######## design 1 ########
[src/rtl/alu_pkg.sv]
// ---------------------------------------------------------------------------
// alu_pkg
// Shared definitions for the saturating add/subtract datapath.
//   - flag bit positions inside the 3-bit {V, N, Z} flag vector
//   - operation mode encoding (ADD / SUB)
//   - signed MIN/MAX constant builders for an arbitrary width (<= MAX_W)
//   - a generic sum-of-products lookahead carry used both inside a CLA
//     group and across groups
// ---------------------------------------------------------------------------
package alu_pkg;

  localparam int FLAG_V = 2;
  localparam int FLAG_N = 1;
  localparam int FLAG_Z = 0;

  typedef enum logic {
    MODE_ADD = 1'b0,
    MODE_SUB = 1'b1
  } mode_e;

  // Widest vector the helper functions handle.
  localparam int MAX_W = 64;

  // Most negative signed value of width w: 1 followed by zeros.
  function automatic logic [MAX_W-1:0] signed_min(input int w);
    logic [MAX_W-1:0] one;
    one = MAX_W'(1);
    return one << (w - 1);
  endfunction

  // Most positive signed value of width w: 0 followed by ones.
  function automatic logic [MAX_W-1:0] signed_max(input int w);
    logic [MAX_W-1:0] one;
    one = MAX_W'(1);
    return (one << (w - 1)) - one;
  endfunction

  // Carry into position n given generate/propagate vectors and a carry-in,
  // written as a flat OR of products so no carry ripples through positions:
  //   c[n] = cin&p[0..n-1] | g[0]&p[1..n-1] | ... | g[n-1]
  function automatic logic lookahead_carry(input logic [MAX_W-1:0] g,
                                           input logic [MAX_W-1:0] p,
                                           input logic             cin,
                                           input int               n);
    logic res;
    logic term;
    res = cin;
    for (int k = 0; k < n; k++) res = res & p[k];
    for (int j = 0; j < n; j++) begin
      term = g[j];
      for (int k = j + 1; k < n; k++) term = term & p[k];
      res = res | term;
    end
    return res;
  endfunction

endpackage

[src/rtl/sat_addsub_pipe_if.sv]
// ---------------------------------------------------------------------------
// sat_addsub_pipe_if
// Operand/result handshake bundle of the saturating add/subtract pipe.
//   in_valid/in_ready  : operand beat handshake (in_a, in_b, in_mode, in_sat)
//   out_valid/out_ready: result handshake (out_data, out_flags = {V,N,Z})
// Modports:
//   master : producer/consumer side (drives operands and out_ready)
//   slave  : the arithmetic unit
// ---------------------------------------------------------------------------
interface sat_addsub_pipe_if #(
  parameter int WIDTH = 16
);
  logic             in_valid;
  logic             in_ready;
  logic [WIDTH-1:0] in_a;
  logic [WIDTH-1:0] in_b;
  logic             in_mode;
  logic             in_sat;
  logic             out_valid;
  logic             out_ready;
  logic [WIDTH-1:0] out_data;
  logic [2:0]       out_flags;

  modport master (
    output in_valid, in_a, in_b, in_mode, in_sat, out_ready,
    input  in_ready, out_valid, out_data, out_flags
  );

  modport slave (
    input  in_valid, in_a, in_b, in_mode, in_sat, out_ready,
    output in_ready, out_valid, out_data, out_flags
  );
endinterface

[src/rtl/cla_group.sv]
// ---------------------------------------------------------------------------
// cla_group
// GROUP-bit carry-lookahead adder slice.
// Ports:
//   i_a, i_b : operand bits of this group
//   i_cin    : carry into the group
//   o_sum    : group sum
//   o_p      : group propagate (all bits propagate)
//   o_g      : group generate (group produces a carry regardless of i_cin)
// o_p/o_g do not depend on i_cin, so the upper level can combine them
// without forming a loop through the group carry-ins.
// ---------------------------------------------------------------------------
module cla_group
  import alu_pkg::*;
#(
  parameter int GROUP = 4
) (
  input  logic [GROUP-1:0] i_a,
  input  logic [GROUP-1:0] i_b,
  input  logic             i_cin,
  output logic [GROUP-1:0] o_sum,
  output logic             o_p,
  output logic             o_g
);

  logic [GROUP-1:0] w_p;
  logic [GROUP-1:0] w_g;
  logic [MAX_W-1:0] w_p_ext;
  logic [MAX_W-1:0] w_g_ext;
  logic [GROUP-1:0] w_c;

  assign w_p     = i_a ^ i_b;
  assign w_g     = i_a & i_b;
  assign w_p_ext = MAX_W'(w_p);
  assign w_g_ext = MAX_W'(w_g);

  genvar gi;
  generate
    for (gi = 0; gi < GROUP; gi++) begin : g_bit
      assign w_c[gi]   = lookahead_carry(w_g_ext, w_p_ext, i_cin, gi);
      assign o_sum[gi] = w_p[gi] ^ w_c[gi];
    end
  endgenerate

  assign o_p = &w_p;
  assign o_g = lookahead_carry(w_g_ext, w_p_ext, 1'b0, GROUP);

endmodule

[src/rtl/sat_addsub_pipe.sv]
// ---------------------------------------------------------------------------
// sat_addsub_pipe
// Two-stage pipelined signed add/subtract with optional saturation.
//   Stage 1: low half sum + half carry-out (CLA groups), registered together
//            with the upper halves of A and effective B and the sat request.
//   Stage 2: upper half from the registered carry, overflow detection,
//            saturation, flags; result held in the output register.
// Ports:
//   clk, rst : clock, asynchronous active-high reset
//   bus      : operand/result handshake bundle (slave side)
//   cnt_clr  : synchronous clear of sat_cnt (wins over an increment)
//   sat_cnt  : number of saturated results delivered, sticks at all-ones
// ---------------------------------------------------------------------------
module sat_addsub_pipe
  import alu_pkg::*;
#(
  parameter int WIDTH = 16,
  parameter int GROUP = 4,
  parameter int CNT_W = 16
) (
  input  logic              clk,
  input  logic              rst,
  sat_addsub_pipe_if.slave  bus,
  input  logic              cnt_clr,
  output logic [CNT_W-1:0]  sat_cnt
);

  localparam int HALF = WIDTH / 2;
  localparam int NG   = HALF / GROUP;
  localparam logic [WIDTH-1:0] L_MIN = WIDTH'(signed_min(WIDTH));
  localparam logic [WIDTH-1:0] L_MAX = WIDTH'(signed_max(WIDTH));

  // ---------------- pipeline registers ----------------
  logic             r_s1_valid;
  logic [HALF-1:0]  r_s1_lo_sum;
  logic             r_s1_carry;
  logic [HALF-1:0]  r_s1_a_hi;
  logic [HALF-1:0]  r_s1_b_hi;
  logic             r_s1_sat;

  logic             r_out_valid;
  logic [WIDTH-1:0] r_out_data;
  logic [2:0]       r_out_flags;
  logic             r_out_sat;
  logic [CNT_W-1:0] r_sat_cnt;

  // ---------------- handshake ----------------
  logic w_out_load;
  logic w_in_ready;
  logic w_in_fire;
  logic w_out_fire;

  assign w_out_load = !r_out_valid || bus.out_ready;
  assign w_in_ready = !r_s1_valid || w_out_load;
  assign w_in_fire  = bus.in_valid && w_in_ready;
  assign w_out_fire = r_out_valid && bus.out_ready;

  // ---------------- stage 1: low half ----------------
  logic             w_cin;
  logic [WIDTH-1:0] w_b_eff;
  logic [HALF-1:0]  w_lo_sum;
  logic [NG-1:0]    w_lo_gp;
  logic [NG-1:0]    w_lo_gg;
  logic [NG-1:0]    w_lo_cin;
  logic [MAX_W-1:0] w_lo_gp_ext;
  logic [MAX_W-1:0] w_lo_gg_ext;
  logic             w_lo_cout;

  // Subtraction is A + ~B + 1.
  assign w_cin       = (bus.in_mode == MODE_SUB);
  assign w_b_eff     = w_cin ? ~bus.in_b : bus.in_b;
  assign w_lo_gp_ext = MAX_W'(w_lo_gp);
  assign w_lo_gg_ext = MAX_W'(w_lo_gg);
  assign w_lo_cout   = lookahead_carry(w_lo_gg_ext, w_lo_gp_ext, w_cin, NG);

  // ---------------- stage 2: high half ----------------
  logic [HALF-1:0]  w_hi_sum;
  logic [NG-1:0]    w_hi_gp;
  logic [NG-1:0]    w_hi_gg;
  logic [NG-1:0]    w_hi_cin;
  logic [MAX_W-1:0] w_hi_gp_ext;
  logic [MAX_W-1:0] w_hi_gg_ext;

  assign w_hi_gp_ext = MAX_W'(w_hi_gp);
  assign w_hi_gg_ext = MAX_W'(w_hi_gg);

  genvar gi;
  generate
    for (gi = 0; gi < NG; gi++) begin : g_lo
      assign w_lo_cin[gi] = lookahead_carry(w_lo_gg_ext, w_lo_gp_ext, w_cin, gi);
      cla_group #(.GROUP(GROUP)) u_cla (
        .i_a   (bus.in_a[gi*GROUP +: GROUP]),
        .i_b   (w_b_eff[gi*GROUP +: GROUP]),
        .i_cin (w_lo_cin[gi]),
        .o_sum (w_lo_sum[gi*GROUP +: GROUP]),
        .o_p   (w_lo_gp[gi]),
        .o_g   (w_lo_gg[gi])
      );
    end
    for (gi = 0; gi < NG; gi++) begin : g_hi
      assign w_hi_cin[gi] = lookahead_carry(w_hi_gg_ext, w_hi_gp_ext, r_s1_carry, gi);
      cla_group #(.GROUP(GROUP)) u_cla (
        .i_a   (r_s1_a_hi[gi*GROUP +: GROUP]),
        .i_b   (r_s1_b_hi[gi*GROUP +: GROUP]),
        .i_cin (w_hi_cin[gi]),
        .o_sum (w_hi_sum[gi*GROUP +: GROUP]),
        .o_p   (w_hi_gp[gi]),
        .o_g   (w_hi_gg[gi])
      );
    end
  endgenerate

  logic [WIDTH-1:0] w_raw;
  logic             w_a_msb;
  logic             w_b_msb;
  logic             w_v;
  logic             w_do_sat;
  logic [WIDTH-1:0] w_res;
  logic [2:0]       w_flags;

  assign w_raw    = {w_hi_sum, r_s1_lo_sum};
  assign w_a_msb  = r_s1_a_hi[HALF-1];
  assign w_b_msb  = r_s1_b_hi[HALF-1];
  // Overflow: like-signed operands producing a result of the other sign.
  assign w_v      = (w_a_msb == w_b_msb) && (w_raw[WIDTH-1] != w_a_msb);
  assign w_do_sat = w_v && r_s1_sat;
  // On overflow the sign of A tells which rail was crossed.
  assign w_res    = w_do_sat ? (w_a_msb ? L_MIN : L_MAX) : w_raw;

  always_comb begin
    w_flags         = 3'b000;
    w_flags[FLAG_V] = w_v;
    w_flags[FLAG_N] = w_res[WIDTH-1];
    w_flags[FLAG_Z] = (w_res == '0);
  end

  // ---------------- state ----------------
  always_ff @(posedge clk or posedge rst) begin
    if (rst) begin
      r_s1_valid  <= 1'b0;
      r_s1_lo_sum <= '0;
      r_s1_carry  <= 1'b0;
      r_s1_a_hi   <= '0;
      r_s1_b_hi   <= '0;
      r_s1_sat    <= 1'b0;
      r_out_valid <= 1'b0;
      r_out_data  <= '0;
      r_out_flags <= '0;
      r_out_sat   <= 1'b0;
      r_sat_cnt   <= '0;
    end else begin
      if (w_in_fire) begin
        r_s1_lo_sum <= w_lo_sum;
        r_s1_carry  <= w_lo_cout;
        r_s1_a_hi   <= bus.in_a[WIDTH-1:HALF];
        r_s1_b_hi   <= w_b_eff[WIDTH-1:HALF];
        r_s1_sat    <= bus.in_sat;
      end

      // A new beat keeps S1 full even when the old one moves on.
      if (w_in_fire) r_s1_valid <= 1'b1;
      else if (w_out_load) r_s1_valid <= 1'b0;

      if (w_out_load) begin
        r_out_valid <= r_s1_valid;
        if (r_s1_valid) begin
          r_out_data  <= w_res;
          r_out_flags <= w_flags;
          r_out_sat   <= w_do_sat;
        end
      end

      if (cnt_clr) r_sat_cnt <= '0;
      else if (w_out_fire && r_out_sat && !(&r_sat_cnt)) r_sat_cnt <= r_sat_cnt + CNT_W'(1);
    end
  end

  assign bus.in_ready  = w_in_ready;
  assign bus.out_valid = r_out_valid;
  assign bus.out_data  = r_out_data;
  assign bus.out_flags = r_out_flags;
  assign sat_cnt       = r_sat_cnt;

endmodule

[src/flat_wrapper.sv]
// flat-port wrapper written by rule: the top's interface ports become plain ports
module sat_addsub_pipe_flat import alu_pkg::*;
#(
  parameter int WIDTH = 16,
  parameter int GROUP = 4,
  parameter int CNT_W = 16
)
  (clk, rst, cnt_clr, sat_cnt, bus_in_valid, bus_in_a, bus_in_b, bus_in_mode, bus_in_sat, bus_out_ready, bus_in_ready, bus_out_valid, bus_out_data, bus_out_flags);
  sat_addsub_pipe_if #(.WIDTH(WIDTH)) bus_i ();
  input  logic clk;
  input  logic rst;
  input  logic cnt_clr;
  output logic [CNT_W-1:0] sat_cnt;
  input wire logic [$bits(bus_i.in_valid)-1:0] bus_in_valid;
  input wire logic [$bits(bus_i.in_a)-1:0] bus_in_a;
  input wire logic [$bits(bus_i.in_b)-1:0] bus_in_b;
  input wire logic [$bits(bus_i.in_mode)-1:0] bus_in_mode;
  input wire logic [$bits(bus_i.in_sat)-1:0] bus_in_sat;
  input wire logic [$bits(bus_i.out_ready)-1:0] bus_out_ready;
  output wire logic [$bits(bus_i.in_ready)-1:0] bus_in_ready;
  output wire logic [$bits(bus_i.out_valid)-1:0] bus_out_valid;
  output wire logic [$bits(bus_i.out_data)-1:0] bus_out_data;
  output wire logic [$bits(bus_i.out_flags)-1:0] bus_out_flags;
  assign bus_i.in_valid = bus_in_valid;
  assign bus_i.in_a = bus_in_a;
  assign bus_i.in_b = bus_in_b;
  assign bus_i.in_mode = bus_in_mode;
  assign bus_i.in_sat = bus_in_sat;
  assign bus_i.out_ready = bus_out_ready;
  assign bus_in_ready = bus_i.in_ready;
  assign bus_out_valid = bus_i.out_valid;
  assign bus_out_data = bus_i.out_data;
  assign bus_out_flags = bus_i.out_flags;
  sat_addsub_pipe #(.WIDTH(WIDTH), .GROUP(GROUP), .CNT_W(CNT_W)) u_core (.clk(clk), .rst(rst), .bus(bus_i), .cnt_clr(cnt_clr), .sat_cnt(sat_cnt));
endmodule
[config.mk]
export PLATFORM = sky130hd
export DESIGN_NAME = sat_addsub_pipe_flat
export DESIGN_NICKNAME = d
export VERILOG_FILES = /design/src/rtl/alu_pkg.sv /design/src/rtl/sat_addsub_pipe_if.sv /design/src/rtl/cla_group.sv /design/src/rtl/sat_addsub_pipe.sv /design/src/flat_wrapper.sv
export SDC_FILE = /design/constraint.sdc
export NUM_CORES = 1
export LEC_CHECK = 0
export CAP_MARGIN = 20
export CORE_ASPECT_RATIO = 2
export CORE_MARGIN = 2
export CORE_UTILIZATION = 42
export DETAILED_ROUTE_END_ITERATION = 8
export GPL_ROUTABILITY_DRIVEN = 0
export GPL_TIMING_DRIVEN = 0
export PLACE_DENSITY = 0.68
export RECOVER_POWER = 50
export SYNTH_ARGS = -nofsm -noshare
export SYNTH_HDL_FRONTEND = slang
export SYNTH_SLANG_ARGS = --single-unit
[constraint.sdc]
create_clock -name clk -period 3.6 [get_ports clk]
set_input_delay 0.9 -clock clk [delete_from_list [all_inputs] [get_ports clk]]
set_output_delay 0.9 -clock clk [all_outputs]
set_load 0.02 [all_outputs]
######## design 2 ########
### config.mk
export PLATFORM = sky130hd
export DESIGN_NAME = if_id_skid_reg
export DESIGN_NICKNAME = d
export VERILOG_FILES = /design/src/rtl/if_id_skid_reg.sv
export SDC_FILE = /design/constraint.sdc
export NUM_CORES = 1
export LEC_CHECK = 0
export ABC_CLOCK_PERIOD_IN_PS = 28000
export CORE_AREA = 2 2 125 127
export CTS_CLUSTER_DIAMETER = 150
export DETAILED_ROUTE_END_ITERATION = 16
export DIE_AREA = 0 0 127 129
export HOLD_SLACK_MARGIN = 0.1
export PLACE_DENSITY = 0.76
export SLEW_MARGIN = 30
export SYNTH_ARGS = -nofsm -noshare
export SYNTH_HDL_FRONTEND = slang
export SYNTH_SLANG_ARGS = --single-unit
export TNS_END_PERCENT = 100
### constraint.sdc
create_clock -name clk -period 28 [get_ports clk]
set_input_delay 5.6 -clock clk [delete_from_list [all_inputs] [get_ports clk]]
set_output_delay 5.6 -clock clk [all_outputs]
set_load 0.03 [all_outputs]
### src/rtl/if_id_skid_reg.sv
// IF/ID boundary register with a 2-entry skid FIFO and PC-write handshake.
// Optional: define IF_ID_BR_PRED_EN to carry static branch predictions.
package pkg;
    typedef struct packed {
        logic staticBT_pred;
        logic staticBTFNT_pred;
    } ctrl_flow_preds;
endpackage

module if_id_skid_reg
    import pkg::*;
#(
    parameter int DEPTH = 2
) (
    input  logic           clk,
    input  logic           rst,
    input  logic [31:0]    IF_pc_i,
    input  logic [31:0]    IF_instr_i,
    input  logic           IF_imem_resp_i,
    input  ctrl_flow_preds IF_br_pred_i,
    input  logic           ID_stall_i,
    input  logic           flush_i,
    output logic           IF_PC_write_o,
    output logic [31:0]    ID_pc_o,
    output logic [31:0]    ID_instr_o,
    output logic           ID_valid_o,
    output ctrl_flow_preds ID_br_pred_o,
    output logic [1:0]     skid_count_o
);

    localparam logic [1:0]  FULL = 2'(DEPTH);
    localparam logic [31:0] NOP  = 32'h0000_0013;

    logic        advance;
    logic        accept;
    logic        push;

    logic [1:0]  count_q, count_d;
    logic        rd_ptr_q, rd_ptr_d;
    logic        wr_ptr_q, wr_ptr_d;
    logic        valid_q, valid_d;
    logic [31:0] pc_q, pc_d;
    logic [31:0] instr_q, instr_d;

    logic [31:0] pc_mem_q    [DEPTH];
    logic [31:0] instr_mem_q [DEPTH];

`ifdef IF_ID_BR_PRED_EN
    ctrl_flow_preds pred_q, pred_d;
    ctrl_flow_preds pred_mem_q [DEPTH];
`endif

    assign advance = !ID_stall_i;
    assign accept  = IF_imem_resp_i && !flush_i &&
                     ((count_q < FULL) || advance);

    // Fetch may move its PC only when the beat is taken or redirected.
    assign IF_PC_write_o = flush_i || accept;

    // Next-state for FIFO bookkeeping and the decode-facing register.
    always_comb begin
        count_d  = count_q;
        rd_ptr_d = rd_ptr_q;
        wr_ptr_d = wr_ptr_q;
        valid_d  = valid_q;
        pc_d     = pc_q;
        instr_d  = instr_q;
`ifdef IF_ID_BR_PRED_EN
        pred_d   = pred_q;
`endif
        push     = 1'b0;

        if (flush_i) begin
            count_d  = '0;
            rd_ptr_d = 1'b0;
            wr_ptr_d = 1'b0;
            valid_d  = 1'b0;
            pc_d     = '0;
            instr_d  = NOP;
`ifdef IF_ID_BR_PRED_EN
            pred_d   = '0;
`endif
        end else if (advance) begin
            if (count_q != 2'd0) begin
                valid_d  = 1'b1;
                pc_d     = pc_mem_q[rd_ptr_q];
                instr_d  = instr_mem_q[rd_ptr_q];
`ifdef IF_ID_BR_PRED_EN
                pred_d   = pred_mem_q[rd_ptr_q];
`endif
                rd_ptr_d = rd_ptr_q + 1'b1;
                push     = accept;
                if (!accept) begin
                    count_d = count_q - 2'd1;
                end
            end else if (accept) begin
                valid_d = 1'b1;
                pc_d    = IF_pc_i;
                instr_d = IF_instr_i;
`ifdef IF_ID_BR_PRED_EN
                pred_d  = IF_br_pred_i;
`endif
            end else begin
                valid_d = 1'b0;
                pc_d    = '0;
                instr_d = NOP;
`ifdef IF_ID_BR_PRED_EN
                pred_d  = '0;
`endif
            end
        end else if (accept) begin
            push    = 1'b1;
            count_d = count_q + 2'd1;
        end

        if (push) begin
            wr_ptr_d = wr_ptr_q + 1'b1;
        end
    end

    // State register; reset forces the bubble and an empty FIFO.
    always_ff @(posedge clk) begin
        if (rst) begin
            count_q  <= '0;
            rd_ptr_q <= 1'b0;
            wr_ptr_q <= 1'b0;
            valid_q  <= 1'b0;
            pc_q     <= '0;
            instr_q  <= NOP;
`ifdef IF_ID_BR_PRED_EN
            pred_q   <= '0;
`endif
        end else begin
            count_q  <= count_d;
            rd_ptr_q <= rd_ptr_d;
            wr_ptr_q <= wr_ptr_d;
            valid_q  <= valid_d;
            pc_q     <= pc_d;
            instr_q  <= instr_d;
`ifdef IF_ID_BR_PRED_EN
            pred_q   <= pred_d;
`endif
        end
    end

    // Skid storage; entries are only meaningful below count_q.
    always_ff @(posedge clk) begin
        if (!rst && push) begin
            pc_mem_q[wr_ptr_q]    <= IF_pc_i;
            instr_mem_q[wr_ptr_q] <= IF_instr_i;
`ifdef IF_ID_BR_PRED_EN
            pred_mem_q[wr_ptr_q]  <= IF_br_pred_i;
`endif
        end
    end

    assign ID_valid_o   = valid_q;
    assign ID_pc_o      = pc_q;
    assign ID_instr_o   = instr_q;
    assign skid_count_o = count_q;

`ifdef IF_ID_BR_PRED_EN
    assign ID_br_pred_o = pred_q;
`else
    logic unused_pred;
    assign unused_pred  = ^IF_br_pred_i;
    assign ID_br_pred_o = '0;
`endif

endmodule

**Design 1: routing congestion**

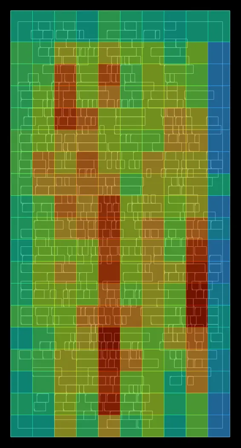
met2 Use GR: 35.8%
met3 Usage GRT: 4.13%
met1 Use GR: 16.9%

==> results.cfg, design 1 <==
; yosys + openroad results
[outcome]
outcome = complete, no violations

[floorplan]
die-area_sq_mm = 0.00925
placementRows = 47

[worst_setup_path]
crit_end = u_core.r_s1_lo_sum[7]
rrSetupSlack_ps = 430
path_buffers = 3

[logic_synthesis]
avgSynthCellArea_sq_um = 9.59
yosys.cell_count.top_type = dfrtp_1
edf_count = 0
fp_nets = 432
synthAoiAreaFrac_pct = 13.3
mux_share_pct = 4.62
yosys-top-cells-count = dfrtp_1 (63), nand2_1 (42), nor2_1 (36), o21ai_0 (30), a21oi_1 (28)

[power]
p_clk_mw = 0.843
p_sw_mw = 0.842
power_leader = sequential cells
pwr-share-clk_pct = 32.0
combinationalPowerShare_pct = 31.9
swShare_pct = 32.0

[clock_network]
cts_made_buffers = 9
postCtsHoldBufs = 0
cts.clk_slew.worst_paths_ps = 50
ctsResizeCount = 7

[cells_and_area]
nNetsFinal = 519
flops = 63
final_area_sq_mm = 0.00474
comb_cells = 283
area_growth_pct = 33.7
diodes = 0

[sta]
worstMarginPinSlew_ps = 1220
max_freq_ghz = 0.294

[job]
tool_warnings = 29

[drt]
drt_iter0_drc = 115
via_count = 2974
drc_errors = 0
drt_wl_total_um = 7970
highest-signal-layer = met4

[global_route]
antenna_found_initial = 0
**Design 2: sequential cells colored by netlist name**

Other sequential cells in the stronger gray, the rest of the logic in the fainter gray.
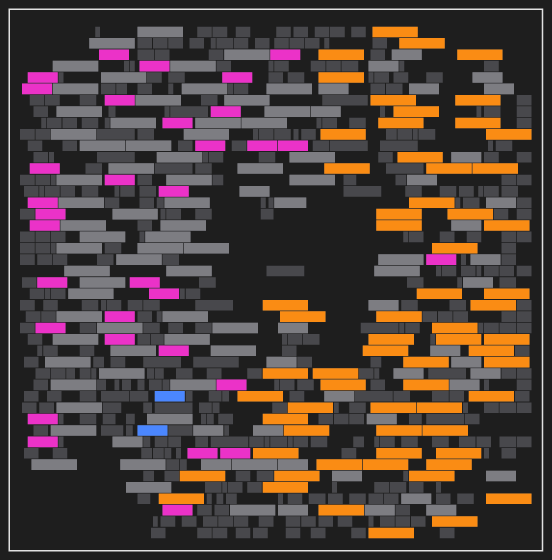
Key: skid_count_o = blue [flops 2]; pc_mem_q = orange [flops 64]; ID_instr_o = magenta [flops 32]
final core utilization: 62.2%
Sequential Area: 0.00525 sq mm
Seq group: 0.317 mW
sequential share of cell area: 56.3%

**Design 2: routing congestion**

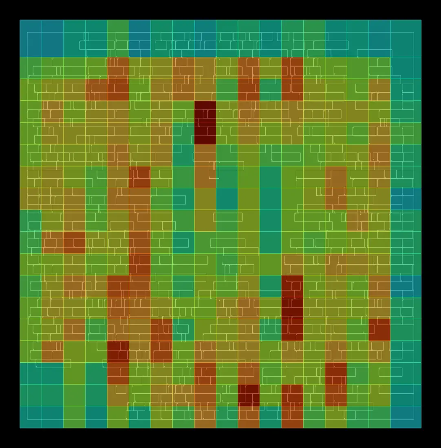
All-Layer GR Usage: 19.7%
wire per inst: 20.4 um
met3 Usage GRT: 4.66%
busiest grt layer: met2
met1 Use GR: 24.4%

==> results.cfg, design 2 <==
; yosys + openroad results
[cells_and_area]
area_growth_pct = 27.1
final_area_sq_mm = 0.00932
drive_above_1_share_pct = 17.3
sh_comb_area_pct = 20.1
nNetsFinal = 660
largest_class = sequential cells

[logic_synthesis]
netlist_instances = 466
simple_gate_area_share_pct = 5.02
synthXorXnorAreaFrac_pct = 0.358
ys_chip_area_sq_mm = 0.00733
avgSynthCellArea_sq_um = 15.7
synth-seq-cells = 198
ys_cells = 466
async_reset_ff_share_pct = 0

[drt]
drt_iter0_drc = 627

[worst_setup_path]
timing.rr.start = skid_count_o[1]
cp_top_family = buffers and inverters
cp_slowest_stage_delay_ps = 680
path_buffers = 3

[sta]
slew_viol_final = 0
rsz0062_at_grt = false

[power]
comb-power_mw = 0.0398
p_leak_nw = 3.00
p_sw_mw = 0.124

[outcome]
outcome = complete, no violations

[clock_network]
postCtsHoldBufs = 0

[floorplan]
n_tap_cell = 188

[worst_hold_path]
min_path_type = flop to flop

==> screenshots <==
Cells by drive strength.
shot_01.png
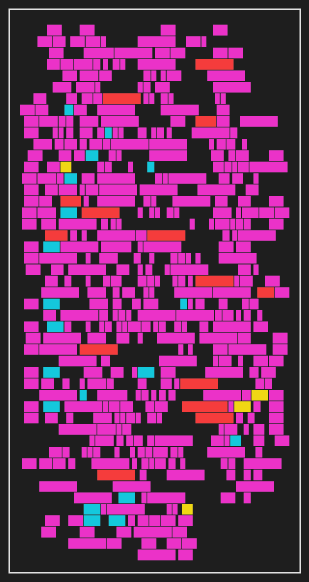
shot_02.png
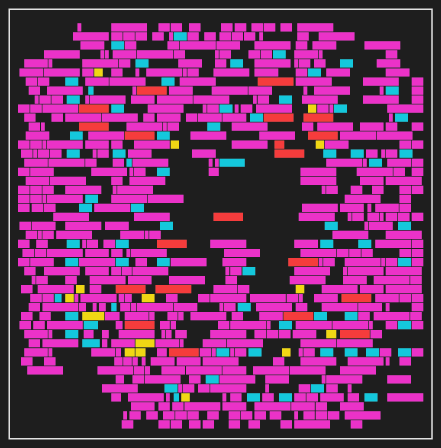
Design 2 is shot_02.png.
Design 1 is shot_01.png.
The one with the most cells is shot_02.png.

Key to shot_01.png:
Key: drive 1 or less = magenta [cells 425, share 92%, most used clkdlybuf4s50_1]; drive 3 to 4 = yellow [cells 4, share 0.87%]; drive 2 = cyan [cells 19, share 4.1%, most used mux2_2]; drive 6 and up = red [cells 14, share 3.0%, most used clkbuf_16]


######## design 3 ########
**Design 3: local utilization**

The die is cut into 14 by 14 equal tiles; black is low, pale yellow is high, 0 to 100% covered.
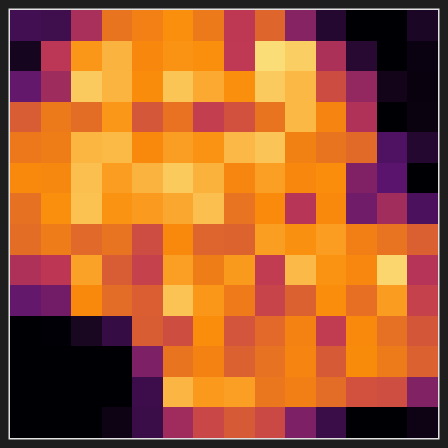

===== src/rtl/obstacle_field_if.sv =====
// rtl/obstacle_field_if.sv - player/obstacle-stage signal bundle
//
// Purpose: groups the player-side inputs and the obstacle-stage outputs so
// both ends share one definition of the bus widths.
// Signals:
//   startRandom        player is in play position; request to run
//   game[1:0]          mode; bit0 selects ceiling (1) or ground (0) spawns
//   BallX/BallY/BallS  player centre X, centre Y and half-size
//   obs_valid          per-slot live flag
//   obs_x              per-slot left edge, slot i at [10i+9:10i]
//   obs_ceil           per-slot ceiling-obstacle flag
//   collided           sticky collision flag back to the player block
//   score              cleared-obstacle count for the HUD (saturating)
//   run_active         obstacle stage is in its RUN state
// Modports: master = player side, slave = obstacle stage.
interface obstacle_field_if #(
  parameter int NUM_OBS = 4
);
  logic                   startRandom;
  logic [1:0]             game;
  logic [9:0]             BallX;
  logic [9:0]             BallY;
  logic [9:0]             BallS;
  logic [NUM_OBS-1:0]     obs_valid;
  logic [10*NUM_OBS-1:0]  obs_x;
  logic [NUM_OBS-1:0]     obs_ceil;
  logic                   collided;
  logic [15:0]            score;
  logic                   run_active;

  modport master (
    output startRandom, game, BallX, BallY, BallS,
    input  obs_valid, obs_x, obs_ceil, collided, score, run_active
  );

  modport slave (
    input  startRandom, game, BallX, BallY, BallS,
    output obs_valid, obs_x, obs_ceil, collided, score, run_active
  );
endinterface


===== src/rtl/obstacle_field.sv =====
// rtl/obstacle_field.sv - obstacle spawn, scroll, collision and score stage
//
// Purpose: once the player block raises startRandom, spawns pseudo-random
// obstacles at the right edge, scrolls them left once per frame, clears and
// counts those that leave the screen, and latches a collision against the
// player box (which freezes the field until Reset).
// Ports:
//   frame_clk  frame-rate clock, all state changes on its rising edge
//   Reset      synchronous, active-high reset
//   bus        obstacle_field_if.slave (player inputs, obstacle outputs)
module obstacle_field #(
  parameter int NUM_OBS     = 4,
  parameter int SCROLL_STEP = 4,
  parameter int OBS_W       = 16,
  parameter int OBS_H       = 24,
  parameter int SPAWN_X     = 624,
  parameter int GAP_MIN     = 40,
  parameter int FLOOR       = 429,
  parameter int CEILING     = 50
) (
  input  logic               frame_clk,
  input  logic               Reset,
  obstacle_field_if.slave    bus
);

  // Gap counter must hold GAP_MIN + 63.
  localparam int GAP_W = $clog2(GAP_MIN + 64);
  localparam int CNT_W = $clog2(NUM_OBS + 1);
  localparam int IDX_W = (NUM_OBS > 1) ? $clog2(NUM_OBS) : 1;

  typedef enum logic [1:0] {
    IDLE = 2'd0,
    RUN  = 2'd1,
    HIT  = 2'd2
  } state_t;

  state_t              state;
  logic [NUM_OBS-1:0]  obs_valid;
  logic [NUM_OBS-1:0]  obs_ceil;
  logic [9:0]          obs_x [NUM_OBS];
  logic                collided;
  logic                run_active;
  logic [15:0]         score;
  logic [15:0]         lfsr;
  logic [GAP_W-1:0]    gap_cnt;

  // Player box in 11 bits so the upper bounds cannot wrap.
  logic [10:0]         bx, by, bs;
  logic [10:0]         px_lo, px_hi, py_lo, py_hi;
  logic [NUM_OBS-1:0]  overlap;
  logic [NUM_OBS-1:0]  clr_mask;
  logic                hit_any;
  logic                free_found;
  logic [IDX_W-1:0]    free_idx;
  logic [CNT_W-1:0]    clr_cnt;
  logic [16:0]         score_sum;
  logic                lfsr_fb;
  logic [10*NUM_OBS-1:0] obs_x_flat;
  logic                unused_game_hi;

  assign unused_game_hi = bus.game[1];

  assign bx = {1'b0, bus.BallX};
  assign by = {1'b0, bus.BallY};
  assign bs = {1'b0, bus.BallS};

  // Lower bounds clamp at zero rather than wrapping.
  assign px_lo = (bx >= bs) ? (bx - bs) : 11'd0;
  assign px_hi = bx + bs;
  assign py_lo = (by >= bs) ? (by - bs) : 11'd0;
  assign py_hi = by + bs;

  for (genvar gi = 0; gi < NUM_OBS; gi++) begin : g_slot
    logic [10:0] ox_lo, ox_hi, oy_lo, oy_hi;
    assign ox_lo = {1'b0, obs_x[gi]};
    assign ox_hi = ox_lo + 11'(OBS_W - 1);
    assign oy_lo = obs_ceil[gi] ? 11'(CEILING) : 11'(FLOOR - OBS_H + 1);
    assign oy_hi = obs_ceil[gi] ? 11'(CEILING + OBS_H - 1) : 11'(FLOOR);
    assign overlap[gi] = obs_valid[gi]
                         && (px_lo <= ox_hi) && (ox_lo <= px_hi)
                         && (py_lo <= oy_hi) && (oy_lo <= py_hi);
    // A live slot that cannot take another full step leaves the screen.
    assign clr_mask[gi] = obs_valid[gi] && (obs_x[gi] < 10'(SCROLL_STEP));
  end

  assign hit_any   = |overlap;
  assign clr_cnt   = CNT_W'($countones(clr_mask));
  assign score_sum = {1'b0, score} + 17'(clr_cnt);

  // Taps 16,14,13,11 (bits 15,13,12,10), shifting toward the MSB.
  assign lfsr_fb = lfsr[15] ^ lfsr[13] ^ lfsr[12] ^ lfsr[10];

  // Lowest-index slot free at the start of the edge; a slot clearing on
  // this edge is still counted as occupied.
  always_comb begin
    free_found = 1'b0;
    free_idx   = '0;
    for (int i = NUM_OBS - 1; i >= 0; i--) begin
      if (!obs_valid[i]) begin
        free_found = 1'b1;
        free_idx   = IDX_W'(i);
      end
    end
  end

  always_ff @(posedge frame_clk) begin
    if (Reset) begin
      state      <= IDLE;
      obs_valid  <= '0;
      obs_ceil   <= '0;
      for (int i = 0; i < NUM_OBS; i++) begin
        obs_x[i] <= '0;
      end
      collided   <= 1'b0;
      run_active <= 1'b0;
      score      <= '0;
      gap_cnt    <= '0;
      lfsr       <= 16'hACE1;
    end else begin
      // Free-running in every state so the spawn pattern depends on idle time.
      lfsr <= {lfsr[14:0], lfsr_fb};
      case (state)
        IDLE: begin
          if (bus.startRandom) begin
            state      <= RUN;
            run_active <= 1'b1;
          end
        end
        RUN: begin
          if (hit_any) begin
            // Collision edge: nothing else moves.
            collided   <= 1'b1;
            run_active <= 1'b0;
            state      <= HIT;
          end else begin
            for (int i = 0; i < NUM_OBS; i++) begin
              if (obs_valid[i]) begin
                if (obs_x[i] >= 10'(SCROLL_STEP)) begin
                  obs_x[i] <= obs_x[i] - 10'(SCROLL_STEP);
                end else begin
                  obs_valid[i] <= 1'b0;
                end
              end
            end
            score <= score_sum[16] ? 16'hFFFF : score_sum[15:0];
            if (gap_cnt == '0) begin
              // With no free slot the counter stays at zero and retries.
              if (free_found) begin
                obs_valid[free_idx] <= 1'b1;
                obs_x[free_idx]     <= 10'(SPAWN_X);
                obs_ceil[free_idx]  <= bus.game[0];
                gap_cnt             <= GAP_W'(GAP_MIN) + GAP_W'(lfsr[5:0]);
              end
            end else begin
              gap_cnt <= gap_cnt - GAP_W'(1);
            end
          end
        end
        HIT: begin
          // Frozen until Reset.
        end
        default: begin
          state      <= IDLE;
          run_active <= 1'b0;
        end
      endcase
    end
  end

  always_comb begin
    obs_x_flat = '0;
    for (int i = 0; i < NUM_OBS; i++) begin
      obs_x_flat[10*i +: 10] = obs_x[i];
    end
  end

  assign bus.obs_valid  = obs_valid;
  assign bus.obs_x      = obs_x_flat;
  assign bus.obs_ceil   = obs_ceil;
  assign bus.collided   = collided;
  assign bus.score      = score;
  assign bus.run_active = run_active;

endmodule


===== src/flat_wrapper.sv =====
// flat-port wrapper written by rule: the top's interface ports become plain ports
module obstacle_field_flat 
#(
  parameter int NUM_OBS     = 4,
  parameter int SCROLL_STEP = 4,
  parameter int OBS_W       = 16,
  parameter int OBS_H       = 24,
  parameter int SPAWN_X     = 624,
  parameter int GAP_MIN     = 40,
  parameter int FLOOR       = 429,
  parameter int CEILING     = 50
)
  (frame_clk, Reset, bus_startRandom, bus_game, bus_BallX, bus_BallY, bus_BallS, bus_obs_valid, bus_obs_x, bus_obs_ceil, bus_collided, bus_score, bus_run_active);
  obstacle_field_if #(.NUM_OBS(NUM_OBS)) bus_i ();
  input  logic frame_clk;
  input  logic Reset;
  input wire logic [$bits(bus_i.startRandom)-1:0] bus_startRandom;
  input wire logic [$bits(bus_i.game)-1:0] bus_game;
  input wire logic [$bits(bus_i.BallX)-1:0] bus_BallX;
  input wire logic [$bits(bus_i.BallY)-1:0] bus_BallY;
  input wire logic [$bits(bus_i.BallS)-1:0] bus_BallS;
  output wire logic [$bits(bus_i.obs_valid)-1:0] bus_obs_valid;
  output wire logic [$bits(bus_i.obs_x)-1:0] bus_obs_x;
  output wire logic [$bits(bus_i.obs_ceil)-1:0] bus_obs_ceil;
  output wire logic [$bits(bus_i.collided)-1:0] bus_collided;
  output wire logic [$bits(bus_i.score)-1:0] bus_score;
  output wire logic [$bits(bus_i.run_active)-1:0] bus_run_active;
  assign bus_i.startRandom = bus_startRandom;
  assign bus_i.game = bus_game;
  assign bus_i.BallX = bus_BallX;
  assign bus_i.BallY = bus_BallY;
  assign bus_i.BallS = bus_BallS;
  assign bus_obs_valid = bus_i.obs_valid;
  assign bus_obs_x = bus_i.obs_x;
  assign bus_obs_ceil = bus_i.obs_ceil;
  assign bus_collided = bus_i.collided;
  assign bus_score = bus_i.score;
  assign bus_run_active = bus_i.run_active;
  obstacle_field #(.NUM_OBS(NUM_OBS), .SCROLL_STEP(SCROLL_STEP), .OBS_W(OBS_W), .OBS_H(OBS_H), .SPAWN_X(SPAWN_X), .GAP_MIN(GAP_MIN), .FLOOR(FLOOR), .CEILING(CEILING)) u_core (.frame_clk(frame_clk), .Reset(Reset), .bus(bus_i));
endmodule

===== config.mk =====
export PLATFORM = sky130hd
export DESIGN_NAME = obstacle_field_flat
export DESIGN_NICKNAME = d
export VERILOG_FILES = /design/src/rtl/obstacle_field_if.sv /design/src/rtl/obstacle_field.sv /design/src/flat_wrapper.sv
export SDC_FILE = /design/constraint.sdc
export NUM_CORES = 1
export LEC_CHECK = 0
export CORE_UTILIZATION = 50
export DETAILED_ROUTE_END_ITERATION = 7
export GPL_ROUTABILITY_DRIVEN = 1
export PLACE_DENSITY = 0.8
export REMOVE_ABC_BUFFERS = 1
export SYNTH_ARGS = -nofsm -noshare
export SYNTH_HDL_FRONTEND = slang
export SYNTH_SLANG_ARGS = --single-unit
export TNS_END_PERCENT = 20

===== constraint.sdc =====
create_clock -name frame_clk -period 8.7 [get_ports frame_clk]
set_input_delay 2.61 -clock frame_clk [delete_from_list [all_inputs] [get_ports frame_clk]]
set_output_delay 2.61 -clock frame_clk [all_outputs]
set_load 0.02 [all_outputs]

######## design 4 ########
`src/rtl/store_narrow_unit.sv`:
```
// -----------------------------------------------------------------------------
// store_narrow_unit
//
// Purpose:
//   Store-side narrowing path between EX/MEM and a word-organised data memory.
//   Takes a 32-bit register value and a store size (byte/half/word), and
//   commits it to memory. Word stores are written directly. Byte and half
//   stores use a read-modify-write: read the containing word, splice the new
//   byte/half into its lane(s), and write the merged word back. Only one
//   request is in flight at a time.
//
// Configuration:
//   NARROW_OVF_CHECK_EN - when defined, adds o_ovf. It pulses with o_done when
//                         the stored byte/half, sign-extended back to 32 bits,
//                         differs from the register value. Word stores never
//                         flag, and the data is written either way.
//
// Parameters:
//   ADDR_W     - byte-address width. Memory is addressed word-aligned.
//   BIG_ENDIAN - 0: byte lane = addr[1:0]; 1: byte lane = 3 - addr[1:0].
//
// Ports:
//   i_clk          clock, rising edge
//   i_rst          asynchronous, active-high reset
//   i_req_valid    store request present
//   o_req_ready    unit can accept a request (IDLE only)
//   i_req_addr     byte address
//   i_req_data     register value; the low 8/16/32 bits are stored
//   i_req_size     00 byte, 01 half, 10 word, 11 illegal
//   o_mem_addr     word address {addr[ADDR_W-1:2], 2'b00}
//   o_mem_rd_en    read strobe; i_mem_rd_data is valid the following cycle
//   i_mem_rd_data  read data
//   o_mem_wr_en    write strobe, one cycle per store
//   o_mem_wr_data  merged write word
//   o_done         1-cycle pulse: store committed
//   o_err          1-cycle pulse: misaligned/illegal request, nothing written
//   o_ovf          (NARROW_OVF_CHECK_EN only) narrowing lost information
// -----------------------------------------------------------------------------
module store_narrow_unit #(
  parameter int ADDR_W     = 32,
  parameter bit BIG_ENDIAN = 1'b0
) (
  input  logic              i_clk,
  input  logic              i_rst,
  input  logic              i_req_valid,
  output logic              o_req_ready,
  input  logic [ADDR_W-1:0] i_req_addr,
  input  logic [31:0]       i_req_data,
  input  logic [1:0]        i_req_size,
  output logic [ADDR_W-1:0] o_mem_addr,
  output logic              o_mem_rd_en,
  input  logic [31:0]       i_mem_rd_data,
  output logic              o_mem_wr_en,
  output logic [31:0]       o_mem_wr_data,
  output logic              o_done,
  output logic              o_err
`ifdef NARROW_OVF_CHECK_EN
  ,
  output logic              o_ovf
`endif
);

  localparam logic [2:0] S_IDLE  = 3'd0;
  localparam logic [2:0] S_READ  = 3'd1;
  localparam logic [2:0] S_WAIT  = 3'd2;
  localparam logic [2:0] S_WRITE = 3'd3;
  localparam logic [2:0] S_ERR   = 3'd4;

  localparam logic [1:0] SZ_BYTE = 2'b00;
  localparam logic [1:0] SZ_HALF = 2'b01;
  localparam logic [1:0] SZ_WORD = 2'b10;
  localparam logic [1:0] SZ_ILL  = 2'b11;

  logic [2:0]        r_state;
  logic [ADDR_W-1:0] r_addr;
  logic [31:0]       r_data;
  logic [1:0]        r_size;
  logic [31:0]       r_merged;

  logic              w_hs;
  logic              w_bad;
  logic [1:0]        w_lane;
  logic              w_hsel;
  logic [31:0]       w_merged;

  // ---------------------------------------------------------------------------
  // Request acceptance and alignment check
  // ---------------------------------------------------------------------------
  assign w_hs = i_req_valid & o_req_ready;

  // Bytes can never be misaligned. Halves need addr[0]=0, words need
  // addr[1:0]=0, and size 11 is always rejected.
  assign w_bad = (i_req_size == SZ_ILL) ||
                 ((i_req_size == SZ_HALF) && i_req_addr[0]) ||
                 ((i_req_size == SZ_WORD) && (i_req_addr[1:0] != 2'b00));

  // ---------------------------------------------------------------------------
  // Lane selection. For two bits, 3 - x is simply ~x.
  // The half-lane select mirrors the same way: addr[1]=0 picks the upper
  // half in big-endian mode.
  // ---------------------------------------------------------------------------
  assign w_lane = BIG_ENDIAN ? ~r_addr[1:0] : r_addr[1:0];
  assign w_hsel = BIG_ENDIAN ? ~r_addr[1]   : r_addr[1];

  // Splice the captured byte/half into the read-back word. Lanes that are
  // not selected pass through bit-exactly.
  always_comb begin
    w_merged = i_mem_rd_data;
    if (r_size == SZ_BYTE) begin
      case (w_lane)
        2'd0:    w_merged[7:0]   = r_data[7:0];
        2'd1:    w_merged[15:8]  = r_data[7:0];
        2'd2:    w_merged[23:16] = r_data[7:0];
        default: w_merged[31:24] = r_data[7:0];
      endcase
    end else begin
      if (w_hsel) w_merged[31:16] = r_data[15:0];
      else        w_merged[15:0]  = r_data[15:0];
    end
  end

  // ---------------------------------------------------------------------------
  // Control FSM
  // ---------------------------------------------------------------------------
  always_ff @(posedge i_clk or posedge i_rst) begin
    if (i_rst) begin
      r_state <= S_IDLE;
    end else begin
      case (r_state)
        S_IDLE: begin
          if (w_hs) begin
            if (w_bad)                    r_state <= S_ERR;
            else if (i_req_size == SZ_WORD) r_state <= S_WRITE;
            else                          r_state <= S_READ;
          end
        end
        S_READ:  r_state <= S_WAIT;
        S_WAIT:  r_state <= S_WRITE;
        S_WRITE: r_state <= S_IDLE;
        S_ERR:   r_state <= S_IDLE;
        default: r_state <= S_IDLE;
      endcase
    end
  end

  // ---------------------------------------------------------------------------
  // Capture registers. Request fields are latched on every handshake,
  // including rejected ones, so they stay constant for the whole sequence.
  // ---------------------------------------------------------------------------
  always_ff @(posedge i_clk or posedge i_rst) begin
    if (i_rst) begin
      r_addr <= '0;
      r_data <= '0;
      r_size <= '0;
    end else if (w_hs) begin
      r_addr <= i_req_addr;
      r_data <= i_req_data;
      r_size <= i_req_size;
    end
  end

  // The read-back word arrives in WAIT, one cycle after the READ strobe.
  always_ff @(posedge i_clk or posedge i_rst) begin
    if (i_rst)                 r_merged <= '0;
    else if (r_state == S_WAIT) r_merged <= w_merged;
  end

  // ---------------------------------------------------------------------------
  // Outputs. Strobes and pulses decode directly from state, so an async
  // reset clears them immediately and a dropped store can never write.
  // ---------------------------------------------------------------------------
  assign o_req_ready   = (r_state == S_IDLE);
  assign o_mem_rd_en   = (r_state == S_READ);
  assign o_mem_wr_en   = (r_state == S_WRITE);
  assign o_done        = (r_state == S_WRITE);
  assign o_err         = (r_state == S_ERR);
  assign o_mem_addr    = {r_addr[ADDR_W-1:2], 2'b00};
  // A word store bypasses the merge and writes the captured value unmodified.
  assign o_mem_wr_data = (r_size == SZ_WORD) ? r_data : r_merged;

`ifdef NARROW_OVF_CHECK_EN
  // ---------------------------------------------------------------------------
  // Narrowing overflow: the value does not survive a sign-extending reload.
  // This is evaluated on the live request and held until the commit pulse.
  // ---------------------------------------------------------------------------
  logic r_ovf;
  logic w_ovf;

  always_comb begin
    w_ovf = 1'b0;
    case (i_req_size)
      SZ_BYTE: w_ovf = ({{24{i_req_data[7]}},  i_req_data[7:0]}  != i_req_data);
      SZ_HALF: w_ovf = ({{16{i_req_data[15]}}, i_req_data[15:0]} != i_req_data);
      default: w_ovf = 1'b0;
    endcase
  end

  always_ff @(posedge i_clk or posedge i_rst) begin
    if (i_rst)     r_ovf <= 1'b0;
    else if (w_hs) r_ovf <= w_ovf;
  end

  assign o_ovf = o_done & r_ovf;
`endif

endmodule
```
`config.mk`:
```
export PLATFORM = sky130hd
export DESIGN_NAME = store_narrow_unit
export DESIGN_NICKNAME = d
export VERILOG_FILES = /design/src/rtl/store_narrow_unit.sv
export SDC_FILE = /design/constraint.sdc
export NUM_CORES = 1
export LEC_CHECK = 0
export CAP_MARGIN = 20
export CORE_MARGIN = 2
export CORE_UTILIZATION = 48
export DETAILED_ROUTE_END_ITERATION = 8
export PLACE_DENSITY = 0.93
export SETUP_SLACK_MARGIN = 0.5
export SLEW_MARGIN = 40
export SYNTH_ARGS = -nofsm -noshare
export SYNTH_HDL_FRONTEND = slang
export SYNTH_SLANG_ARGS = --single-unit
```
`constraint.sdc`:
```
create_clock -name i_clk -period 3.7 [get_ports i_clk]
set_input_delay 0.74 -clock i_clk [delete_from_list [all_inputs] [get_ports i_clk]]
set_output_delay 0.74 -clock i_clk [all_outputs]
set_load 0.005 [all_outputs]
```
######## design 5 ########
$ cat config.mk
export PLATFORM = sky130hd
export DESIGN_NAME = passcode_entry
export DESIGN_NICKNAME = d
export VERILOG_FILES = /design/src/rtl/passcode_entry.sv
export SDC_FILE = /design/constraint.sdc
export NUM_CORES = 1
export LEC_CHECK = 0
export CORE_MARGIN = 3
export CORE_UTILIZATION = 55
export DETAILED_ROUTE_END_ITERATION = 7
export PLACE_DENSITY = 0.77
export SYNTH_ARGS = -nofsm -noshare
export SYNTH_HDL_FRONTEND = slang
export SYNTH_SLANG_ARGS = --single-unit
$ cat constraint.sdc
create_clock -name clk -period 2.92 [get_ports clk]
set_clock_uncertainty 0.15 [all_clocks]
set_input_delay 0.584 -clock clk [delete_from_list [all_inputs] [get_ports clk]]
set_output_delay 0.584 -clock clk [all_outputs]
set_load 0.01 [all_outputs]
$ cat src/rtl/passcode_entry.sv
// ---------------------------------------------------------------------------
// passcode_entry
//   Front-end capture stage for the passcode blinker. Two bouncing push
//   buttons (Enter, Clear) are synchronized and debounced. Each confirmed
//   Enter press latches the slide-switch symbol into the next of four slots.
//   Once four symbols are held, the frame is presented with code_valid until
//   the LED transmitter acknowledges it with code_ack.
//
// Ports
//   clk         system clock, rising edge
//   rst         asynchronous active-high reset
//   sw[4:0]     raw slide-switch symbol (quasi-static, unsynchronized)
//   btn_enter   raw Enter button, active high
//   btn_clear   raw Clear button, active high
//   code_ack    one-cycle pulse: transmitter finished the frame
//   code0..3    captured symbols in entry order
//   code_valid  frame complete; codes held stable while high
//   slot_count  symbols captured so far, 0..4
// ---------------------------------------------------------------------------

// Per-button synchronizer + debouncer + rising-edge pulse.
module passcode_debounce #(
  parameter int DEBOUNCE_CYCLES = 1000000,
  parameter int CNT_W           = 20
) (
  input  logic clk,
  input  logic rst,
  input  logic btn,
  output logic pulse
);
  localparam logic [CNT_W-1:0] CNT_LAST = CNT_W'(DEBOUNCE_CYCLES - 1);

  logic [1:0]       sync;   // sync[1] is the synchronized level
  logic             acc;    // accepted (debounced) level
  logic             acc_d;  // accepted level one cycle ago, for edge detect
  logic [CNT_W-1:0] cnt;

  always_ff @(posedge clk or posedge rst) begin
    if (rst) begin
      sync  <= '0;
      acc   <= 1'b0;
      acc_d <= 1'b0;
      cnt   <= '0;
      pulse <= 1'b0;
    end else begin
      sync  <= {sync[0], btn};
      acc_d <= acc;
      // Registered press pulse: one cycle after the accepted level rises.
      pulse <= acc & ~acc_d;
      if (sync[1] != acc) begin
        // Level has been different for DEBOUNCE_CYCLES samples: accept it.
        if (cnt == CNT_LAST) begin
          acc <= sync[1];
          cnt <= '0;
        end else begin
          cnt <= cnt + 1'b1;
        end
      end else begin
        // Any agreeing sample restarts the qualification window.
        cnt <= '0;
      end
    end
  end
endmodule

module passcode_entry #(
  parameter int DEBOUNCE_CYCLES = 1000000,
  parameter int CNT_W           = 20
) (
  input  logic       clk,
  input  logic       rst,
  input  logic [4:0] sw,
  input  logic       btn_enter,
  input  logic       btn_clear,
  input  logic       code_ack,
  output logic [4:0] code0,
  output logic [4:0] code1,
  output logic [4:0] code2,
  output logic [4:0] code3,
  output logic       code_valid,
  output logic [2:0] slot_count
);
  localparam int NUM_BTN = 2;
  localparam int BTN_ENT = 0;
  localparam int BTN_CLR = 1;

  typedef enum logic {COLLECT = 1'b0, FULL = 1'b1} state_t;

  logic [NUM_BTN-1:0] btn_raw;
  logic [NUM_BTN-1:0] btn_pulse;
  logic               enter_pulse;
  logic               clear_pulse;

  state_t             state;
  logic [3:0][4:0]    codes;

  assign btn_raw = {btn_clear, btn_enter};

  // Both buttons get identical conditioning.
  genvar g;
  generate
    for (g = 0; g < NUM_BTN; g++) begin : g_btn
      passcode_debounce #(
        .DEBOUNCE_CYCLES(DEBOUNCE_CYCLES),
        .CNT_W          (CNT_W)
      ) u_db (
        .clk  (clk),
        .rst  (rst),
        .btn  (btn_raw[g]),
        .pulse(btn_pulse[g])
      );
    end
  endgenerate

  assign enter_pulse = btn_pulse[BTN_ENT];
  assign clear_pulse = btn_pulse[BTN_CLR];

  always_ff @(posedge clk or posedge rst) begin
    if (rst) begin
      state      <= COLLECT;
      codes      <= '0;
      slot_count <= 3'd0;
      code_valid <= 1'b0;
    end else begin
      case (state)
        COLLECT: begin
          // Clear has priority over a coincident Enter.
          if (clear_pulse) begin
            codes      <= '0;
            slot_count <= 3'd0;
          end else if (enter_pulse) begin
            codes[slot_count[1:0]] <= sw;
            slot_count             <= slot_count + 3'd1;
            // Fourth capture completes the frame on the same edge.
            if (slot_count == 3'd3) begin
              state      <= FULL;
              code_valid <= 1'b1;
            end
          end
        end
        FULL: begin
          // Frame is frozen while the transmitter works; buttons ignored.
          // Codes are left as-is after ack and get overwritten slot by slot.
          if (code_ack) begin
            state      <= COLLECT;
            slot_count <= 3'd0;
            code_valid <= 1'b0;
          end
        end
        default: begin
          state      <= COLLECT;
          code_valid <= 1'b0;
        end
      endcase
    end
  end

  assign code0 = codes[0];
  assign code1 = codes[1];
  assign code2 = codes[2];
  assign code3 = codes[3];
endmodule
######## design 6 ########
## config.mk

```make
export PLATFORM = sky130hd
export DESIGN_NAME = instr_predecode_queue
export DESIGN_NICKNAME = d
export VERILOG_FILES = /design/src/rtl/instr_predecode_queue_pkg.sv /design/src/rtl/instr_predecode_queue_predecode.sv /design/src/rtl/instr_predecode_queue.sv
export SDC_FILE = /design/constraint.sdc
export NUM_CORES = 1
export LEC_CHECK = 0
export CORE_UTILIZATION = 30
export CTS_CLUSTER_DIAMETER = 120
export DETAILED_ROUTE_END_ITERATION = 12
export GPL_ROUTABILITY_DRIVEN = 0
export GPL_TIMING_DRIVEN = 0
export SLEW_MARGIN = 10
export SYNTH_ARGS = -nofsm -noshare
export SYNTH_HDL_FRONTEND = slang
export SYNTH_SLANG_ARGS = --single-unit
```

## constraint.sdc

```tcl
create_clock -name clk -period 4.5 [get_ports clk]
set_input_delay 0.45 -clock clk [delete_from_list [all_inputs] [get_ports clk]]
set_output_delay 0.45 -clock clk [all_outputs]
set_load 0.03 [all_outputs]
```

## src/rtl/instr_predecode_queue_pkg.sv

```systemverilog
// Shared instruction encoding types and the predecode record carried by the fetch-to-decode queue.
package instr_predecode_queue_pkg;

  typedef enum logic [6:0] {
    OP_NONE   = 7'h00,
    OP_LD     = 7'h03,
    OP_BRR    = 7'h0B,
    OP_ARITHI = 7'h13,
    OP_LDUIPC = 7'h17,
    OP_ST     = 7'h23,
    OP_ARITH  = 7'h33,
    OP_LDUI   = 7'h37,
    OP_BR     = 7'h63,
    OP_JALR   = 7'h67,
    OP_JAL    = 7'h6F
  } op_t;

  typedef enum logic [2:0] {
    FMT_R,
    FMT_I,
    FMT_S,
    FMT_U,
    FMT_CI,
    FMT_CU
  } fmt_t;

  typedef logic [4:0] reg_t;
  typedef logic [4:0] cond_t;
  typedef logic [2:0] funct3_t;

  typedef struct packed {
    op_t         op;
    fmt_t        fmt;
    reg_t        rd;
    reg_t        rs1;
    reg_t        rs2;
    cond_t       cond;
    funct3_t     funct3;
    logic [31:0] imm;
    logic        writes_rd;
    logic        uses_rs1;
    logic        uses_rs2;
    logic        illegal;
  } predec_t;

  localparam int unsigned PREDEC_W = $bits(predec_t);

  function automatic logic [31:0] sext12(input logic [11:0] v);
    return {{20{v[11]}}, v};
  endfunction

  function automatic logic [31:0] sext20(input logic [19:0] v);
    return {{12{v[19]}}, v};
  endfunction

endpackage

```

## src/rtl/instr_predecode_queue_predecode.sv

```systemverilog
// Combinational predecoder: raw 32-bit instruction word to predec_t record.
module instr_predecode
  import instr_predecode_queue_pkg::*;
(
  input  logic [31:0] raw,
  output predec_t     pd
);

  op_t  op_v;
  fmt_t fmt_v;
  logic legal;

  // Stage 1: classify opcode and check funct3 legality.
  always_comb begin
    op_v  = OP_NONE;
    fmt_v = FMT_R;
    legal = 1'b1;
    case (raw[31:25])
      OP_ARITH:  begin op_v = OP_ARITH;  fmt_v = FMT_R;  end
      OP_ARITHI: begin op_v = OP_ARITHI; fmt_v = FMT_I;  end
      OP_JALR:   begin op_v = OP_JALR;   fmt_v = FMT_I;  end
      OP_LD: begin
        op_v  = OP_LD;
        fmt_v = FMT_I;
        legal = !(raw[19:17] == 3'b011 || raw[19:17] == 3'b110 || raw[19:17] == 3'b111);
      end
      OP_ST: begin
        op_v  = OP_ST;
        fmt_v = FMT_S;
        legal = (raw[19:17] <= 3'b010);
      end
      OP_LDUI:   begin op_v = OP_LDUI;   fmt_v = FMT_U;  end
      OP_LDUIPC: begin op_v = OP_LDUIPC; fmt_v = FMT_U;  end
      OP_JAL:    begin op_v = OP_JAL;    fmt_v = FMT_U;  end
      OP_BR:     begin op_v = OP_BR;     fmt_v = FMT_CU; end
      OP_BRR:    begin op_v = OP_BRR;    fmt_v = FMT_CI; end
      default:   legal = 1'b0;
    endcase
  end

  // Stage 2: extract fields by format; an illegal word leaves everything but the flag zero.
  always_comb begin
    pd = '0;
    if (!legal) begin
      pd.illegal = 1'b1;
    end else begin
      pd.op  = op_v;
      pd.fmt = fmt_v;
      case (fmt_v)
        FMT_R: begin
          pd.rd        = raw[24:20];
          pd.rs1       = raw[16:12];
          pd.rs2       = raw[11:7];
          pd.funct3    = raw[19:17];
          pd.writes_rd = 1'b1;
          pd.uses_rs1  = 1'b1;
          pd.uses_rs2  = 1'b1;
        end
        FMT_I: begin
          pd.rd        = raw[24:20];
          pd.rs1       = raw[16:12];
          pd.funct3    = raw[19:17];
          pd.imm       = sext12(raw[11:0]);
          pd.writes_rd = 1'b1;
          pd.uses_rs1  = 1'b1;
        end
        FMT_S: begin
          pd.rs1      = raw[16:12];
          pd.rs2      = raw[11:7];
          pd.funct3   = raw[19:17];
          pd.imm      = sext12({raw[6:0], raw[24:20]});
          pd.uses_rs1 = 1'b1;
          pd.uses_rs2 = 1'b1;
        end
        FMT_U: begin
          pd.rd        = raw[24:20];
          pd.imm       = (op_v == OP_JAL) ? sext20(raw[19:0]) : {raw[19:0], 12'b0};
          pd.writes_rd = 1'b1;
        end
        FMT_CI: begin
          pd.cond     = raw[24:20];
          pd.rs1      = raw[16:12];
          pd.funct3   = raw[19:17];
          pd.imm      = sext12(raw[11:0]);
          pd.uses_rs1 = 1'b1;
        end
        FMT_CU: begin
          pd.cond = raw[24:20];
          pd.imm  = sext20(raw[19:0]);
        end
        default: pd.illegal = 1'b1;
      endcase
    end
  end

endmodule

```

## src/rtl/instr_predecode_queue.sv

```systemverilog
// Fetch-to-decode circular buffer; words are predecoded on entry and the head is presented from flops.
module instr_predecode_queue
  import instr_predecode_queue_pkg::*;
#(
  parameter int unsigned DEPTH = 4,
  parameter int unsigned PC_W  = 32
) (
  input  logic            clk,
  input  logic            rst_n,
  input  logic            flush,
  input  logic            in_valid,
  output logic            in_ready,
  input  logic [PC_W-1:0] in_pc,
  input  logic [31:0]     in_raw,
  output logic            out_valid,
  input  logic            out_ready,
  output logic [PC_W-1:0] out_pc,
  output logic [31:0]     out_raw,
  output predec_t         out_pd
);

  localparam int unsigned AW = $clog2(DEPTH);

  typedef struct packed {
    logic [PC_W-1:0] pc;
    logic [31:0]     raw;
    predec_t         pd;
  } entry_t;

  entry_t        mem [DEPTH];
  entry_t        head;
  predec_t       in_pd;
  logic [AW:0]   wr_ptr, rd_ptr;
  logic [AW:0]   wr_ptr_nx, rd_ptr_nx;
  logic          do_push, do_pop;
  logic          full_nx, empty_nx;

  instr_predecode u_predecode (
    .raw (in_raw),
    .pd  (in_pd)
  );

  assign do_push = in_valid && in_ready && !flush;
  assign do_pop  = out_valid && out_ready;

  // Pointers carry an extra wrap bit so full and empty are distinguishable.
  always_comb begin
    wr_ptr_nx = wr_ptr;
    rd_ptr_nx = rd_ptr;
    if (flush) begin
      wr_ptr_nx = '0;
      rd_ptr_nx = '0;
    end else begin
      if (do_push) wr_ptr_nx = wr_ptr + 1'b1;
      if (do_pop)  rd_ptr_nx = rd_ptr + 1'b1;
    end
  end

  assign full_nx  = (wr_ptr_nx[AW] != rd_ptr_nx[AW]) &&
                    (wr_ptr_nx[AW-1:0] == rd_ptr_nx[AW-1:0]);
  assign empty_nx = (wr_ptr_nx == rd_ptr_nx);

  always_ff @(posedge clk) begin
    if (!rst_n) begin
      wr_ptr    <= '0;
      rd_ptr    <= '0;
      in_ready  <= 1'b0;
      out_valid <= 1'b0;
    end else begin
      wr_ptr    <= wr_ptr_nx;
      rd_ptr    <= rd_ptr_nx;
      in_ready  <= !full_nx;
      out_valid <= !empty_nx;
    end
  end

  // Payload storage is deliberately left unreset; validity lives in the pointers.
  always_ff @(posedge clk) begin
    if (do_push) mem[wr_ptr[AW-1:0]] <= '{pc: in_pc, raw: in_raw, pd: in_pd};
  end

  assign head    = mem[rd_ptr[AW-1:0]];
  assign out_pc  = head.pc;
  assign out_raw = head.raw;
  assign out_pd  = head.pd;

endmodule

```

**Design 3: sequential cells colored by netlist name**

Other sequential cells in the stronger gray, the rest of the logic in the fainter gray.
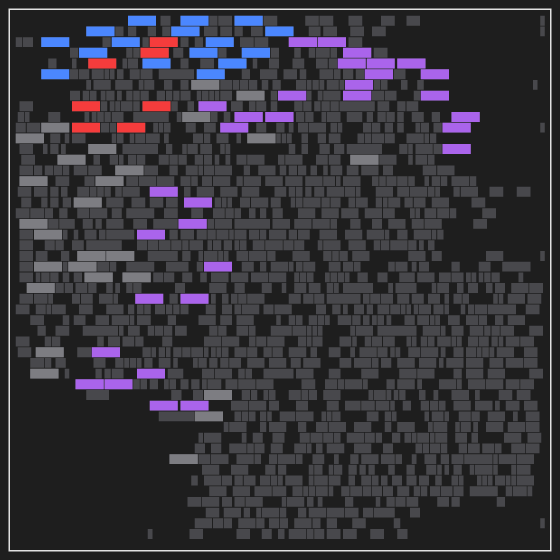
Key: u_core.obs_x = purple [flops 32]; u_core.lfsr = blue [flops 16]; u_core.gap_cnt = red [flops 7, where upper left]
Another 27 sequential cells are not colored.

## Picture notes: 'local utilization' of design 3
The emptiest ninth of the die: lower left. The mean over all tiles is 54%. 27% of the tiles are over 75% full.
final core utilization: 58.7%
Core Area: 0.0180 sq mm
Core Density at Floorplan: 51.0%

==> results.cfg, design 3 <==
; yosys + openroad results
[outcome]
outcome = complete, no violations

[cells_and_area]
final_area_sq_mm = 0.0106
diodes = 0
clkbuf_count = 9
area_growth_pct = 15.2
comb_cells = 947

[worst_hold_path]
holdPathStages = 1
min_to = u_core.lfsr[10]

[logic_synthesis]
ys_chip_area_sq_mm = 0.00916
edf_count = 0
yosys.cell_count.top_type = ha_1
simple_gate_area_share_pct = 24.3
synthXorXnorAreaFrac_pct = 7.36

[clock_network]
cts_setup_buffers = 0
worstSkewPairLatency_ps = 350
cts_made_buffers = 9
clock_path_buffers = 2

[drt]
wl_met3_um = 2260
wl_met2_um = 11600

[sta]
max-slew-margin-rel_pct = 38.3
finalClockPeriodUsage_pct = 92.6
fin_crit_ps = 8050
hold_violations = 0
rsz0062_at_grt = false

[worst_setup_path]
cp_data_arrival_time_ps = 8270
path_class = input port to flop
path_cells = clkdlybuf4s50_1 > inv_1 > ha_1 > a21o_1 > a21oi_1 > a21boi_0 > a21boi_1 > nor2_1 > buf_4 > ha_1 > a21o_1 > a21o_1 > a21oi_1 > and3_1 > a211o_1 > o211a_1 > o221a_2 > a31oi_4 > buf_4 > nand3_1 > o21ai_0 > nor2_1
cp_slowest_stage_delay_ps = 550
crit_required_ps = 8910
reg2regPathDepth = 15

[power]
swShare_pct = 42.0
pg_seq_mw = 0.444

[place]
hpwl_um = 20300
dp.cells = 1421

[global_route]
grt_pass1_wl_um = 41400

[job]
tool_warnings = 50
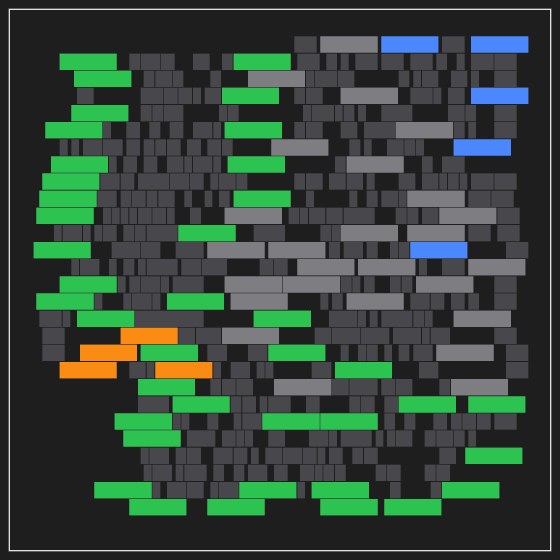
**Above:** design 5 (sequential cells colored by netlist name).
Other sequential cells in the stronger gray, the rest of the logic in the fainter gray.
Key: code1 = blue [flops 5, where upper right]; g_btn.u_db.sync = orange [flops 4]; g_btn.u_db.cnt = green [flops 40, where spread over the die]
Another 26 sequential cells are not colored.

==> results.cfg, design 5 <==
; yosys + openroad results
[logic_synthesis]
synth_top_area_share_pct = 53.7
largest_area_cell = dfrtp_1
fp_nets = 373
netlist_instances = 356

[worst_setup_path]
rrSetupSlack_ps = 630
path_cells = ha_1 > nand2_1 > or2_2 > o31ai_2 > buf_4 > nor2_1
setup.worst_path.start_class = flop
path_class = flop to flop
crit_required_ps = 3000
r2r_end = g_btn[1].u_db.cnt[4]

[global_route]
grt_pass1_wl_um = 12000
grt.total_usage_pct = 20.5

[outcome]
outcome = complete, no violations

[floorplan]
die_w_um = 85.7
die_h_um = 85.7

[power]
power_density_mw_per_mm2 = 470
comb-power_mw = 0.0662
p_seq_share_pct = 54.4
swShare_pct = 22.3

[cells_and_area]
final_area_sq_mm = 0.00412
buf_share_pct = 9.10
inv_count = 11
comb_cells = 258

[drt]
wl_met2_um = 3200
wl_met1_um = 3320
drc_errors = 0
vias_per_cell = 5.72

[worst_hold_path]
holdPathStages = 0

[place]
place_area_sq_mm = 0.00392

[sta]
fin_crit_ps = 2290
setup-tns-final_ps = 0
**Design 4: cells colored by class**

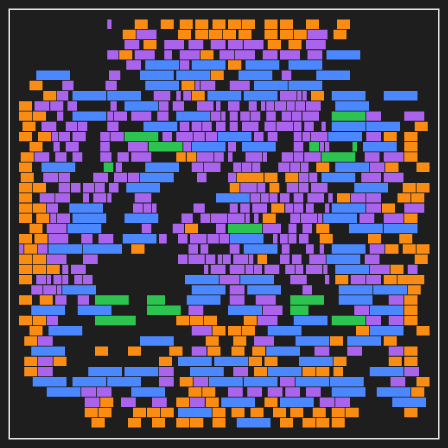
Key: clock drivers and dummy loads = green [cells 15, share of their area 4.1%]; other buffers and delay cells = orange [cells 175, share of their area 24%]; flip-flops = blue [cells 101, share of their area 34%]; all other logic = purple [cells 307, share of their area 38%]
sequential share of cell area: 33.4%
final instance area: 0.00757 sq mm
FP Rows: 40
final core utilization: 63.6%

**Design 4: sequential cells colored by netlist name**

Other sequential cells in the stronger gray, the rest of the logic in the fainter gray.
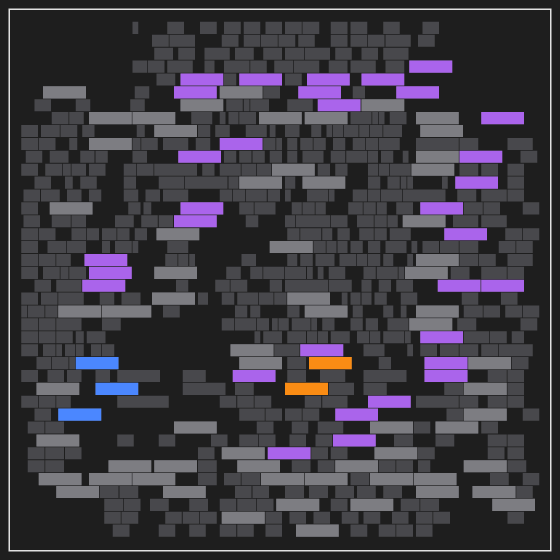
Key: r_data = purple [flops 32]; r_state = blue [flops 3]; r_size = orange [flops 2]
Another 64 sequential cells are not colored.

==> results.cfg, design 4 <==
; yosys + openroad results
[outcome]
outcome = complete, no violations

[sta]
setup-tns-final_ps = 0
clock_skew_ps = 4.43
rsz0062_at_grt = false
hold_violations = 0
worst_slack_ps = 628

[logic_synthesis]
ys_cells = 482
synth_top_area_share_pct = 43.6
synthAoiAreaFrac_pct = 16.1
synthXorXnorAreaFrac_pct = 0
synth_warnings = 0
yosys.cell_count.top_type = dfrtp_1
simple_gate_area_share_pct = 9.23
ys_sh_adder_pct = 0

[worst_setup_path]
crit_required_ps = 2960
path_buffers = 2

[power]
power_density_mw_per_mm2 = 910
pwr-share-clk_pct = 13.9
power_leader = combinational cells
swShare_pct = 35.8
comb-power_mw = 3.66
p_clk_mw = 0.959

[cells_and_area]
buffers = 175
clkbuf_count = 12

[global_route]
use_met1_pct = 30.4
met2_usage_pct = 36.6
grt_pass1_wl_um = 23100

[clock_network]
worstSkewPairLatency_ps = 340

[drt]
wl_met2_um = 6980
ant_nets = 0

[worst_hold_path]
min_path_type = flop to flop

[floorplan]
die_h_um = 114
fp_util_pct = 48.7
**Design 6: sequential cells colored by netlist name**

Other sequential cells in the stronger gray, the rest of the logic in the fainter gray.
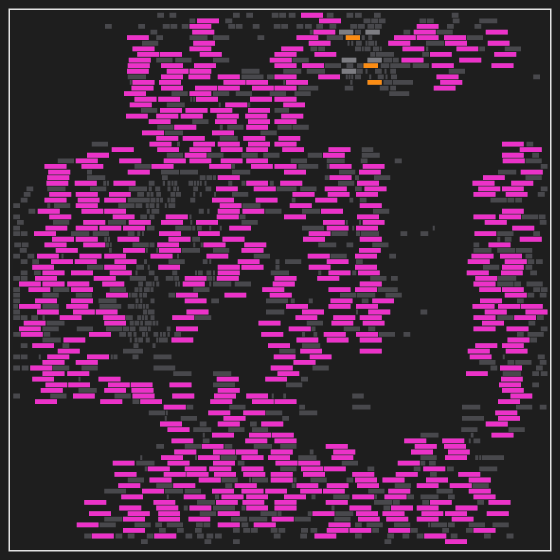
Key: mem = magenta [flops 528, where spread over the die]; wr_ptr = orange [flops 3]

==> results.cfg, design 6 <==
; yosys + openroad results
[sta]
hold_violations = 0
max-slew-margin-rel_pct = 33.4

[outcome]
outcome = complete, no violations

[power]
power_leader = sequential cells

[logic_synthesis]
yosys.cell_count.top_type = edfxtp_1
topCombFamilyByArea = multiplexers
mux_share_pct = 14.7

[worst_setup_path]
cp_slowest_stage_delay_ps = 770
path_class = flop to output pin

[cells_and_area]
clkbuf_count = 70

[floorplan]
fp_util_pct = 30.3
die-area_sq_mm = 0.0688

[drt]
ant_nets = 0

[place]
hpwl_um = 31500

[global_route]
use_met1_pct = 18.1

######## design 7 ########
**Design 7: sequential cells colored by netlist name**

Other cells in gray.
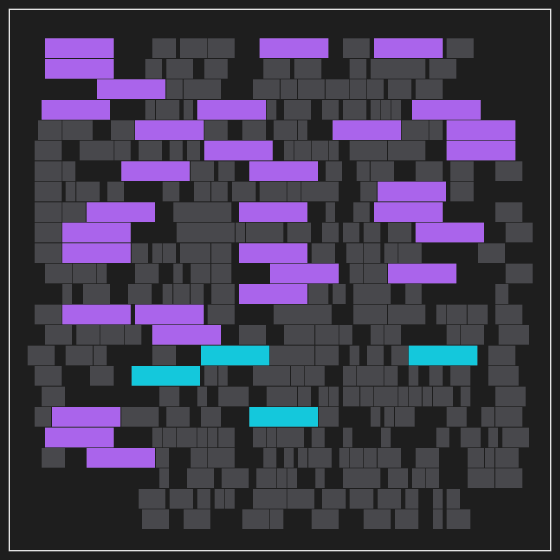

**src/rtl/multicycle_ctrl_if.sv**
```systemverilog
// Control/datapath bundle between the multicycle controller and its datapath.
// The master modport is the controller; the slave modport is the datapath side.
interface multicycle_ctrl_if;
    logic [6:0]  op;
    logic [2:0]  funct3;
    logic        funct7;
    logic        zero;
    logic        mem_ready;

    logic        pc_write;
    logic        adr_src;
    logic        ir_write;
    logic        mem_write;
    logic        reg_write;
    logic [1:0]  alu_src_a;
    logic [1:0]  alu_src_b;
    logic [1:0]  result_src;
    logic [1:0]  imm_src;
    logic [2:0]  alu_control;
    logic        illegal;
    logic [3:0]  state;
    logic [31:0] instret;

    modport master (
        input  op, funct3, funct7, zero, mem_ready,
        output pc_write, adr_src, ir_write, mem_write, reg_write,
               alu_src_a, alu_src_b, result_src, imm_src, alu_control,
               illegal, state, instret
    );

    modport slave (
        output op, funct3, funct7, zero, mem_ready,
        input  pc_write, adr_src, ir_write, mem_write, reg_write,
               alu_src_a, alu_src_b, result_src, imm_src, alu_control,
               illegal, state, instret
    );
endinterface

```
**src/rtl/multicycle_ctrl.sv**
```systemverilog
// Multicycle RV32 subset controller: FSM sequencing fetch/decode/execute with
// memory-ready stalls, ALU decode and a retired-instruction counter.
module multicycle_ctrl (
    input  logic            clk,
    input  logic            rst_n,
    multicycle_ctrl_if.master bus
);
    typedef enum logic [3:0] {
        S_FETCH    = 4'd0,
        S_DECODE   = 4'd1,
        S_MEMADR   = 4'd2,
        S_MEMREAD  = 4'd3,
        S_MEMWB    = 4'd4,
        S_MEMWRITE = 4'd5,
        S_EXECR    = 4'd6,
        S_ALUWB    = 4'd7,
        S_EXECI    = 4'd8,
        S_JAL      = 4'd9,
        S_BEQ      = 4'd10
    } state_t;

    localparam logic [6:0] OP_LW   = 7'b0000011;
    localparam logic [6:0] OP_SW   = 7'b0100011;
    localparam logic [6:0] OP_R    = 7'b0110011;
    localparam logic [6:0] OP_ALUI = 7'b0010011;
    localparam logic [6:0] OP_JAL  = 7'b1101111;
    localparam logic [6:0] OP_BEQ  = 7'b1100011;

    state_t      r_state;
    state_t      w_next;
    logic [31:0] r_instret;

    logic        w_pc_write;
    logic        w_adr_src;
    logic        w_ir_write;
    logic        w_mem_write;
    logic        w_reg_write;
    logic [1:0]  w_alu_src_a;
    logic [1:0]  w_alu_src_b;
    logic [1:0]  w_result_src;
    logic [1:0]  w_imm_src;
    logic [2:0]  w_alu_control;
    logic        w_illegal;
    logic [2:0]  w_alu_dec;
    logic        w_retire;

    always_comb begin
        w_alu_dec = 3'b000;
        case (bus.funct3)
            3'b000:  w_alu_dec = (bus.op[5] & bus.funct7) ? 3'b001 : 3'b000;
            3'b010:  w_alu_dec = 3'b101;
            3'b110:  w_alu_dec = 3'b011;
            3'b111:  w_alu_dec = 3'b010;
            default: w_alu_dec = 3'b000;
        endcase
    end

    always_ff @(posedge clk or negedge rst_n) begin
        if (!rst_n) begin
            r_state <= S_FETCH;
        end else begin
            r_state <= w_next;
        end
    end

    always_comb begin
        w_next        = r_state;
        w_pc_write    = 1'b0;
        w_adr_src     = 1'b0;
        w_ir_write    = 1'b0;
        w_mem_write   = 1'b0;
        w_reg_write   = 1'b0;
        w_alu_src_a   = 2'b00;
        w_alu_src_b   = 2'b00;
        w_result_src  = 2'b00;
        w_imm_src     = 2'b00;
        w_alu_control = 3'b000;
        w_illegal     = 1'b0;
        case (r_state)
            S_FETCH: begin
                w_alu_src_b  = 2'b10;
                w_result_src = 2'b10;
                w_ir_write   = bus.mem_ready;
                w_pc_write   = bus.mem_ready;
                if (bus.mem_ready) w_next = S_DECODE;
            end
            S_DECODE: begin
                w_alu_src_a = 2'b01;
                w_alu_src_b = 2'b01;
                case (bus.op)
                    OP_LW:   begin w_imm_src = 2'b00; w_next = S_MEMADR; end
                    OP_SW:   begin w_imm_src = 2'b01; w_next = S_MEMADR; end
                    OP_R:    begin w_imm_src = 2'b00; w_next = S_EXECR;  end
                    OP_ALUI: begin w_imm_src = 2'b00; w_next = S_EXECI;  end
                    OP_JAL:  begin w_imm_src = 2'b11; w_next = S_JAL;    end
                    OP_BEQ:  begin w_imm_src = 2'b10; w_next = S_BEQ;    end
                    default: begin w_illegal = 1'b1;  w_next = S_FETCH;  end
                endcase
            end
            S_MEMADR: begin
                w_alu_src_a = 2'b10;
                w_alu_src_b = 2'b01;
                w_imm_src   = bus.op[5] ? 2'b01 : 2'b00;
                w_next      = bus.op[5] ? S_MEMWRITE : S_MEMREAD;
            end
            S_MEMREAD: begin
                w_adr_src = 1'b1;
                if (bus.mem_ready) w_next = S_MEMWB;
            end
            S_MEMWB: begin
                w_result_src = 2'b01;
                w_reg_write  = 1'b1;
                w_next       = S_FETCH;
            end
            S_MEMWRITE: begin
                w_adr_src   = 1'b1;
                w_mem_write = 1'b1;
                if (bus.mem_ready) w_next = S_FETCH;
            end
            S_EXECR: begin
                w_alu_src_a   = 2'b10;
                w_alu_src_b   = 2'b00;
                w_alu_control = w_alu_dec;
                w_next        = S_ALUWB;
            end
            S_EXECI: begin
                w_alu_src_a   = 2'b10;
                w_alu_src_b   = 2'b01;
                w_alu_control = w_alu_dec;
                w_next        = S_ALUWB;
            end
            S_ALUWB: begin
                w_reg_write = 1'b1;
                w_next      = S_FETCH;
            end
            S_JAL: begin
                w_alu_src_a = 2'b01;
                w_alu_src_b = 2'b10;
                w_pc_write  = 1'b1;
                w_next      = S_ALUWB;
            end
            S_BEQ: begin
                w_alu_src_a   = 2'b10;
                w_alu_src_b   = 2'b00;
                w_alu_control = 3'b001;
                w_imm_src     = 2'b10;
                w_pc_write    = bus.zero;
                w_next        = S_FETCH;
            end
            default: w_next = S_FETCH;
        endcase
    end

    // Illegal-opcode returns come from DECODE, so they never retire.
    assign w_retire = (w_next == S_FETCH) &&
                      ((r_state == S_MEMWB) || (r_state == S_MEMWRITE) ||
                       (r_state == S_ALUWB) || (r_state == S_BEQ));

    always_ff @(posedge clk or negedge rst_n) begin
        if (!rst_n) begin
            r_instret <= 32'd0;
        end else if (w_retire) begin
            r_instret <= r_instret + 32'd1;
        end
    end

    // Strobes are gated by rst_n so FETCH's mem_ready path stays quiet in reset.
    assign bus.pc_write    = w_pc_write  & rst_n;
    assign bus.ir_write    = w_ir_write  & rst_n;
    assign bus.mem_write   = w_mem_write & rst_n;
    assign bus.reg_write   = w_reg_write & rst_n;
    assign bus.illegal     = w_illegal   & rst_n;
    assign bus.adr_src     = w_adr_src;
    assign bus.alu_src_a   = w_alu_src_a;
    assign bus.alu_src_b   = w_alu_src_b;
    assign bus.result_src  = w_result_src;
    assign bus.imm_src     = w_imm_src;
    assign bus.alu_control = w_alu_control;
    assign bus.state       = r_state;
    assign bus.instret     = r_instret;
endmodule
```
**src/flat_wrapper.sv**
```systemverilog
// flat-port wrapper written by rule: the top's interface ports become plain ports
module multicycle_ctrl_flat 
  (clk, rst_n, bus_op, bus_funct3, bus_funct7, bus_zero, bus_mem_ready, bus_pc_write, bus_adr_src, bus_ir_write, bus_mem_write, bus_reg_write, bus_alu_src_a, bus_alu_src_b, bus_result_src, bus_imm_src, bus_alu_control, bus_illegal, bus_state, bus_instret);
  multicycle_ctrl_if bus_i ();
  input  logic clk;
  input  logic rst_n;
  input wire logic [$bits(bus_i.op)-1:0] bus_op;
  input wire logic [$bits(bus_i.funct3)-1:0] bus_funct3;
  input wire logic [$bits(bus_i.funct7)-1:0] bus_funct7;
  input wire logic [$bits(bus_i.zero)-1:0] bus_zero;
  input wire logic [$bits(bus_i.mem_ready)-1:0] bus_mem_ready;
  output wire logic [$bits(bus_i.pc_write)-1:0] bus_pc_write;
  output wire logic [$bits(bus_i.adr_src)-1:0] bus_adr_src;
  output wire logic [$bits(bus_i.ir_write)-1:0] bus_ir_write;
  output wire logic [$bits(bus_i.mem_write)-1:0] bus_mem_write;
  output wire logic [$bits(bus_i.reg_write)-1:0] bus_reg_write;
  output wire logic [$bits(bus_i.alu_src_a)-1:0] bus_alu_src_a;
  output wire logic [$bits(bus_i.alu_src_b)-1:0] bus_alu_src_b;
  output wire logic [$bits(bus_i.result_src)-1:0] bus_result_src;
  output wire logic [$bits(bus_i.imm_src)-1:0] bus_imm_src;
  output wire logic [$bits(bus_i.alu_control)-1:0] bus_alu_control;
  output wire logic [$bits(bus_i.illegal)-1:0] bus_illegal;
  output wire logic [$bits(bus_i.state)-1:0] bus_state;
  output wire logic [$bits(bus_i.instret)-1:0] bus_instret;
  assign bus_i.op = bus_op;
  assign bus_i.funct3 = bus_funct3;
  assign bus_i.funct7 = bus_funct7;
  assign bus_i.zero = bus_zero;
  assign bus_i.mem_ready = bus_mem_ready;
  assign bus_pc_write = bus_i.pc_write;
  assign bus_adr_src = bus_i.adr_src;
  assign bus_ir_write = bus_i.ir_write;
  assign bus_mem_write = bus_i.mem_write;
  assign bus_reg_write = bus_i.reg_write;
  assign bus_alu_src_a = bus_i.alu_src_a;
  assign bus_alu_src_b = bus_i.alu_src_b;
  assign bus_result_src = bus_i.result_src;
  assign bus_imm_src = bus_i.imm_src;
  assign bus_alu_control = bus_i.alu_control;
  assign bus_illegal = bus_i.illegal;
  assign bus_state = bus_i.state;
  assign bus_instret = bus_i.instret;
  multicycle_ctrl u_core (.clk(clk), .rst_n(rst_n), .bus(bus_i));
endmodule
```
**config.mk**
```make
export PLATFORM = sky130hd
export DESIGN_NAME = multicycle_ctrl_flat
export DESIGN_NICKNAME = d
export VERILOG_FILES = /design/src/rtl/multicycle_ctrl_if.sv /design/src/rtl/multicycle_ctrl.sv /design/src/flat_wrapper.sv
export SDC_FILE = /design/constraint.sdc
export NUM_CORES = 1
export LEC_CHECK = 0
export CORE_MARGIN = 2
export CORE_UTILIZATION = 46
export DETAILED_ROUTE_END_ITERATION = 12
export GPL_TIMING_DRIVEN = 0
export HOLD_SLACK_MARGIN = 0.08
export PLACE_DENSITY = 0.78
export SETUP_SLACK_MARGIN = 0.4
export SYNTH_ARGS = -nofsm -noshare
export SYNTH_HDL_FRONTEND = slang
export SYNTH_SLANG_ARGS = --single-unit
```
**constraint.sdc**
```tcl
create_clock -name clk -period 2.6 [get_ports clk]
set_clock_uncertainty 0.05 [all_clocks]
set_input_delay 0.26 -clock clk [delete_from_list [all_inputs] [get_ports clk]]
set_output_delay 0.26 -clock clk [all_outputs]
set_load 0.02 [all_outputs]
```
######## design 8 ########
$ cat src/rtl/p1n3ser_pkg.sv
// Shared types and helpers for the P1N3SERX1 precharge/evaluate sequencer.
package p1n3ser_pkg;

    typedef enum logic [2:0] {
        IDLE  = 3'd0,
        PRECH = 3'd1,
        GAP   = 3'd2,
        EVAL  = 3'd3,
        HOLD  = 3'd4
    } state_t;

    localparam int unsigned IDX_B = 0;
    localparam int unsigned IDX_C = 1;
    localparam int unsigned IDX_D = 2;

    // A healthy cell discharges Z only when all three series gates conduct.
    function automatic logic exp_z(input logic [2:0] req);
        return ~(req[IDX_B] & req[IDX_C] & req[IDX_D]);
    endfunction

endpackage

$ cat src/rtl/rail_sync.sv
// Multi-flop synchroniser for an asynchronous single-bit rail; only the last stage is visible.
module rail_sync #(
    parameter int unsigned STAGES  = 2,
    parameter logic        RST_VAL = 1'b1
) (
    input  logic clk_i,
    input  logic rst_i,
    input  logic d_i,
    output logic q_o
);

    logic [STAGES-1:0] sync_q;

    always_ff @(posedge clk_i or posedge rst_i) begin
        if (rst_i) begin
            sync_q <= {STAGES{RST_VAL}};
        end else begin
            sync_q <= {sync_q[STAGES-2:0], d_i};
        end
    end

    assign q_o = sync_q[STAGES-1];

endmodule

$ cat src/rtl/p1n3ser_seq.sv
// Precharge/evaluate sequencer for the P1N3SERX1 dynamic NAND3 stage with result checking.
// Optional `ERR_STICKY_EN adds a sticky error flag output.
module p1n3ser_seq
    import p1n3ser_pkg::*;
#(
    parameter int unsigned PRECH_CYC   = 2,
    parameter int unsigned EVAL_CYC    = 2,
    parameter int unsigned SYNC_STAGES = 2,
    parameter int unsigned CNT_W       = 4
) (
    input  logic       CLK,
    input  logic       RST,
    input  logic       in_valid,
    output logic       in_ready,
    input  logic [2:0] in_data,
    output logic       pch_n,
    output logic [2:0] ev,
    input  logic       node_z,
    output logic       out_valid,
    input  logic       out_ready,
    output logic       out_data,
    output logic       out_err
`ifdef ERR_STICKY_EN
    ,
    output logic       err_sticky
`endif
);

    state_t             state_q, state_d;
    logic [CNT_W-1:0]   cnt_q, cnt_d;
    logic [2:0]         req_q, req_d;
    logic               z_sync;
    logic               capture;
    logic               pch_n_d;
    logic [2:0]         ev_d;
    logic               out_valid_d, out_data_d, out_err_d;

    rail_sync #(
        .STAGES  (SYNC_STAGES),
        .RST_VAL (1'b1)
    ) u_z_sync (
        .clk_i (CLK),
        .rst_i (RST),
        .d_i   (node_z),
        .q_o   (z_sync)
    );

    assign in_ready = (state_q == IDLE);

    always_ff @(posedge CLK or posedge RST) begin
        if (RST) begin
            state_q <= IDLE;
            cnt_q   <= '0;
            req_q   <= '0;
        end else begin
            state_q <= state_d;
            cnt_q   <= cnt_d;
            req_q   <= req_d;
        end
    end

    always_comb begin
        state_d = state_q;
        cnt_d   = cnt_q;
        req_d   = req_q;
        unique case (state_q)
            IDLE: begin
                if (in_valid) begin
                    req_d   = in_data;
                    cnt_d   = CNT_W'(PRECH_CYC - 1);
                    state_d = PRECH;
                end
            end
            PRECH: begin
                if (cnt_q == '0) state_d = GAP;
                else             cnt_d   = cnt_q - 1'b1;
            end
            GAP: begin
                // Sync latency is folded into the evaluate window so the capture sees settled Z.
                cnt_d   = CNT_W'(EVAL_CYC + SYNC_STAGES - 1);
                state_d = EVAL;
            end
            EVAL: begin
                if (cnt_q == '0) state_d = HOLD;
                else             cnt_d   = cnt_q - 1'b1;
            end
            HOLD: begin
                if (out_valid && out_ready) state_d = IDLE;
            end
            default: state_d = IDLE;
        endcase
    end

    // Gate drives follow the next state, so precharge and evaluate switch on the same edge
    // as the state and can never overlap.
    always_comb begin
        pch_n_d     = !(state_d == IDLE || state_d == PRECH);
        ev_d        = (state_d == EVAL) ? req_d : 3'b000;
        capture     = (state_q == EVAL) && (state_d == HOLD);
        out_valid_d = out_valid;
        out_data_d  = out_data;
        out_err_d   = out_err;
        if (capture) begin
            out_valid_d = 1'b1;
            out_data_d  = z_sync;
            out_err_d   = (z_sync != exp_z(req_q));
        end else if (state_q == HOLD && state_d == IDLE) begin
            out_valid_d = 1'b0;
        end
    end

    always_ff @(posedge CLK or posedge RST) begin
        if (RST) begin
            pch_n     <= 1'b0;
            ev        <= 3'b000;
            out_valid <= 1'b0;
            out_data  <= 1'b0;
            out_err   <= 1'b0;
        end else begin
            pch_n     <= pch_n_d;
            ev        <= ev_d;
            out_valid <= out_valid_d;
            out_data  <= out_data_d;
            out_err   <= out_err_d;
        end
    end

`ifdef ERR_STICKY_EN
    always_ff @(posedge CLK or posedge RST) begin
        if (RST) begin
            err_sticky <= 1'b0;
        end else if (capture && out_err_d) begin
            err_sticky <= 1'b1;
        end
    end
`endif

endmodule

$ cat config.mk
export PLATFORM = sky130hd
export DESIGN_NAME = p1n3ser_seq
export DESIGN_NICKNAME = d
export VERILOG_FILES = /design/src/rtl/p1n3ser_pkg.sv /design/src/rtl/rail_sync.sv /design/src/rtl/p1n3ser_seq.sv
export SDC_FILE = /design/constraint.sdc
export NUM_CORES = 1
export LEC_CHECK = 0
export CORE_MARGIN = 4
export CORE_UTILIZATION = 30
export CTS_CLUSTER_SIZE = 28
export DETAILED_ROUTE_END_ITERATION = 8
export PLACE_DENSITY = 0.56
export SLEW_MARGIN = 30
export SYNTH_ARGS = -nofsm -noshare
export SYNTH_HDL_FRONTEND = slang
export SYNTH_HIERARCHICAL = 1
export SYNTH_SLANG_ARGS = --single-unit
$ cat constraint.sdc
create_clock -name CLK -period 2.1 [get_ports CLK]
set_input_delay 0.42 -clock CLK [delete_from_list [all_inputs] [get_ports CLK]]
set_output_delay 0.42 -clock CLK [all_outputs]
set_load 0.02 [all_outputs]
######## design 9 ########
<file path="src/rtl/mux_scan_ctrl_pkg.sv">
// Shared types and sizes for the 4:1 mux scan sequencer.
// State encodings are fixed so the values are stable for anyone decoding them.
package mux_scan_ctrl_pkg;

    localparam int NCH   = 4;
    localparam int SEL_W = 2;
    localparam int CNT_W = 4;

    typedef enum logic [1:0] {
        ST_IDLE    = 2'd0,
        ST_SETTLE  = 2'd1,
        ST_CAPTURE = 2'd2,
        ST_HOLD    = 2'd3
    } scan_state_e;

endpackage

</file>
<file path="src/rtl/mux_scan_ctrl_next_ch_pick.sv">
// Finds the lowest enabled channel strictly above cur,
// or the lowest enabled channel overall when from_start is set.
module next_ch_pick
    import mux_scan_ctrl_pkg::*;
(
    input  logic [NCH-1:0]   mask,
    input  logic [SEL_W-1:0] cur,
    input  logic             from_start,
    output logic [SEL_W-1:0] next_ch,
    output logic             none_left
);

    logic [NCH-1:0] cand;
    genvar gi;

    generate
        for (gi = 0; gi < NCH; gi++) begin : g_cand
            assign cand[gi] = mask[gi] && (from_start || (SEL_W'(gi) > cur));
        end
    endgenerate

    // Descending walk so the lowest candidate wins.
    always_comb begin
        next_ch   = '0;
        none_left = 1'b1;
        for (int i = NCH - 1; i >= 0; i--) begin
            if (cand[i]) begin
                next_ch   = SEL_W'(i);
                none_left = 1'b0;
            end
        end
    end

endmodule

</file>
<file path="src/rtl/mux_scan_ctrl.sv">
// Scans the enabled inputs of a 4:1 mux in ascending order, samples each after
// a settle delay, and hands the assembled word out over valid/ready.
module mux_scan_ctrl
    import mux_scan_ctrl_pkg::*;
#(
    parameter int SETTLE     = 1,
    parameter bit CONTINUOUS = 1'b0
) (
    input  logic             clk,
    input  logic             rst,
    input  logic             start,
    input  logic [NCH-1:0]   ch_mask,
    output logic [SEL_W-1:0] select,
    input  logic             mux_out,
    output logic [NCH-1:0]   sample,
    output logic             valid,
    input  logic             ready,
    output logic             busy
);

    localparam logic [CNT_W-1:0] SETTLE_LOAD = CNT_W'(SETTLE - 1);

    scan_state_e      state_reg, state_next;
    logic [SEL_W-1:0] sel_reg, sel_next;
    logic [NCH-1:0]   sample_reg, sample_next;
    logic [NCH-1:0]   mask_reg, mask_next;
    logic [CNT_W-1:0] cnt_reg, cnt_next;

    logic [NCH-1:0]   pick_mask;
    logic             pick_from_start;
    logic [SEL_W-1:0] pick_ch;
    logic             pick_none;

    // In IDLE the mask is not latched yet, so search the live input.
    assign pick_mask       = (state_reg == ST_IDLE) ? ch_mask : mask_reg;
    assign pick_from_start = (state_reg != ST_CAPTURE);

    next_ch_pick u_pick (
        .mask       (pick_mask),
        .cur        (sel_reg),
        .from_start (pick_from_start),
        .next_ch    (pick_ch),
        .none_left  (pick_none)
    );

    always_ff @(posedge clk or posedge rst) begin
        if (rst) begin
            state_reg  <= ST_IDLE;
            sel_reg    <= '0;
            sample_reg <= '0;
            mask_reg   <= '0;
            cnt_reg    <= '0;
        end else begin
            state_reg  <= state_next;
            sel_reg    <= sel_next;
            sample_reg <= sample_next;
            mask_reg   <= mask_next;
            cnt_reg    <= cnt_next;
        end
    end

    always_comb begin
        state_next  = state_reg;
        sel_next    = sel_reg;
        sample_next = sample_reg;
        mask_next   = mask_reg;
        cnt_next    = cnt_reg;
        case (state_reg)
            ST_IDLE: begin
                sel_next = '0;
                if (start) begin
                    mask_next   = ch_mask;
                    sample_next = '0;
                    if (pick_none) begin
                        state_next = ST_HOLD;
                    end else begin
                        state_next = ST_SETTLE;
                        sel_next   = pick_ch;
                        cnt_next   = SETTLE_LOAD;
                    end
                end
            end
            ST_SETTLE: begin
                if (cnt_reg == '0) begin
                    state_next = ST_CAPTURE;
                end else begin
                    cnt_next = cnt_reg - CNT_W'(1);
                end
            end
            ST_CAPTURE: begin
                sample_next[sel_reg] = mux_out;
                if (pick_none) begin
                    state_next = ST_HOLD;
                end else begin
                    state_next = ST_SETTLE;
                    sel_next   = pick_ch;
                    cnt_next   = SETTLE_LOAD;
                end
            end
            ST_HOLD: begin
                if (ready) begin
                    if (CONTINUOUS) begin
                        // An empty latched mask just re-presents a zero word.
                        sample_next = '0;
                        if (!pick_none) begin
                            state_next = ST_SETTLE;
                            sel_next   = pick_ch;
                            cnt_next   = SETTLE_LOAD;
                        end
                    end else begin
                        state_next = ST_IDLE;
                        sel_next   = '0;
                    end
                end
            end
            default: state_next = ST_IDLE;
        endcase
    end

    assign select = sel_reg;
    assign sample = sample_reg;
    assign valid  = (state_reg == ST_HOLD);
    assign busy   = (state_reg != ST_IDLE);

endmodule

</file>
<file path="config.mk">
export PLATFORM = sky130hd
export DESIGN_NAME = mux_scan_ctrl
export DESIGN_NICKNAME = d
export VERILOG_FILES = /design/src/rtl/mux_scan_ctrl_pkg.sv /design/src/rtl/mux_scan_ctrl_next_ch_pick.sv /design/src/rtl/mux_scan_ctrl.sv
export SDC_FILE = /design/constraint.sdc
export NUM_CORES = 1
export LEC_CHECK = 0
export CAP_MARGIN = 20
export CORE_MARGIN = 4
export CORE_UTILIZATION = 40
export DETAILED_ROUTE_END_ITERATION = 10
export GPL_TIMING_DRIVEN = 0
export PLACE_DENSITY = 0.72
export SETUP_SLACK_MARGIN = 0.02
export SLEW_MARGIN = 20
export SYNTH_ARGS = -nofsm -noshare
export SYNTH_HDL_FRONTEND = slang
export SYNTH_SLANG_ARGS = --single-unit
</file>
<file path="constraint.sdc">
create_clock -name clk -period 2.5 [get_ports clk]
set_clock_uncertainty 0.2 [all_clocks]
set_input_delay 0.75 -clock clk [delete_from_list [all_inputs] [get_ports clk]]
set_output_delay 0.75 -clock clk [all_outputs]
set_load 0.005 [all_outputs]
</file>
######## design 10 ########
<file path="config.mk">
export PLATFORM = sky130hd
export DESIGN_NAME = alu_bist
export DESIGN_NICKNAME = d
export VERILOG_FILES = /design/src/rtl/alu_bist.sv
export SDC_FILE = /design/constraint.sdc
export NUM_CORES = 1
export LEC_CHECK = 0
export CAP_MARGIN = 10
export CORE_AREA = 2 2 130 132
export CTS_BUF_LIST = sky130_fd_sc_hd__clkbuf_8
export CTS_CLUSTER_DIAMETER = 80
export DETAILED_ROUTE_END_ITERATION = 12
export DIE_AREA = 0 0 132 134
export GPL_TIMING_DRIVEN = 1
export PLACE_DENSITY_LB_ADDON = 0.15
export SLEW_MARGIN = 20
export SYNTH_ARGS = -nofsm -noshare
export SYNTH_HDL_FRONTEND = slang
export SYNTH_SLANG_ARGS = --single-unit
</file>
<file path="constraint.sdc">
create_clock -name clk -period 3.5 [get_ports clk]
set_input_delay 0.525 -clock clk [delete_from_list [all_inputs] [get_ports clk]]
set_output_delay 0.525 -clock clk [all_outputs]
set_load 0.03 [all_outputs]
</file>
<file path="src/rtl/alu_bist.sv">
// alu_bist: built-in self-test sequencer for an 8-bit, 8-opcode ALU.
// The block drives registered operands and an opcode into the ALU. It holds
// each vector for SETTLE_CYCLES cycles, then checks the result for one
// cycle. It counts mismatches and records the first failing vector.
module alu_bist #(
   parameter int SETTLE_CYCLES = 1
) (
   input  logic       clk,
   input  logic       reset,
   input  logic       start,
   input  logic [7:0] seed,
   input  logic [7:0] num_vectors,
   output logic [7:0] alu_a,
   output logic [7:0] alu_b,
   output logic [2:0] alu_cnt,
   input  logic [7:0] alu_c,
   input  logic       alu_zero,
   output logic       busy,
   output logic       done,
   output logic       pass,
   output logic [7:0] err_count,
   output logic [2:0] first_fail_op,
   output logic [7:0] first_fail_a,
   output logic [7:0] first_fail_b
);

   typedef enum logic [1:0] {S_IDLE, S_DRIVE, S_CHECK, S_DONE} state_t;

   localparam logic [3:0] SETTLE_LAST = 4'(SETTLE_CYCLES - 1);

   state_t      state, state_nxt;
   logic [3:0]  settle_cnt;
   logic [7:0]  vec_idx;
   logic [7:0]  last_idx;     // num_vectors-1; 0 wraps to 255, giving 256 vectors
   logic [15:0] lfsr;
   logic [15:0] lfsr_step;
   logic [15:0] lfsr_adv;     // LFSR value after completing the current vector
   logic [7:0]  exp_c;
   logic        exp_zero;
   logic        mismatch;
   logic        accept;
   logic        settled;
   logic        last_vec;
   logic        last_run;

   assign accept    = start && (state == S_IDLE || state == S_DONE);
   assign settled   = (settle_cnt == SETTLE_LAST);
   assign last_vec  = (vec_idx == last_idx);
   assign last_run  = last_vec && (alu_cnt == 3'd7);
   assign lfsr_step = {lfsr[14:0], lfsr[15] ^ lfsr[13] ^ lfsr[12] ^ lfsr[10]};
   // Only random vectors (index >= 2) consume an LFSR step
   assign lfsr_adv  = (vec_idx >= 8'd2) ? lfsr_step : lfsr;

   // Reference ALU, evaluated on the operands currently held on the ALU inputs
   always_comb begin
      exp_c = 8'd0;
      case (alu_cnt)
         3'd0: exp_c = alu_a + alu_b;
         3'd1: exp_c = alu_a - alu_b;
         3'd2: exp_c = ~alu_a;
         3'd3: exp_c = alu_a << alu_b;   // shifts of 8 or more yield 0
         3'd4: exp_c = alu_a >> alu_b;
         3'd5: exp_c = alu_a & alu_b;
         3'd6: exp_c = alu_a | alu_b;
         3'd7: exp_c = {7'd0, alu_a < alu_b};
         default: exp_c = 8'd0;
      endcase
      exp_zero = (exp_c == 8'd0);
      mismatch = (alu_c != exp_c) || (alu_zero != exp_zero);
   end

   // FSM state register
   always_ff @(posedge clk) begin
      if (reset) state <= S_IDLE;
      else       state <= state_nxt;
   end

   // FSM next-state logic
   always_comb begin
      state_nxt = state;
      case (state)
         S_IDLE, S_DONE: if (start)   state_nxt = S_DRIVE;
         S_DRIVE:        if (settled) state_nxt = S_CHECK;
         S_CHECK:        state_nxt = last_run ? S_DONE : S_DRIVE;
         default:        state_nxt = S_IDLE;
      endcase
   end

   // FSM status outputs; pass can only be high while done is high
   always_comb begin
      busy = (state == S_DRIVE) || (state == S_CHECK);
      done = (state == S_DONE);
      pass = done && (err_count == 8'd0);
   end

   // Datapath: vector sequencing, operand drive and result bookkeeping
   always_ff @(posedge clk) begin
      if (reset) begin
         alu_a         <= 8'd0;
         alu_b         <= 8'd0;
         alu_cnt       <= 3'd0;
         vec_idx       <= 8'd0;
         last_idx      <= 8'd0;
         lfsr          <= 16'd0;
         settle_cnt    <= 4'd0;
         err_count     <= 8'd0;
         first_fail_op <= 3'd0;
         first_fail_a  <= 8'd0;
         first_fail_b  <= 8'd0;
      end else if (accept) begin
         alu_a         <= 8'd0;
         alu_b         <= 8'd0;
         alu_cnt       <= 3'd0;
         vec_idx       <= 8'd0;
         last_idx      <= num_vectors - 8'd1;
         lfsr          <= {seed, ~seed};
         settle_cnt    <= 4'd0;
         err_count     <= 8'd0;
         first_fail_op <= 3'd0;
         first_fail_a  <= 8'd0;
         first_fail_b  <= 8'd0;
      end else if (state == S_DRIVE) begin
         settle_cnt <= settled ? 4'd0 : settle_cnt + 4'd1;
      end else if (state == S_CHECK) begin
         if (mismatch) begin
            if (err_count != 8'hFF) err_count <= err_count + 8'd1;
            if (err_count == 8'd0) begin
               first_fail_op <= alu_cnt;
               first_fail_a  <= alu_a;
               first_fail_b  <= alu_b;
            end
         end
         lfsr <= lfsr_adv;
         // On the final vector the operands stay frozen for inspection in DONE
         if (!last_run) begin
            if (last_vec) begin
               vec_idx <= 8'd0;
               alu_cnt <= alu_cnt + 3'd1;
               alu_a   <= 8'd0;
               alu_b   <= 8'd0;
            end else begin
               vec_idx <= vec_idx + 8'd1;
               if (vec_idx == 8'd0) begin
                  alu_a <= 8'hFF;
                  alu_b <= 8'h01;
               end else begin
                  alu_a <= lfsr_adv[15:8];
                  alu_b <= lfsr_adv[7:0];
               end
            end
         end
      end
   end

endmodule

</file>
**Design 9: local utilization**

The die is cut into 12 by 12 equal tiles; black is low, pale yellow is high, 0 to 100% covered.
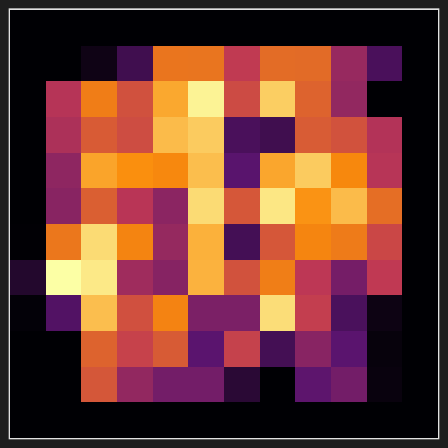
34% of the tiles are nearly empty. 15% of the tiles are over 75% full. The emptiest ninth of the die: lower right. The fullest tile reaches 100%.

**Design 9: cells by drive strength**

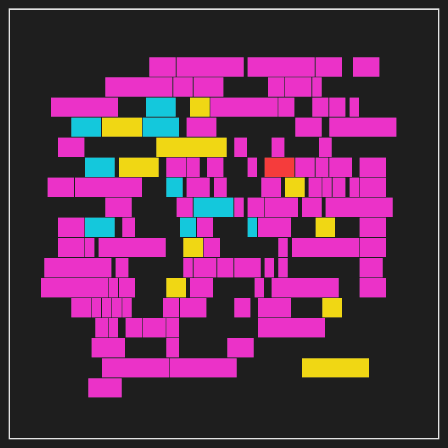
Key: drive 3 to 4 = yellow [cells 10, share 8.5%, most used clkbuf_4]; drive 1 or less = magenta [cells 98, share 83%, most used dfrtp_1]; drive 2 = cyan [cells 9, share 7.6%, most used mux2_2]; drive 6 and up = red [cells 1, share 0.85%, most used buf_6]

==> results.cfg, design 9 <==
; yosys + openroad results
[drt]
first_pass_iters = 4
highest-signal-layer = met4

[floorplan]
die_w_um = 58.1
die-area_sq_mm = 0.00337

[cells_and_area]
clkCellAreaFrac_pct = 1.81
area_growth_pct = 24.3
flops = 16
fill_cells = 221
drive_above_1_share_pct = 16.9

[worst_setup_path]
path_class = flop to output pin
cp_slowest_cell = clkdlybuf4s50_1
cp_num_cells = 3

[place]
gp_congestion = 0.839

[logic_synthesis]
synth_warnings = 0
ys.flop_type = dfrtp_1
ys_chip_area_sq_mm = 0.00100

[clock_network]
worstSkewPairLatency_ps = 280
cts.sink_count = 16

[sta]
slew_viol_final = 0

[outcome]
outcome = complete, no violations

[power]
p_leak_nw = 0.546

[worst_hold_path]
min_to = mask_reg[1]
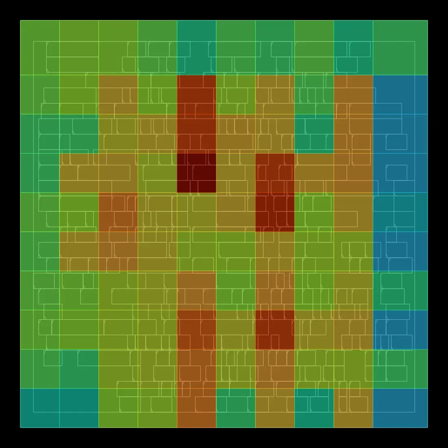
**Above:** design 7 (routing congestion).
met2 Use GR: 32.7%
All-Layer GR Usage: 21.8%
met3 Usage GRT: 4.08%

Notes on 'sequential cells colored by netlist name' of design 7 above:
Key: u_core.bus.state = cyan [flops 4]; u_core.bus.instret = purple [flops 32]
final core utilization: 68.9%
Sequential Area: 901 sq um

==> results.cfg, design 7 <==
; yosys + openroad results
[outcome]
outcome = complete, no violations

[logic_synthesis]
postSynthSeqShare_pct = 42.7
ys.flop_type = dfrtp_1
async_reset_ff_share_pct = 100
largest_area_cell = dfrtp_1
yosys.cell_count.top_type = dfrtp_1

[sta]
hold_violations = 0
worstMarginPinSlew_ps = 478
max-slew-margin-rel_pct = 67.9
finalClockPeriodUsage_pct = 85.7

[clock_network]
postCtsHoldBufs = 2
cts_tree = built
cts_setup_buffers = 0
cts_root_buf = clkbuf_8

[place]
post-place-ws_ps = -28.3

[cells_and_area]
final_area_sq_mm = 0.00302
comb_cells = 175
flops = 36

[drt]
wl_per_cell_um = 14.8
drt_iter0_drc = 169

[floorplan]
ios = 68

[global_route]
grt_pass1_vias = 1785
grt.busiest_layer = met2

[power]
p_clk_mw = 0.417
p_total_mw = 1.63
p_int_mw = 1.07
power_leader = sequential cells
comb-power_mw = 0.555

[worst_setup_path]
rrSetupSlack_ps = 540
end_kind = output pin
crit_end = bus_imm_src[0]
cp_slowest_stage_delay_ps = 440

[worst_hold_path]
holdCritStartpoint = bus_op[5]
**Design 10: cells by drive strength**

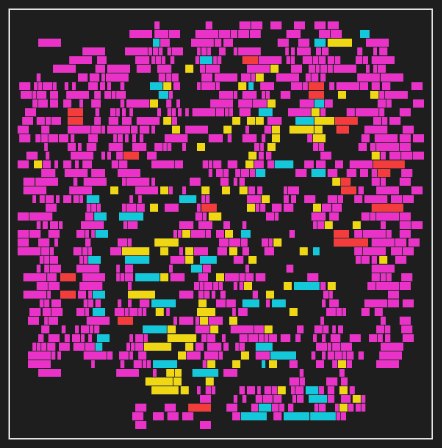
Key: drive 2 = cyan [cells 45, share 5.2%, most used mux2_2]; drive 3 to 4 = yellow [cells 90, share 10%, most used buf_4]; drive 6 and up = red [cells 20, share 2.3%, most used clkbuf_8]; drive 1 or less = magenta [cells 706, share 82%, most used nor2_1]

**Design 10: routing congestion**

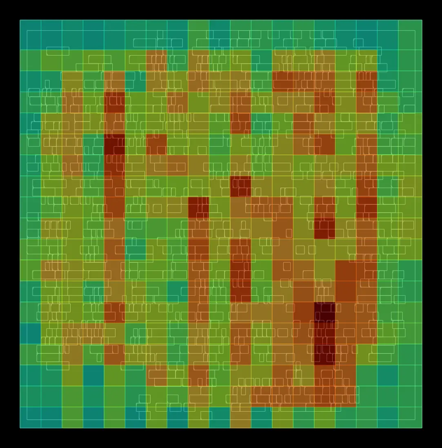
final core utilization: 47.7%
wire per inst: 17.7 um
met1 Use GR: 27.4%

==> results.cfg, design 10 <==
; yosys + openroad results
[outcome]
outcome = finished, violations left
violations = negative setup slack

[cells_and_area]
final_area_sq_mm = 0.00777
clkCellAreaFrac_pct = 2.74
sh_comb_area_pct = 51.1
comb_cells = 562

[logic_synthesis]
edf_count = 0
avgSynthCellArea_sq_um = 8.04

[power]
pwr-share-clk_pct = 33.7
p_clk_mw = 0.740

[global_route]
grt_pass1_wl_um = 30500

[sta]
worst_slack_ps = -111
setup_viol = 27

[clock_network]
postCtsHoldBufs = 0

[floorplan]
coreArea_sq_mm = 0.0163

[drt]
first_pass_iters = 5

[worst_setup_path]
r2r_end = first_fail_b[3]

[place]
dp.cells = 1058
**Design 8: local utilization**

The die is cut into 6 by 6 equal tiles; black is low, pale yellow is high, 0 to 100% covered.
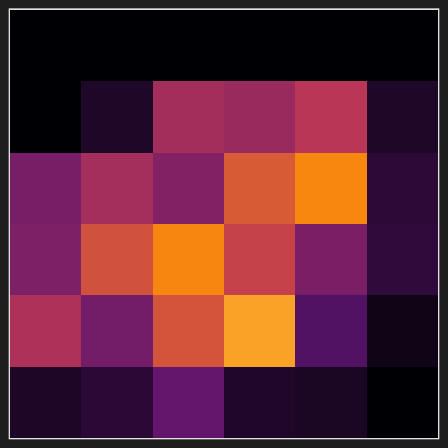
The emptiest ninth of the die: upper left. The densest ninth of the die: center. 2.8% of the tiles are over 75% full. The fullest tile reaches 80%. The mean over all tiles is 27%.
final core utilization: 39.2%
Core Density at Floorplan: 31.8%
Core Area: 0.00278 sq mm

==> results.cfg, design 8 <==
; yosys + openroad results
[outcome]
outcome = complete, no violations

[drt]
wl_met3_um = 64
vias_per_cell = 4.61
drt_wl_total_um = 1490

[cells_and_area]
clkCellAreaFrac_pct = 2.52
sh_comb_area_pct = 32.0
diodes = 0
inv_count = 6

[clock_network]
ctsResizeCount = 0
cts_tree = built

[job]
drv_cap = 0

[floorplan]
ios = 16

[worst_setup_path]
cp_num_cells = 2
rrSetupSlack_ps = 310

[sta]
slew_viol_final = 0

[power]
p_seq_share_pct = 37.7

[logic_synthesis]
yosys-top-cells-count = dfrtp_1 (17), inv_1 (5), mux2_2 (5), nand2_1 (5), nor2b_1 (4)

[global_route]
grt_pass1_wl_um = 2600

######## design 11 ########
## config.mk

```make
export PLATFORM = sky130hd
export DESIGN_NAME = funct_generator_addr_gen
export DESIGN_NICKNAME = d
export VERILOG_FILES = /design/src/rtl/gen_fifo_defines_pkg.sv /design/src/rtl/funct_generator_phase_acc.sv /design/src/rtl/funct_generator_addr_gen.sv
export SDC_FILE = /design/constraint.sdc
export NUM_CORES = 1
export LEC_CHECK = 0
export ABC_AREA = 1
export CORE_MARGIN = 1
export CORE_UTILIZATION = 40
export DETAILED_ROUTE_END_ITERATION = 10
export GPL_TIMING_DRIVEN = 0
export SETUP_SLACK_MARGIN = 0.5
export SYNTH_ARGS = -nofsm -noshare
export SYNTH_HDL_FRONTEND = slang
export SYNTH_SLANG_ARGS = --single-unit
```

## constraint.sdc

```tcl
create_clock -name clk -period 4.3 [get_ports clk]
set_input_delay 0.86 -clock clk [delete_from_list [all_inputs] [get_ports clk]]
set_output_delay 0.86 -clock clk [all_outputs]
set_load 0.005 [all_outputs]
```

## src/rtl/gen_fifo_defines_pkg.sv

```systemverilog
// Shared definitions for the function-generator address path: widths, FSM state type
// and small helpers used by the address generator and its phase accumulator.
package gen_fifo_defines_pkg;

    localparam int GEN_DATA_WIDTH   = 16;
    localparam int GEN_LUT_ADDR     = 8;
    localparam int GEN_PHASE_WIDTH  = 24;
    localparam int GEN_PERIOD_WIDTH = 16;

    typedef enum logic [1:0] {
        GEN_IDLE  = 2'd0,
        GEN_RUN   = 2'd1,
        GEN_DRAIN = 2'd2
    } gen_state_t;

    // Period counter increment that sticks at all-ones in continuous mode.
    function automatic logic [GEN_PERIOD_WIDTH-1:0] sat_inc16(input logic [GEN_PERIOD_WIDTH-1:0] value);
        logic [GEN_PERIOD_WIDTH-1:0] result;
        if (value == 16'hFFFF) begin
            result = value;
        end else begin
            result = value + 16'd1;
        end
        return result;
    endfunction

endpackage

```

## src/rtl/funct_generator_phase_acc.sv

```systemverilog
// Phase accumulator: clears on a new start, adds the tuning word on each accepted
// sample and exposes the next sum plus its carry so the caller can flag a wrap.
module funct_generator_phase_acc
    import gen_fifo_defines_pkg::*;
#(
    parameter int PHASE_WIDTH = GEN_PHASE_WIDTH
) (
    input  logic                   clk,
    input  logic                   rst_n,
    input  logic                   clear,
    input  logic                   advance,
    input  logic [PHASE_WIDTH-1:0] ftw,
    output logic [PHASE_WIDTH-1:0] acc,
    output logic [PHASE_WIDTH-1:0] sum,
    output logic                   carry
);

    logic [PHASE_WIDTH-1:0] acc_r;
    logic [PHASE_WIDTH:0]   ext_sum_s;

    assign ext_sum_s = {1'b0, acc_r} + {1'b0, ftw};
    assign sum       = ext_sum_s[PHASE_WIDTH-1:0];
    assign carry     = ext_sum_s[PHASE_WIDTH];
    assign acc       = acc_r;

    // Accumulator register: clear has priority, otherwise advance only on an accepted sample.
    always_ff @(posedge clk or negedge rst_n) begin
        if (!rst_n) begin
            acc_r <= '0;
        end else if (clear) begin
            acc_r <= '0;
        end else if (advance) begin
            acc_r <= ext_sum_s[PHASE_WIDTH-1:0];
        end else begin
            acc_r <= acc_r;
        end
    end

endmodule

```

## src/rtl/funct_generator_addr_gen.sv

```systemverilog
// DDS-style address generator feeding funct_generator_lut: a phase accumulator whose
// top bits plus an offset form the LUT read address, with a ready/valid handshake.
module funct_generator_addr_gen
    import gen_fifo_defines_pkg::*;
#(
    parameter int DATA_WIDTH  = GEN_DATA_WIDTH,
    parameter int ADDR_WIDTH  = GEN_LUT_ADDR,
    parameter int PHASE_WIDTH = GEN_PHASE_WIDTH
) (
    input  logic                        clk,
    input  logic                        rst_n,
    input  logic                        start_i,
    input  logic                        stop_i,
    input  logic [PHASE_WIDTH-1:0]      ftw_i,
    input  logic [ADDR_WIDTH-1:0]       phase_off_i,
    input  logic [GEN_PERIOD_WIDTH-1:0] num_periods_i,
    input  logic                        ready_i,
    output logic [ADDR_WIDTH-1:0]       read_addr_o,
    output logic                        addr_valid_o,
    output logic                        data_valid_o,
    output logic                        wrap_o,
    output logic                        busy_o
);

    generate
        if (PHASE_WIDTH < ADDR_WIDTH || DATA_WIDTH < 1) begin : g_param_check
            $error("funct_generator_addr_gen: PHASE_WIDTH must be >= ADDR_WIDTH and DATA_WIDTH >= 1");
        end
    endgenerate

    gen_state_t                  state_r;
    gen_state_t                  state_s;
    logic [PHASE_WIDTH-1:0]      ftw_r;
    logic [ADDR_WIDTH-1:0]       off_r;
    logic [GEN_PERIOD_WIDTH-1:0] num_r;
    logic [GEN_PERIOD_WIDTH-1:0] cnt_r;
    logic [GEN_PERIOD_WIDTH-1:0] cnt_next_s;
    logic [ADDR_WIDTH-1:0]       addr_r;
    logic                        valid_r;
    logic                        data_valid_r;
    logic                        wrap_r;

    logic [PHASE_WIDTH-1:0]      acc_s;
    logic [PHASE_WIDTH-1:0]      sum_s;
    logic                        carry_s;
    logic                        load_s;
    logic                        accept_s;
    logic                        wrap_s;
    logic                        period_done_s;
    logic                        acc_zero_s;

    assign load_s        = (state_r == GEN_IDLE) && start_i;
    assign accept_s      = valid_r && ready_i;
    assign wrap_s        = accept_s && carry_s;
    assign cnt_next_s    = sat_inc16(cnt_r);
    assign period_done_s = wrap_s && (num_r != 16'd0) && (cnt_next_s == num_r);
    assign acc_zero_s    = (acc_s == '0);

    funct_generator_phase_acc #(
        .PHASE_WIDTH (PHASE_WIDTH)
    ) u_phase_acc (
        .clk     (clk),
        .rst_n   (rst_n),
        .clear   (load_s),
        .advance (accept_s),
        .ftw     (ftw_r),
        .acc     (acc_s),
        .sum     (sum_s),
        .carry   (carry_s)
    );

    // FSM state register.
    always_ff @(posedge clk or negedge rst_n) begin
        if (!rst_n) begin
            state_r <= GEN_IDLE;
        end else begin
            state_r <= state_s;
        end
    end

    // Next-state logic; the wrap closing the last requested period ends the run outright,
    // since there is no partial period left to drain.
    always_comb begin
        state_s = state_r;
        case (state_r)
            GEN_IDLE: begin
                if (start_i) begin
                    state_s = GEN_RUN;
                end else begin
                    state_s = GEN_IDLE;
                end
            end
            GEN_RUN: begin
                if (period_done_s) begin
                    state_s = GEN_IDLE;
                end else if (stop_i) begin
                    if (acc_zero_s || wrap_s) begin
                        state_s = GEN_IDLE;
                    end else begin
                        state_s = GEN_DRAIN;
                    end
                end else begin
                    state_s = GEN_RUN;
                end
            end
            GEN_DRAIN: begin
                if (wrap_s || (stop_i && acc_zero_s)) begin
                    state_s = GEN_IDLE;
                end else begin
                    state_s = GEN_DRAIN;
                end
            end
            default: begin
                state_s = GEN_IDLE;
            end
        endcase
    end

    // Datapath: captured settings, period counter and the registered output stage.
    always_ff @(posedge clk or negedge rst_n) begin
        if (!rst_n) begin
            ftw_r        <= '0;
            off_r        <= '0;
            num_r        <= 16'd0;
            cnt_r        <= 16'd0;
            addr_r       <= '0;
            valid_r      <= 1'b0;
            data_valid_r <= 1'b0;
            wrap_r       <= 1'b0;
        end else begin
            wrap_r       <= wrap_s;
            data_valid_r <= accept_s;
            valid_r      <= (state_s != GEN_IDLE);
            if (load_s) begin
                ftw_r  <= ftw_i;
                off_r  <= phase_off_i;
                num_r  <= num_periods_i;
                cnt_r  <= 16'd0;
                addr_r <= phase_off_i;
            end else begin
                if (accept_s) begin
                    addr_r <= sum_s[PHASE_WIDTH-1 -: ADDR_WIDTH] + off_r;
                end else begin
                    addr_r <= addr_r;
                end
                if (wrap_s) begin
                    cnt_r <= cnt_next_s;
                end else begin
                    cnt_r <= cnt_r;
                end
            end
        end
    end

    assign read_addr_o  = addr_r;
    assign addr_valid_o = valid_r;
    assign data_valid_o = data_valid_r;
    assign wrap_o       = wrap_r;
    assign busy_o       = (state_r != GEN_IDLE);

endmodule

```

######## design 12 ########
File: src/rtl/gate_net_pkg.sv
// Shared defaults, loader state encoding and one-hot decode helper for the
// gate-network frame loader slice.
package gate_net_pkg;

  localparam int unsigned N_BITS_DEF = 49;
  localparam int unsigned N_OUT_DEF  = 2;
  localparam int unsigned DEC_MAX    = 64;

  typedef enum logic [1:0] {
    FILL   = 2'd0,
    EVAL   = 2'd1,
    RESULT = 2'd2
  } state_t;

  typedef struct packed {
    logic [7:0] cls;
    logic       tie;
  } decode_t;

  // Lowest set bit wins; anything other than exactly one set bit is a tie.
  function automatic decode_t onehot_decode(input logic [DEC_MAX-1:0] bits,
                                            input int unsigned n);
    decode_t     d;
    int unsigned ones;
    logic        found;
    d     = '0;
    ones  = 0;
    found = 1'b0;
    for (int unsigned i = 0; i < DEC_MAX; i++) begin
      if (i < n && bits[i]) begin
        ones++;
        if (!found) begin
          d.cls = 8'(i);
          found = 1'b1;
        end
      end
    end
    d.tie = (ones != 1);
    return d;
  endfunction

endpackage

File: src/rtl/gate_net_onehot_decoder.sv
// Combinational class decoder: classifier output vector -> class index + tie flag.
module gate_net_onehot_decoder
  import gate_net_pkg::*;
#(
  parameter  int unsigned N_OUT = N_OUT_DEF,
  localparam int unsigned CLS_W = (N_OUT > 1) ? $clog2(N_OUT) : 1
) (
  input  logic [N_OUT-1:0] bits,
  output logic [CLS_W-1:0] cls,
  output logic             tie
);

  logic [DEC_MAX-1:0] ext;
  decode_t            d;

  always_comb begin
    ext             = '0;
    ext[N_OUT-1:0]  = bits;
    d               = onehot_decode(ext, N_OUT);
    cls             = CLS_W'(d.cls);
    tie             = d.tie;
  end

endmodule

File: src/rtl/gate_net_frame_loader.sv
// Deserialises a 1-bit pixel stream into a frame for the combinational
// classifier, samples its response and returns the decoded class.
module gate_net_frame_loader
  import gate_net_pkg::*;
#(
  parameter  int unsigned N_BITS   = N_BITS_DEF,
  parameter  int unsigned N_OUT    = N_OUT_DEF,
  parameter  int unsigned EVAL_LAT = 1,
  localparam int unsigned CLS_W    = (N_OUT > 1) ? $clog2(N_OUT) : 1
) (
  input  logic              clk,
  input  logic              rst,
  input  logic              pix_valid,
  output logic              pix_ready,
  input  logic              pix_data,
  input  logic              pix_sof,
  output logic [N_BITS-1:0] net_in_bits,
  input  logic [N_OUT-1:0]  net_out_bits,
  output logic              res_valid,
  input  logic              res_ready,
  output logic [CLS_W-1:0]  res_class,
  output logic [N_OUT-1:0]  res_raw,
  output logic              res_tie,
  output logic              frame_err
);

  localparam int unsigned      CNT_W    = (N_BITS > 1) ? $clog2(N_BITS) : 1;
  localparam int unsigned      EV_W     = (EVAL_LAT > 1) ? $clog2(EVAL_LAT) : 1;
  localparam logic [CNT_W-1:0] LAST_PIX = CNT_W'(N_BITS - 1);
  localparam logic [EV_W-1:0]  LAST_EV  = EV_W'(EVAL_LAT - 1);

  state_t            state;
  logic [CNT_W-1:0]  cnt;
  logic [EV_W-1:0]   ev_cnt;
  logic [N_BITS-1:0] frame_q;
  logic [N_BITS-1:0] frame_d;
  logic [CNT_W-1:0]  wr_idx;
  logic              beat;
  logic              restart;
  logic [CLS_W-1:0]  dec_cls;
  logic              dec_tie;

  // Gated by rst so every output reads 0 while reset is held.
  assign pix_ready = (state == FILL) && !rst;
  assign beat      = pix_valid && pix_ready;
  assign restart   = pix_sof && (cnt != '0);
  assign wr_idx    = restart ? '0 : cnt;

  always_comb begin
    frame_d         = frame_q;
    frame_d[wr_idx] = pix_data;
  end

  gate_net_onehot_decoder #(.N_OUT(N_OUT)) u_dec (
    .bits (net_out_bits),
    .cls  (dec_cls),
    .tie  (dec_tie)
  );

  always_ff @(posedge clk or posedge rst) begin
    if (rst) begin
      state       <= FILL;
      cnt         <= '0;
      ev_cnt      <= '0;
      frame_q     <= '0;
      net_in_bits <= '0;
      res_valid   <= 1'b0;
      res_class   <= '0;
      res_raw     <= '0;
      res_tie     <= 1'b0;
      frame_err   <= 1'b0;
    end else begin
      frame_err <= 1'b0;
      case (state)
        FILL: begin
          if (beat) begin
            frame_q   <= frame_d;
            frame_err <= restart;
            if (restart) begin
              cnt <= CNT_W'(1);
            end else if (cnt == LAST_PIX) begin
              // Only a completed frame ever reaches the classifier.
              cnt         <= '0;
              net_in_bits <= frame_d;
              ev_cnt      <= '0;
              state       <= EVAL;
            end else begin
              cnt <= cnt + CNT_W'(1);
            end
          end
        end
        EVAL: begin
          if (ev_cnt == LAST_EV) begin
            res_raw   <= net_out_bits;
            res_class <= dec_cls;
            res_tie   <= dec_tie;
            res_valid <= 1'b1;
            state     <= RESULT;
          end else begin
            ev_cnt <= ev_cnt + EV_W'(1);
          end
        end
        RESULT: begin
          if (res_ready) begin
            res_valid <= 1'b0;
            state     <= FILL;
          end
        end
        default: state <= FILL;
      endcase
    end
  end

endmodule

File: config.mk
export PLATFORM = sky130hd
export DESIGN_NAME = gate_net_frame_loader
export DESIGN_NICKNAME = d
export VERILOG_FILES = /design/src/rtl/gate_net_pkg.sv /design/src/rtl/gate_net_onehot_decoder.sv /design/src/rtl/gate_net_frame_loader.sv
export SDC_FILE = /design/constraint.sdc
export NUM_CORES = 1
export LEC_CHECK = 0
export CAP_MARGIN = 20
export CORE_MARGIN = 5
export CORE_UTILIZATION = 56
export DETAILED_ROUTE_END_ITERATION = 12
export GPL_ROUTABILITY_DRIVEN = 0
export GPL_TIMING_DRIVEN = 1
export PLACE_DENSITY = 0.85
export RECOVER_POWER = 25
export SYNTH_ARGS = -nofsm -noshare
export SYNTH_HDL_FRONTEND = slang
export SYNTH_HIERARCHICAL = 1
export SYNTH_SLANG_ARGS = --single-unit
File: constraint.sdc
create_clock -name clk -period 4.5 [get_ports clk]
set_input_delay 0.9 -clock clk [delete_from_list [all_inputs] [get_ports clk]]
set_output_delay 0.9 -clock clk [all_outputs]
set_load 0.05 [all_outputs]
######## design 13 ########
`config.mk`:
```
export PLATFORM = sky130hd
export DESIGN_NAME = irq_ctl
export DESIGN_NICKNAME = d
export VERILOG_FILES = /design/src/rtl/irq_ctl.sv
export SDC_FILE = /design/constraint.sdc
export NUM_CORES = 1
export LEC_CHECK = 0
export ABC_AREA = 1
export CORE_AREA = 2 2 69 71
export CTS_CLUSTER_DIAMETER = 150
export DETAILED_ROUTE_END_ITERATION = 8
export DIE_AREA = 0 0 71 73
export PLACE_DENSITY = 0.81
export RECOVER_POWER = 100
export SLEW_MARGIN = 20
export SYNTH_ARGS = -nofsm -noshare
export SYNTH_HDL_FRONTEND = slang
export SYNTH_SLANG_ARGS = --single-unit
```
`constraint.sdc`:
```
create_clock -name clk -period 3.18 [get_ports clk]
set_input_delay 0.795 -clock clk [delete_from_list [all_inputs] [get_ports clk]]
set_output_delay 0.795 -clock clk [all_outputs]
set_load 0.02 [all_outputs]
```
`src/rtl/irq_ctl.sv`:
```
// rtl/irq_ctl.sv - interrupt controller: sync, edge/level latch, NMI-first arbitration, vector hold
module irq_ctl #(
  parameter int          CHANNELS  = 8,
  parameter logic [7:0]  EDGE_MASK = 8'hFF,
  parameter logic [7:0]  VEC_BASE  = 8'hE0,
  parameter logic [7:0]  NMI_VEC   = 8'hFA
) (
  input  logic                clk,
  input  logic                RST,
  input  logic [CHANNELS-1:0] irq_in,
  input  logic                NMI,
  input  logic                sync,
  input  logic                RDY,
  input  logic                I,
  input  logic                ack,
  output logic                int_req,
  output logic                int_nmi,
  output logic [7:0]          vec,
  input  logic                reg_we,
  input  logic [1:0]          reg_addr,
  input  logic [7:0]          reg_di,
  output logic [7:0]          reg_do
);

  localparam logic [7:0] CH_MASK    = 8'((9'd1 << CHANNELS) - 9'd1);
  localparam logic [7:0] EDGE_BITS  = EDGE_MASK & CH_MASK;
  localparam logic [7:0] LEVEL_BITS = ~EDGE_MASK & CH_MASK;

  typedef enum logic {IDLE, REQ} state_t;

  state_t     state, state_n;
  logic [7:0] irq_ext;
  logic [7:0] irq_s1, irq_s2, irq_s3;
  logic       nmi_s1, nmi_s2, nmi_s3;
  logic [7:0] irq_rise;
  logic       nmi_rise;
  logic [7:0] pending, pending_n;
  logic [7:0] enable;
  logic       nmi_pend;
  logic [7:0] eligible;
  logic       any_elig;
  logic [2:0] arb_idx;
  logic       take, done;
  logic       cap_nmi;
  logic [2:0] cap_idx;
  logic [7:0] ack_clr, w1c_clr;

  assign irq_ext = 8'(irq_in);

  // Stage 3 exists only to give the edge detector a delayed copy of stage 2.
  always_ff @(posedge clk) begin
    if (RST) begin
      irq_s1 <= 8'h00;
      irq_s2 <= 8'h00;
      irq_s3 <= 8'h00;
      nmi_s1 <= 1'b0;
      nmi_s2 <= 1'b0;
      nmi_s3 <= 1'b0;
    end else begin
      irq_s1 <= irq_ext & CH_MASK;
      irq_s2 <= irq_s1;
      irq_s3 <= irq_s2;
      nmi_s1 <= NMI;
      nmi_s2 <= nmi_s1;
      nmi_s3 <= nmi_s2;
    end
  end

  assign irq_rise = irq_s2 & ~irq_s3 & EDGE_BITS;
  assign nmi_rise = nmi_s2 & ~nmi_s3;

  assign eligible = pending & enable & ~{8{I}} & CH_MASK;

  always_comb begin
    arb_idx  = 3'd0;
    any_elig = 1'b0;
    for (int k = 7; k >= 0; k--) begin
      if (eligible[k]) begin
        arb_idx  = 3'(k);
        any_elig = 1'b1;
      end
    end
  end

  assign take = (state == IDLE) && sync && RDY && (nmi_pend || any_elig);
  assign done = (state == REQ) && ack && RDY;

  always_ff @(posedge clk) begin
    if (RST) state <= IDLE;
    else     state <= state_n;
  end

  always_comb begin
    state_n = state;
    case (state)
      IDLE:    if (take) state_n = REQ;
      REQ:     if (done) state_n = IDLE;
      default: state_n = IDLE;
    endcase
  end

  always_comb begin
    int_req = (state == REQ);
  end

  // Set terms are OR'd after the clears so a same-cycle rise always survives.
  assign ack_clr = (done && !cap_nmi) ? (8'd1 << cap_idx) : 8'h00;
  assign w1c_clr = (reg_we && reg_addr == 2'd1) ? reg_di : 8'h00;
  assign pending_n = ((irq_rise | (pending & ~(ack_clr | w1c_clr))) & EDGE_BITS)
                   | (irq_s2 & LEVEL_BITS);

  always_ff @(posedge clk) begin
    if (RST) begin
      pending  <= 8'h00;
      nmi_pend <= 1'b0;
      enable   <= 8'h00;
    end else begin
      pending  <= pending_n;
      nmi_pend <= nmi_rise | (nmi_pend & ~(done & cap_nmi));
      if (reg_we && reg_addr == 2'd0) enable <= reg_di & CH_MASK;
    end
  end

  always_ff @(posedge clk) begin
    if (RST) begin
      cap_nmi <= 1'b0;
      cap_idx <= 3'd0;
      vec     <= 8'h00;
    end else if (take) begin
      cap_nmi <= nmi_pend;
      cap_idx <= nmi_pend ? 3'd0 : arb_idx;
      vec     <= nmi_pend ? NMI_VEC : VEC_BASE + {4'b0000, arb_idx, 1'b0};
    end
  end

  assign int_nmi = cap_nmi;

  always_ff @(posedge clk) begin
    if (RST) begin
      reg_do <= 8'h00;
    end else begin
      case (reg_addr)
        2'd0:    reg_do <= enable;
        2'd1:    reg_do <= pending;
        2'd2:    reg_do <= {int_req, cap_nmi, nmi_pend, 2'b00, cap_idx};
        default: reg_do <= 8'h00;
      endcase
    end
  end

endmodule

```

==> gallery <==
Local utilization.
picture 1
The die is cut into 13 by 13 equal tiles; black is low, pale yellow is high, 0 to 100% covered.
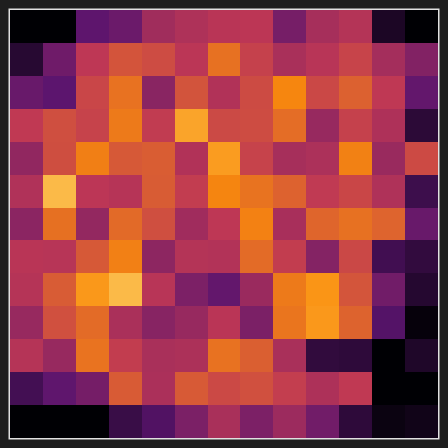
picture 2
The die is cut into 7 by 7 equal tiles; black is low, pale yellow is high, 0 to 100% covered.
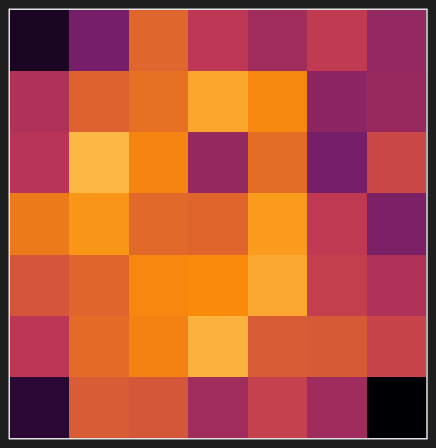
picture 3
The die is cut into 11 by 11 equal tiles; black is low, pale yellow is high, 0 to 100% covered.
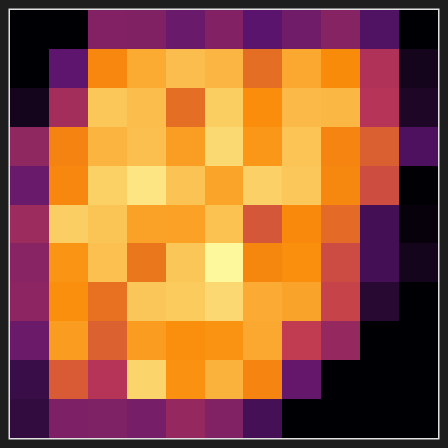
design 11 -> picture 1
design 12 -> picture 3
design 13 -> picture 2
Of these, lowest utilization: picture 1

Key to picture 2:
2.0% of the tiles are nearly empty. The mean over all tiles is 55%. The fullest tile reaches 85%. 12% of the tiles are over 75% full.

**Design 12: cells by drive strength**

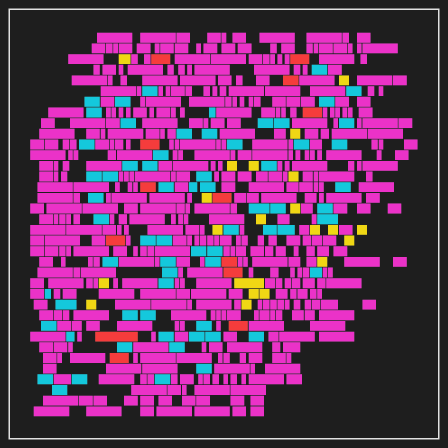
Key: drive 6 and up = red [cells 13, share 2.2%, most used clkbuf_8]; drive 2 = cyan [cells 66, share 11%, most used mux2_2]; drive 1 or less = magenta [cells 483, share 83%, most used dfrtp_1]; drive 3 to 4 = yellow [cells 21, share 3.6%, most used buf_4]

**Design 12: routing congestion**

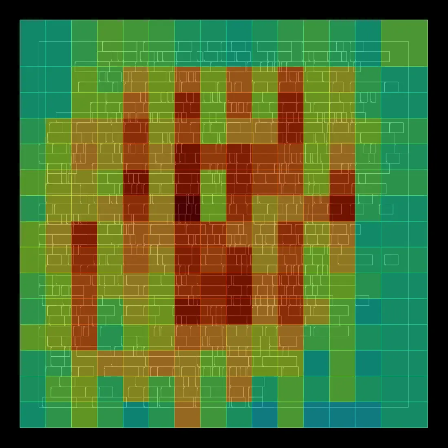
wire per inst: 16.9 um
met2 Use GR: 35.4%
final core utilization: 66.5%
All-Layer GR Usage: 22.2%

==> results.cfg, design 12 <==
; yosys + openroad results
[outcome]
outcome = finished, violations left
violations = max-capacitance violations, max-slew violations

[logic_synthesis]
async_reset_ff_share_pct = 100
avgSynthCellArea_sq_um = 10.4
postSynthSeqShare_pct = 51.0
synth_cell_types = 41
synth_top_area_share_pct = 51.0
simple_gate_area_share_pct = 17.8
synth_warnings = 6

[drt]
vias_per_cell = 5.74
wl_met3_um = 742
first_pass_iters = 5
drc_errors = 0

[global_route]
use_met3_pct = 5.68
overflow = 0
grt_pass1_wl_um = 20400
use_met1_pct = 28.7

[power]
p_leak_nw = 3.07
vdd_drop_max_v = 0.000267
p_sw_mw = 0.896
swShare_pct = 35.5
power_density_mw_per_mm2 = 393
p_int_mw = 1.63

[sta]
setup-tns-final_ps = 0
worst_slack_ps = 1120
fin_crit_ps = 3380
hold_violations = 0
slew_viol_final = 57

[cells_and_area]
sh_seq_area_pct = 43.5
inv_count = 6
layout.cells.non_filler = 716
nNetsFinal = 589

[clock_network]
cts.clk_slew.worst_paths_ps = 110
clock_path_buffers = 2
cts_setup_buffers = 0

[floorplan]
placementRows = 36
die_w_um = 109

[place]
port_buffers = 63

[job]
drv_cap = 1

[worst_setup_path]
r2r_end = frame_q[1]
**Design 13: sequential cells colored by netlist name**

Other sequential cells in the stronger gray, the rest of the logic in the fainter gray.
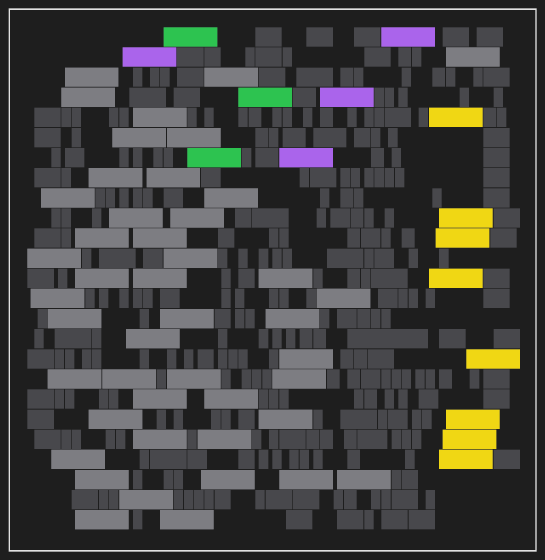
Key: vec = purple [flops 4]; cap_idx = green [flops 3]; reg_do = yellow [flops 8]
Another 45 sequential cells are not colored.

==> results.cfg, design 13 <==
; yosys + openroad results
[logic_synthesis]
async_reset_ff_share_pct = 0
topCombFamilyByArea = simple AND/OR/NAND/NOR gates
mux_share_pct = 0
fp_nets = 331
postSynthSeqShare_pct = 51.5
ys_cells = 305
edf_count = 0
synth_cell_types = 27
simple_gate_area_share_pct = 26.9
synthAoiAreaFrac_pct = 10.3

[sta]
setup_viol = 0
worst_hold_slack_ps = 403

[cells_and_area]
area_growth_pct = 25.0
inv_count = 52
largest_class = sequential cells
sh_seq_area_pct = 41.2
final_cell_mix = nand2_1 (62), nor2_1 (61), dfxtp_1 (60), inv_1 (52), clkdlybuf4s50_1 (22)

[worst_setup_path]
path_cells = dlygate4sd3_1 > inv_1 > nand3_1 > nand2_1 > nor2_1 > nand3_2 > nand2_1 > nor2_1 > nand2_1 > a21oi_1
path_buffers = 2
rrSetupSlack_ps = 1520
reg2regPathDepth = 8
cp_data_arrival_time_ps = 2740

[clock_network]
cts_made_buffers = 9
h-tree-depth = 3
postCtsHoldBufs = 0

[global_route]
grt.total_usage_pct = 20.6

[place]
port_buffers = 42
dp.cells = 391
gp_congestion = 0.930

[outcome]
outcome = complete, no violations

[drt]
highest-signal-layer = met4
vias_per_cell = 4.73

[power]
p_int_mw = 1.20
swShare_pct = 23.9
pg_seq_mw = 0.798

[job]
drv_cap = 0
**Design 11: routing congestion**

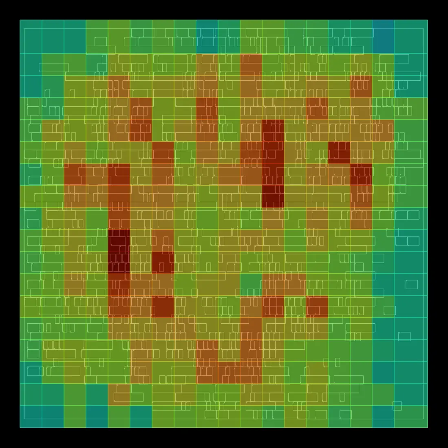
wire per inst: 14.5 um
met2 Use GR: 34.5%
All-Layer GR Usage: 22.1%

**Design 11: cells colored by class**

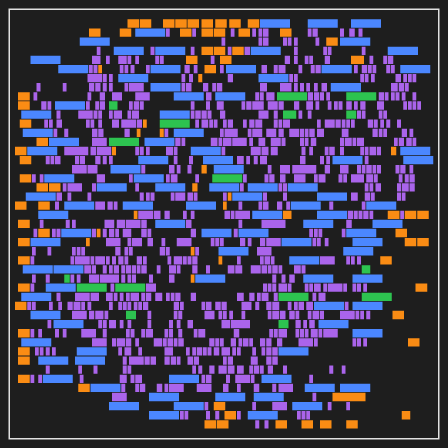
Key: other buffers and delay cells = orange [cells 84, share of their area 10%]; all other logic = purple [cells 754, share of their area 51%]; clock drivers and dummy loads = green [cells 16, share of their area 3.9%]; flip-flops = blue [cells 101, share of their area 35%]

==> results.cfg, design 11 <==
; yosys + openroad results
[outcome]
outcome = complete, no violations

[cells_and_area]
drive_above_1_share_pct = 5.24
nNetsFinal = 1039
diodes = 0
utilization_pct = 49.4
area.sequential_sq_mm = 0.00253
buffers = 84
largest_class = multi-input combinational cells

[global_route]
use_met3_pct = 3.46

[worst_setup_path]
cp_slowest_stage_delay_ps = 410
cp_num_cells = 20
path_class = flop to flop
path_buffers = 0
crit_required_ps = 4540

[logic_synthesis]
fp_nets = 963
postSynthSeqShare_pct = 39.9
yosys.cell_count.top_type = nand2_1
yosys-top-cells-count = nand2_1 (300), inv_1 (105), dfrtp_1 (101), nand3_1 (58), o21ai_0 (57)
top_cells_by_area = dfrtp_1 (40%), nand2_1 (18%), ha_1 (6.7%), inv_1 (6.2%), nand3_1 (4.6%)
synthXorXnorAreaFrac_pct = 2.63

[sta]
finalClockPeriodUsage_pct = 83.0

[clock_network]
clock_path_buffers = 2
ctsResizeCount = 3

[floorplan]
die-area_sq_mm = 0.0163
fp_util_pct = 41.3

[place]
hpwl_um = 13000

[drt]
wl_met2_um = 7570
wl_met3_um = 510

######## design 14 ########
**Design 14: cells colored by class**

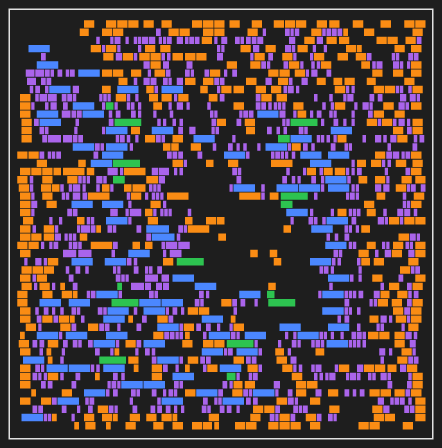

## config.mk

```make
export PLATFORM = sky130hd
export DESIGN_NAME = wfg_wb_demux
export DESIGN_NICKNAME = d
export VERILOG_FILES = /design/src/rtl/wfg_wb_demux.sv
export SDC_FILE = /design/constraint.sdc
export NUM_CORES = 1
export LEC_CHECK = 0
export ABC_AREA = 1
export CAP_MARGIN = 15
export CORE_AREA = 2 2 138 140
export DETAILED_ROUTE_END_ITERATION = 6
export DIE_AREA = 0 0 140 142
export PLACE_DENSITY_LB_ADDON = 0.12
export SLEW_MARGIN = 20
export SYNTH_ARGS = -nofsm -noshare
export SYNTH_HDL_FRONTEND = slang
export SYNTH_SLANG_ARGS = --single-unit
```

## constraint.sdc

```tcl
create_clock -name io_wbs_clk -period 2.05 [get_ports io_wbs_clk]
set_input_delay 0.205 -clock io_wbs_clk [delete_from_list [all_inputs] [get_ports io_wbs_clk]]
set_output_delay 0.205 -clock io_wbs_clk [all_outputs]
set_load 0.02 [all_outputs]
```

## src/rtl/wfg_wb_demux.sv

```systemverilog
// Wishbone page demultiplexer: one master, NSLV slave pages selected by the
// address bits above PAGE_LSB, with a per-access ack timeout and an error counter.
module wfg_wb_demux #(
    parameter int BUSW     = 32,
    parameter int NSLV     = 6,
    parameter int PAGE_LSB = 4,
    parameter int TIMEOUT  = 15
) (
    input  logic                 io_wbs_clk,
    input  logic                 io_wbs_rst,
    input  logic [BUSW-1:0]      io_wbs_adr,
    input  logic [BUSW-1:0]      io_wbs_datwr,
    input  logic                 io_wbs_we,
    input  logic                 io_wbs_stb,
    input  logic                 io_wbs_cyc,
    output logic [BUSW-1:0]      io_wbs_datrd,
    output logic                 io_wbs_ack,
    output logic                 io_wbs_err,
    output logic [NSLV-1:0]      slv_stb_o,
    output logic                 slv_cyc_o,
    output logic                 slv_we_o,
    output logic [PAGE_LSB-1:0]  slv_adr_o,
    output logic [BUSW-1:0]      slv_dat_o,
    input  logic [NSLV-1:0]      slv_ack_i,
    input  logic [NSLV*BUSW-1:0] slv_dat_i,
    output logic                 busy_o,
    output logic [7:0]           err_cnt_o,
    output logic [1:0]           o_dbg_state
);

    localparam int PW = BUSW - PAGE_LSB;
    localparam int CW = $clog2(TIMEOUT + 1);

    // Handshake: the master request is taken when stb and cyc are both high in
    // IDLE; the response is a single-cycle ack or err pulse in RESP.
    typedef enum logic [1:0] {S_IDLE = 2'd0, S_ACTIVE = 2'd1, S_RESP = 2'd2} state_t;

    state_t               r_state, w_next;
    logic [3:0]           r_sel;
    logic [PAGE_LSB-1:0]  r_off;
    logic                 r_we;
    logic [BUSW-1:0]      r_wdat;
    logic [BUSW-1:0]      r_rdata;
    logic                 r_err;
    logic [CW-1:0]        r_cnt;
    logic [7:0]           r_err_cnt;

    logic [PW-1:0]        w_page;
    logic                 w_mapped;
    logic [3:0]           w_idx;
    logic                 w_ack_sel;
    logic [BUSW-1:0]      w_dat_sel;
    logic                 w_start;
    logic                 w_ack_take;
    logic                 w_err_entry;
    logic                 w_active;
    logic                 w_resp;

    assign w_page   = io_wbs_adr[BUSW-1:PAGE_LSB];
    assign w_mapped = (w_page != '0) && (w_page <= PW'(NSLV));
    assign w_idx    = 4'(w_page - PW'(1));
    assign w_active = (r_state == S_ACTIVE);
    assign w_resp   = (r_state == S_RESP);

    // Only the latched slave's ack and data are visible; the rest are ignored.
    always_comb begin
        w_ack_sel = 1'b0;
        w_dat_sel = '0;
        for (int k = 0; k < NSLV; k++) begin
            if (r_sel == 4'(k)) begin
                w_ack_sel = slv_ack_i[k];
                w_dat_sel = slv_dat_i[k*BUSW +: BUSW];
            end
        end
    end

    always_comb begin
        w_next      = r_state;
        w_start     = 1'b0;
        w_ack_take  = 1'b0;
        w_err_entry = 1'b0;
        case (r_state)
            S_IDLE: begin
                if (io_wbs_stb && io_wbs_cyc) begin
                    w_start = 1'b1;
                    if (w_mapped) begin
                        w_next = S_ACTIVE;
                    end else begin
                        w_next      = S_RESP;
                        w_err_entry = 1'b1;
                    end
                end
            end
            S_ACTIVE: begin
                // A dropped cycle abandons the access silently, even if an ack arrives.
                if (!io_wbs_cyc) begin
                    w_next = S_IDLE;
                end else if (w_ack_sel) begin
                    w_next     = S_RESP;
                    w_ack_take = 1'b1;
                end else if (r_cnt == CW'(TIMEOUT - 1)) begin
                    w_next      = S_RESP;
                    w_err_entry = 1'b1;
                end
            end
            S_RESP:  w_next = S_IDLE;
            default: w_next = S_IDLE;
        endcase
    end

    always_ff @(posedge io_wbs_clk) begin
        if (io_wbs_rst) begin
            r_state   <= S_IDLE;
            r_sel     <= '0;
            r_off     <= '0;
            r_we      <= 1'b0;
            r_wdat    <= '0;
            r_rdata   <= '0;
            r_err     <= 1'b0;
            r_cnt     <= '0;
            r_err_cnt <= '0;
        end else begin
            r_state <= w_next;
            if (w_start) begin
                r_sel  <= w_mapped ? w_idx : 4'd0;
                r_off  <= io_wbs_adr[PAGE_LSB-1:0];
                r_we   <= io_wbs_we;
                r_wdat <= io_wbs_datwr;
                r_cnt  <= '0;
            end else if (w_active) begin
                r_cnt <= r_cnt + CW'(1);
            end
            if (w_ack_take) begin
                r_rdata <= w_dat_sel;
                r_err   <= 1'b0;
            end
            if (w_err_entry) begin
                r_rdata <= '0;
                r_err   <= 1'b1;
                if (r_err_cnt != 8'hFF) begin
                    r_err_cnt <= r_err_cnt + 8'd1;
                end
            end
        end
    end

    always_comb begin
        slv_stb_o = '0;
        for (int k = 0; k < NSLV; k++) begin
            slv_stb_o[k] = w_active && (r_sel == 4'(k));
        end
    end

    assign slv_cyc_o    = w_active;
    assign slv_we_o     = w_active && r_we;
    assign slv_adr_o    = w_active ? r_off : '0;
    assign slv_dat_o    = w_active ? r_wdat : '0;
    assign io_wbs_ack   = w_resp && !r_err;
    assign io_wbs_err   = w_resp && r_err;
    assign io_wbs_datrd = io_wbs_ack ? r_rdata : '0;
    assign busy_o       = (r_state != S_IDLE);
    assign err_cnt_o    = r_err_cnt;
    assign o_dbg_state  = r_state;

endmodule
```

######## design 15 ########
===== src/rtl/qqspi_arbiter.sv =====
// qqspi_arbiter: two-master arbiter and flash/PSRAM decoder in front of the qqspi controller.
// Define QQSPI_ARB_RR_EN for round-robin arbitration; otherwise M0 has fixed priority.
module qqspi_arbiter #(
    parameter logic [31:0] FLASH_BASE = 32'h2000_0000,
    parameter logic [31:0] PSRAM_BASE = 32'h8000_0000,
    parameter logic        FLASH_QUAD = 1'b0,
    parameter logic        PSRAM_QUAD = 1'b1
) (
    input  logic        clk,
    input  logic        reset,
    input  logic        m0_valid,
    input  logic [31:0] m0_addr,
    input  logic [31:0] m0_wdata,
    input  logic [3:0]  m0_wstrb,
    output logic        m0_ready,
    output logic [31:0] m0_rdata,
    output logic        m0_err,
    input  logic        m1_valid,
    input  logic [31:0] m1_addr,
    input  logic [31:0] m1_wdata,
    input  logic [3:0]  m1_wstrb,
    output logic        m1_ready,
    output logic [31:0] m1_rdata,
    output logic        m1_err,
    output logic        mem_valid,
    input  logic        mem_ready,
    output logic [22:0] mem_addr,
    output logic [31:0] mem_wdata,
    output logic [3:0]  mem_wstrb,
    input  logic [31:0] mem_rdata,
    output logic        flash_valid,
    output logic        psram_valid,
    output logic        psram_spiflash,
    output logic        quad_mode
);
    typedef enum logic [1:0] {IDLE, ISSUE, DRAIN, RESP} state_t;
    state_t      state, state_n;
    logic        grant, grant_n;
    logic        mem_valid_n, flash_valid_n, psram_valid_n, psram_spiflash_n, quad_mode_n;
    logic [22:0] mem_addr_n;
    logic [31:0] mem_wdata_n, m0_rdata_n, m1_rdata_n;
    logic [3:0]  mem_wstrb_n;
    logic        m0_ready_n, m1_ready_n, m0_err_n, m1_err_n;
    logic        pend0, pend1, pick, start, psram_hit, flash_hit, mapped;
    logic [31:0] sel_addr, sel_wdata;
    logic [3:0]  sel_wstrb;
    logic        unused_addr_lsbs;

    // A master whose ready is high this cycle is finishing, not requesting again.
    assign pend0 = m0_valid & ~m0_ready;
    assign pend1 = m1_valid & ~m1_ready;
    assign start = (state == IDLE) & (pend0 | pend1) & ~mem_ready;

`ifdef QQSPI_ARB_RR_EN
    logic last;
    assign pick = (pend0 & pend1) ? ~last : pend1;
    always_ff @(posedge clk or posedge reset)
        if (reset) last <= 1'b1;
        else if (start) last <= pick;
`else
    assign pick = ~pend0;
`endif

    assign sel_addr         = pick ? m1_addr : m0_addr;
    assign sel_wdata        = pick ? m1_wdata : m0_wdata;
    assign sel_wstrb        = pick ? m1_wstrb : m0_wstrb;
    assign psram_hit        = sel_addr[31:25] == PSRAM_BASE[31:25];
    assign flash_hit        = sel_addr[31:25] == FLASH_BASE[31:25];
    assign mapped           = psram_hit | (flash_hit & (sel_wstrb == 4'd0));
    assign unused_addr_lsbs = ^sel_addr[1:0];

    always_comb begin
        state_n          = state;
        grant_n          = grant;
        mem_valid_n      = mem_valid;
        mem_addr_n       = mem_addr;
        mem_wdata_n      = mem_wdata;
        mem_wstrb_n      = mem_wstrb;
        flash_valid_n    = flash_valid;
        psram_valid_n    = psram_valid;
        psram_spiflash_n = psram_spiflash;
        quad_mode_n      = quad_mode;
        m0_rdata_n       = m0_rdata;
        m1_rdata_n       = m1_rdata;
        m0_ready_n       = 1'b0;
        m1_ready_n       = 1'b0;
        m0_err_n         = 1'b0;
        m1_err_n         = 1'b0;
        case (state)
            IDLE: if (start) begin
                grant_n = pick;
                state_n = mapped ? ISSUE : RESP;
                if (mapped) begin
                    mem_valid_n      = 1'b1;
                    mem_addr_n       = sel_addr[24:2];
                    mem_wdata_n      = sel_wdata;
                    mem_wstrb_n      = sel_wstrb;
                    flash_valid_n    = ~psram_hit;
                    psram_valid_n    = psram_hit;
                    psram_spiflash_n = psram_hit;
                    quad_mode_n      = psram_hit ? PSRAM_QUAD : FLASH_QUAD;
                end
            end
            ISSUE: if (mem_ready) begin
                state_n     = DRAIN;
                mem_valid_n = 1'b0;
                m0_ready_n  = ~grant;
                m1_ready_n  = grant;
                m0_rdata_n  = grant ? m0_rdata : mem_rdata;
                m1_rdata_n  = grant ? mem_rdata : m1_rdata;
            end
            // Hold the region strobes until qqspi has released ready.
            DRAIN: if (!mem_ready) begin
                state_n       = IDLE;
                flash_valid_n = 1'b0;
                psram_valid_n = 1'b0;
            end
            RESP: begin
                state_n    = IDLE;
                m0_ready_n = ~grant;
                m0_err_n   = ~grant;
                m1_ready_n = grant;
                m1_err_n   = grant;
                m0_rdata_n = grant ? m0_rdata : 32'd0;
                m1_rdata_n = grant ? 32'd0 : m1_rdata;
            end
            default: state_n = IDLE;
        endcase
    end

    always_ff @(posedge clk or posedge reset) begin
        if (reset) begin
            state          <= IDLE;
            grant          <= 1'b0;
            mem_valid      <= 1'b0;
            mem_addr       <= '0;
            mem_wdata      <= '0;
            mem_wstrb      <= '0;
            flash_valid    <= 1'b0;
            psram_valid    <= 1'b0;
            psram_spiflash <= 1'b0;
            quad_mode      <= 1'b0;
            m0_rdata       <= '0;
            m1_rdata       <= '0;
            m0_ready       <= 1'b0;
            m1_ready       <= 1'b0;
            m0_err         <= 1'b0;
            m1_err         <= 1'b0;
        end else begin
            state          <= state_n;
            grant          <= grant_n;
            mem_valid      <= mem_valid_n;
            mem_addr       <= mem_addr_n;
            mem_wdata      <= mem_wdata_n;
            mem_wstrb      <= mem_wstrb_n;
            flash_valid    <= flash_valid_n;
            psram_valid    <= psram_valid_n;
            psram_spiflash <= psram_spiflash_n;
            quad_mode      <= quad_mode_n;
            m0_rdata       <= m0_rdata_n;
            m1_rdata       <= m1_rdata_n;
            m0_ready       <= m0_ready_n;
            m1_ready       <= m1_ready_n;
            m0_err         <= m0_err_n;
            m1_err         <= m1_err_n;
        end
    end
endmodule


===== config.mk =====
export PLATFORM = sky130hd
export DESIGN_NAME = qqspi_arbiter
export DESIGN_NICKNAME = d
export VERILOG_FILES = /design/src/rtl/qqspi_arbiter.sv
export SDC_FILE = /design/constraint.sdc
export NUM_CORES = 1
export LEC_CHECK = 0
export ABC_AREA = 1
export CORE_ASPECT_RATIO = 0.9
export CORE_MARGIN = 5
export CORE_UTILIZATION = 41
export DETAILED_ROUTE_END_ITERATION = 8
export PLACE_DENSITY = 0.87
export REMOVE_ABC_BUFFERS = 1
export SETUP_SLACK_MARGIN = 0.4
export SLEW_MARGIN = 20
export SYNTH_ARGS = -nofsm -noshare
export SYNTH_HDL_FRONTEND = slang
export SYNTH_SLANG_ARGS = --single-unit

===== constraint.sdc =====
create_clock -name clk -period 5.2 [get_ports clk]
set_input_delay 1.04 -clock clk [delete_from_list [all_inputs] [get_ports clk]]
set_output_delay 1.04 -clock clk [all_outputs]
set_load 0.005 [all_outputs]

######## design 16 ########
<file path="src/rtl/ring_credit_node_pkg.sv">
// ----------------------------------------------------------------------------
// NetworkPkg
// Shared ring-network definitions: node addressing, the packet format carried
// on every ring link, and the output-arbiter grant encoding.
//   NUMNODES   : number of addressable ring nodes
//   ID_SIZE    : width of a node address
//   DATA_WIDTH : payload width of one packet
//   pkt_t      : {src, dest, data}, packed so it travels as a flat vector
//   grant_e    : who owns the downstream link in a given cycle
// ----------------------------------------------------------------------------
package NetworkPkg;

    localparam int NUMNODES   = 8;
    localparam int ID_SIZE    = $clog2(NUMNODES);
    localparam int DATA_WIDTH = 8;

    typedef struct packed {
        logic [ID_SIZE-1:0]    src;
        logic [ID_SIZE-1:0]    dest;
        logic [DATA_WIDTH-1:0] data;
    } pkt_t;

    localparam int PKT_WIDTH = $bits(pkt_t);

    typedef enum logic [1:0] {
        GRANT_NONE    = 2'd0,
        GRANT_TRANSIT = 2'd1,
        GRANT_INJECT  = 2'd2
    } grant_e;

    // Each pop frees exactly one slot of the shared pool, so the credit
    // handed back upstream is just the number of pops this cycle.
    function automatic logic [1:0] pop_credits(input logic pop_a, input logic pop_b);
        return {1'b0, pop_a} + {1'b0, pop_b};
    endfunction

endpackage

</file>
<file path="src/rtl/ring_credit_node_fifo.sv">
// ----------------------------------------------------------------------------
// fifo_sync
// Single-clock first-word-fall-through FIFO. The head entry is visible on
// data_out whenever the FIFO is not empty (zero when empty).
//   clk, rst_l : clock, asynchronous active-low reset (empties the FIFO)
//   we, data_in: push request and data; ignored while full
//   re         : pop request; ignored while empty
//   data_out   : current head entry
//   full, empty: occupancy flags
//   count      : number of stored entries, 0..DEPTH
// DEPTH must be a power of two so the pointers wrap by plain overflow.
// ----------------------------------------------------------------------------
module fifo_sync #(
    parameter int WIDTH = 8,
    parameter int DEPTH = 8
) (
    input  logic                   clk,
    input  logic                   rst_l,
    input  logic                   we,
    input  logic [WIDTH-1:0]       data_in,
    input  logic                   re,
    output logic [WIDTH-1:0]       data_out,
    output logic                   full,
    output logic                   empty,
    output logic [$clog2(DEPTH):0] count
);

    localparam int AW = $clog2(DEPTH);
    localparam logic [AW:0] FULL_COUNT = (AW+1)'(DEPTH);

    logic [WIDTH-1:0] mem [DEPTH];
    logic [AW-1:0]    wr_ptr;
    logic [AW-1:0]    rd_ptr;
    logic             do_write;
    logic             do_read;

    assign full     = (count == FULL_COUNT);
    assign empty    = (count == '0);
    assign do_write = we && !full;
    assign do_read  = re && !empty;
    assign data_out = empty ? '0 : mem[rd_ptr];

    // Storage array carries no reset; stale entries are unreachable once the
    // pointers and count are cleared.
    always_ff @(posedge clk) begin
        if (do_write) begin
            mem[wr_ptr] <= data_in;
        end
    end

    // Pointers wrap modulo DEPTH; a simultaneous push and pop leaves the
    // count unchanged.
    always_ff @(posedge clk or negedge rst_l) begin
        if (!rst_l) begin
            wr_ptr <= '0;
            rd_ptr <= '0;
            count  <= '0;
        end else begin
            if (do_write) begin
                wr_ptr <= wr_ptr + 1'b1;
            end
            if (do_read) begin
                rd_ptr <= rd_ptr + 1'b1;
            end
            case ({do_write, do_read})
                2'b10:   count <= count + 1'b1;
                2'b01:   count <= count - 1'b1;
                default: count <= count;
            endcase
        end
    end

endmodule

</file>
<file path="src/rtl/ring_credit_node.sv">
// ----------------------------------------------------------------------------
// ring_credit_node
// One stop on a unidirectional credit-flow-controlled ring. Arriving packets
// are either ejected to the local core (dest == NODE_ID) or queued for
// forwarding; the local core can inject new packets onto the ring. Both local
// queues share one pool of DEPTH slots, which is exactly the credit count the
// upstream neighbour holds for this node.
//   clk, rst_l          : clock, asynchronous active-low reset
//   ring_in_valid/_pkt  : packet from upstream
//   ring_in_credit      : slots freed this cycle, returned upstream (0..2)
//   ring_out_valid/_pkt : registered packet to downstream
//   ring_out_credit     : credits returned by downstream (0..2)
//   inj_valid/_pkt      : core injection offer
//   inj_ready           : injection taken this cycle
//   ej_valid/_pkt       : head of the eject queue
//   ej_ready            : core consumes the ejected packet
//   err                 : sticky protocol error (drop, self-injection, credit
//                         overflow)
// ----------------------------------------------------------------------------
module ring_credit_node
    import NetworkPkg::*;
#(
    parameter int NODE_ID    = 0,
    parameter int DEPTH      = 8,
    parameter int STARVE_MAX = 4
) (
    input  logic       clk,
    input  logic       rst_l,
    input  logic       ring_in_valid,
    input  pkt_t       ring_in_pkt,
    output logic [1:0] ring_in_credit,
    output logic       ring_out_valid,
    output pkt_t       ring_out_pkt,
    input  logic [1:0] ring_out_credit,
    input  logic       inj_valid,
    input  pkt_t       inj_pkt,
    output logic       inj_ready,
    output logic       ej_valid,
    output pkt_t       ej_pkt,
    input  logic       ej_ready,
    output logic       err
);

    localparam int CW = $clog2(DEPTH) + 1;
    localparam int SW = $clog2(STARVE_MAX + 1);
    localparam logic [CW-1:0]      CREDIT_MAX   = CW'(DEPTH);
    localparam logic [SW-1:0]      STARVE_LIMIT = SW'(STARVE_MAX);
    localparam logic [ID_SIZE-1:0] MY_ID        = ID_SIZE'(NODE_ID);

    // Queue status
    logic [CW-1:0] t_count;
    logic [CW-1:0] e_count;
    logic          t_empty;
    logic          e_empty;
    logic          t_full;
    logic          e_full;
    pkt_t          t_head;
    pkt_t          e_head;
    logic          t_we;
    logic          e_we;
    logic          t_re;
    logic          e_re;

    // Arrival / pool
    logic [CW:0]   occupancy;
    logic          pool_full;
    logic          arrive_local;
    logic          drop_err;

    // Arbitration
    grant_e        grant;
    logic          send;
    logic          has_credit;
    logic          inj_self;
    logic          inj_req;
    logic          starved;

    // Credit and starve bookkeeping
    logic [CW-1:0] credits;
    logic [CW-1:0] credits_next;
    logic [CW:0]   credit_sum;
    logic          credit_over;
    logic [SW-1:0] starve_cnt;
    logic [SW-1:0] starve_next;

    // Arrival steering. The pool limit is judged on occupancy before this
    // cycle's pops: slots freed now are only usable by upstream next cycle.
    assign occupancy    = {1'b0, t_count} + {1'b0, e_count};
    assign pool_full    = (occupancy >= {1'b0, CREDIT_MAX});
    assign arrive_local = (ring_in_pkt.dest == MY_ID);
    assign t_we         = ring_in_valid && !pool_full && !arrive_local;
    assign e_we         = ring_in_valid && !pool_full &&  arrive_local;
    assign drop_err     = ring_in_valid && pool_full;

    fifo_sync #(
        .WIDTH (PKT_WIDTH),
        .DEPTH (DEPTH)
    ) u_transit (
        .clk      (clk),
        .rst_l    (rst_l),
        .we       (t_we),
        .data_in  (ring_in_pkt),
        .re       (t_re),
        .data_out (t_head),
        .full     (t_full),
        .empty    (t_empty),
        .count    (t_count)
    );

    fifo_sync #(
        .WIDTH (PKT_WIDTH),
        .DEPTH (DEPTH)
    ) u_eject (
        .clk      (clk),
        .rst_l    (rst_l),
        .we       (e_we),
        .data_in  (ring_in_pkt),
        .re       (e_re),
        .data_out (e_head),
        .full     (e_full),
        .empty    (e_empty),
        .count    (e_count)
    );

    // Self-addressed injections never touch the link: they are swallowed and
    // flagged, and do not compete with transit traffic. Everything here is
    // gated by rst_l so handshakes read as idle while reset is held.
    assign has_credit = rst_l && (credits != '0);
    assign inj_self   = rst_l && inj_valid && (inj_pkt.dest == MY_ID);
    assign inj_req    = rst_l && inj_valid && (inj_pkt.dest != MY_ID);
    assign starved    = (starve_cnt >= STARVE_LIMIT);

    // Output arbiter: transit first, unless the transit queue is empty or the
    // core has been passed over STARVE_MAX times in a row.
    always_comb begin
        grant = GRANT_NONE;
        if (has_credit) begin
            if (inj_req && (starved || t_empty)) begin
                grant = GRANT_INJECT;
            end else if (!t_empty) begin
                grant = GRANT_TRANSIT;
            end
        end
    end

    assign send           = (grant != GRANT_NONE);
    assign t_re           = (grant == GRANT_TRANSIT);
    assign e_re           = rst_l && ej_ready && !e_empty;
    assign inj_ready      = (grant == GRANT_INJECT) || inj_self;
    assign ring_in_credit = pop_credits(t_re, e_re);
    assign ej_valid       = !e_empty;
    assign ej_pkt         = e_head;

    // Downstream credit tracking: a send and a return in the same cycle net
    // out. A send needs credits > 0, so the subtraction never underflows; an
    // excess return is clamped and reported.
    always_comb begin
        credit_sum   = {1'b0, credits} - {{CW{1'b0}}, send}
                     + {{(CW-1){1'b0}}, ring_out_credit};
        credit_over  = (credit_sum > {1'b0, CREDIT_MAX});
        credits_next = credit_over ? CREDIT_MAX : credit_sum[CW-1:0];
    end

    // Starvation counter: counts only denials that happened while the link
    // could have been used, saturates at the limit, and clears on a grant or
    // when the core withdraws.
    always_comb begin
        starve_next = starve_cnt;
        if (!inj_req || grant == GRANT_INJECT) begin
            starve_next = '0;
        end else if (has_credit && !starved) begin
            starve_next = starve_cnt + 1'b1;
        end
    end

    always_ff @(posedge clk or negedge rst_l) begin
        if (!rst_l) begin
            credits    <= CREDIT_MAX;
            starve_cnt <= '0;
        end else begin
            credits    <= credits_next;
            starve_cnt <= starve_next;
        end
    end

    // Registered link output; the payload holds its last value between sends.
    always_ff @(posedge clk or negedge rst_l) begin
        if (!rst_l) begin
            ring_out_valid <= 1'b0;
            ring_out_pkt   <= '0;
        end else begin
            ring_out_valid <= send;
            if (grant == GRANT_INJECT) begin
                ring_out_pkt <= inj_pkt;
            end else if (grant == GRANT_TRANSIT) begin
                ring_out_pkt <= t_head;
            end
        end
    end

    // Sticky error flag, cleared only by reset.
    always_ff @(posedge clk or negedge rst_l) begin
        if (!rst_l) begin
            err <= 1'b0;
        end else if (drop_err || inj_self || credit_over) begin
            err <= 1'b1;
        end
    end

endmodule

</file>
<file path="config.mk">
export PLATFORM = sky130hd
export DESIGN_NAME = ring_credit_node
export DESIGN_NICKNAME = d
export VERILOG_FILES = /design/src/rtl/ring_credit_node_pkg.sv /design/src/rtl/ring_credit_node_fifo.sv /design/src/rtl/ring_credit_node.sv
export SDC_FILE = /design/constraint.sdc
export NUM_CORES = 1
export LEC_CHECK = 0
export CAP_MARGIN = 20
export CORE_AREA = 3 3 178 223
export DETAILED_ROUTE_END_ITERATION = 12
export DIE_AREA = 0 0 181 226
export PLACE_DENSITY_LB_ADDON = 0.2
export SETUP_SLACK_MARGIN = 0.15
export SYNTH_ARGS = -nofsm -noshare
export SYNTH_HDL_FRONTEND = slang
export SYNTH_HIERARCHICAL = 1
export SYNTH_SLANG_ARGS = --single-unit
</file>
<file path="constraint.sdc">
create_clock -name clk -period 10 [get_ports clk]
set_clock_uncertainty 0.1 [all_clocks]
set_input_delay 2 -clock clk [delete_from_list [all_inputs] [get_ports clk]]
set_output_delay 2 -clock clk [all_outputs]
set_load 0.05 [all_outputs]
</file>
######## design 17 ########
File: config.mk
export PLATFORM = sky130hd
export DESIGN_NAME = mux8_rr_arbiter
export DESIGN_NICKNAME = d
export VERILOG_FILES = /design/src/rtl/mux8_rr_arbiter.sv
export SDC_FILE = /design/constraint.sdc
export NUM_CORES = 1
export LEC_CHECK = 0
export CELL_PAD_IN_SITES_DETAIL_PLACEMENT = 2
export CELL_PAD_IN_SITES_GLOBAL_PLACEMENT = 2
export CORE_ASPECT_RATIO = 1.25
export CORE_MARGIN = 2
export CORE_UTILIZATION = 37
export CTS_CLUSTER_DIAMETER = 60
export DETAILED_ROUTE_END_ITERATION = 7
export PLACE_DENSITY_LB_ADDON = 0.1
export SKIP_LAST_GASP = 1
export SYNTH_ARGS = -nofsm -noshare
export SYNTH_HDL_FRONTEND = slang
export SYNTH_SLANG_ARGS = --single-unit
File: constraint.sdc
create_clock -name clk -period 5.8 [get_ports clk]
set_input_delay 1.16 -clock clk [delete_from_list [all_inputs] [get_ports clk]]
set_output_delay 1.16 -clock clk [all_outputs]
set_load 0.02 [all_outputs]
File: src/rtl/mux8_rr_arbiter.sv
// Round-robin arbiter for the shared 8:1 mux channel: one-hot grant for a bounded burst,
// with registered select lines that drive the mux select inputs directly.
module mux8_rr_arbiter #(
  parameter int unsigned HOLD_MAX = 4
) (
  input  logic       clk,
  input  logic       rst,
  input  logic       en,
  input  logic [7:0] req,
  output logic [7:0] gnt,
  output logic       valid,
  output logic       s1,
  output logic       s2,
  output logic       s3
);

  typedef enum logic [0:0] {StIdle, StGrant} state_e;

  localparam logic [3:0] CntLast = 4'(HOLD_MAX - 1);

  state_e     state_q, state_d;
  logic [2:0] cur_q, cur_d;
  logic [2:0] ptr_q, ptr_d;
  logic [3:0] cnt_q, cnt_d;
  logic [7:0] gnt_q, gnt_d;

  logic [2:0] search_start;
  logic [3:0] pick;
  logic       release_grant;

  // Returns {found, index} of the first set bit at or after start, ascending mod 8.
  function automatic logic [3:0] rr_pick(input logic [7:0] r, input logic [2:0] start);
    logic [3:0] res;
    logic [2:0] idx;
    res = '0;
    // Walk from the farthest offset down so the nearest set bit is written last.
    for (int i = 7; i >= 0; i--) begin
      idx = start + 3'(i);
      if (r[idx]) res = {1'b1, idx};
    end
    return res;
  endfunction

  always_comb begin
    state_d       = state_q;
    cur_d         = cur_q;
    ptr_d         = ptr_q;
    cnt_d         = cnt_q;
    gnt_d         = gnt_q;
    release_grant = 1'b0;

    // On release the search starts just past the owner, making it the lowest priority.
    search_start = (state_q == StGrant) ? cur_q + 3'd1 : ptr_q;
    pick         = rr_pick(req, search_start);

    unique case (state_q)
      StIdle: begin
        gnt_d = '0;
        if (en && pick[3]) begin
          state_d = StGrant;
          cur_d   = pick[2:0];
          cnt_d   = '0;
          gnt_d   = 8'b1 << pick[2:0];
        end
      end
      StGrant: begin
        release_grant = !req[cur_q] || (cnt_q == CntLast) || !en;
        if (release_grant) begin
          ptr_d = cur_q + 3'd1;
          if (en && pick[3]) begin
            cur_d = pick[2:0];
            cnt_d = '0;
            gnt_d = 8'b1 << pick[2:0];
          end else begin
            state_d = StIdle;
            gnt_d   = '0;
          end
        end else begin
          cnt_d = cnt_q + 4'd1;
        end
      end
      default: begin
        state_d = StIdle;
        gnt_d   = '0;
      end
    endcase
  end

  always_ff @(posedge clk) begin
    if (rst) begin
      state_q <= StIdle;
      cur_q   <= '0;
      ptr_q   <= '0;
      cnt_q   <= '0;
      gnt_q   <= '0;
    end else begin
      state_q <= state_d;
      cur_q   <= cur_d;
      ptr_q   <= ptr_d;
      cnt_q   <= cnt_d;
      gnt_q   <= gnt_d;
    end
  end

  assign gnt          = gnt_q;
  assign valid        = (state_q == StGrant);
  // Selects track cur, which only changes on a new grant, so y stays put while idle.
  assign {s3, s2, s1} = cur_q;

endmodule

**Design 16: cells colored by class**

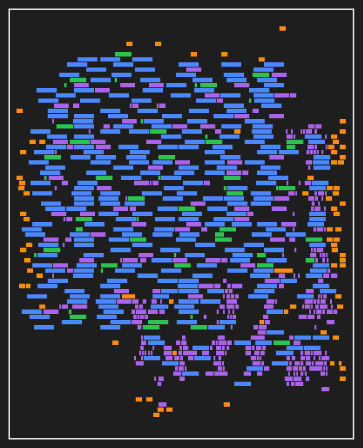
Key: flip-flops = blue [cells 267, share of their area 61%]; clock drivers and dummy loads = green [cells 52, share of their area 7.1%]; all other logic = purple [cells 342, share of their area 26%]; other buffers and delay cells = orange [cells 76, share of their area 6.0%]
FP Rows: 79
final core utilization: 35.9%
Core Area: 0.0375 sq mm

**Design 16: cells by drive strength**

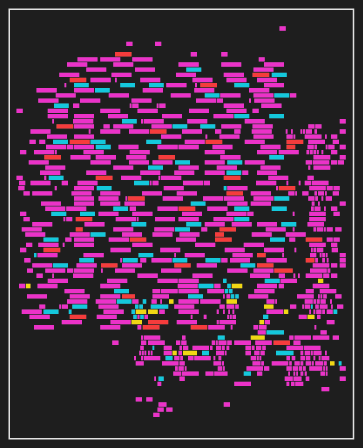
Key: drive 2 = cyan [cells 84, share 11%, most used mux4_2]; drive 6 and up = red [cells 38, share 5.2%, most used clkbuf_16]; drive 3 to 4 = yellow [cells 16, share 2.2%, most used buf_4]; drive 1 or less = magenta [cells 599, share 81%, most used edfxtp_1]

==> results.cfg, design 16 <==
; yosys + openroad results
[outcome]
outcome = complete, no violations

[global_route]
grt_max_degree = 50

[floorplan]
die-area_sq_mm = 0.0409

[logic_synthesis]
fp_nets = 697

[sta]
worst_slack_ps = 2620

[drt]
drc_errors = 0
drt_wl_total_um = 23500
ant_nets = 0
wl_per_cell_um = 19.2

[cells_and_area]
clkbuf_count = 42
nNetsFinal = 779

[place]
hpwl_um = 14400
place_area_sq_mm = 0.0125

[clock_network]
cts_made_buffers = 28

[power]
pwr-share-clk_pct = 25.4

[worst_setup_path]
timing.rr.start = credits[3]
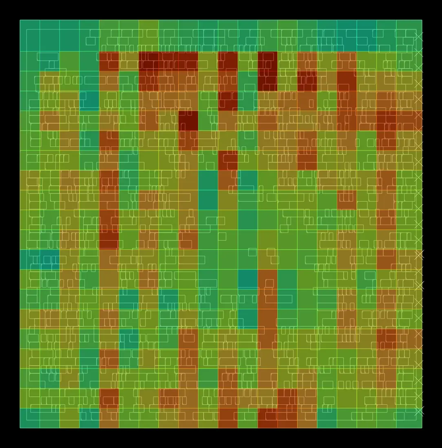
**Above:** design 14 (routing congestion).
busiest grt layer: met2
met1 Use GR: 26.1%
final core utilization: 51.1%
met2 Use GR: 39.6%

Notes on 'cells colored by class' of design 14 above:
Key: flip-flops = blue [cells 88, share of their area 19%]; other buffers and delay cells = orange [cells 388, share of their area 41%]; all other logic = purple [cells 730, share of their area 37%]; clock drivers and dummy loads = green [cells 16, share of their area 3.1%]

==> results.cfg, design 14 <==
; yosys + openroad results
[floorplan]
n_tap_cell = 234
die_w_um = 140
die_h_um = 142

[cells_and_area]
diodes = 0
area_growth_pct = 77.4
drive_above_1_share_pct = 7.20
final_cell_mix = clkdlybuf4s50_1 (279), nand2_1 (204), nor2_1 (120), inv_1 (88), nand3_1 (87)
sh_seq_area_pct = 18.7
comb_area_sq_mm = 0.00298
flops = 88
layout.cells.non_filler = 1456

[worst_setup_path]
cp_slowest_stage_delay_ps = 350
cp_data_arrival_time_ps = 1730
cp_num_cells = 5

[outcome]
outcome = finished, violations left
violations = design-rule violations

[global_route]
grt.total_usage_pct = 22.3
grt_pass1_vias = 6571

[drt]
wl_per_cell_um = 15.7
ant_nets = 0
drc_errors = 28

[sta]
worst_hold_slack_ps = 449

[place]
place_area_sq_mm = 0.00927
post-place-ws_ps = -13.1

[worst_hold_path]
holdCritStartpoint = r_wdat[27]

[clock_network]
postCtsHoldBufs = 0

[power]
p_clk_mw = 1.61

[logic_synthesis]
ys_chip_area_sq_mm = 0.00532

[job]
drv_cap = 0
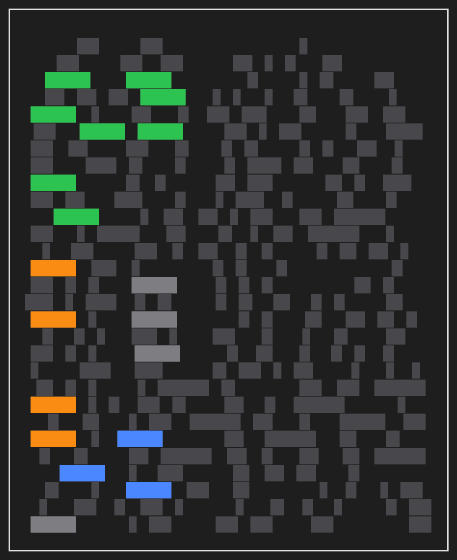
**Above:** design 17 (sequential cells colored by netlist name).
Other sequential cells in the stronger gray, the rest of the logic in the fainter gray.
Key: gnt = green [flops 8, where upper left]; ptr_q = blue [flops 3]; cnt_q = orange [flops 4]
Another 4 sequential cells are not colored.

==> results.cfg, design 17 <==
; yosys + openroad results
[outcome]
outcome = complete, no violations

[logic_synthesis]
postSynthSeqShare_pct = 19.1
simple_gate_area_share_pct = 21.7
edf_count = 0
mux_share_pct = 19.5
synthXorXnorAreaFrac_pct = 2.14

[place]
place_area_sq_mm = 0.00218

[worst_setup_path]
cp_slowest_cell = mux4_2

[drt]
ant_nets = 0
drt_iter0_drc = 111
via_count = 1993
drc_errors = 0

[clock_network]
clock_path_buffers = 2
cts_made_buffers = 3
cts.clk_slew.worst_paths_ps = 70
worstSkewPairLatency_ps = 260

[cells_and_area]
area.sequential_sq_um = 380
diodes = 0
comb_cells = 195
comb_area_sq_mm = 0.00147
clkbuf_count = 4

[power]
pwr-share-clk_pct = 14.8
p_clk_mw = 0.0922
p_total_mw = 0.624

[worst_hold_path]
holdCritStartpoint = gnt[7]

[floorplan]
fp_util_pct = 38.9

[sta]
worstMarginPinSlew_ps = 799
clock_skew_ps = 2.69
**Design 15: sequential cells colored by netlist name**

Other sequential cells in the stronger gray, the rest of the logic in the fainter gray.
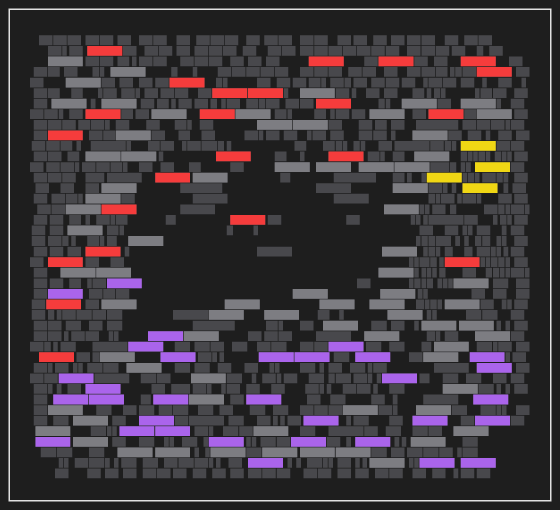
Key: mem_addr = red [flops 23]; m0_rdata = purple [flops 32, where a band across the bottom]; mem_wstrb = yellow [flops 4]
Another 75 sequential cells are not colored.

**Design 15: local utilization**

The die is cut into 14 by 13 equal tiles; black is low, pale yellow is high, 0 to 100% covered.
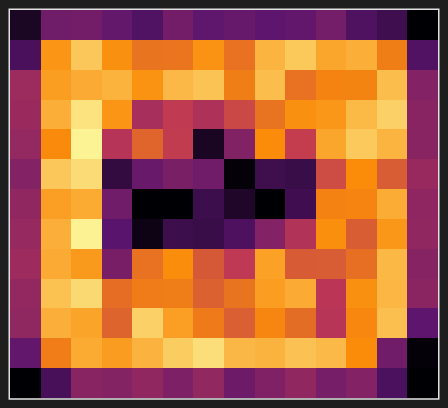
The mean over all tiles is 55%. 4.4% of the tiles are nearly empty. 34% of the tiles are over 75% full. The fullest tile reaches 97%.

==> results.cfg, design 15 <==
; yosys + openroad results
[outcome]
outcome = complete, no violations

[power]
p_sw_mw = 1.26
swShare_pct = 27.7
combinationalPowerShare_pct = 37.7
p_clk_mw = 1.27
p_total_mw = 4.56
power_leader = combinational cells

[worst_setup_path]
crit_start = m0_valid
path_buffers = 4
r2r_end = mem_wdata[9]
cp_num_cells = 13

[cells_and_area]
flops = 134
inv_count = 53
largest_class = sequential cells
diodes = 0
final_cell_mix = clkdlybuf4s50_1 (300), dfrtp_1 (134), nand2_1 (92), mux2_2 (64), mux2i_1 (55)
lay_top_count = clkdlybuf4s50_1

[logic_synthesis]
synthXorXnorAreaFrac_pct = 0
avgSynthCellArea_sq_um = 11.0
yosys.cell_count.top_type = dfrtp_1
largest_area_cell = dfrtp_1
ys_cells = 559
mux_share_pct = 20.7
top_cells_by_area = dfrtp_1 (55%), mux2_2 (12%), mux2i_1 (9.0%), nand2_1 (5.6%), o21ai_2 (5.3%)

[clock_network]
ctsResizeCount = 0
cts_made_buffers = 17

[global_route]
grt.busiest_layer = met2
overflow = 0
use_met3_pct = 6.29

[place]
port_buffers = 300
post-place-ws_ps = 1440

[floorplan]
coreArea_sq_mm = 0.0147
fp_util_pct = 41.7
die_h_um = 126

[sta]
setup-tns-final_ps = 0
fin_crit_ps = 3330
hold_violations = 0

[worst_hold_path]
holdPathStages = 2

[drt]
drc_errors = 0
drt_iter0_drc = 161
drt_wl_total_um = 17600

[job]
tool_warnings = 31

######## design 18 ########
**Design 18: cells colored by class**

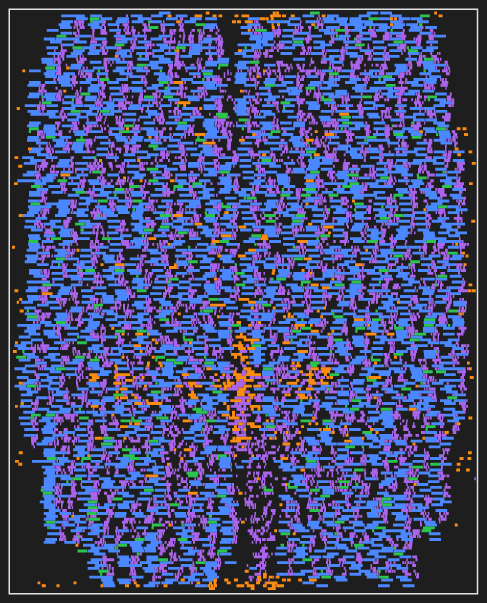

[config.mk]
export PLATFORM = sky130hd
export DESIGN_NAME = operand_stack
export DESIGN_NICKNAME = d
export VERILOG_FILES = /design/src/rtl/operand_stack.sv
export SDC_FILE = /design/constraint.sdc
export NUM_CORES = 2
export LEC_CHECK = 0
export ABC_AREA = 1
export CORE_ASPECT_RATIO = 1.25
export CORE_UTILIZATION = 46
export DETAILED_ROUTE_END_ITERATION = 12
export PLACE_DENSITY = 0.58
export REMOVE_ABC_BUFFERS = 1
export SETUP_SLACK_MARGIN = 0.5
export SLEW_MARGIN = 20
export SYNTH_ARGS = -nofsm -noshare
export SYNTH_HDL_FRONTEND = slang
export SYNTH_SLANG_ARGS = --single-unit
export TNS_END_PERCENT = 30
[constraint.sdc]
create_clock -name clk -period 6.7 [get_ports clk]
set_input_delay 1.34 -clock clk [delete_from_list [all_inputs] [get_ports clk]]
set_output_delay 1.34 -clock clk [all_outputs]
set_load 0.01 [all_outputs]
[src/rtl/operand_stack.sv]
// Operand stack for decode: one push plus multi-entry pop per cycle, two tops presented combinationally.
// Latency: 1 cycle from operation to updated tops/depth/flags; no back-pressure, the writeback producer owns legality.
// OPSTACK_GUARD_EN: drop illegal operations whole and raise sticky st__err; otherwise clamp underflow and drop overflow pushes.
module operand_stack #(
    parameter int WIDTH = 35,
    parameter int DEPTH = 64,
    parameter int POP_W = 11,
    localparam int DEPTH_W = $clog2(DEPTH + 1)
) (
    input  logic               clk,
    input  logic               rst_b,
    input  logic               st__push,
    input  logic [WIDTH-1:0]   st__to_push,
    input  logic [POP_W-1:0]   st__to_pop,
    output logic [WIDTH-1:0]   st__top_0,
    output logic [WIDTH-1:0]   st__top_1,
    output logic [DEPTH_W-1:0] st__depth,
    output logic               st__empty,
    output logic               st__full,
    output logic               st__err
);
    localparam int AW = ((POP_W > DEPTH_W) ? POP_W : DEPTH_W) + 1;
    localparam int IW = $clog2(DEPTH);

    logic [WIDTH-1:0]   mem [DEPTH];
    logic [DEPTH_W-1:0] d;
    logic [DEPTH_W-1:0] d_next;
    logic [AW-1:0]      d_ext;
    logic [AW-1:0]      p_ext;
    logic [AW-1:0]      base;
    logic [AW-1:0]      sum;
    logic               underflow;
    logic               overflow;
    logic               wr_en;
    logic [IW-1:0]      wr_idx;
    logic [IW-1:0]      idx_0;
    logic [IW-1:0]      idx_1;

    // Wide enough that a huge pop count compares as underflow instead of wrapping.
    always_comb begin
        d_ext     = AW'(d);
        p_ext     = AW'(st__to_pop);
        underflow = p_ext > d_ext;
        base      = d_ext - p_ext;
        sum       = base + AW'(st__push);
        overflow  = !underflow && (sum > AW'(DEPTH));
`ifdef OPSTACK_GUARD_EN
        wr_en  = st__push && !underflow && !overflow;
        wr_idx = IW'(base);
        d_next = (underflow || overflow) ? d : DEPTH_W'(sum);
`else
        wr_en  = st__push && !overflow;
        wr_idx = underflow ? '0 : IW'(base);
        if (underflow) begin
            d_next = DEPTH_W'(st__push);
        end else if (overflow) begin
            d_next = DEPTH_W'(base);
        end else begin
            d_next = DEPTH_W'(sum);
        end
`endif
    end

    always_ff @(posedge clk) begin
        if (!rst_b) begin
            d <= '0;
        end else begin
            d <= d_next;
        end
    end

    // Storage is deliberately left unreset; entries at or above d are never observable.
    always_ff @(posedge clk) begin
        if (rst_b && wr_en) begin
            mem[wr_idx] <= st__to_push;
        end
    end

`ifdef OPSTACK_GUARD_EN
    logic err_q;

    always_ff @(posedge clk) begin
        if (!rst_b) begin
            err_q <= 1'b0;
        end else if (underflow || overflow) begin
            err_q <= 1'b1;
        end
    end

    assign st__err = err_q;
`else
    assign st__err = 1'b0;
`endif

    assign idx_0     = IW'(d - DEPTH_W'(1));
    assign idx_1     = IW'(d - DEPTH_W'(2));
    assign st__top_0 = (d >= DEPTH_W'(1)) ? mem[idx_0] : '0;
    assign st__top_1 = (d >= DEPTH_W'(2)) ? mem[idx_1] : '0;
    assign st__depth = d;
    assign st__empty = (d == '0);
    assign st__full  = (d == DEPTH_W'(DEPTH));

endmodule
######## design 19 ########
`src/rtl/ps2_dev_pkg.sv`:
```
// ---------------------------------------------------------------------------
// ps2_dev_pkg
// Shared definitions for the device-side PS/2 transceiver:
//   state_e     - top-level sequencer states
//   FRAME_BITS  - device-to-host frame length (start, 8 data, parity, stop)
//   RX_BITS     - host-to-device bits clocked in after request-to-send
//                 (8 data, parity, stop; the start bit is the RTS itself)
//   DATA_BITS   - payload width
//   odd_parity  - parity bit that makes data plus parity contain an odd
//                 number of ones
//   max3        - elaboration-time helper for sizing counters
// ---------------------------------------------------------------------------
package ps2_dev_pkg;

    typedef enum logic [1:0] {
        IDLE   = 2'd0,
        TX_BIT = 2'd1,
        RX_BIT = 2'd2,
        RX_ACK = 2'd3
    } state_e;

    localparam int FRAME_BITS = 11;
    localparam int RX_BITS    = 10;
    localparam int DATA_BITS  = 8;

    function automatic logic odd_parity(input logic [DATA_BITS-1:0] d);
        return ~(^d);
    endfunction

    function automatic int max3(input int a, input int b, input int c);
        int m;
        m = (a > b) ? a : b;
        return (m > c) ? m : c;
    endfunction

endpackage

```
`src/rtl/ps2_dev_clkgen.sv`:
```
// ---------------------------------------------------------------------------
// ps2_dev_clkgen
// Half-period timer that paces the PS/2 clock the device generates.
// Ports:
//   clk, rst    - system clock, asynchronous active-low reset
//   run_i       - 1 while a frame is being clocked; 0 holds the count at 0
//   load_i      - restart a fresh half-period with phase load_h_i
//   load_h_i    - phase to start in on load (1 = H, clock released)
//   phase_h_o   - current phase: 1 = H (released), 0 = L (driven low)
//   mid_h_o     - strobe at cycle HALF_PERIOD/2 of an H phase
//   eop_o       - strobe on the last cycle of either phase
// ---------------------------------------------------------------------------
module ps2_dev_clkgen #(
    parameter int HALF_PERIOD = 2000,
    parameter int CNT_W       = 12
) (
    input  logic clk,
    input  logic rst,
    input  logic run_i,
    input  logic load_i,
    input  logic load_h_i,
    output logic phase_h_o,
    output logic mid_h_o,
    output logic eop_o
);

    localparam logic [CNT_W-1:0] LAST_CNT = CNT_W'(HALF_PERIOD - 1);
    localparam logic [CNT_W-1:0] MID_CNT  = CNT_W'(HALF_PERIOD / 2);

    logic [CNT_W-1:0] cnt_q, cnt_d;
    logic             phase_q, phase_d;

    always_ff @(posedge clk or negedge rst) begin
        if (!rst) begin
            cnt_q   <= '0;
            phase_q <= 1'b1;
        end else begin
            cnt_q   <= cnt_d;
            phase_q <= phase_d;
        end
    end

    // Phases alternate on their own once running, so the sequencer only has
    // to pick the starting phase when it leaves IDLE.
    always_comb begin
        cnt_d   = cnt_q;
        phase_d = phase_q;
        if (load_i) begin
            cnt_d   = '0;
            phase_d = load_h_i;
        end else if (!run_i) begin
            cnt_d = '0;
        end else if (cnt_q == LAST_CNT) begin
            cnt_d   = '0;
            phase_d = ~phase_q;
        end else begin
            cnt_d = cnt_q + 1'b1;
        end
    end

    assign phase_h_o = phase_q;
    assign eop_o     = run_i & (cnt_q == LAST_CNT);
    assign mid_h_o   = run_i & phase_q & (cnt_q == MID_CNT);

endmodule

```
`src/rtl/ps2_device_txrx.sv`:
```
// ---------------------------------------------------------------------------
// ps2_device_txrx
// Device (keyboard/mouse) end of a PS/2 link. Generates the PS/2 clock,
// sends device-to-host frames, detects host request-to-send and receives
// host-to-device command frames, answering each with the ACK pulse.
// Ports:
//   clk, rst       - system clock, asynchronous active-low reset
//   ps2_clk_in     - raw clock pad level
//   ps2_data_in    - raw data pad level
//   ps2_clk_oe     - 1 pulls the clock line low
//   ps2_data_oe    - 1 pulls the data line low
//   tx_valid/tx_data/tx_ready - byte handshake for device-to-host sends
//   tx_done        - pulse: frame fully sent
//   tx_abort       - pulse: host inhibited mid-frame, byte kept for retry
//   rx_valid       - pulse: host frame received, rx_err qualifies it
//   rx_data        - last received byte, held until the next rx_valid
//   busy           - a frame is in progress in either direction
// ---------------------------------------------------------------------------
module ps2_device_txrx
    import ps2_dev_pkg::*;
#(
    parameter int HALF_PERIOD = 2000,
    parameter int IDLE_CYCLES = 2500,
    parameter int RTS_CYCLES  = 2000
) (
    input  logic                 clk,
    input  logic                 rst,
    input  logic                 ps2_clk_in,
    input  logic                 ps2_data_in,
    output logic                 ps2_clk_oe,
    output logic                 ps2_data_oe,
    input  logic                 tx_valid,
    input  logic [DATA_BITS-1:0] tx_data,
    output logic                 tx_ready,
    output logic                 tx_done,
    output logic                 tx_abort,
    output logic                 rx_valid,
    output logic [DATA_BITS-1:0] rx_data,
    output logic                 rx_err,
    output logic                 busy
);

    localparam int               MAX_CYC     = max3(HALF_PERIOD, IDLE_CYCLES, RTS_CYCLES);
    localparam int               CNT_W       = $clog2(MAX_CYC + 1);
    localparam logic [CNT_W-1:0] IDLE_TH     = CNT_W'(IDLE_CYCLES);
    localparam logic [CNT_W-1:0] RTS_TH      = CNT_W'(RTS_CYCLES);
    localparam logic [3:0]       LAST_TX_BIT = 4'(FRAME_BITS - 1);
    localparam logic [3:0]       LAST_RX_BIT = 4'(RX_BITS - 1);

    function automatic logic [CNT_W-1:0] sat_inc(input logic [CNT_W-1:0] v);
        return (&v) ? v : v + 1'b1;
    endfunction

    // Pad synchronizers; lines idle high so they reset to 1.
    logic clk_meta_q, clk_s_q, data_meta_q, data_s_q;

    always_ff @(posedge clk or negedge rst) begin
        if (!rst) begin
            clk_meta_q  <= 1'b1;
            clk_s_q     <= 1'b1;
            data_meta_q <= 1'b1;
            data_s_q    <= 1'b1;
        end else begin
            clk_meta_q  <= ps2_clk_in;
            clk_s_q     <= clk_meta_q;
            data_meta_q <= ps2_data_in;
            data_s_q    <= data_meta_q;
        end
    end

    state_e                 state_q, state_d;
    logic [3:0]             bit_q, bit_d;
    logic                   pending_q, pending_d;
    logic [CNT_W-1:0]       idle_q, idle_d;
    logic [CNT_W-1:0]       rts_q, rts_d;
    logic                   tx_done_q, tx_done_d;
    logic                   tx_abort_q, tx_abort_d;
    logic                   rx_valid_q, rx_valid_d;
    logic                   rx_err_q, rx_err_d;
    logic [DATA_BITS-1:0]   rx_data_q, rx_data_d;
    logic [DATA_BITS-1:0]   tx_byte_q;
    logic [RX_BITS-1:0]     rx_sh_q;

    logic run, load, load_h;
    logic phase_h, mid_h, eop;
    logic accept;
    logic [FRAME_BITS-1:0] tx_frame;
    logic tx_bit;

    ps2_dev_clkgen #(
        .HALF_PERIOD (HALF_PERIOD),
        .CNT_W       (CNT_W)
    ) u_clkgen (
        .clk       (clk),
        .rst       (rst),
        .run_i     (run),
        .load_i    (load),
        .load_h_i  (load_h),
        .phase_h_o (phase_h),
        .mid_h_o   (mid_h),
        .eop_o     (eop)
    );

    // tx_done masks ready for its own cycle so a byte offered alongside the
    // completion is taken one cycle later, never in the same cycle.
    assign tx_ready = (state_q == IDLE) & ~pending_q & ~tx_done_q;
    assign accept   = tx_valid & tx_ready;

    assign tx_frame = {1'b1, odd_parity(tx_byte_q), tx_byte_q, 1'b0};
    assign tx_bit   = (bit_q <= LAST_TX_BIT) ? tx_frame[bit_q] : 1'b1;

    always_ff @(posedge clk or negedge rst) begin
        if (!rst) begin
            state_q    <= IDLE;
            bit_q      <= '0;
            pending_q  <= 1'b0;
            idle_q     <= '0;
            rts_q      <= '0;
            tx_done_q  <= 1'b0;
            tx_abort_q <= 1'b0;
            rx_valid_q <= 1'b0;
            rx_err_q   <= 1'b0;
            rx_data_q  <= '0;
        end else begin
            state_q    <= state_d;
            bit_q      <= bit_d;
            pending_q  <= pending_d;
            idle_q     <= idle_d;
            rts_q      <= rts_d;
            tx_done_q  <= tx_done_d;
            tx_abort_q <= tx_abort_d;
            rx_valid_q <= rx_valid_d;
            rx_err_q   <= rx_err_d;
            rx_data_q  <= rx_data_d;
        end
    end

    // Payload registers carry no reset; pending_q says whether tx_byte_q is
    // meaningful and rx_valid says when rx_sh_q has been consumed.
    always_ff @(posedge clk) begin
        if (accept) begin
            tx_byte_q <= tx_data;
        end
        // Shift in LSB first; after ten samples [0] holds d0 and [9] stop.
        if (state_q == RX_BIT && mid_h) begin
            rx_sh_q <= {data_s_q, rx_sh_q[RX_BITS-1:1]};
        end
    end

    always_comb begin
        state_d    = state_q;
        bit_d      = bit_q;
        pending_d  = pending_q;
        idle_d     = '0;
        rts_d      = '0;
        tx_done_d  = 1'b0;
        tx_abort_d = 1'b0;
        rx_valid_d = 1'b0;
        rx_err_d   = 1'b0;
        rx_data_d  = rx_data_q;
        run        = 1'b0;
        load       = 1'b0;
        load_h     = 1'b0;

        case (state_q)
            IDLE: begin
                bit_d = '0;
                // A low clock (host inhibit) clears both timers here.
                idle_d = (clk_s_q & data_s_q)  ? sat_inc(idle_q) : '0;
                rts_d  = (clk_s_q & ~data_s_q) ? sat_inc(rts_q)  : '0;
                if (accept) begin
                    pending_d = 1'b1;
                end
                if (rts_q >= RTS_TH) begin
                    state_d = RX_BIT;
                    load    = 1'b1;
                    load_h  = 1'b0;
                    idle_d  = '0;
                    rts_d   = '0;
                end else if (pending_q && idle_q >= IDLE_TH) begin
                    state_d = TX_BIT;
                    load    = 1'b1;
                    load_h  = 1'b1;
                    idle_d  = '0;
                    rts_d   = '0;
                end
            end

            TX_BIT: begin
                run = 1'b1;
                if (eop) begin
                    if (phase_h) begin
                        // Host pulled the clock down while we released it;
                        // the stop bit is past the point of no return.
                        if (!clk_s_q && bit_q != LAST_TX_BIT) begin
                            tx_abort_d = 1'b1;
                            state_d    = IDLE;
                        end
                    end else if (bit_q == LAST_TX_BIT) begin
                        tx_done_d = 1'b1;
                        pending_d = 1'b0;
                        state_d   = IDLE;
                    end else begin
                        bit_d = bit_q + 4'd1;
                    end
                end
            end

            RX_BIT: begin
                run = 1'b1;
                if (eop && phase_h) begin
                    if (bit_q == LAST_RX_BIT) begin
                        bit_d   = '0;
                        state_d = RX_ACK;
                    end else begin
                        bit_d = bit_q + 4'd1;
                    end
                end
            end

            RX_ACK: begin
                run = 1'b1;
                if (eop && phase_h) begin
                    state_d    = IDLE;
                    rx_valid_d = 1'b1;
                    rx_data_d  = rx_sh_q[DATA_BITS-1:0];
                    rx_err_d   = ~(^rx_sh_q[DATA_BITS:0]) | ~rx_sh_q[RX_BITS-1];
                end
            end

            default: begin
                state_d = IDLE;
            end
        endcase
    end

    // Line drive decodes straight from reset flops so an async reset
    // releases both pads immediately.
    assign ps2_clk_oe  = (state_q != IDLE) & ~phase_h;
    assign ps2_data_oe = (state_q == TX_BIT) ? ~tx_bit : (state_q == RX_ACK);

    assign busy     = (state_q != IDLE);
    assign tx_done  = tx_done_q;
    assign tx_abort = tx_abort_q;
    assign rx_valid = rx_valid_q;
    assign rx_err   = rx_err_q;
    assign rx_data  = rx_data_q;

endmodule

```
`config.mk`:
```
export PLATFORM = sky130hd
export DESIGN_NAME = ps2_device_txrx
export DESIGN_NICKNAME = d
export VERILOG_FILES = /design/src/rtl/ps2_dev_pkg.sv /design/src/rtl/ps2_dev_clkgen.sv /design/src/rtl/ps2_device_txrx.sv
export SDC_FILE = /design/constraint.sdc
export NUM_CORES = 1
export LEC_CHECK = 0
export ABC_CLOCK_PERIOD_IN_PS = 5320
export CAP_MARGIN = 20
export CORE_MARGIN = 5
export CORE_UTILIZATION = 48
export CTS_CLUSTER_DIAMETER = 80
export DETAILED_ROUTE_END_ITERATION = 10
export HOLD_SLACK_MARGIN = 0.03
export PLACE_DENSITY = 0.68
export SKIP_LAST_GASP = 1
export SLEW_MARGIN = 40
export SYNTH_ARGS = -nofsm -noshare
export SYNTH_HDL_FRONTEND = slang
export SYNTH_SLANG_ARGS = --single-unit
```
`constraint.sdc`:
```
create_clock -name clk -period 5.32 [get_ports clk]
set_input_delay 1.064 -clock clk [delete_from_list [all_inputs] [get_ports clk]]
set_output_delay 1.064 -clock clk [all_outputs]
set_load 0.05 [all_outputs]
```
######## design 20 ########
### config.mk
export PLATFORM = sky130hd
export DESIGN_NAME = mac_seq_ctrl_flat
export DESIGN_NICKNAME = d
export VERILOG_FILES = /design/src/rtl/mac_seq_ctrl_pkg.sv /design/src/rtl/mac_seq_ctrl_if.sv /design/src/rtl/mac_seq_ctrl_beat_counter.sv /design/src/rtl/mac_seq_ctrl.sv /design/src/flat_wrapper.sv
export SDC_FILE = /design/constraint.sdc
export NUM_CORES = 1
export LEC_CHECK = 0
export ABC_AREA = 1
export ABC_CLOCK_PERIOD_IN_PS = 3200
export CORE_AREA = 2 2 163 165
export DETAILED_ROUTE_END_ITERATION = 8
export DIE_AREA = 0 0 165 167
export PLACE_DENSITY = 0.67
export SYNTH_ARGS = -nofsm -noshare
export SYNTH_HDL_FRONTEND = slang
export SYNTH_HIERARCHICAL = 1
export SYNTH_SLANG_ARGS = --single-unit
### constraint.sdc
create_clock -name clk -period 3.2 [get_ports clk]
set_clock_uncertainty 0.1 [all_clocks]
set_input_delay 0.64 -clock clk [delete_from_list [all_inputs] [get_ports clk]]
set_output_delay 0.64 -clock clk [all_outputs]
set_load 0.02 [all_outputs]
### src/rtl/mac_seq_ctrl_pkg.sv
// Shared types for the MAC lane sequencer.
// Optional build macro: MAC_SEQ_STALL_CNT_EN (enables the stall counter).
package mac_ctrl_pkg;

  typedef enum logic [2:0] {
    IDLE,
    CLEAR,
    STREAM,
    DRAIN,
    RESULT
  } mac_seq_state_e;

  function automatic int acc_width(input int dw);
    return 3 * dw;
  endfunction

endpackage

### src/rtl/mac_seq_ctrl_if.sv
// Operand stream, lane control and result handshake bundle.
// Optional build macro: MAC_SEQ_STALL_CNT_EN (no effect on this file).
interface mac_seq_if
  import mac_ctrl_pkg::*;
#(
  parameter int DATA_WIDTH = 8,
  parameter int NUM_LANES  = 8
) ();

  localparam int ACC_W = acc_width(DATA_WIDTH);

  logic                       op_valid;
  logic                       op_ready;
  logic                       mac_clr;
  logic                       mac_en;
  logic [NUM_LANES*ACC_W-1:0] mac_cout;
  logic                       res_valid;
  logic                       res_ready;
  logic [NUM_LANES*ACC_W-1:0] res_data;

  modport master (
    input  op_valid,
    input  mac_cout,
    input  res_ready,
    output op_ready,
    output mac_clr,
    output mac_en,
    output res_valid,
    output res_data
  );

  modport slave (
    output op_valid,
    output mac_cout,
    output res_ready,
    input  op_ready,
    input  mac_clr,
    input  mac_en,
    input  res_valid,
    input  res_data
  );

endinterface

### src/rtl/mac_seq_ctrl_beat_counter.sv
// Loadable up-counter: wraps after len beats, or saturates in SAT mode.
// Optional build macro: MAC_SEQ_STALL_CNT_EN (instantiated twice when set).
module mac_beat_counter #(
  parameter int W   = 9,
  parameter bit SAT = 1'b0
) (
  input  logic         clk,
  input  logic         rst,
  input  logic         load_i,
  input  logic [W-1:0] len_i,
  input  logic         inc_i,
  output logic [W-1:0] cnt_o,
  output logic         last_o
);

  logic [W-1:0] cnt_q;
  logic [W-1:0] cnt_d;
  logic [W-1:0] len_q;
  logic         last;

  // SAT mode: last means the count is pinned at all-ones
  assign last = SAT ? (&cnt_q)
                    : (cnt_q == (len_q - W'(1)));

  always_comb begin
    cnt_d = cnt_q;
    if (inc_i) begin
      if (last)
        cnt_d = SAT ? cnt_q : '0;
      else
        cnt_d = cnt_q + W'(1);
    end
  end

  always_ff @(posedge clk) begin
    if (rst) begin
      cnt_q <= '0;
      len_q <= '0;
    end else if (load_i) begin
      cnt_q <= '0;
      len_q <= len_i;
    end else begin
      cnt_q <= cnt_d;
    end
  end

  assign cnt_o  = cnt_q;
  assign last_o = last;

endmodule

### src/rtl/mac_seq_ctrl.sv
// Job sequencer for a lockstep bank of MAC lanes.
// Optional build macro: MAC_SEQ_STALL_CNT_EN (stall cycle counter).
module mac_seq_ctrl
  import mac_ctrl_pkg::*;
#(
  parameter int DATA_WIDTH = 8,
  parameter int NUM_LANES  = 8,
  parameter int MAX_LEN    = 256,
  localparam int LEN_W     = $clog2(MAX_LEN + 1),
  localparam int ACC_W     = acc_width(DATA_WIDTH)
) (
  input  logic             clk,
  input  logic             rst,
  input  logic             start,
  input  logic [LEN_W-1:0] vec_len,
  output logic             busy,
  output logic             len_err,
  mac_seq_if.master        bus,
  output logic [15:0]      stall_cnt
);

  mac_seq_state_e state_q;

  logic busy_q;
  logic len_err_q;
  logic op_ready_q;
  logic mac_clr_q;
  logic res_valid_q;
  logic [NUM_LANES*ACC_W-1:0] res_data_q;

  logic len_ok;
  logic accept;
  logic mac_en;
  logic beat_last;
  logic [LEN_W-1:0] unused_beat_cnt;

  assign len_ok = (vec_len != '0)
                & (vec_len <= LEN_W'(MAX_LEN));
  assign accept = (state_q == IDLE)
                & start & len_ok;
  assign mac_en = bus.op_valid & op_ready_q;

  mac_beat_counter #(
    .W   (LEN_W),
    .SAT (1'b0)
  ) u_beat (
    .clk    (clk),
    .rst    (rst),
    .load_i (accept),
    .len_i  (vec_len),
    .inc_i  (mac_en),
    .cnt_o  (unused_beat_cnt),
    .last_o (beat_last)
  );

  always_ff @(posedge clk) begin
    if (rst) begin
      state_q     <= IDLE;
      busy_q      <= 1'b0;
      len_err_q   <= 1'b0;
      op_ready_q  <= 1'b0;
      mac_clr_q   <= 1'b0;
      res_valid_q <= 1'b0;
      res_data_q  <= '0;
    end else begin
      len_err_q <= 1'b0;
      mac_clr_q <= 1'b0;
      unique case (state_q)
        IDLE: begin
          unique case (1'b1)
            start & len_ok: begin
              state_q   <= CLEAR;
              busy_q    <= 1'b1;
              mac_clr_q <= 1'b1;
            end
            start & ~len_ok: len_err_q <= 1'b1;
            default: ;
          endcase
        end
        CLEAR: begin
          state_q    <= STREAM;
          op_ready_q <= 1'b1;
        end
        STREAM: begin
          if (mac_en && beat_last) begin
            state_q    <= DRAIN;
            op_ready_q <= 1'b0;
          end
        end
        DRAIN: begin
          // lanes now hold the final sums
          res_data_q  <= bus.mac_cout;
          res_valid_q <= 1'b1;
          state_q     <= RESULT;
        end
        RESULT: begin
          if (bus.res_ready) begin
            res_valid_q <= 1'b0;
            busy_q      <= 1'b0;
            state_q     <= IDLE;
          end
        end
        default: state_q <= IDLE;
      endcase
    end
  end

  assign busy          = busy_q;
  assign len_err       = len_err_q;
  assign bus.op_ready  = op_ready_q;
  assign bus.mac_clr   = mac_clr_q;
  assign bus.mac_en    = mac_en;
  assign bus.res_valid = res_valid_q;
  assign bus.res_data  = res_data_q;

`ifdef MAC_SEQ_STALL_CNT_EN
  logic stall_inc;
  logic unused_stall_sat;

  assign stall_inc = (state_q == STREAM)
                   & ~bus.op_valid;

  mac_beat_counter #(
    .W   (16),
    .SAT (1'b1)
  ) u_stall (
    .clk    (clk),
    .rst    (rst),
    .load_i (accept),
    .len_i  (16'h0000),
    .inc_i  (stall_inc),
    .cnt_o  (stall_cnt),
    .last_o (unused_stall_sat)
  );
`else
  assign stall_cnt = 16'h0000;
`endif

endmodule

### src/flat_wrapper.sv
// flat-port wrapper written by rule: the top's interface ports become plain ports
module mac_seq_ctrl_flat import mac_ctrl_pkg::*;
#(
  parameter int DATA_WIDTH = 8,
  parameter int NUM_LANES  = 8,
  parameter int MAX_LEN    = 256,
  localparam int LEN_W     = $clog2(MAX_LEN + 1),
  localparam int ACC_W     = acc_width(DATA_WIDTH)
)
  (clk, rst, start, vec_len, busy, len_err, stall_cnt, bus_op_valid, bus_mac_cout, bus_res_ready, bus_op_ready, bus_mac_clr, bus_mac_en, bus_res_valid, bus_res_data);
  mac_seq_if #(.DATA_WIDTH(DATA_WIDTH), .NUM_LANES(NUM_LANES)) bus_i ();
  input  logic clk;
  input  logic rst;
  input  logic start;
  input  logic [LEN_W-1:0] vec_len;
  output logic busy;
  output logic len_err;
  output logic [15:0] stall_cnt;
  input wire logic [$bits(bus_i.op_valid)-1:0] bus_op_valid;
  input wire logic [$bits(bus_i.mac_cout)-1:0] bus_mac_cout;
  input wire logic [$bits(bus_i.res_ready)-1:0] bus_res_ready;
  output wire logic [$bits(bus_i.op_ready)-1:0] bus_op_ready;
  output wire logic [$bits(bus_i.mac_clr)-1:0] bus_mac_clr;
  output wire logic [$bits(bus_i.mac_en)-1:0] bus_mac_en;
  output wire logic [$bits(bus_i.res_valid)-1:0] bus_res_valid;
  output wire logic [$bits(bus_i.res_data)-1:0] bus_res_data;
  assign bus_i.op_valid = bus_op_valid;
  assign bus_i.mac_cout = bus_mac_cout;
  assign bus_i.res_ready = bus_res_ready;
  assign bus_op_ready = bus_i.op_ready;
  assign bus_mac_clr = bus_i.mac_clr;
  assign bus_mac_en = bus_i.mac_en;
  assign bus_res_valid = bus_i.res_valid;
  assign bus_res_data = bus_i.res_data;
  mac_seq_ctrl #(.DATA_WIDTH(DATA_WIDTH), .NUM_LANES(NUM_LANES), .MAX_LEN(MAX_LEN)) u_core (.clk(clk), .rst(rst), .start(start), .vec_len(vec_len), .busy(busy), .len_err(len_err), .bus(bus_i), .stall_cnt(stall_cnt));
endmodule
**Design 18: local utilization**

The die is cut into 22 by 27 equal tiles; black is low, pale yellow is high, 0 to 100% covered.
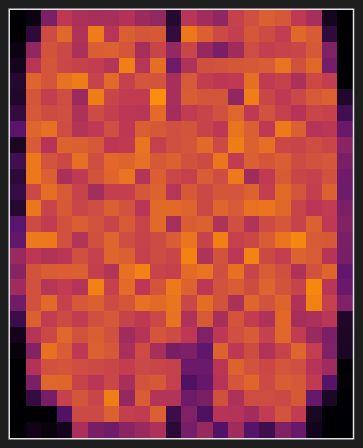
0.20% of the tiles are over 75% full. The mean over all tiles is 49%. The densest ninth of the die: center. The fullest tile reaches 75%. 3.9% of the tiles are nearly empty.
Core Area: 0.237 sq mm
final core utilization: 51.7%

Notes on 'cells colored by class' of design 18 above:
Key: all other logic = purple [cells 7956, share of their area 33%]; flip-flops = blue [cells 2247, share of their area 57%]; clock drivers and dummy loads = green [cells 398, share of their area 5.9%]; other buffers and delay cells = orange [cells 442, share of their area 4.4%]

==> results.cfg, design 18 <==
; yosys + openroad results
[outcome]
outcome = complete, no violations

[worst_setup_path]
rrSetupSlack_ps = 1850
path_buffers = 3
crit_required_ps = 5360
setup.worst_path.start_class = flop
crit_start = st__depth[1]
reg2regPathDepth = 18
timing.rr.start = st__depth[0]

[worst_hold_path]
min_to = mem[10][20]
min_path_type = input port to flop

[power]
swShare_pct = 24.5
pwr-share-clk_pct = 40.8
p_seq_share_pct = 50.7
comb-power_mw = 2.59
power_leader = sequential cells
power_density_mw_per_mm2 = 249

[drt]
wl_met2_um = 198000
drt_wl_total_um = 433000
vias_per_cell = 6.60

[cells_and_area]
largest_class = sequential cells
comb_area_sq_mm = 0.0388
clkbuf_count = 272
sh_seq_area_pct = 54.9
inv_count = 71

[sta]
hold_violations = 0
worst_hold_slack_ps = 609
setup_viol = 0

[logic_synthesis]
postSynthSeqShare_pct = 61.4
synthXorXnorAreaFrac_pct = 0.0775
ys.flop_type = edfxtp_1
mux_share_pct = 0
synth_warnings = 0

[global_route]
grt_pass1_vias = 86000
grt.busiest_layer = met2
overflow = 0

[clock_network]
worstSkewPairLatency_ps = 940
cts.sink_count = 2247
cts_tree = built
cts_root_buf = clkbuf_16

[floorplan]
ios = 129

[place]
post-place-ws_ps = 318
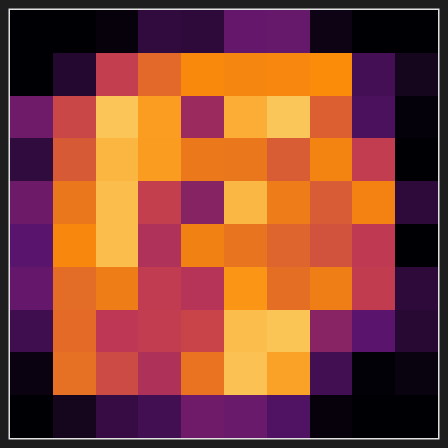
**Above:** design 19 (local utilization).
The die is cut into 10 by 10 equal tiles; black is low, pale yellow is high, 0 to 100% covered.
The mean over all tiles is 43%. The fullest tile reaches 88%. The densest ninth of the die: center. The emptiest ninth of the die: lower right. 14% of the tiles are over 75% full. 14% of the tiles are nearly empty.

**Design 19: cells by drive strength**

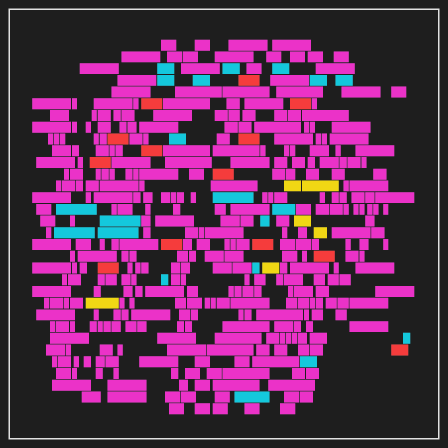
Key: drive 3 to 4 = yellow [cells 6, share 1.6%, most used and3_4]; drive 1 or less = magenta [cells 344, share 90%]; drive 2 = cyan [cells 20, share 5.2%, most used mux2_2]; drive 6 and up = red [cells 13, share 3.4%, most used clkbuf_8]
area grow syn2layout: 14.9%
final setup margin: 1590 ps
Signal buffers: 29
final instance area: 0.00440 sq mm

==> results.cfg, design 19 <==
; yosys + openroad results
[cells_and_area]
diodes = 0
top_regs = idle_q x12, rts_q x12, u_clkgen.cnt_q x12
fill_cells = 659
comb_area_sq_mm = 0.00169
nNetsFinal = 405
largest_class = sequential cells
utilization_pct = 56.9
comb_cells = 244

[drt]
highest-signal-layer = met4
ant_nets = 0
drt_iter0_drc = 71
drt_wl_total_um = 6820

[logic_synthesis]
ys_chip_area_sq_mm = 0.00383
fp_nets = 374
avgSynthCellArea_sq_um = 11.0
ys_sh_adder_pct = 4.58
topCombFamilyByArea = simple AND/OR/NAND/NOR gates

[sta]
worst_hold_slack_ps = 358
hold_violations = 0
finalClockPeriodUsage_pct = 70.2

[clock_network]
ctsResizeCount = 0

[place]
dp.cells = 469
place_area_sq_mm = 0.00421

[outcome]
outcome = complete, no violations

[floorplan]
die_h_um = 99.3

[power]
combinationalPowerShare_pct = 28.6

[global_route]
use_met1_pct = 19.7

[worst_setup_path]
r2r_end = rx_sh_q[5]
**Design 20: routing congestion**

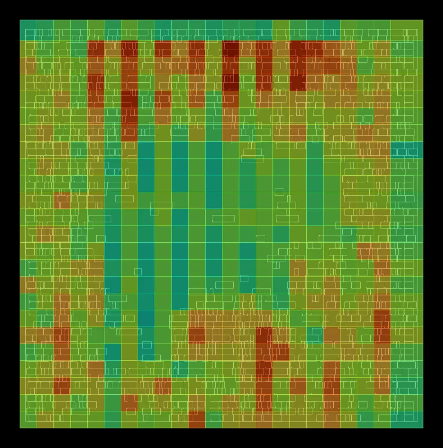
wire per inst: 15.2 um
met1 Use GR: 22.0%

==> results.cfg, design 20 <==
; yosys + openroad results
[power]
combinationalPowerShare_pct = 20.4
pwr-share-clk_pct = 37.9
p_clk_mw = 2.74
p_seq_share_pct = 41.7

[cells_and_area]
layout.cells.non_filler = 1813
diodes = 1
utilization_pct = 51.2
clkCellAreaFrac_pct = 5.89

[logic_synthesis]
postSynthSeqShare_pct = 53.3
avgSynthCellArea_sq_um = 7.58

[sta]
worst_hold_slack_ps = 370
worst_slack_ps = 646
setup_viol = 0
rsz0062_at_grt = false

[floorplan]
coreArea_sq_mm = 0.0258

[place]
hpwl_um = 20000
dp.cells = 1767
post-place-ws_ps = 642

[outcome]
outcome = complete, no violations

[clock_network]
worstSkewPairLatency_ps = 520
cts.clk_slew.worst_paths_ps = 50

[worst_setup_path]
rrSetupSlack_ps = 1080
cp_data_arrival_time_ps = 1810

[global_route]
grt.busiest_layer = met2
met2_usage_pct = 33.0

==> layout pictures side by side <==
Sequential cells colored by netlist name.
Plate I
Other sequential cells in the stronger gray, the rest of the logic in the fainter gray.
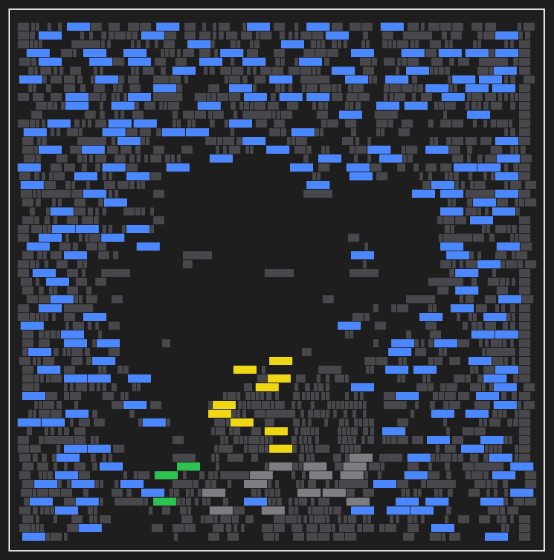
Plate II
Other cells in gray.
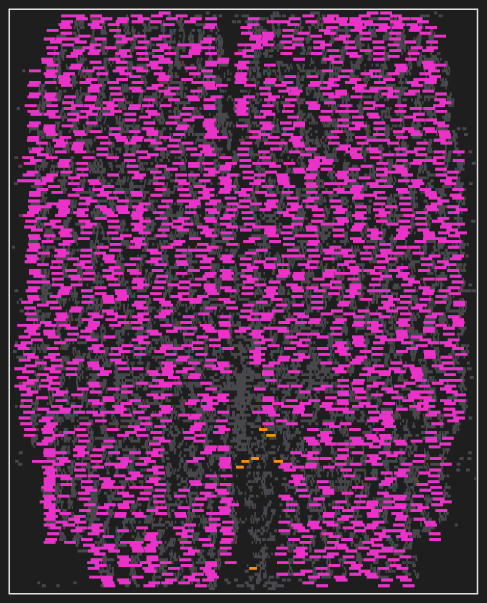
Plate III
Other sequential cells in the stronger gray, the rest of the logic in the fainter gray.
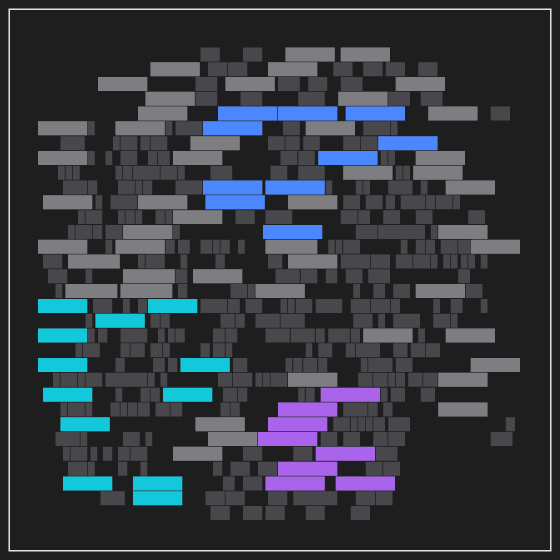
- fewest sequential cells: Plate III
- most sequential cells: Plate II
design 20: Plate I
design 19: Plate III
design 18: Plate II


######## design 21 ########
**Design 21: local utilization**

The die is cut into 8 by 8 equal tiles; black is low, pale yellow is high, 0 to 100% covered.
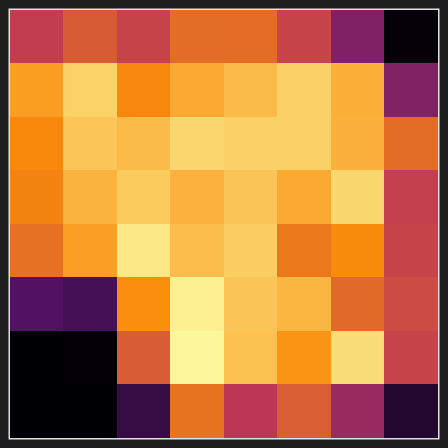

===== config.mk =====
export PLATFORM = sky130hd
export DESIGN_NAME = score_packer
export DESIGN_NICKNAME = d
export VERILOG_FILES = /design/src/rtl/score_packer_pkg.sv /design/src/rtl/score_packer.sv
export SDC_FILE = /design/constraint.sdc
export NUM_CORES = 1
export LEC_CHECK = 0
export CAP_MARGIN = 20
export CORE_UTILIZATION = 51
export DETAILED_ROUTE_END_ITERATION = 7
export HOLD_SLACK_MARGIN = 0.03
export PLACE_DENSITY = 0.95
export SLEW_MARGIN = 20
export SYNTH_ARGS = -nofsm -noshare
export SYNTH_HDL_FRONTEND = slang
export SYNTH_SLANG_ARGS = --single-unit

===== constraint.sdc =====
create_clock -name clk -period 3.7 [get_ports clk]
set_input_delay 0.37 -clock clk [delete_from_list [all_inputs] [get_ports clk]]
set_output_delay 0.37 -clock clk [all_outputs]
set_load 0.05 [all_outputs]

===== src/rtl/score_packer_pkg.sv =====
// Shared MLP header: default widths for the score path and the
// collector FSM state encoding used by score_packer.
package score_packer_pkg;

    localparam int DEF_N                      = 8;
    localparam int DEF_NUMBER_OF_LABELS       = 10;
    localparam int DEF_CLOG2_NUMBER_OF_LABELS = 4;

    typedef enum logic {
        COLLECT = 1'b0,
        FULL    = 1'b1
    } state_t;

endpackage


===== src/rtl/score_packer.sv =====
// score_packer: serial-to-parallel collector between the output layer and
// the argmax label stage. Accepts one score per handshake in label order,
// presents the completed frame with valid/ready and keeps a sticky flag
// for frames whose last-marker disagrees with the score count.
module score_packer
    import score_packer_pkg::*;
#(
    parameter int n                      = DEF_N,
    parameter int number_of_labels       = DEF_NUMBER_OF_LABELS,
    parameter int clog2_number_of_labels = DEF_CLOG2_NUMBER_OF_LABELS
) (
    input  logic                               clk,
    input  logic                               rst,
    input  logic                               in_valid,
    output logic                               in_ready,
    input  logic [n-1:0]                       in_score,
    input  logic                               in_last,
    output logic                               out_valid,
    input  logic                               out_ready,
    output logic [number_of_labels*n-1:0]      numbers,
    output logic [clog2_number_of_labels-1:0]  idx,
    output logic                               frame_err
);

    // Index of the final slot of a frame; frame length is fixed by count.
    localparam logic [clog2_number_of_labels-1:0] LAST_IDX =
        clog2_number_of_labels'(number_of_labels - 1);

    state_t                             r_state;
    logic [clog2_number_of_labels-1:0]  r_idx;
    logic [n-1:0]                       r_slots [number_of_labels];
    logic                               r_frame_err;

    logic                               w_accept;
    logic                               w_last_slot;
    logic [number_of_labels-1:0]        w_slot_we;

    // A score is taken only while collecting; nothing is accepted in FULL.
    assign w_accept    = in_valid && (r_state == COLLECT);
    assign w_last_slot = (r_idx == LAST_IDX);

    // Per-slot write-enable decode and packing into the argmax input format
    // (label k occupies bits [n*k+n-1 -: n]).
    generate
        for (genvar gi = 0; gi < number_of_labels; gi++) begin : g_slot
            assign w_slot_we[gi]         = w_accept &&
                                           (r_idx == clog2_number_of_labels'(gi));
            assign numbers[gi*n +: n]    = r_slots[gi];
        end
    endgenerate

    // Slot storage: written on acceptance, never cleared on consume, so the
    // frame stays stable while FULL and is overwritten by the next frame.
    always_ff @(posedge clk) begin
        if (rst) begin
            for (int k = 0; k < number_of_labels; k++) begin
                r_slots[k] <= '0;
            end
        end else begin
            for (int k = 0; k < number_of_labels; k++) begin
                if (w_slot_we[k]) begin
                    r_slots[k] <= in_score;
                end
            end
        end
    end

    // Collector FSM: index counter, frame hand-off and sticky framing check.
    always_ff @(posedge clk) begin
        if (rst) begin
            r_state     <= COLLECT;
            r_idx       <= '0;
            r_frame_err <= 1'b0;
        end else begin
            case (r_state)
                COLLECT: begin
                    if (w_accept) begin
                        // last-marker must coincide exactly with the final slot
                        if (in_last != w_last_slot) begin
                            r_frame_err <= 1'b1;
                        end
                        if (w_last_slot) begin
                            r_idx   <= '0;
                            r_state <= FULL;
                        end else begin
                            r_idx <= r_idx + clog2_number_of_labels'(1);
                        end
                    end
                end
                FULL: begin
                    if (out_ready) begin
                        r_state <= COLLECT;
                    end
                end
            endcase
        end
    end

    // All outputs decode registered state only.
    assign in_ready  = (r_state == COLLECT);
    assign out_valid = (r_state == FULL);
    assign idx       = r_idx;
    assign frame_err = r_frame_err;

endmodule


######## design 22 ########
## src/rtl/gray_tree_seq_if.sv

```systemverilog
// Frame-event handshake between the gray tree sequencer and the sample readout.
//   frame_valid  sequencer -> readout  a frame event is pending
//   frame_ready  readout -> sequencer  readout takes the pending event
//   frame_idx    sequencer -> readout  index of the pending frame
interface gray_tree_seq_if;
  logic        frame_valid;
  logic        frame_ready;
  logic [15:0] frame_idx;

  modport master (output frame_valid, output frame_idx, input frame_ready);
  modport slave  (input frame_valid, input frame_idx, output frame_ready);
endinterface

```

## src/rtl/gray_tree_seq.sv

```systemverilog
// Sequencer for the gray-code clock-divider tree feeding the cochlea sine
// generators. Holds the tree in reset, releases it, paces it with a
// qualified advance pulse, tracks the gray position and reports every
// completed gray period (frame) over a valid/ready handshake.
//
// Ports
//   clk_master  master clock, everything on its rising edge
//   rst         synchronous active-high reset
//   start       begin request, honoured in IDLE only
//   stop        end request, honoured in RUN; finishes the current frame
//   cfg_stages  active stage count (0 -> 1, above MAX_STAGES -> MAX_STAGES)
//   cfg_div     one advance every cfg_div+1 cycles
//   tree_rstb   active-low reset to the tree (low in IDLE and HOLD)
//   tree_adv    one-cycle advance qualifier
//   gray_pos    gray code of the current position
//   overrun     sticky: a frame event arrived while one was still pending
//   busy        high in every state except IDLE
//   frm         frame-event handshake (master side)
module gray_tree_seq #(
  parameter int MAX_STAGES = 10,
  parameter int RST_HOLD   = 4
) (
  input  logic                  clk_master,
  input  logic                  rst,
  input  logic                  start,
  input  logic                  stop,
  input  logic [3:0]            cfg_stages,
  input  logic [7:0]            cfg_div,
  output logic                  tree_rstb,
  output logic                  tree_adv,
  output logic [MAX_STAGES-1:0] gray_pos,
  output logic                  overrun,
  output logic                  busy,
  gray_tree_seq_if.master       frm
);

  localparam int HOLD_W = (RST_HOLD > 1) ? $clog2(RST_HOLD) : 1;
  localparam logic [HOLD_W-1:0] HOLD_LAST = HOLD_W'(RST_HOLD - 1);

  typedef enum logic [1:0] {IDLE, HOLD, RUN, DRAIN} state_t;

  function automatic logic [3:0] clamp_stages(input logic [3:0] s);
    logic [3:0] r;
    if (s == 4'd0)                 r = 4'd1;
    else if (int'(s) > MAX_STAGES) r = 4'(MAX_STAGES);
    else                           r = s;
    return r;
  endfunction

  // Position mask: ones on the active stages, so the wrap point is pos == mask
  // and the gray bits above the active stage count can never be set.
  function automatic logic [MAX_STAGES-1:0] stage_mask(input logic [3:0] s);
    logic [MAX_STAGES-1:0] m;
    for (int i = 0; i < MAX_STAGES; i++) m[i] = (i < int'(s));
    return m;
  endfunction

  function automatic logic [MAX_STAGES-1:0] bin2gray(input logic [MAX_STAGES-1:0] b);
    return b ^ (b >> 1);
  endfunction

  state_t                state, state_n;
  logic [HOLD_W-1:0]     hold_cnt, hold_cnt_n;
  logic [7:0]            div_l, div_cnt, div_cnt_n;
  logic [MAX_STAGES-1:0] mask_l, pos, pos_n;
  logic [15:0]           frame_cnt;
  logic                  accept, wrap, run_n, adv_n, frame_evt, hs;

  assign accept    = (state == IDLE) && start;
  assign wrap      = (pos == mask_l);
  // tree_adv is only ever high in RUN/DRAIN, on the cycle the divider hits div_l.
  assign frame_evt = tree_adv && wrap;
  assign hs        = frm.frame_valid && frm.frame_ready;

  always_comb begin
    state_n    = state;
    hold_cnt_n = hold_cnt;
    div_cnt_n  = div_cnt;
    pos_n      = pos;
    case (state)
      IDLE: begin
        if (start) begin
          state_n    = HOLD;
          hold_cnt_n = '0;
          div_cnt_n  = '0;
          pos_n      = '0;
        end
      end
      HOLD: begin
        if (hold_cnt == HOLD_LAST) begin
          state_n   = RUN;
          div_cnt_n = '0;
        end else begin
          hold_cnt_n = hold_cnt + HOLD_W'(1);
        end
      end
      RUN, DRAIN: begin
        if (tree_adv) begin
          div_cnt_n = '0;
          pos_n     = wrap ? '0 : pos + MAX_STAGES'(1);
        end else begin
          div_cnt_n = div_cnt + 8'd1;
        end
        // A wrap ends the run when draining, or when stop lands on the wrap itself.
        if (frame_evt && ((state == DRAIN) || stop)) state_n = IDLE;
        else if ((state == RUN) && stop)             state_n = DRAIN;
      end
      default: state_n = IDLE;
    endcase
    run_n = (state_n == RUN) || (state_n == DRAIN);
    adv_n = run_n && (div_cnt_n == div_l);
  end

  // Control register stage: FSM, counters and registered tree outputs
  always_ff @(posedge clk_master) begin
    if (rst) begin
      state     <= IDLE;
      hold_cnt  <= '0;
      div_cnt   <= '0;
      pos       <= '0;
      tree_rstb <= 1'b0;
      tree_adv  <= 1'b0;
      gray_pos  <= '0;
      busy      <= 1'b0;
    end else begin
      state     <= state_n;
      hold_cnt  <= hold_cnt_n;
      div_cnt   <= div_cnt_n;
      pos       <= pos_n;
      tree_rstb <= run_n;
      tree_adv  <= adv_n;
      gray_pos  <= bin2gray(pos_n);
      busy      <= (state_n != IDLE);
    end
  end

  // Configuration latch stage
  always_ff @(posedge clk_master) begin
    if (accept) begin
      div_l  <= cfg_div;
      mask_l <= stage_mask(clamp_stages(cfg_stages));
    end
  end

  // Frame event stage: pending event, index, overrun
  always_ff @(posedge clk_master) begin
    if (rst) begin
      frm.frame_valid <= 1'b0;
      frm.frame_idx   <= '0;
      overrun         <= 1'b0;
      frame_cnt       <= '0;
    end else if (accept) begin
      frm.frame_valid <= 1'b0;
      overrun         <= 1'b0;
      frame_cnt       <= '0;
    end else if (frame_evt) begin
      // The counter always moves, so dropped frames show up as an index gap.
      if (!frm.frame_valid || hs) begin
        frm.frame_valid <= 1'b1;
        frm.frame_idx   <= frame_cnt;
      end else begin
        overrun <= 1'b1;
      end
      frame_cnt <= frame_cnt + 16'd1;
    end else if (hs) begin
      frm.frame_valid <= 1'b0;
    end
  end

endmodule

```

## src/flat_wrapper.sv

```systemverilog
// flat-port wrapper written by rule: the top's interface ports become plain ports
module gray_tree_seq_flat 
#(
  parameter int MAX_STAGES = 10,
  parameter int RST_HOLD   = 4
)
  (clk_master, rst, start, stop, cfg_stages, cfg_div, tree_rstb, tree_adv, gray_pos, overrun, busy, frm_frame_valid, frm_frame_idx, frm_frame_ready);
  gray_tree_seq_if frm_i ();
  input  logic clk_master;
  input  logic rst;
  input  logic start;
  input  logic stop;
  input  logic [3:0] cfg_stages;
  input  logic [7:0] cfg_div;
  output logic tree_rstb;
  output logic tree_adv;
  output logic [MAX_STAGES-1:0] gray_pos;
  output logic overrun;
  output logic busy;
  output wire logic [$bits(frm_i.frame_valid)-1:0] frm_frame_valid;
  output wire logic [$bits(frm_i.frame_idx)-1:0] frm_frame_idx;
  input wire logic [$bits(frm_i.frame_ready)-1:0] frm_frame_ready;
  assign frm_frame_valid = frm_i.frame_valid;
  assign frm_frame_idx = frm_i.frame_idx;
  assign frm_i.frame_ready = frm_frame_ready;
  gray_tree_seq #(.MAX_STAGES(MAX_STAGES), .RST_HOLD(RST_HOLD)) u_core (.clk_master(clk_master), .rst(rst), .start(start), .stop(stop), .cfg_stages(cfg_stages), .cfg_div(cfg_div), .tree_rstb(tree_rstb), .tree_adv(tree_adv), .gray_pos(gray_pos), .overrun(overrun), .busy(busy), .frm(frm_i));
endmodule
```

## config.mk

```make
export PLATFORM = sky130hd
export DESIGN_NAME = gray_tree_seq_flat
export DESIGN_NICKNAME = d
export VERILOG_FILES = /design/src/rtl/gray_tree_seq_if.sv /design/src/rtl/gray_tree_seq.sv /design/src/flat_wrapper.sv
export SDC_FILE = /design/constraint.sdc
export NUM_CORES = 1
export LEC_CHECK = 0
export ABC_AREA = 1
export CAP_MARGIN = 20
export CORE_MARGIN = 2
export CORE_UTILIZATION = 35
export DETAILED_ROUTE_END_ITERATION = 8
export SLEW_MARGIN = 20
export SYNTH_ARGS = -nofsm -noshare
export SYNTH_HDL_FRONTEND = slang
export SYNTH_SLANG_ARGS = --single-unit
```

## constraint.sdc

```tcl
create_clock -name clk_master -period 4 [get_ports clk_master]
set_clock_uncertainty 0.15 [all_clocks]
set_input_delay 0.4 -clock clk_master [delete_from_list [all_inputs] [get_ports clk_master]]
set_output_delay 0.4 -clock clk_master [all_outputs]
set_load 0.005 [all_outputs]
```

######## design 23 ########
$ cat src/rtl/pixel_block_addr_gen.sv
// pixel_block_addr_gen
//   Sequential pixel-to-block address generator. The raster position is
//   tracked internally from a pixel strobe, and each consumed pixel produces
//   one registered result a cycle later. The result carries the block address
//   (block_row*COLS + block_col), the pixel x/y, the block column/row and the
//   offsets inside the block. Per-axis sub-block counters and a row-base
//   accumulator replace any multiply or divide.
//
// Ports
//   clk            rising-edge clock
//   rst_n          asynchronous active-low reset
//   frame_start_i  restart position at (0,0); clears overrun
//   pix_valid_i    one pixel consumed at the current position
//   addr_valid_o   one-cycle strobe: outputs below hold a new result
//   addr_o         block address
//   x_out_o        pixel x
//   y_out_o        pixel y
//   blk_col_o      block column
//   blk_row_o      block row
//   sub_x_o        x offset inside block
//   sub_y_o        y offset inside block
//   frame_done_o   one-cycle pulse alongside the last pixel's result
//   overrun_o      sticky: pixel strobe seen after the frame completed
module pixel_block_addr_gen #(
  parameter int H_ACTIVE = 640,
  parameter int V_ACTIVE = 480,
  parameter int BLK_W    = 10,
  parameter int BLK_H    = 10,
  parameter int ADDR_W   = 12,
  localparam int COLS    = (H_ACTIVE + BLK_W - 1) / BLK_W,
  localparam int ROWS    = (V_ACTIVE + BLK_H - 1) / BLK_H,
  localparam int XW      = (H_ACTIVE > 1) ? $clog2(H_ACTIVE) : 1,
  localparam int YW      = (V_ACTIVE > 1) ? $clog2(V_ACTIVE) : 1,
  localparam int CW      = (COLS > 1) ? $clog2(COLS) : 1,
  localparam int RW      = (ROWS > 1) ? $clog2(ROWS) : 1,
  localparam int SXW     = (BLK_W > 1) ? $clog2(BLK_W) : 1,
  localparam int SYW     = (BLK_H > 1) ? $clog2(BLK_H) : 1
) (
  input  logic              clk,
  input  logic              rst_n,
  input  logic              frame_start_i,
  input  logic              pix_valid_i,
  output logic              addr_valid_o,
  output logic [ADDR_W-1:0] addr_o,
  output logic [XW-1:0]     x_out_o,
  output logic [YW-1:0]     y_out_o,
  output logic [CW-1:0]     blk_col_o,
  output logic [RW-1:0]     blk_row_o,
  output logic [SXW-1:0]    sub_x_o,
  output logic [SYW-1:0]    sub_y_o,
  output logic              frame_done_o,
  output logic              overrun_o
);

  typedef enum logic [1:0] {IDLE, ACTIVE, DONE} state_e;

  localparam logic [XW-1:0]     X_LAST   = XW'(H_ACTIVE - 1);
  localparam logic [YW-1:0]     Y_LAST   = YW'(V_ACTIVE - 1);
  localparam logic [SXW-1:0]    SX_LAST  = SXW'(BLK_W - 1);
  localparam logic [SYW-1:0]    SY_LAST  = SYW'(BLK_H - 1);
  localparam logic [ADDR_W-1:0] ROW_STEP = ADDR_W'(COLS);

  state_e state_q, state_d;

  // position counters (next pixel to be consumed)
  logic [XW-1:0]     x_q, x_d;
  logic [YW-1:0]     y_q, y_d;
  logic [SXW-1:0]    sx_q, sx_d;
  logic [SYW-1:0]    sy_q, sy_d;
  logic [CW-1:0]     bc_q, bc_d;
  logic [RW-1:0]     br_q, br_d;
  logic [ADDR_W-1:0] rb_q, rb_d;

  // registered result
  logic              av_q, av_d;
  logic [ADDR_W-1:0] addr_q, addr_d;
  logic [XW-1:0]     xo_q, xo_d;
  logic [YW-1:0]     yo_q, yo_d;
  logic [CW-1:0]     co_q, co_d;
  logic [RW-1:0]     ro_q, ro_d;
  logic [SXW-1:0]    sxo_q, sxo_d;
  logic [SYW-1:0]    syo_q, syo_d;
  logic              fd_q, fd_d;
  logic              ovr_q, ovr_d;

  // position of the pixel consumed this cycle
  logic [XW-1:0]     cur_x;
  logic [YW-1:0]     cur_y;
  logic [SXW-1:0]    cur_sx;
  logic [SYW-1:0]    cur_sy;
  logic [CW-1:0]     cur_bc;
  logic [RW-1:0]     cur_br;
  logic [ADDR_W-1:0] cur_rb;
  logic              consume;

  always_comb begin
    // frame_start overrides the tracked position so a same-cycle pixel is (0,0)
    cur_x   = frame_start_i ? '0 : x_q;
    cur_y   = frame_start_i ? '0 : y_q;
    cur_sx  = frame_start_i ? '0 : sx_q;
    cur_sy  = frame_start_i ? '0 : sy_q;
    cur_bc  = frame_start_i ? '0 : bc_q;
    cur_br  = frame_start_i ? '0 : br_q;
    cur_rb  = frame_start_i ? '0 : rb_q;
    consume = pix_valid_i && (frame_start_i || (state_q == ACTIVE));

    state_d = state_q;
    x_d     = x_q;
    y_d     = y_q;
    sx_d    = sx_q;
    sy_d    = sy_q;
    bc_d    = bc_q;
    br_d    = br_q;
    rb_d    = rb_q;
    av_d    = 1'b0;
    fd_d    = 1'b0;
    addr_d  = addr_q;
    xo_d    = xo_q;
    yo_d    = yo_q;
    co_d    = co_q;
    ro_d    = ro_q;
    sxo_d   = sxo_q;
    syo_d   = syo_q;
    ovr_d   = ovr_q;

    if (frame_start_i) begin
      state_d = ACTIVE;
      x_d     = '0;
      y_d     = '0;
      sx_d    = '0;
      sy_d    = '0;
      bc_d    = '0;
      br_d    = '0;
      rb_d    = '0;
      ovr_d   = 1'b0;
    end else if ((state_q == DONE) && pix_valid_i) begin
      ovr_d = 1'b1;
    end

    if (consume) begin
      av_d   = 1'b1;
      addr_d = cur_rb + ADDR_W'(cur_bc);
      xo_d   = cur_x;
      yo_d   = cur_y;
      co_d   = cur_bc;
      ro_d   = cur_br;
      sxo_d  = cur_sx;
      syo_d  = cur_sy;

      if (cur_x == X_LAST) begin
        // line wrap; a partial last block is cut short here
        x_d  = '0;
        sx_d = '0;
        bc_d = '0;
        if (cur_y == Y_LAST) begin
          y_d     = '0;
          sy_d    = '0;
          br_d    = '0;
          rb_d    = '0;
          fd_d    = 1'b1;
          state_d = DONE;
        end else begin
          y_d = cur_y + YW'(1);
          if (cur_sy == SY_LAST) begin
            sy_d = '0;
            br_d = cur_br + RW'(1);
            rb_d = cur_rb + ROW_STEP;
          end else begin
            sy_d = cur_sy + SYW'(1);
            br_d = cur_br;
            rb_d = cur_rb;
          end
        end
      end else begin
        x_d  = cur_x + XW'(1);
        y_d  = cur_y;
        sy_d = cur_sy;
        br_d = cur_br;
        rb_d = cur_rb;
        if (cur_sx == SX_LAST) begin
          sx_d = '0;
          bc_d = cur_bc + CW'(1);
        end else begin
          sx_d = cur_sx + SXW'(1);
          bc_d = cur_bc;
        end
      end
    end
  end

  always_ff @(posedge clk or negedge rst_n) begin
    if (!rst_n) begin
      state_q <= IDLE;
      x_q     <= '0;
      y_q     <= '0;
      sx_q    <= '0;
      sy_q    <= '0;
      bc_q    <= '0;
      br_q    <= '0;
      rb_q    <= '0;
      av_q    <= 1'b0;
      addr_q  <= '0;
      xo_q    <= '0;
      yo_q    <= '0;
      co_q    <= '0;
      ro_q    <= '0;
      sxo_q   <= '0;
      syo_q   <= '0;
      fd_q    <= 1'b0;
      ovr_q   <= 1'b0;
    end else begin
      state_q <= state_d;
      x_q     <= x_d;
      y_q     <= y_d;
      sx_q    <= sx_d;
      sy_q    <= sy_d;
      bc_q    <= bc_d;
      br_q    <= br_d;
      rb_q    <= rb_d;
      av_q    <= av_d;
      addr_q  <= addr_d;
      xo_q    <= xo_d;
      yo_q    <= yo_d;
      co_q    <= co_d;
      ro_q    <= ro_d;
      sxo_q   <= sxo_d;
      syo_q   <= syo_d;
      fd_q    <= fd_d;
      ovr_q   <= ovr_d;
    end
  end

  assign addr_valid_o = av_q;
  assign addr_o       = addr_q;
  assign x_out_o      = xo_q;
  assign y_out_o      = yo_q;
  assign blk_col_o    = co_q;
  assign blk_row_o    = ro_q;
  assign sub_x_o      = sxo_q;
  assign sub_y_o      = syo_q;
  assign frame_done_o = fd_q;
  assign overrun_o    = ovr_q;

endmodule

$ cat config.mk
export PLATFORM = sky130hd
export DESIGN_NAME = pixel_block_addr_gen
export DESIGN_NICKNAME = d
export VERILOG_FILES = /design/src/rtl/pixel_block_addr_gen.sv
export SDC_FILE = /design/constraint.sdc
export NUM_CORES = 1
export LEC_CHECK = 0
export ABC_CLOCK_PERIOD_IN_PS = 4650
export CAP_MARGIN = 25
export CORE_ASPECT_RATIO = 1.5
export CORE_MARGIN = 1
export CORE_UTILIZATION = 60
export CTS_CLUSTER_SIZE = 10
export DETAILED_ROUTE_END_ITERATION = 8
export PLACE_DENSITY = 0.91
export SYNTH_ARGS = -nofsm -noshare
export SYNTH_HDL_FRONTEND = slang
export SYNTH_SLANG_ARGS = --single-unit
$ cat constraint.sdc
create_clock -name clk -period 4.65 [get_ports clk]
set_input_delay 0.93 -clock clk [delete_from_list [all_inputs] [get_ports clk]]
set_output_delay 0.93 -clock clk [all_outputs]
set_load 0.03 [all_outputs]
######## design 24 ########
## config.mk

```make
export PLATFORM = sky130hd
export DESIGN_NAME = csa_resolve_seq
export DESIGN_NICKNAME = d
export VERILOG_FILES = /design/src/rtl/csa_pkg.sv /design/src/rtl/csa_chunk_add.sv /design/src/rtl/csa_resolve_seq.sv
export SDC_FILE = /design/constraint.sdc
export NUM_CORES = 1
export LEC_CHECK = 0
export ABC_AREA = 1
export CAP_MARGIN = 25
export CORE_UTILIZATION = 50
export CTS_CLUSTER_SIZE = 12
export DETAILED_ROUTE_END_ITERATION = 7
export PLACE_DENSITY = 0.78
export SYNTH_ARGS = -nofsm -noshare
export SYNTH_HDL_FRONTEND = slang
export SYNTH_SLANG_ARGS = --single-unit
```

## constraint.sdc

```tcl
create_clock -name clk -period 8.5 [get_ports clk]
set_input_delay 1.7 -clock clk [delete_from_list [all_inputs] [get_ports clk]]
set_output_delay 1.7 -clock clk [all_outputs]
set_load 0.03 [all_outputs]
```

## src/rtl/csa_pkg.sv

```systemverilog
// Shared definitions for the carry-save resolver: default geometry, FSM states
// and the chunk-count derivation.
package csa_pkg;

    localparam int DEF_WIDTH = 92;
    localparam int DEF_CHUNK = 23;

    typedef enum logic [1:0] {
        IDLE,
        ADD,
        DONE
    } state_t;

    function automatic int nchunk(input int width, input int chunk);
        return width / chunk;
    endfunction

endpackage

```

## src/rtl/csa_chunk_add.sv

```systemverilog
// Combinational CHUNK-bit adder with carry in and carry out; one slice of the
// sequential carry-propagate resolver.
module csa_chunk_add #(
    parameter int CHUNK = 23
) (
    input  logic [CHUNK-1:0] a,
    input  logic [CHUNK-1:0] b,
    input  logic             cin,
    output logic [CHUNK-1:0] sum,
    output logic             cout
);

    assign {cout, sum} = {1'b0, a} + {1'b0, b} + {{CHUNK{1'b0}}, cin};

endmodule

```

## src/rtl/csa_resolve_seq.sv

```systemverilog
// Sequential carry-propagate resolver: adds a captured (sum, carry) pair CHUNK
// bits per cycle with a registered ripple carry, result modulo 2^WIDTH.
module csa_resolve_seq
    import csa_pkg::*;
#(
    parameter int WIDTH = DEF_WIDTH,
    parameter int CHUNK = DEF_CHUNK
) (
    input  logic             clk,
    input  logic             rst,
    input  logic             in_valid,
    output logic             in_ready,
    input  logic [WIDTH-1:0] in_sum,
    input  logic [WIDTH-1:0] in_carry,
    output logic             out_valid,
    input  logic             out_ready,
    output logic [WIDTH-1:0] out_result
);

    localparam int NCHUNK = nchunk(WIDTH, CHUNK);
    localparam int KW     = (NCHUNK > 1) ? $clog2(NCHUNK) : 1;
    localparam logic [KW-1:0] K_LAST = KW'(NCHUNK - 1);

    generate
        if (WIDTH % CHUNK != 0) begin : g_bad_chunk
            $error("csa_resolve_seq: WIDTH must be a multiple of CHUNK");
        end
    endgenerate

    state_t            state;
    state_t            state_next;
    logic              accept;
    logic [KW-1:0]     k;
    logic              cin;
    logic [WIDTH-1:0]  op_a;
    logic [WIDTH-1:0]  op_b;
    logic [WIDTH-1:0]  result;
    logic [CHUNK-1:0]  a_slice;
    logic [CHUNK-1:0]  b_slice;
    logic [CHUNK-1:0]  slice_sum;
    logic              slice_cout;

    always_ff @(posedge clk) begin
        if (rst) begin
            state <= IDLE;
        end else begin
            state <= state_next;
        end
    end

    // in_ready is a function of state and rst only, never of the handshake inputs.
    always_comb begin
        state_next = state;
        in_ready   = 1'b0;
        out_valid  = 1'b0;
        accept     = 1'b0;
        case (state)
            IDLE: begin
                in_ready = !rst;
                accept   = in_valid && !rst;
                if (accept) begin
                    state_next = ADD;
                end
            end
            ADD: begin
                if (k == K_LAST) begin
                    state_next = DONE;
                end
            end
            DONE: begin
                out_valid = 1'b1;
                if (out_ready) begin
                    state_next = IDLE;
                end
            end
            default: state_next = IDLE;
        endcase
    end

    always_comb begin
        a_slice = op_a[32'(k) * CHUNK +: CHUNK];
        b_slice = op_b[32'(k) * CHUNK +: CHUNK];
    end

    csa_chunk_add #(
        .CHUNK (CHUNK)
    ) u_chunk_add (
        .a    (a_slice),
        .b    (b_slice),
        .cin  (cin),
        .sum  (slice_sum),
        .cout (slice_cout)
    );

    // Slices land in place in the result register; the top carry-out is dropped.
    always_ff @(posedge clk) begin
        if (rst) begin
            k      <= '0;
            cin    <= 1'b0;
            result <= '0;
        end else if (accept) begin
            op_a <= in_sum;
            op_b <= in_carry;
            k    <= '0;
            cin  <= 1'b0;
        end else if (state == ADD) begin
            result[32'(k) * CHUNK +: CHUNK] <= slice_sum;
            cin <= slice_cout;
            k   <= (k == K_LAST) ? '0 : k + KW'(1);
        end
    end

    assign out_result = result;

endmodule

```

**Design 23: local utilization**

The die is cut into 8 by 12 equal tiles; black is low, pale yellow is high, 0 to 100% covered.
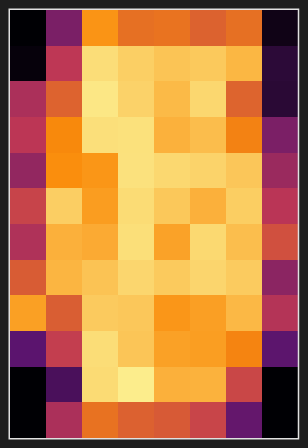
54% of the tiles are over 75% full. 6.2% of the tiles are nearly empty. The mean over all tiles is 66%. The fullest tile reaches 96%.

==> results.cfg, design 23 <==
; yosys + openroad results
[floorplan]
coreArea_sq_mm = 0.00841
die_h_um = 116
placementRows = 41
ios = 58

[power]
p_seq_share_pct = 53.7
p_clk_mw = 0.717
power_leader = sequential cells

[cells_and_area]
area.sequential_sq_mm = 0.00268
area_growth_pct = 17.5
diodes = 0
largest_class = sequential cells
comb_area_sq_mm = 0.00233
clkbuf_count = 14

[place]
gp_congestion = 0.836

[global_route]
grt_max_degree = 94
grt.busiest_layer = met2
met2_usage_pct = 49.3
grt.total_usage_pct = 28.1

[worst_setup_path]
cp_data_arrival_time_ps = 3780
end_kind = flop
path_buffers = 2

[drt]
vias_per_cell = 5.91
via_count = 4134
ant_nets = 0
wl_met2_um = 6310

[logic_synthesis]
ys_chip_area_sq_mm = 0.00522
yosys.cell_count.top_type = nand2_1
topCombFamilyByArea = simple AND/OR/NAND/NOR gates

[outcome]
outcome = complete, no violations

[sta]
worstMarginPinSlew_ps = 841
setup_viol = 0
clock_skew_ps = 6.13

[job]
tool_warnings = 28

[clock_network]
worstSkewPairLatency_ps = 350

[worst_hold_path]
min_path_type = input port to asynchronous set/reset pin
**Design 21: routing congestion**

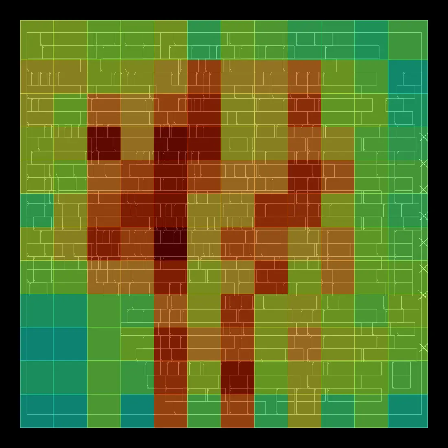
met1 Use GR: 28.2%
met2 Use GR: 42.6%
busiest grt layer: met2
wire per inst: 19.4 um

**Design 21: cells colored by class**

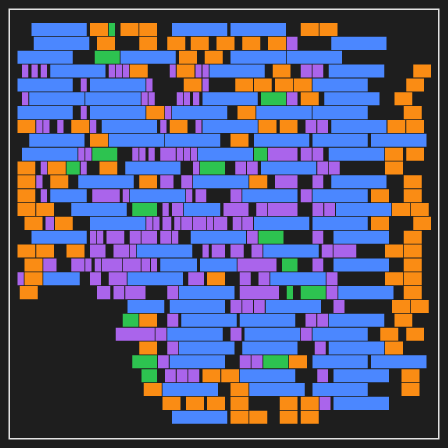
Key: flip-flops = blue [cells 86, share of their area 55%]; clock drivers and dummy loads = green [cells 16, share of their area 3.8%]; other buffers and delay cells = orange [cells 99, share of their area 22%]; all other logic = purple [cells 143, share of their area 19%]

Notes on 'local utilization' of design 21 above:
The emptiest ninth of the die: lower left. The densest ninth of the die: center. 7.8% of the tiles are nearly empty. 47% of the tiles are over 75% full. The fullest tile reaches 98%. The mean over all tiles is 65%.
final core utilization: 72.7%
Core Density at Floorplan: 53.5%

==> results.cfg, design 21 <==
; yosys + openroad results
[cells_and_area]
sh_comb_area_pct = 18.8
comb_area_sq_um = 878
nNetsFinal = 352
buf_share_pct = 21.2

[global_route]
grt.total_usage_pct = 24.6

[logic_synthesis]
mux_share_pct = 0
netlist_area_sq_mm = 0.00344
synth-seq-cells = 86
synthXorXnorAreaFrac_pct = 0.510
largest_area_cell = edfxtp_1
ys_sh_adder_pct = 0

[floorplan]
n_tap_cell = 77
die_h_um = 84.1
die_w_um = 84.1
coreArea_sq_mm = 0.00642
die-area_sq_mm = 0.00707

[drt]
ant_nets = 0
drc_errors = 16

[worst_setup_path]
timing.rr.start = idx[0]
crit_end = idx[2]
crit_required_ps = 3330
cp_slowest_cell = clkdlybuf4s50_1

[sta]
setup_viol = 0
fin_crit_ps = 2340
rsz0062_at_grt = false

[clock_network]
worstSkewPairLatency_ps = 360
cts_tree = built
h-tree-depth = 3

[outcome]
outcome = finished, violations left
violations = design-rule violations

[place]
gp_congestion = 0.810
dp.cells = 405
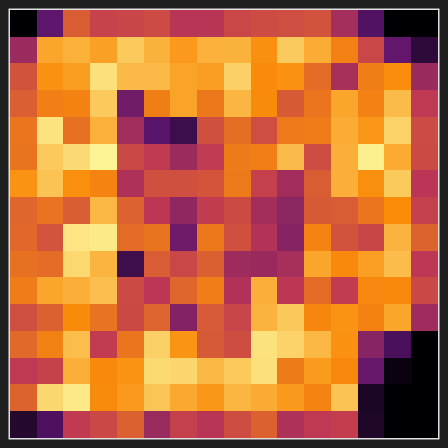
**Above:** design 24 (local utilization).
The die is cut into 16 by 16 equal tiles; black is low, pale yellow is high, 0 to 100% covered.
3.5% of the tiles are nearly empty. The mean over all tiles is 63%. The fullest tile reaches 97%. The emptiest ninth of the die: lower right.

==> results.cfg, design 24 <==
; yosys + openroad results
[drt]
ant_nets = 0

[cells_and_area]
largest_class = sequential cells
buf_share_pct = 18.1
drive_above_1_share_pct = 5.99
clkbuf_count = 49

[logic_synthesis]
synth_top_area_share_pct = 45.6
async_reset_ff_share_pct = 0
netlist_instances = 1243
simple_gate_area_share_pct = 18.3
synth-seq-cells = 281

[power]
pwr-share-clk_pct = 35.1
vdd_drop_max_v = 0.000190
pg_seq_mw = 1.54

[outcome]
outcome = complete, no violations

[job]
drv_cap = 0

[worst_setup_path]
crit_end = in_ready

[global_route]
grt.total_usage_pct = 25.6

[floorplan]
ios = 282

[sta]
worst_hold_slack_ps = 464

[worst_hold_path]
holdCritStartpoint = out_result[32]
**Design 22: cells colored by class**

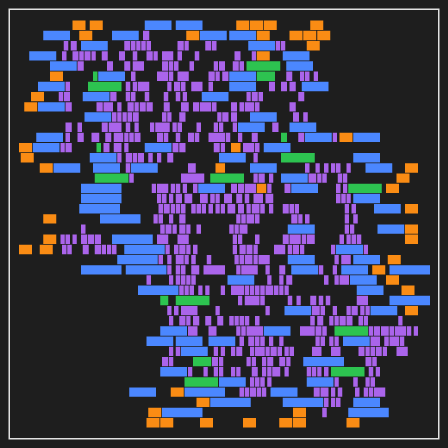
Key: flip-flops = blue [cells 86, share of their area 38%]; clock drivers and dummy loads = green [cells 16, share of their area 6.0%]; other buffers and delay cells = orange [cells 50, share of their area 9.9%]; all other logic = purple [cells 492, share of their area 46%]
Core Area: 0.0120 sq mm
final instance area: 0.00515 sq mm

==> results.cfg, design 22 <==
; yosys + openroad results
[cells_and_area]
final_cell_mix = nand2_1 (164), inv_1 (85), dfxtp_1 (68), nor2_1 (65), clkdlybuf4s50_1 (47)
buffers = 50
drive_above_1_share_pct = 5.59
largest_class = multi-input combinational cells

[logic_synthesis]
avgSynthCellArea_sq_um = 7.20
synth-seq-cells = 86

[power]
p_sw_mw = 0.465
p_clk_mw = 0.824
pwr-share-clk_pct = 42.7

[worst_setup_path]
cp_slowest_cell = inv_1
cp_num_cells = 8
cp_slowest_stage_delay_ps = 670
reg2regPathDepth = 8
path_buffers = 1
cp_data_arrival_time_ps = 2830
path_cells = xnor2_1 > nand2_1 > nor3_1 > nand3_1 > inv_1 > nand2_2 > nand2_1 > a21oi_1

[place]
dp.cells = 775

[sta]
setup_viol = 0
setup-tns-final_ps = 0
hold_violations = 0

[outcome]
outcome = complete, no violations

[floorplan]
fp_util_pct = 35.6
placementRows = 40

[clock_network]
h-tree-depth = 3
worstSkewPairLatency_ps = 350

[worst_hold_path]
min_to = u_core.frm.frame_idx[14]

[drt]
drt_wl_total_um = 10000
vias_per_cell = 4.85

[job]
drv_cap = 0

[global_route]
grt_pass1_wl_um = 17100
grt_max_degree = 29
use_met1_pct = 23.1


==> layout pictures side by side <==
Cells colored by class.
image #1
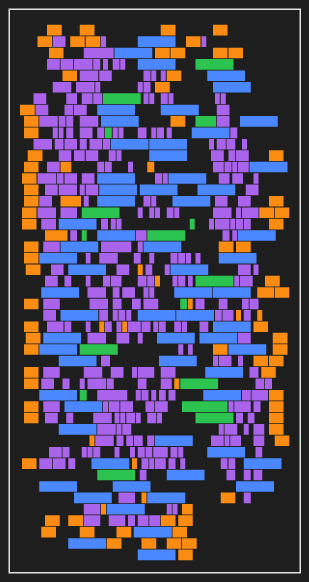
image #2
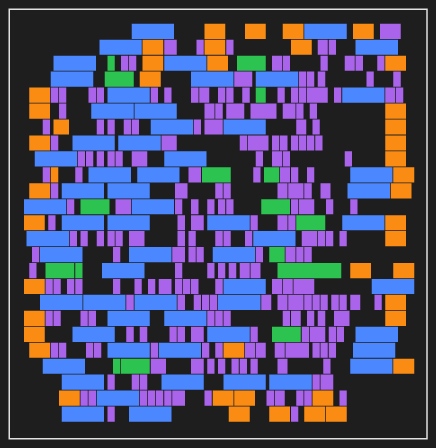
image #3
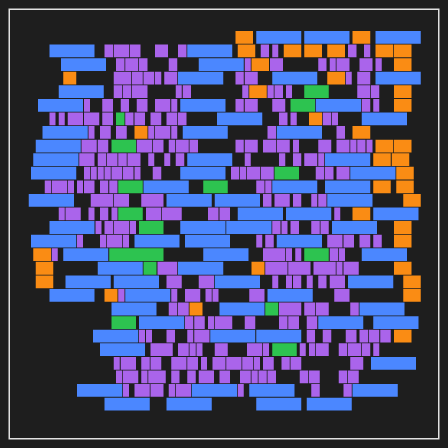
image #4
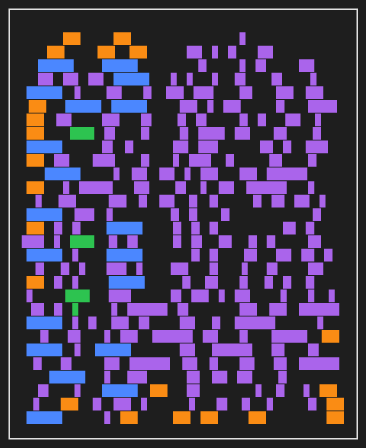
image #5
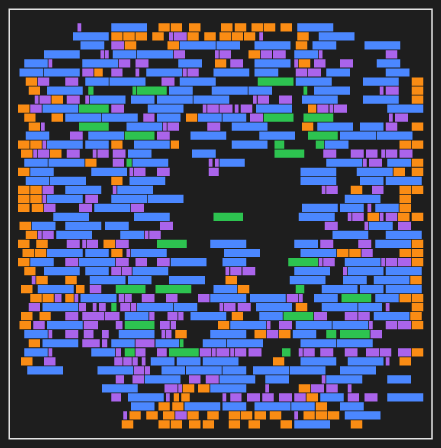
image #6
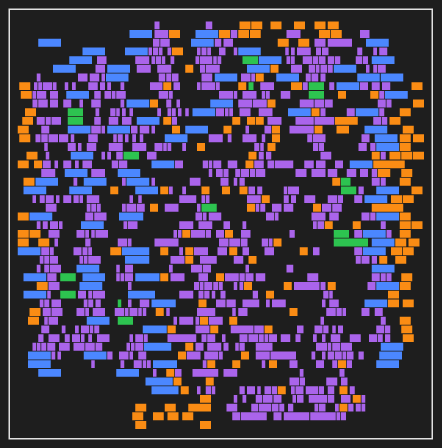
- image #6 = design 10
- image #2 = design 13
- image #5 = design 2
- image #4 = design 17
- image #3 = design 5
- image #1 = design 1

Key to image #2:
Key: flip-flops = blue [cells 60, share of their area 42%]; other buffers and delay cells = orange [cells 44, share of their area 15%]; clock drivers and dummy loads = green [cells 16, share of their area 6.5%]; all other logic = purple [cells 233, share of their area 36%]


==> notes/layouts.md <==
Pictures saved along the way, in no particular order.

Sequential cells colored by netlist name.
Other sequential cells in the stronger gray, the rest of the logic in the fainter gray.
(a)
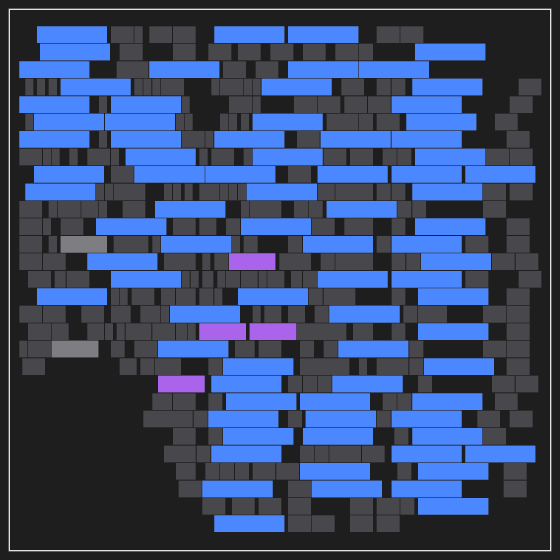
(b)
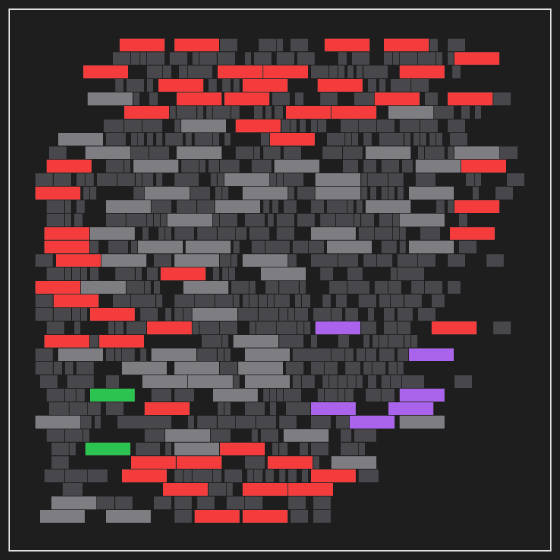
(c)
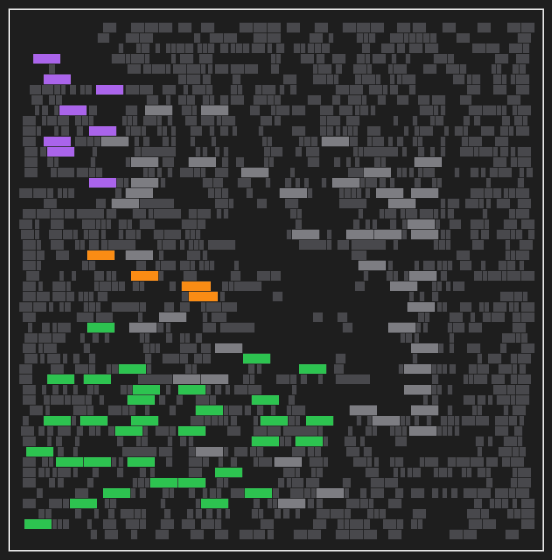
(d)
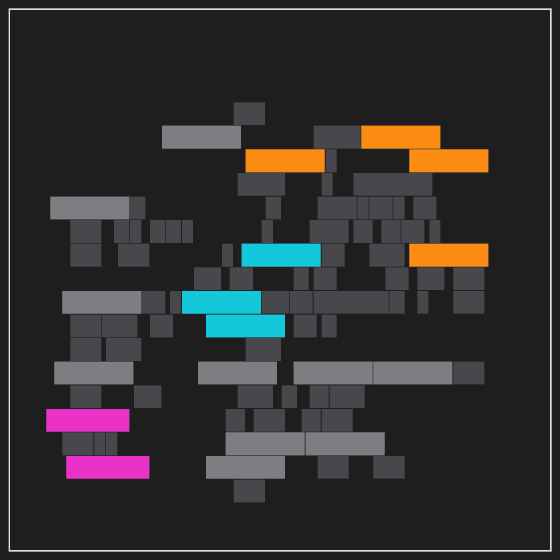
(e)
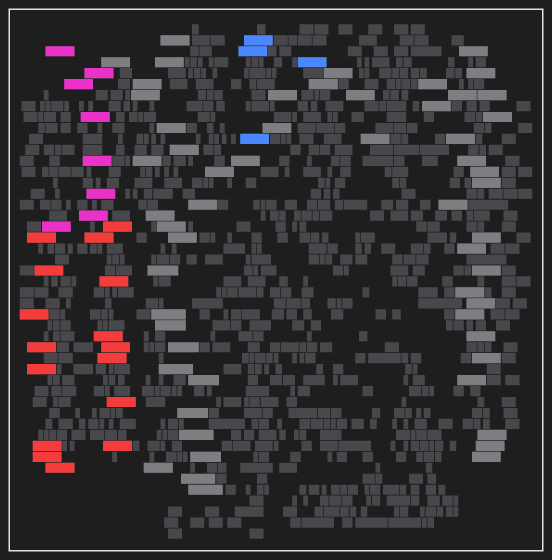
(f)
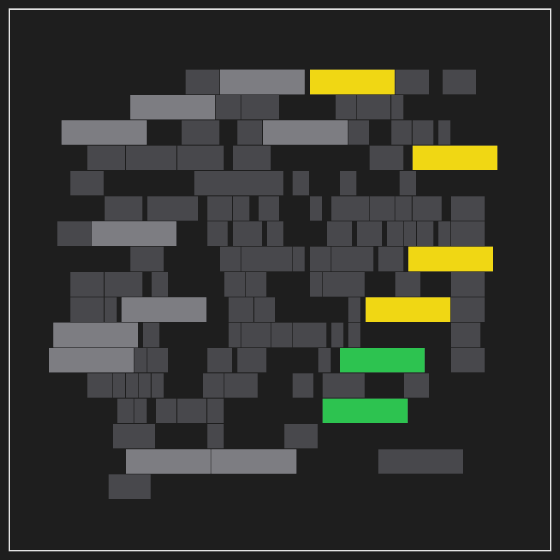
For design 10, see (e).
For design 9, see (f).
For design 12, see (b).
For design 14, see (c).
For design 8, see (d).
For design 21, see (a).
- most cells: (c)

Key to (c):
Key: r_wdat = green [flops 32]; err_cnt_o = purple [flops 8, where upper left]; r_sel = orange [flops 4]

Power and IR drop assume default switching activity.
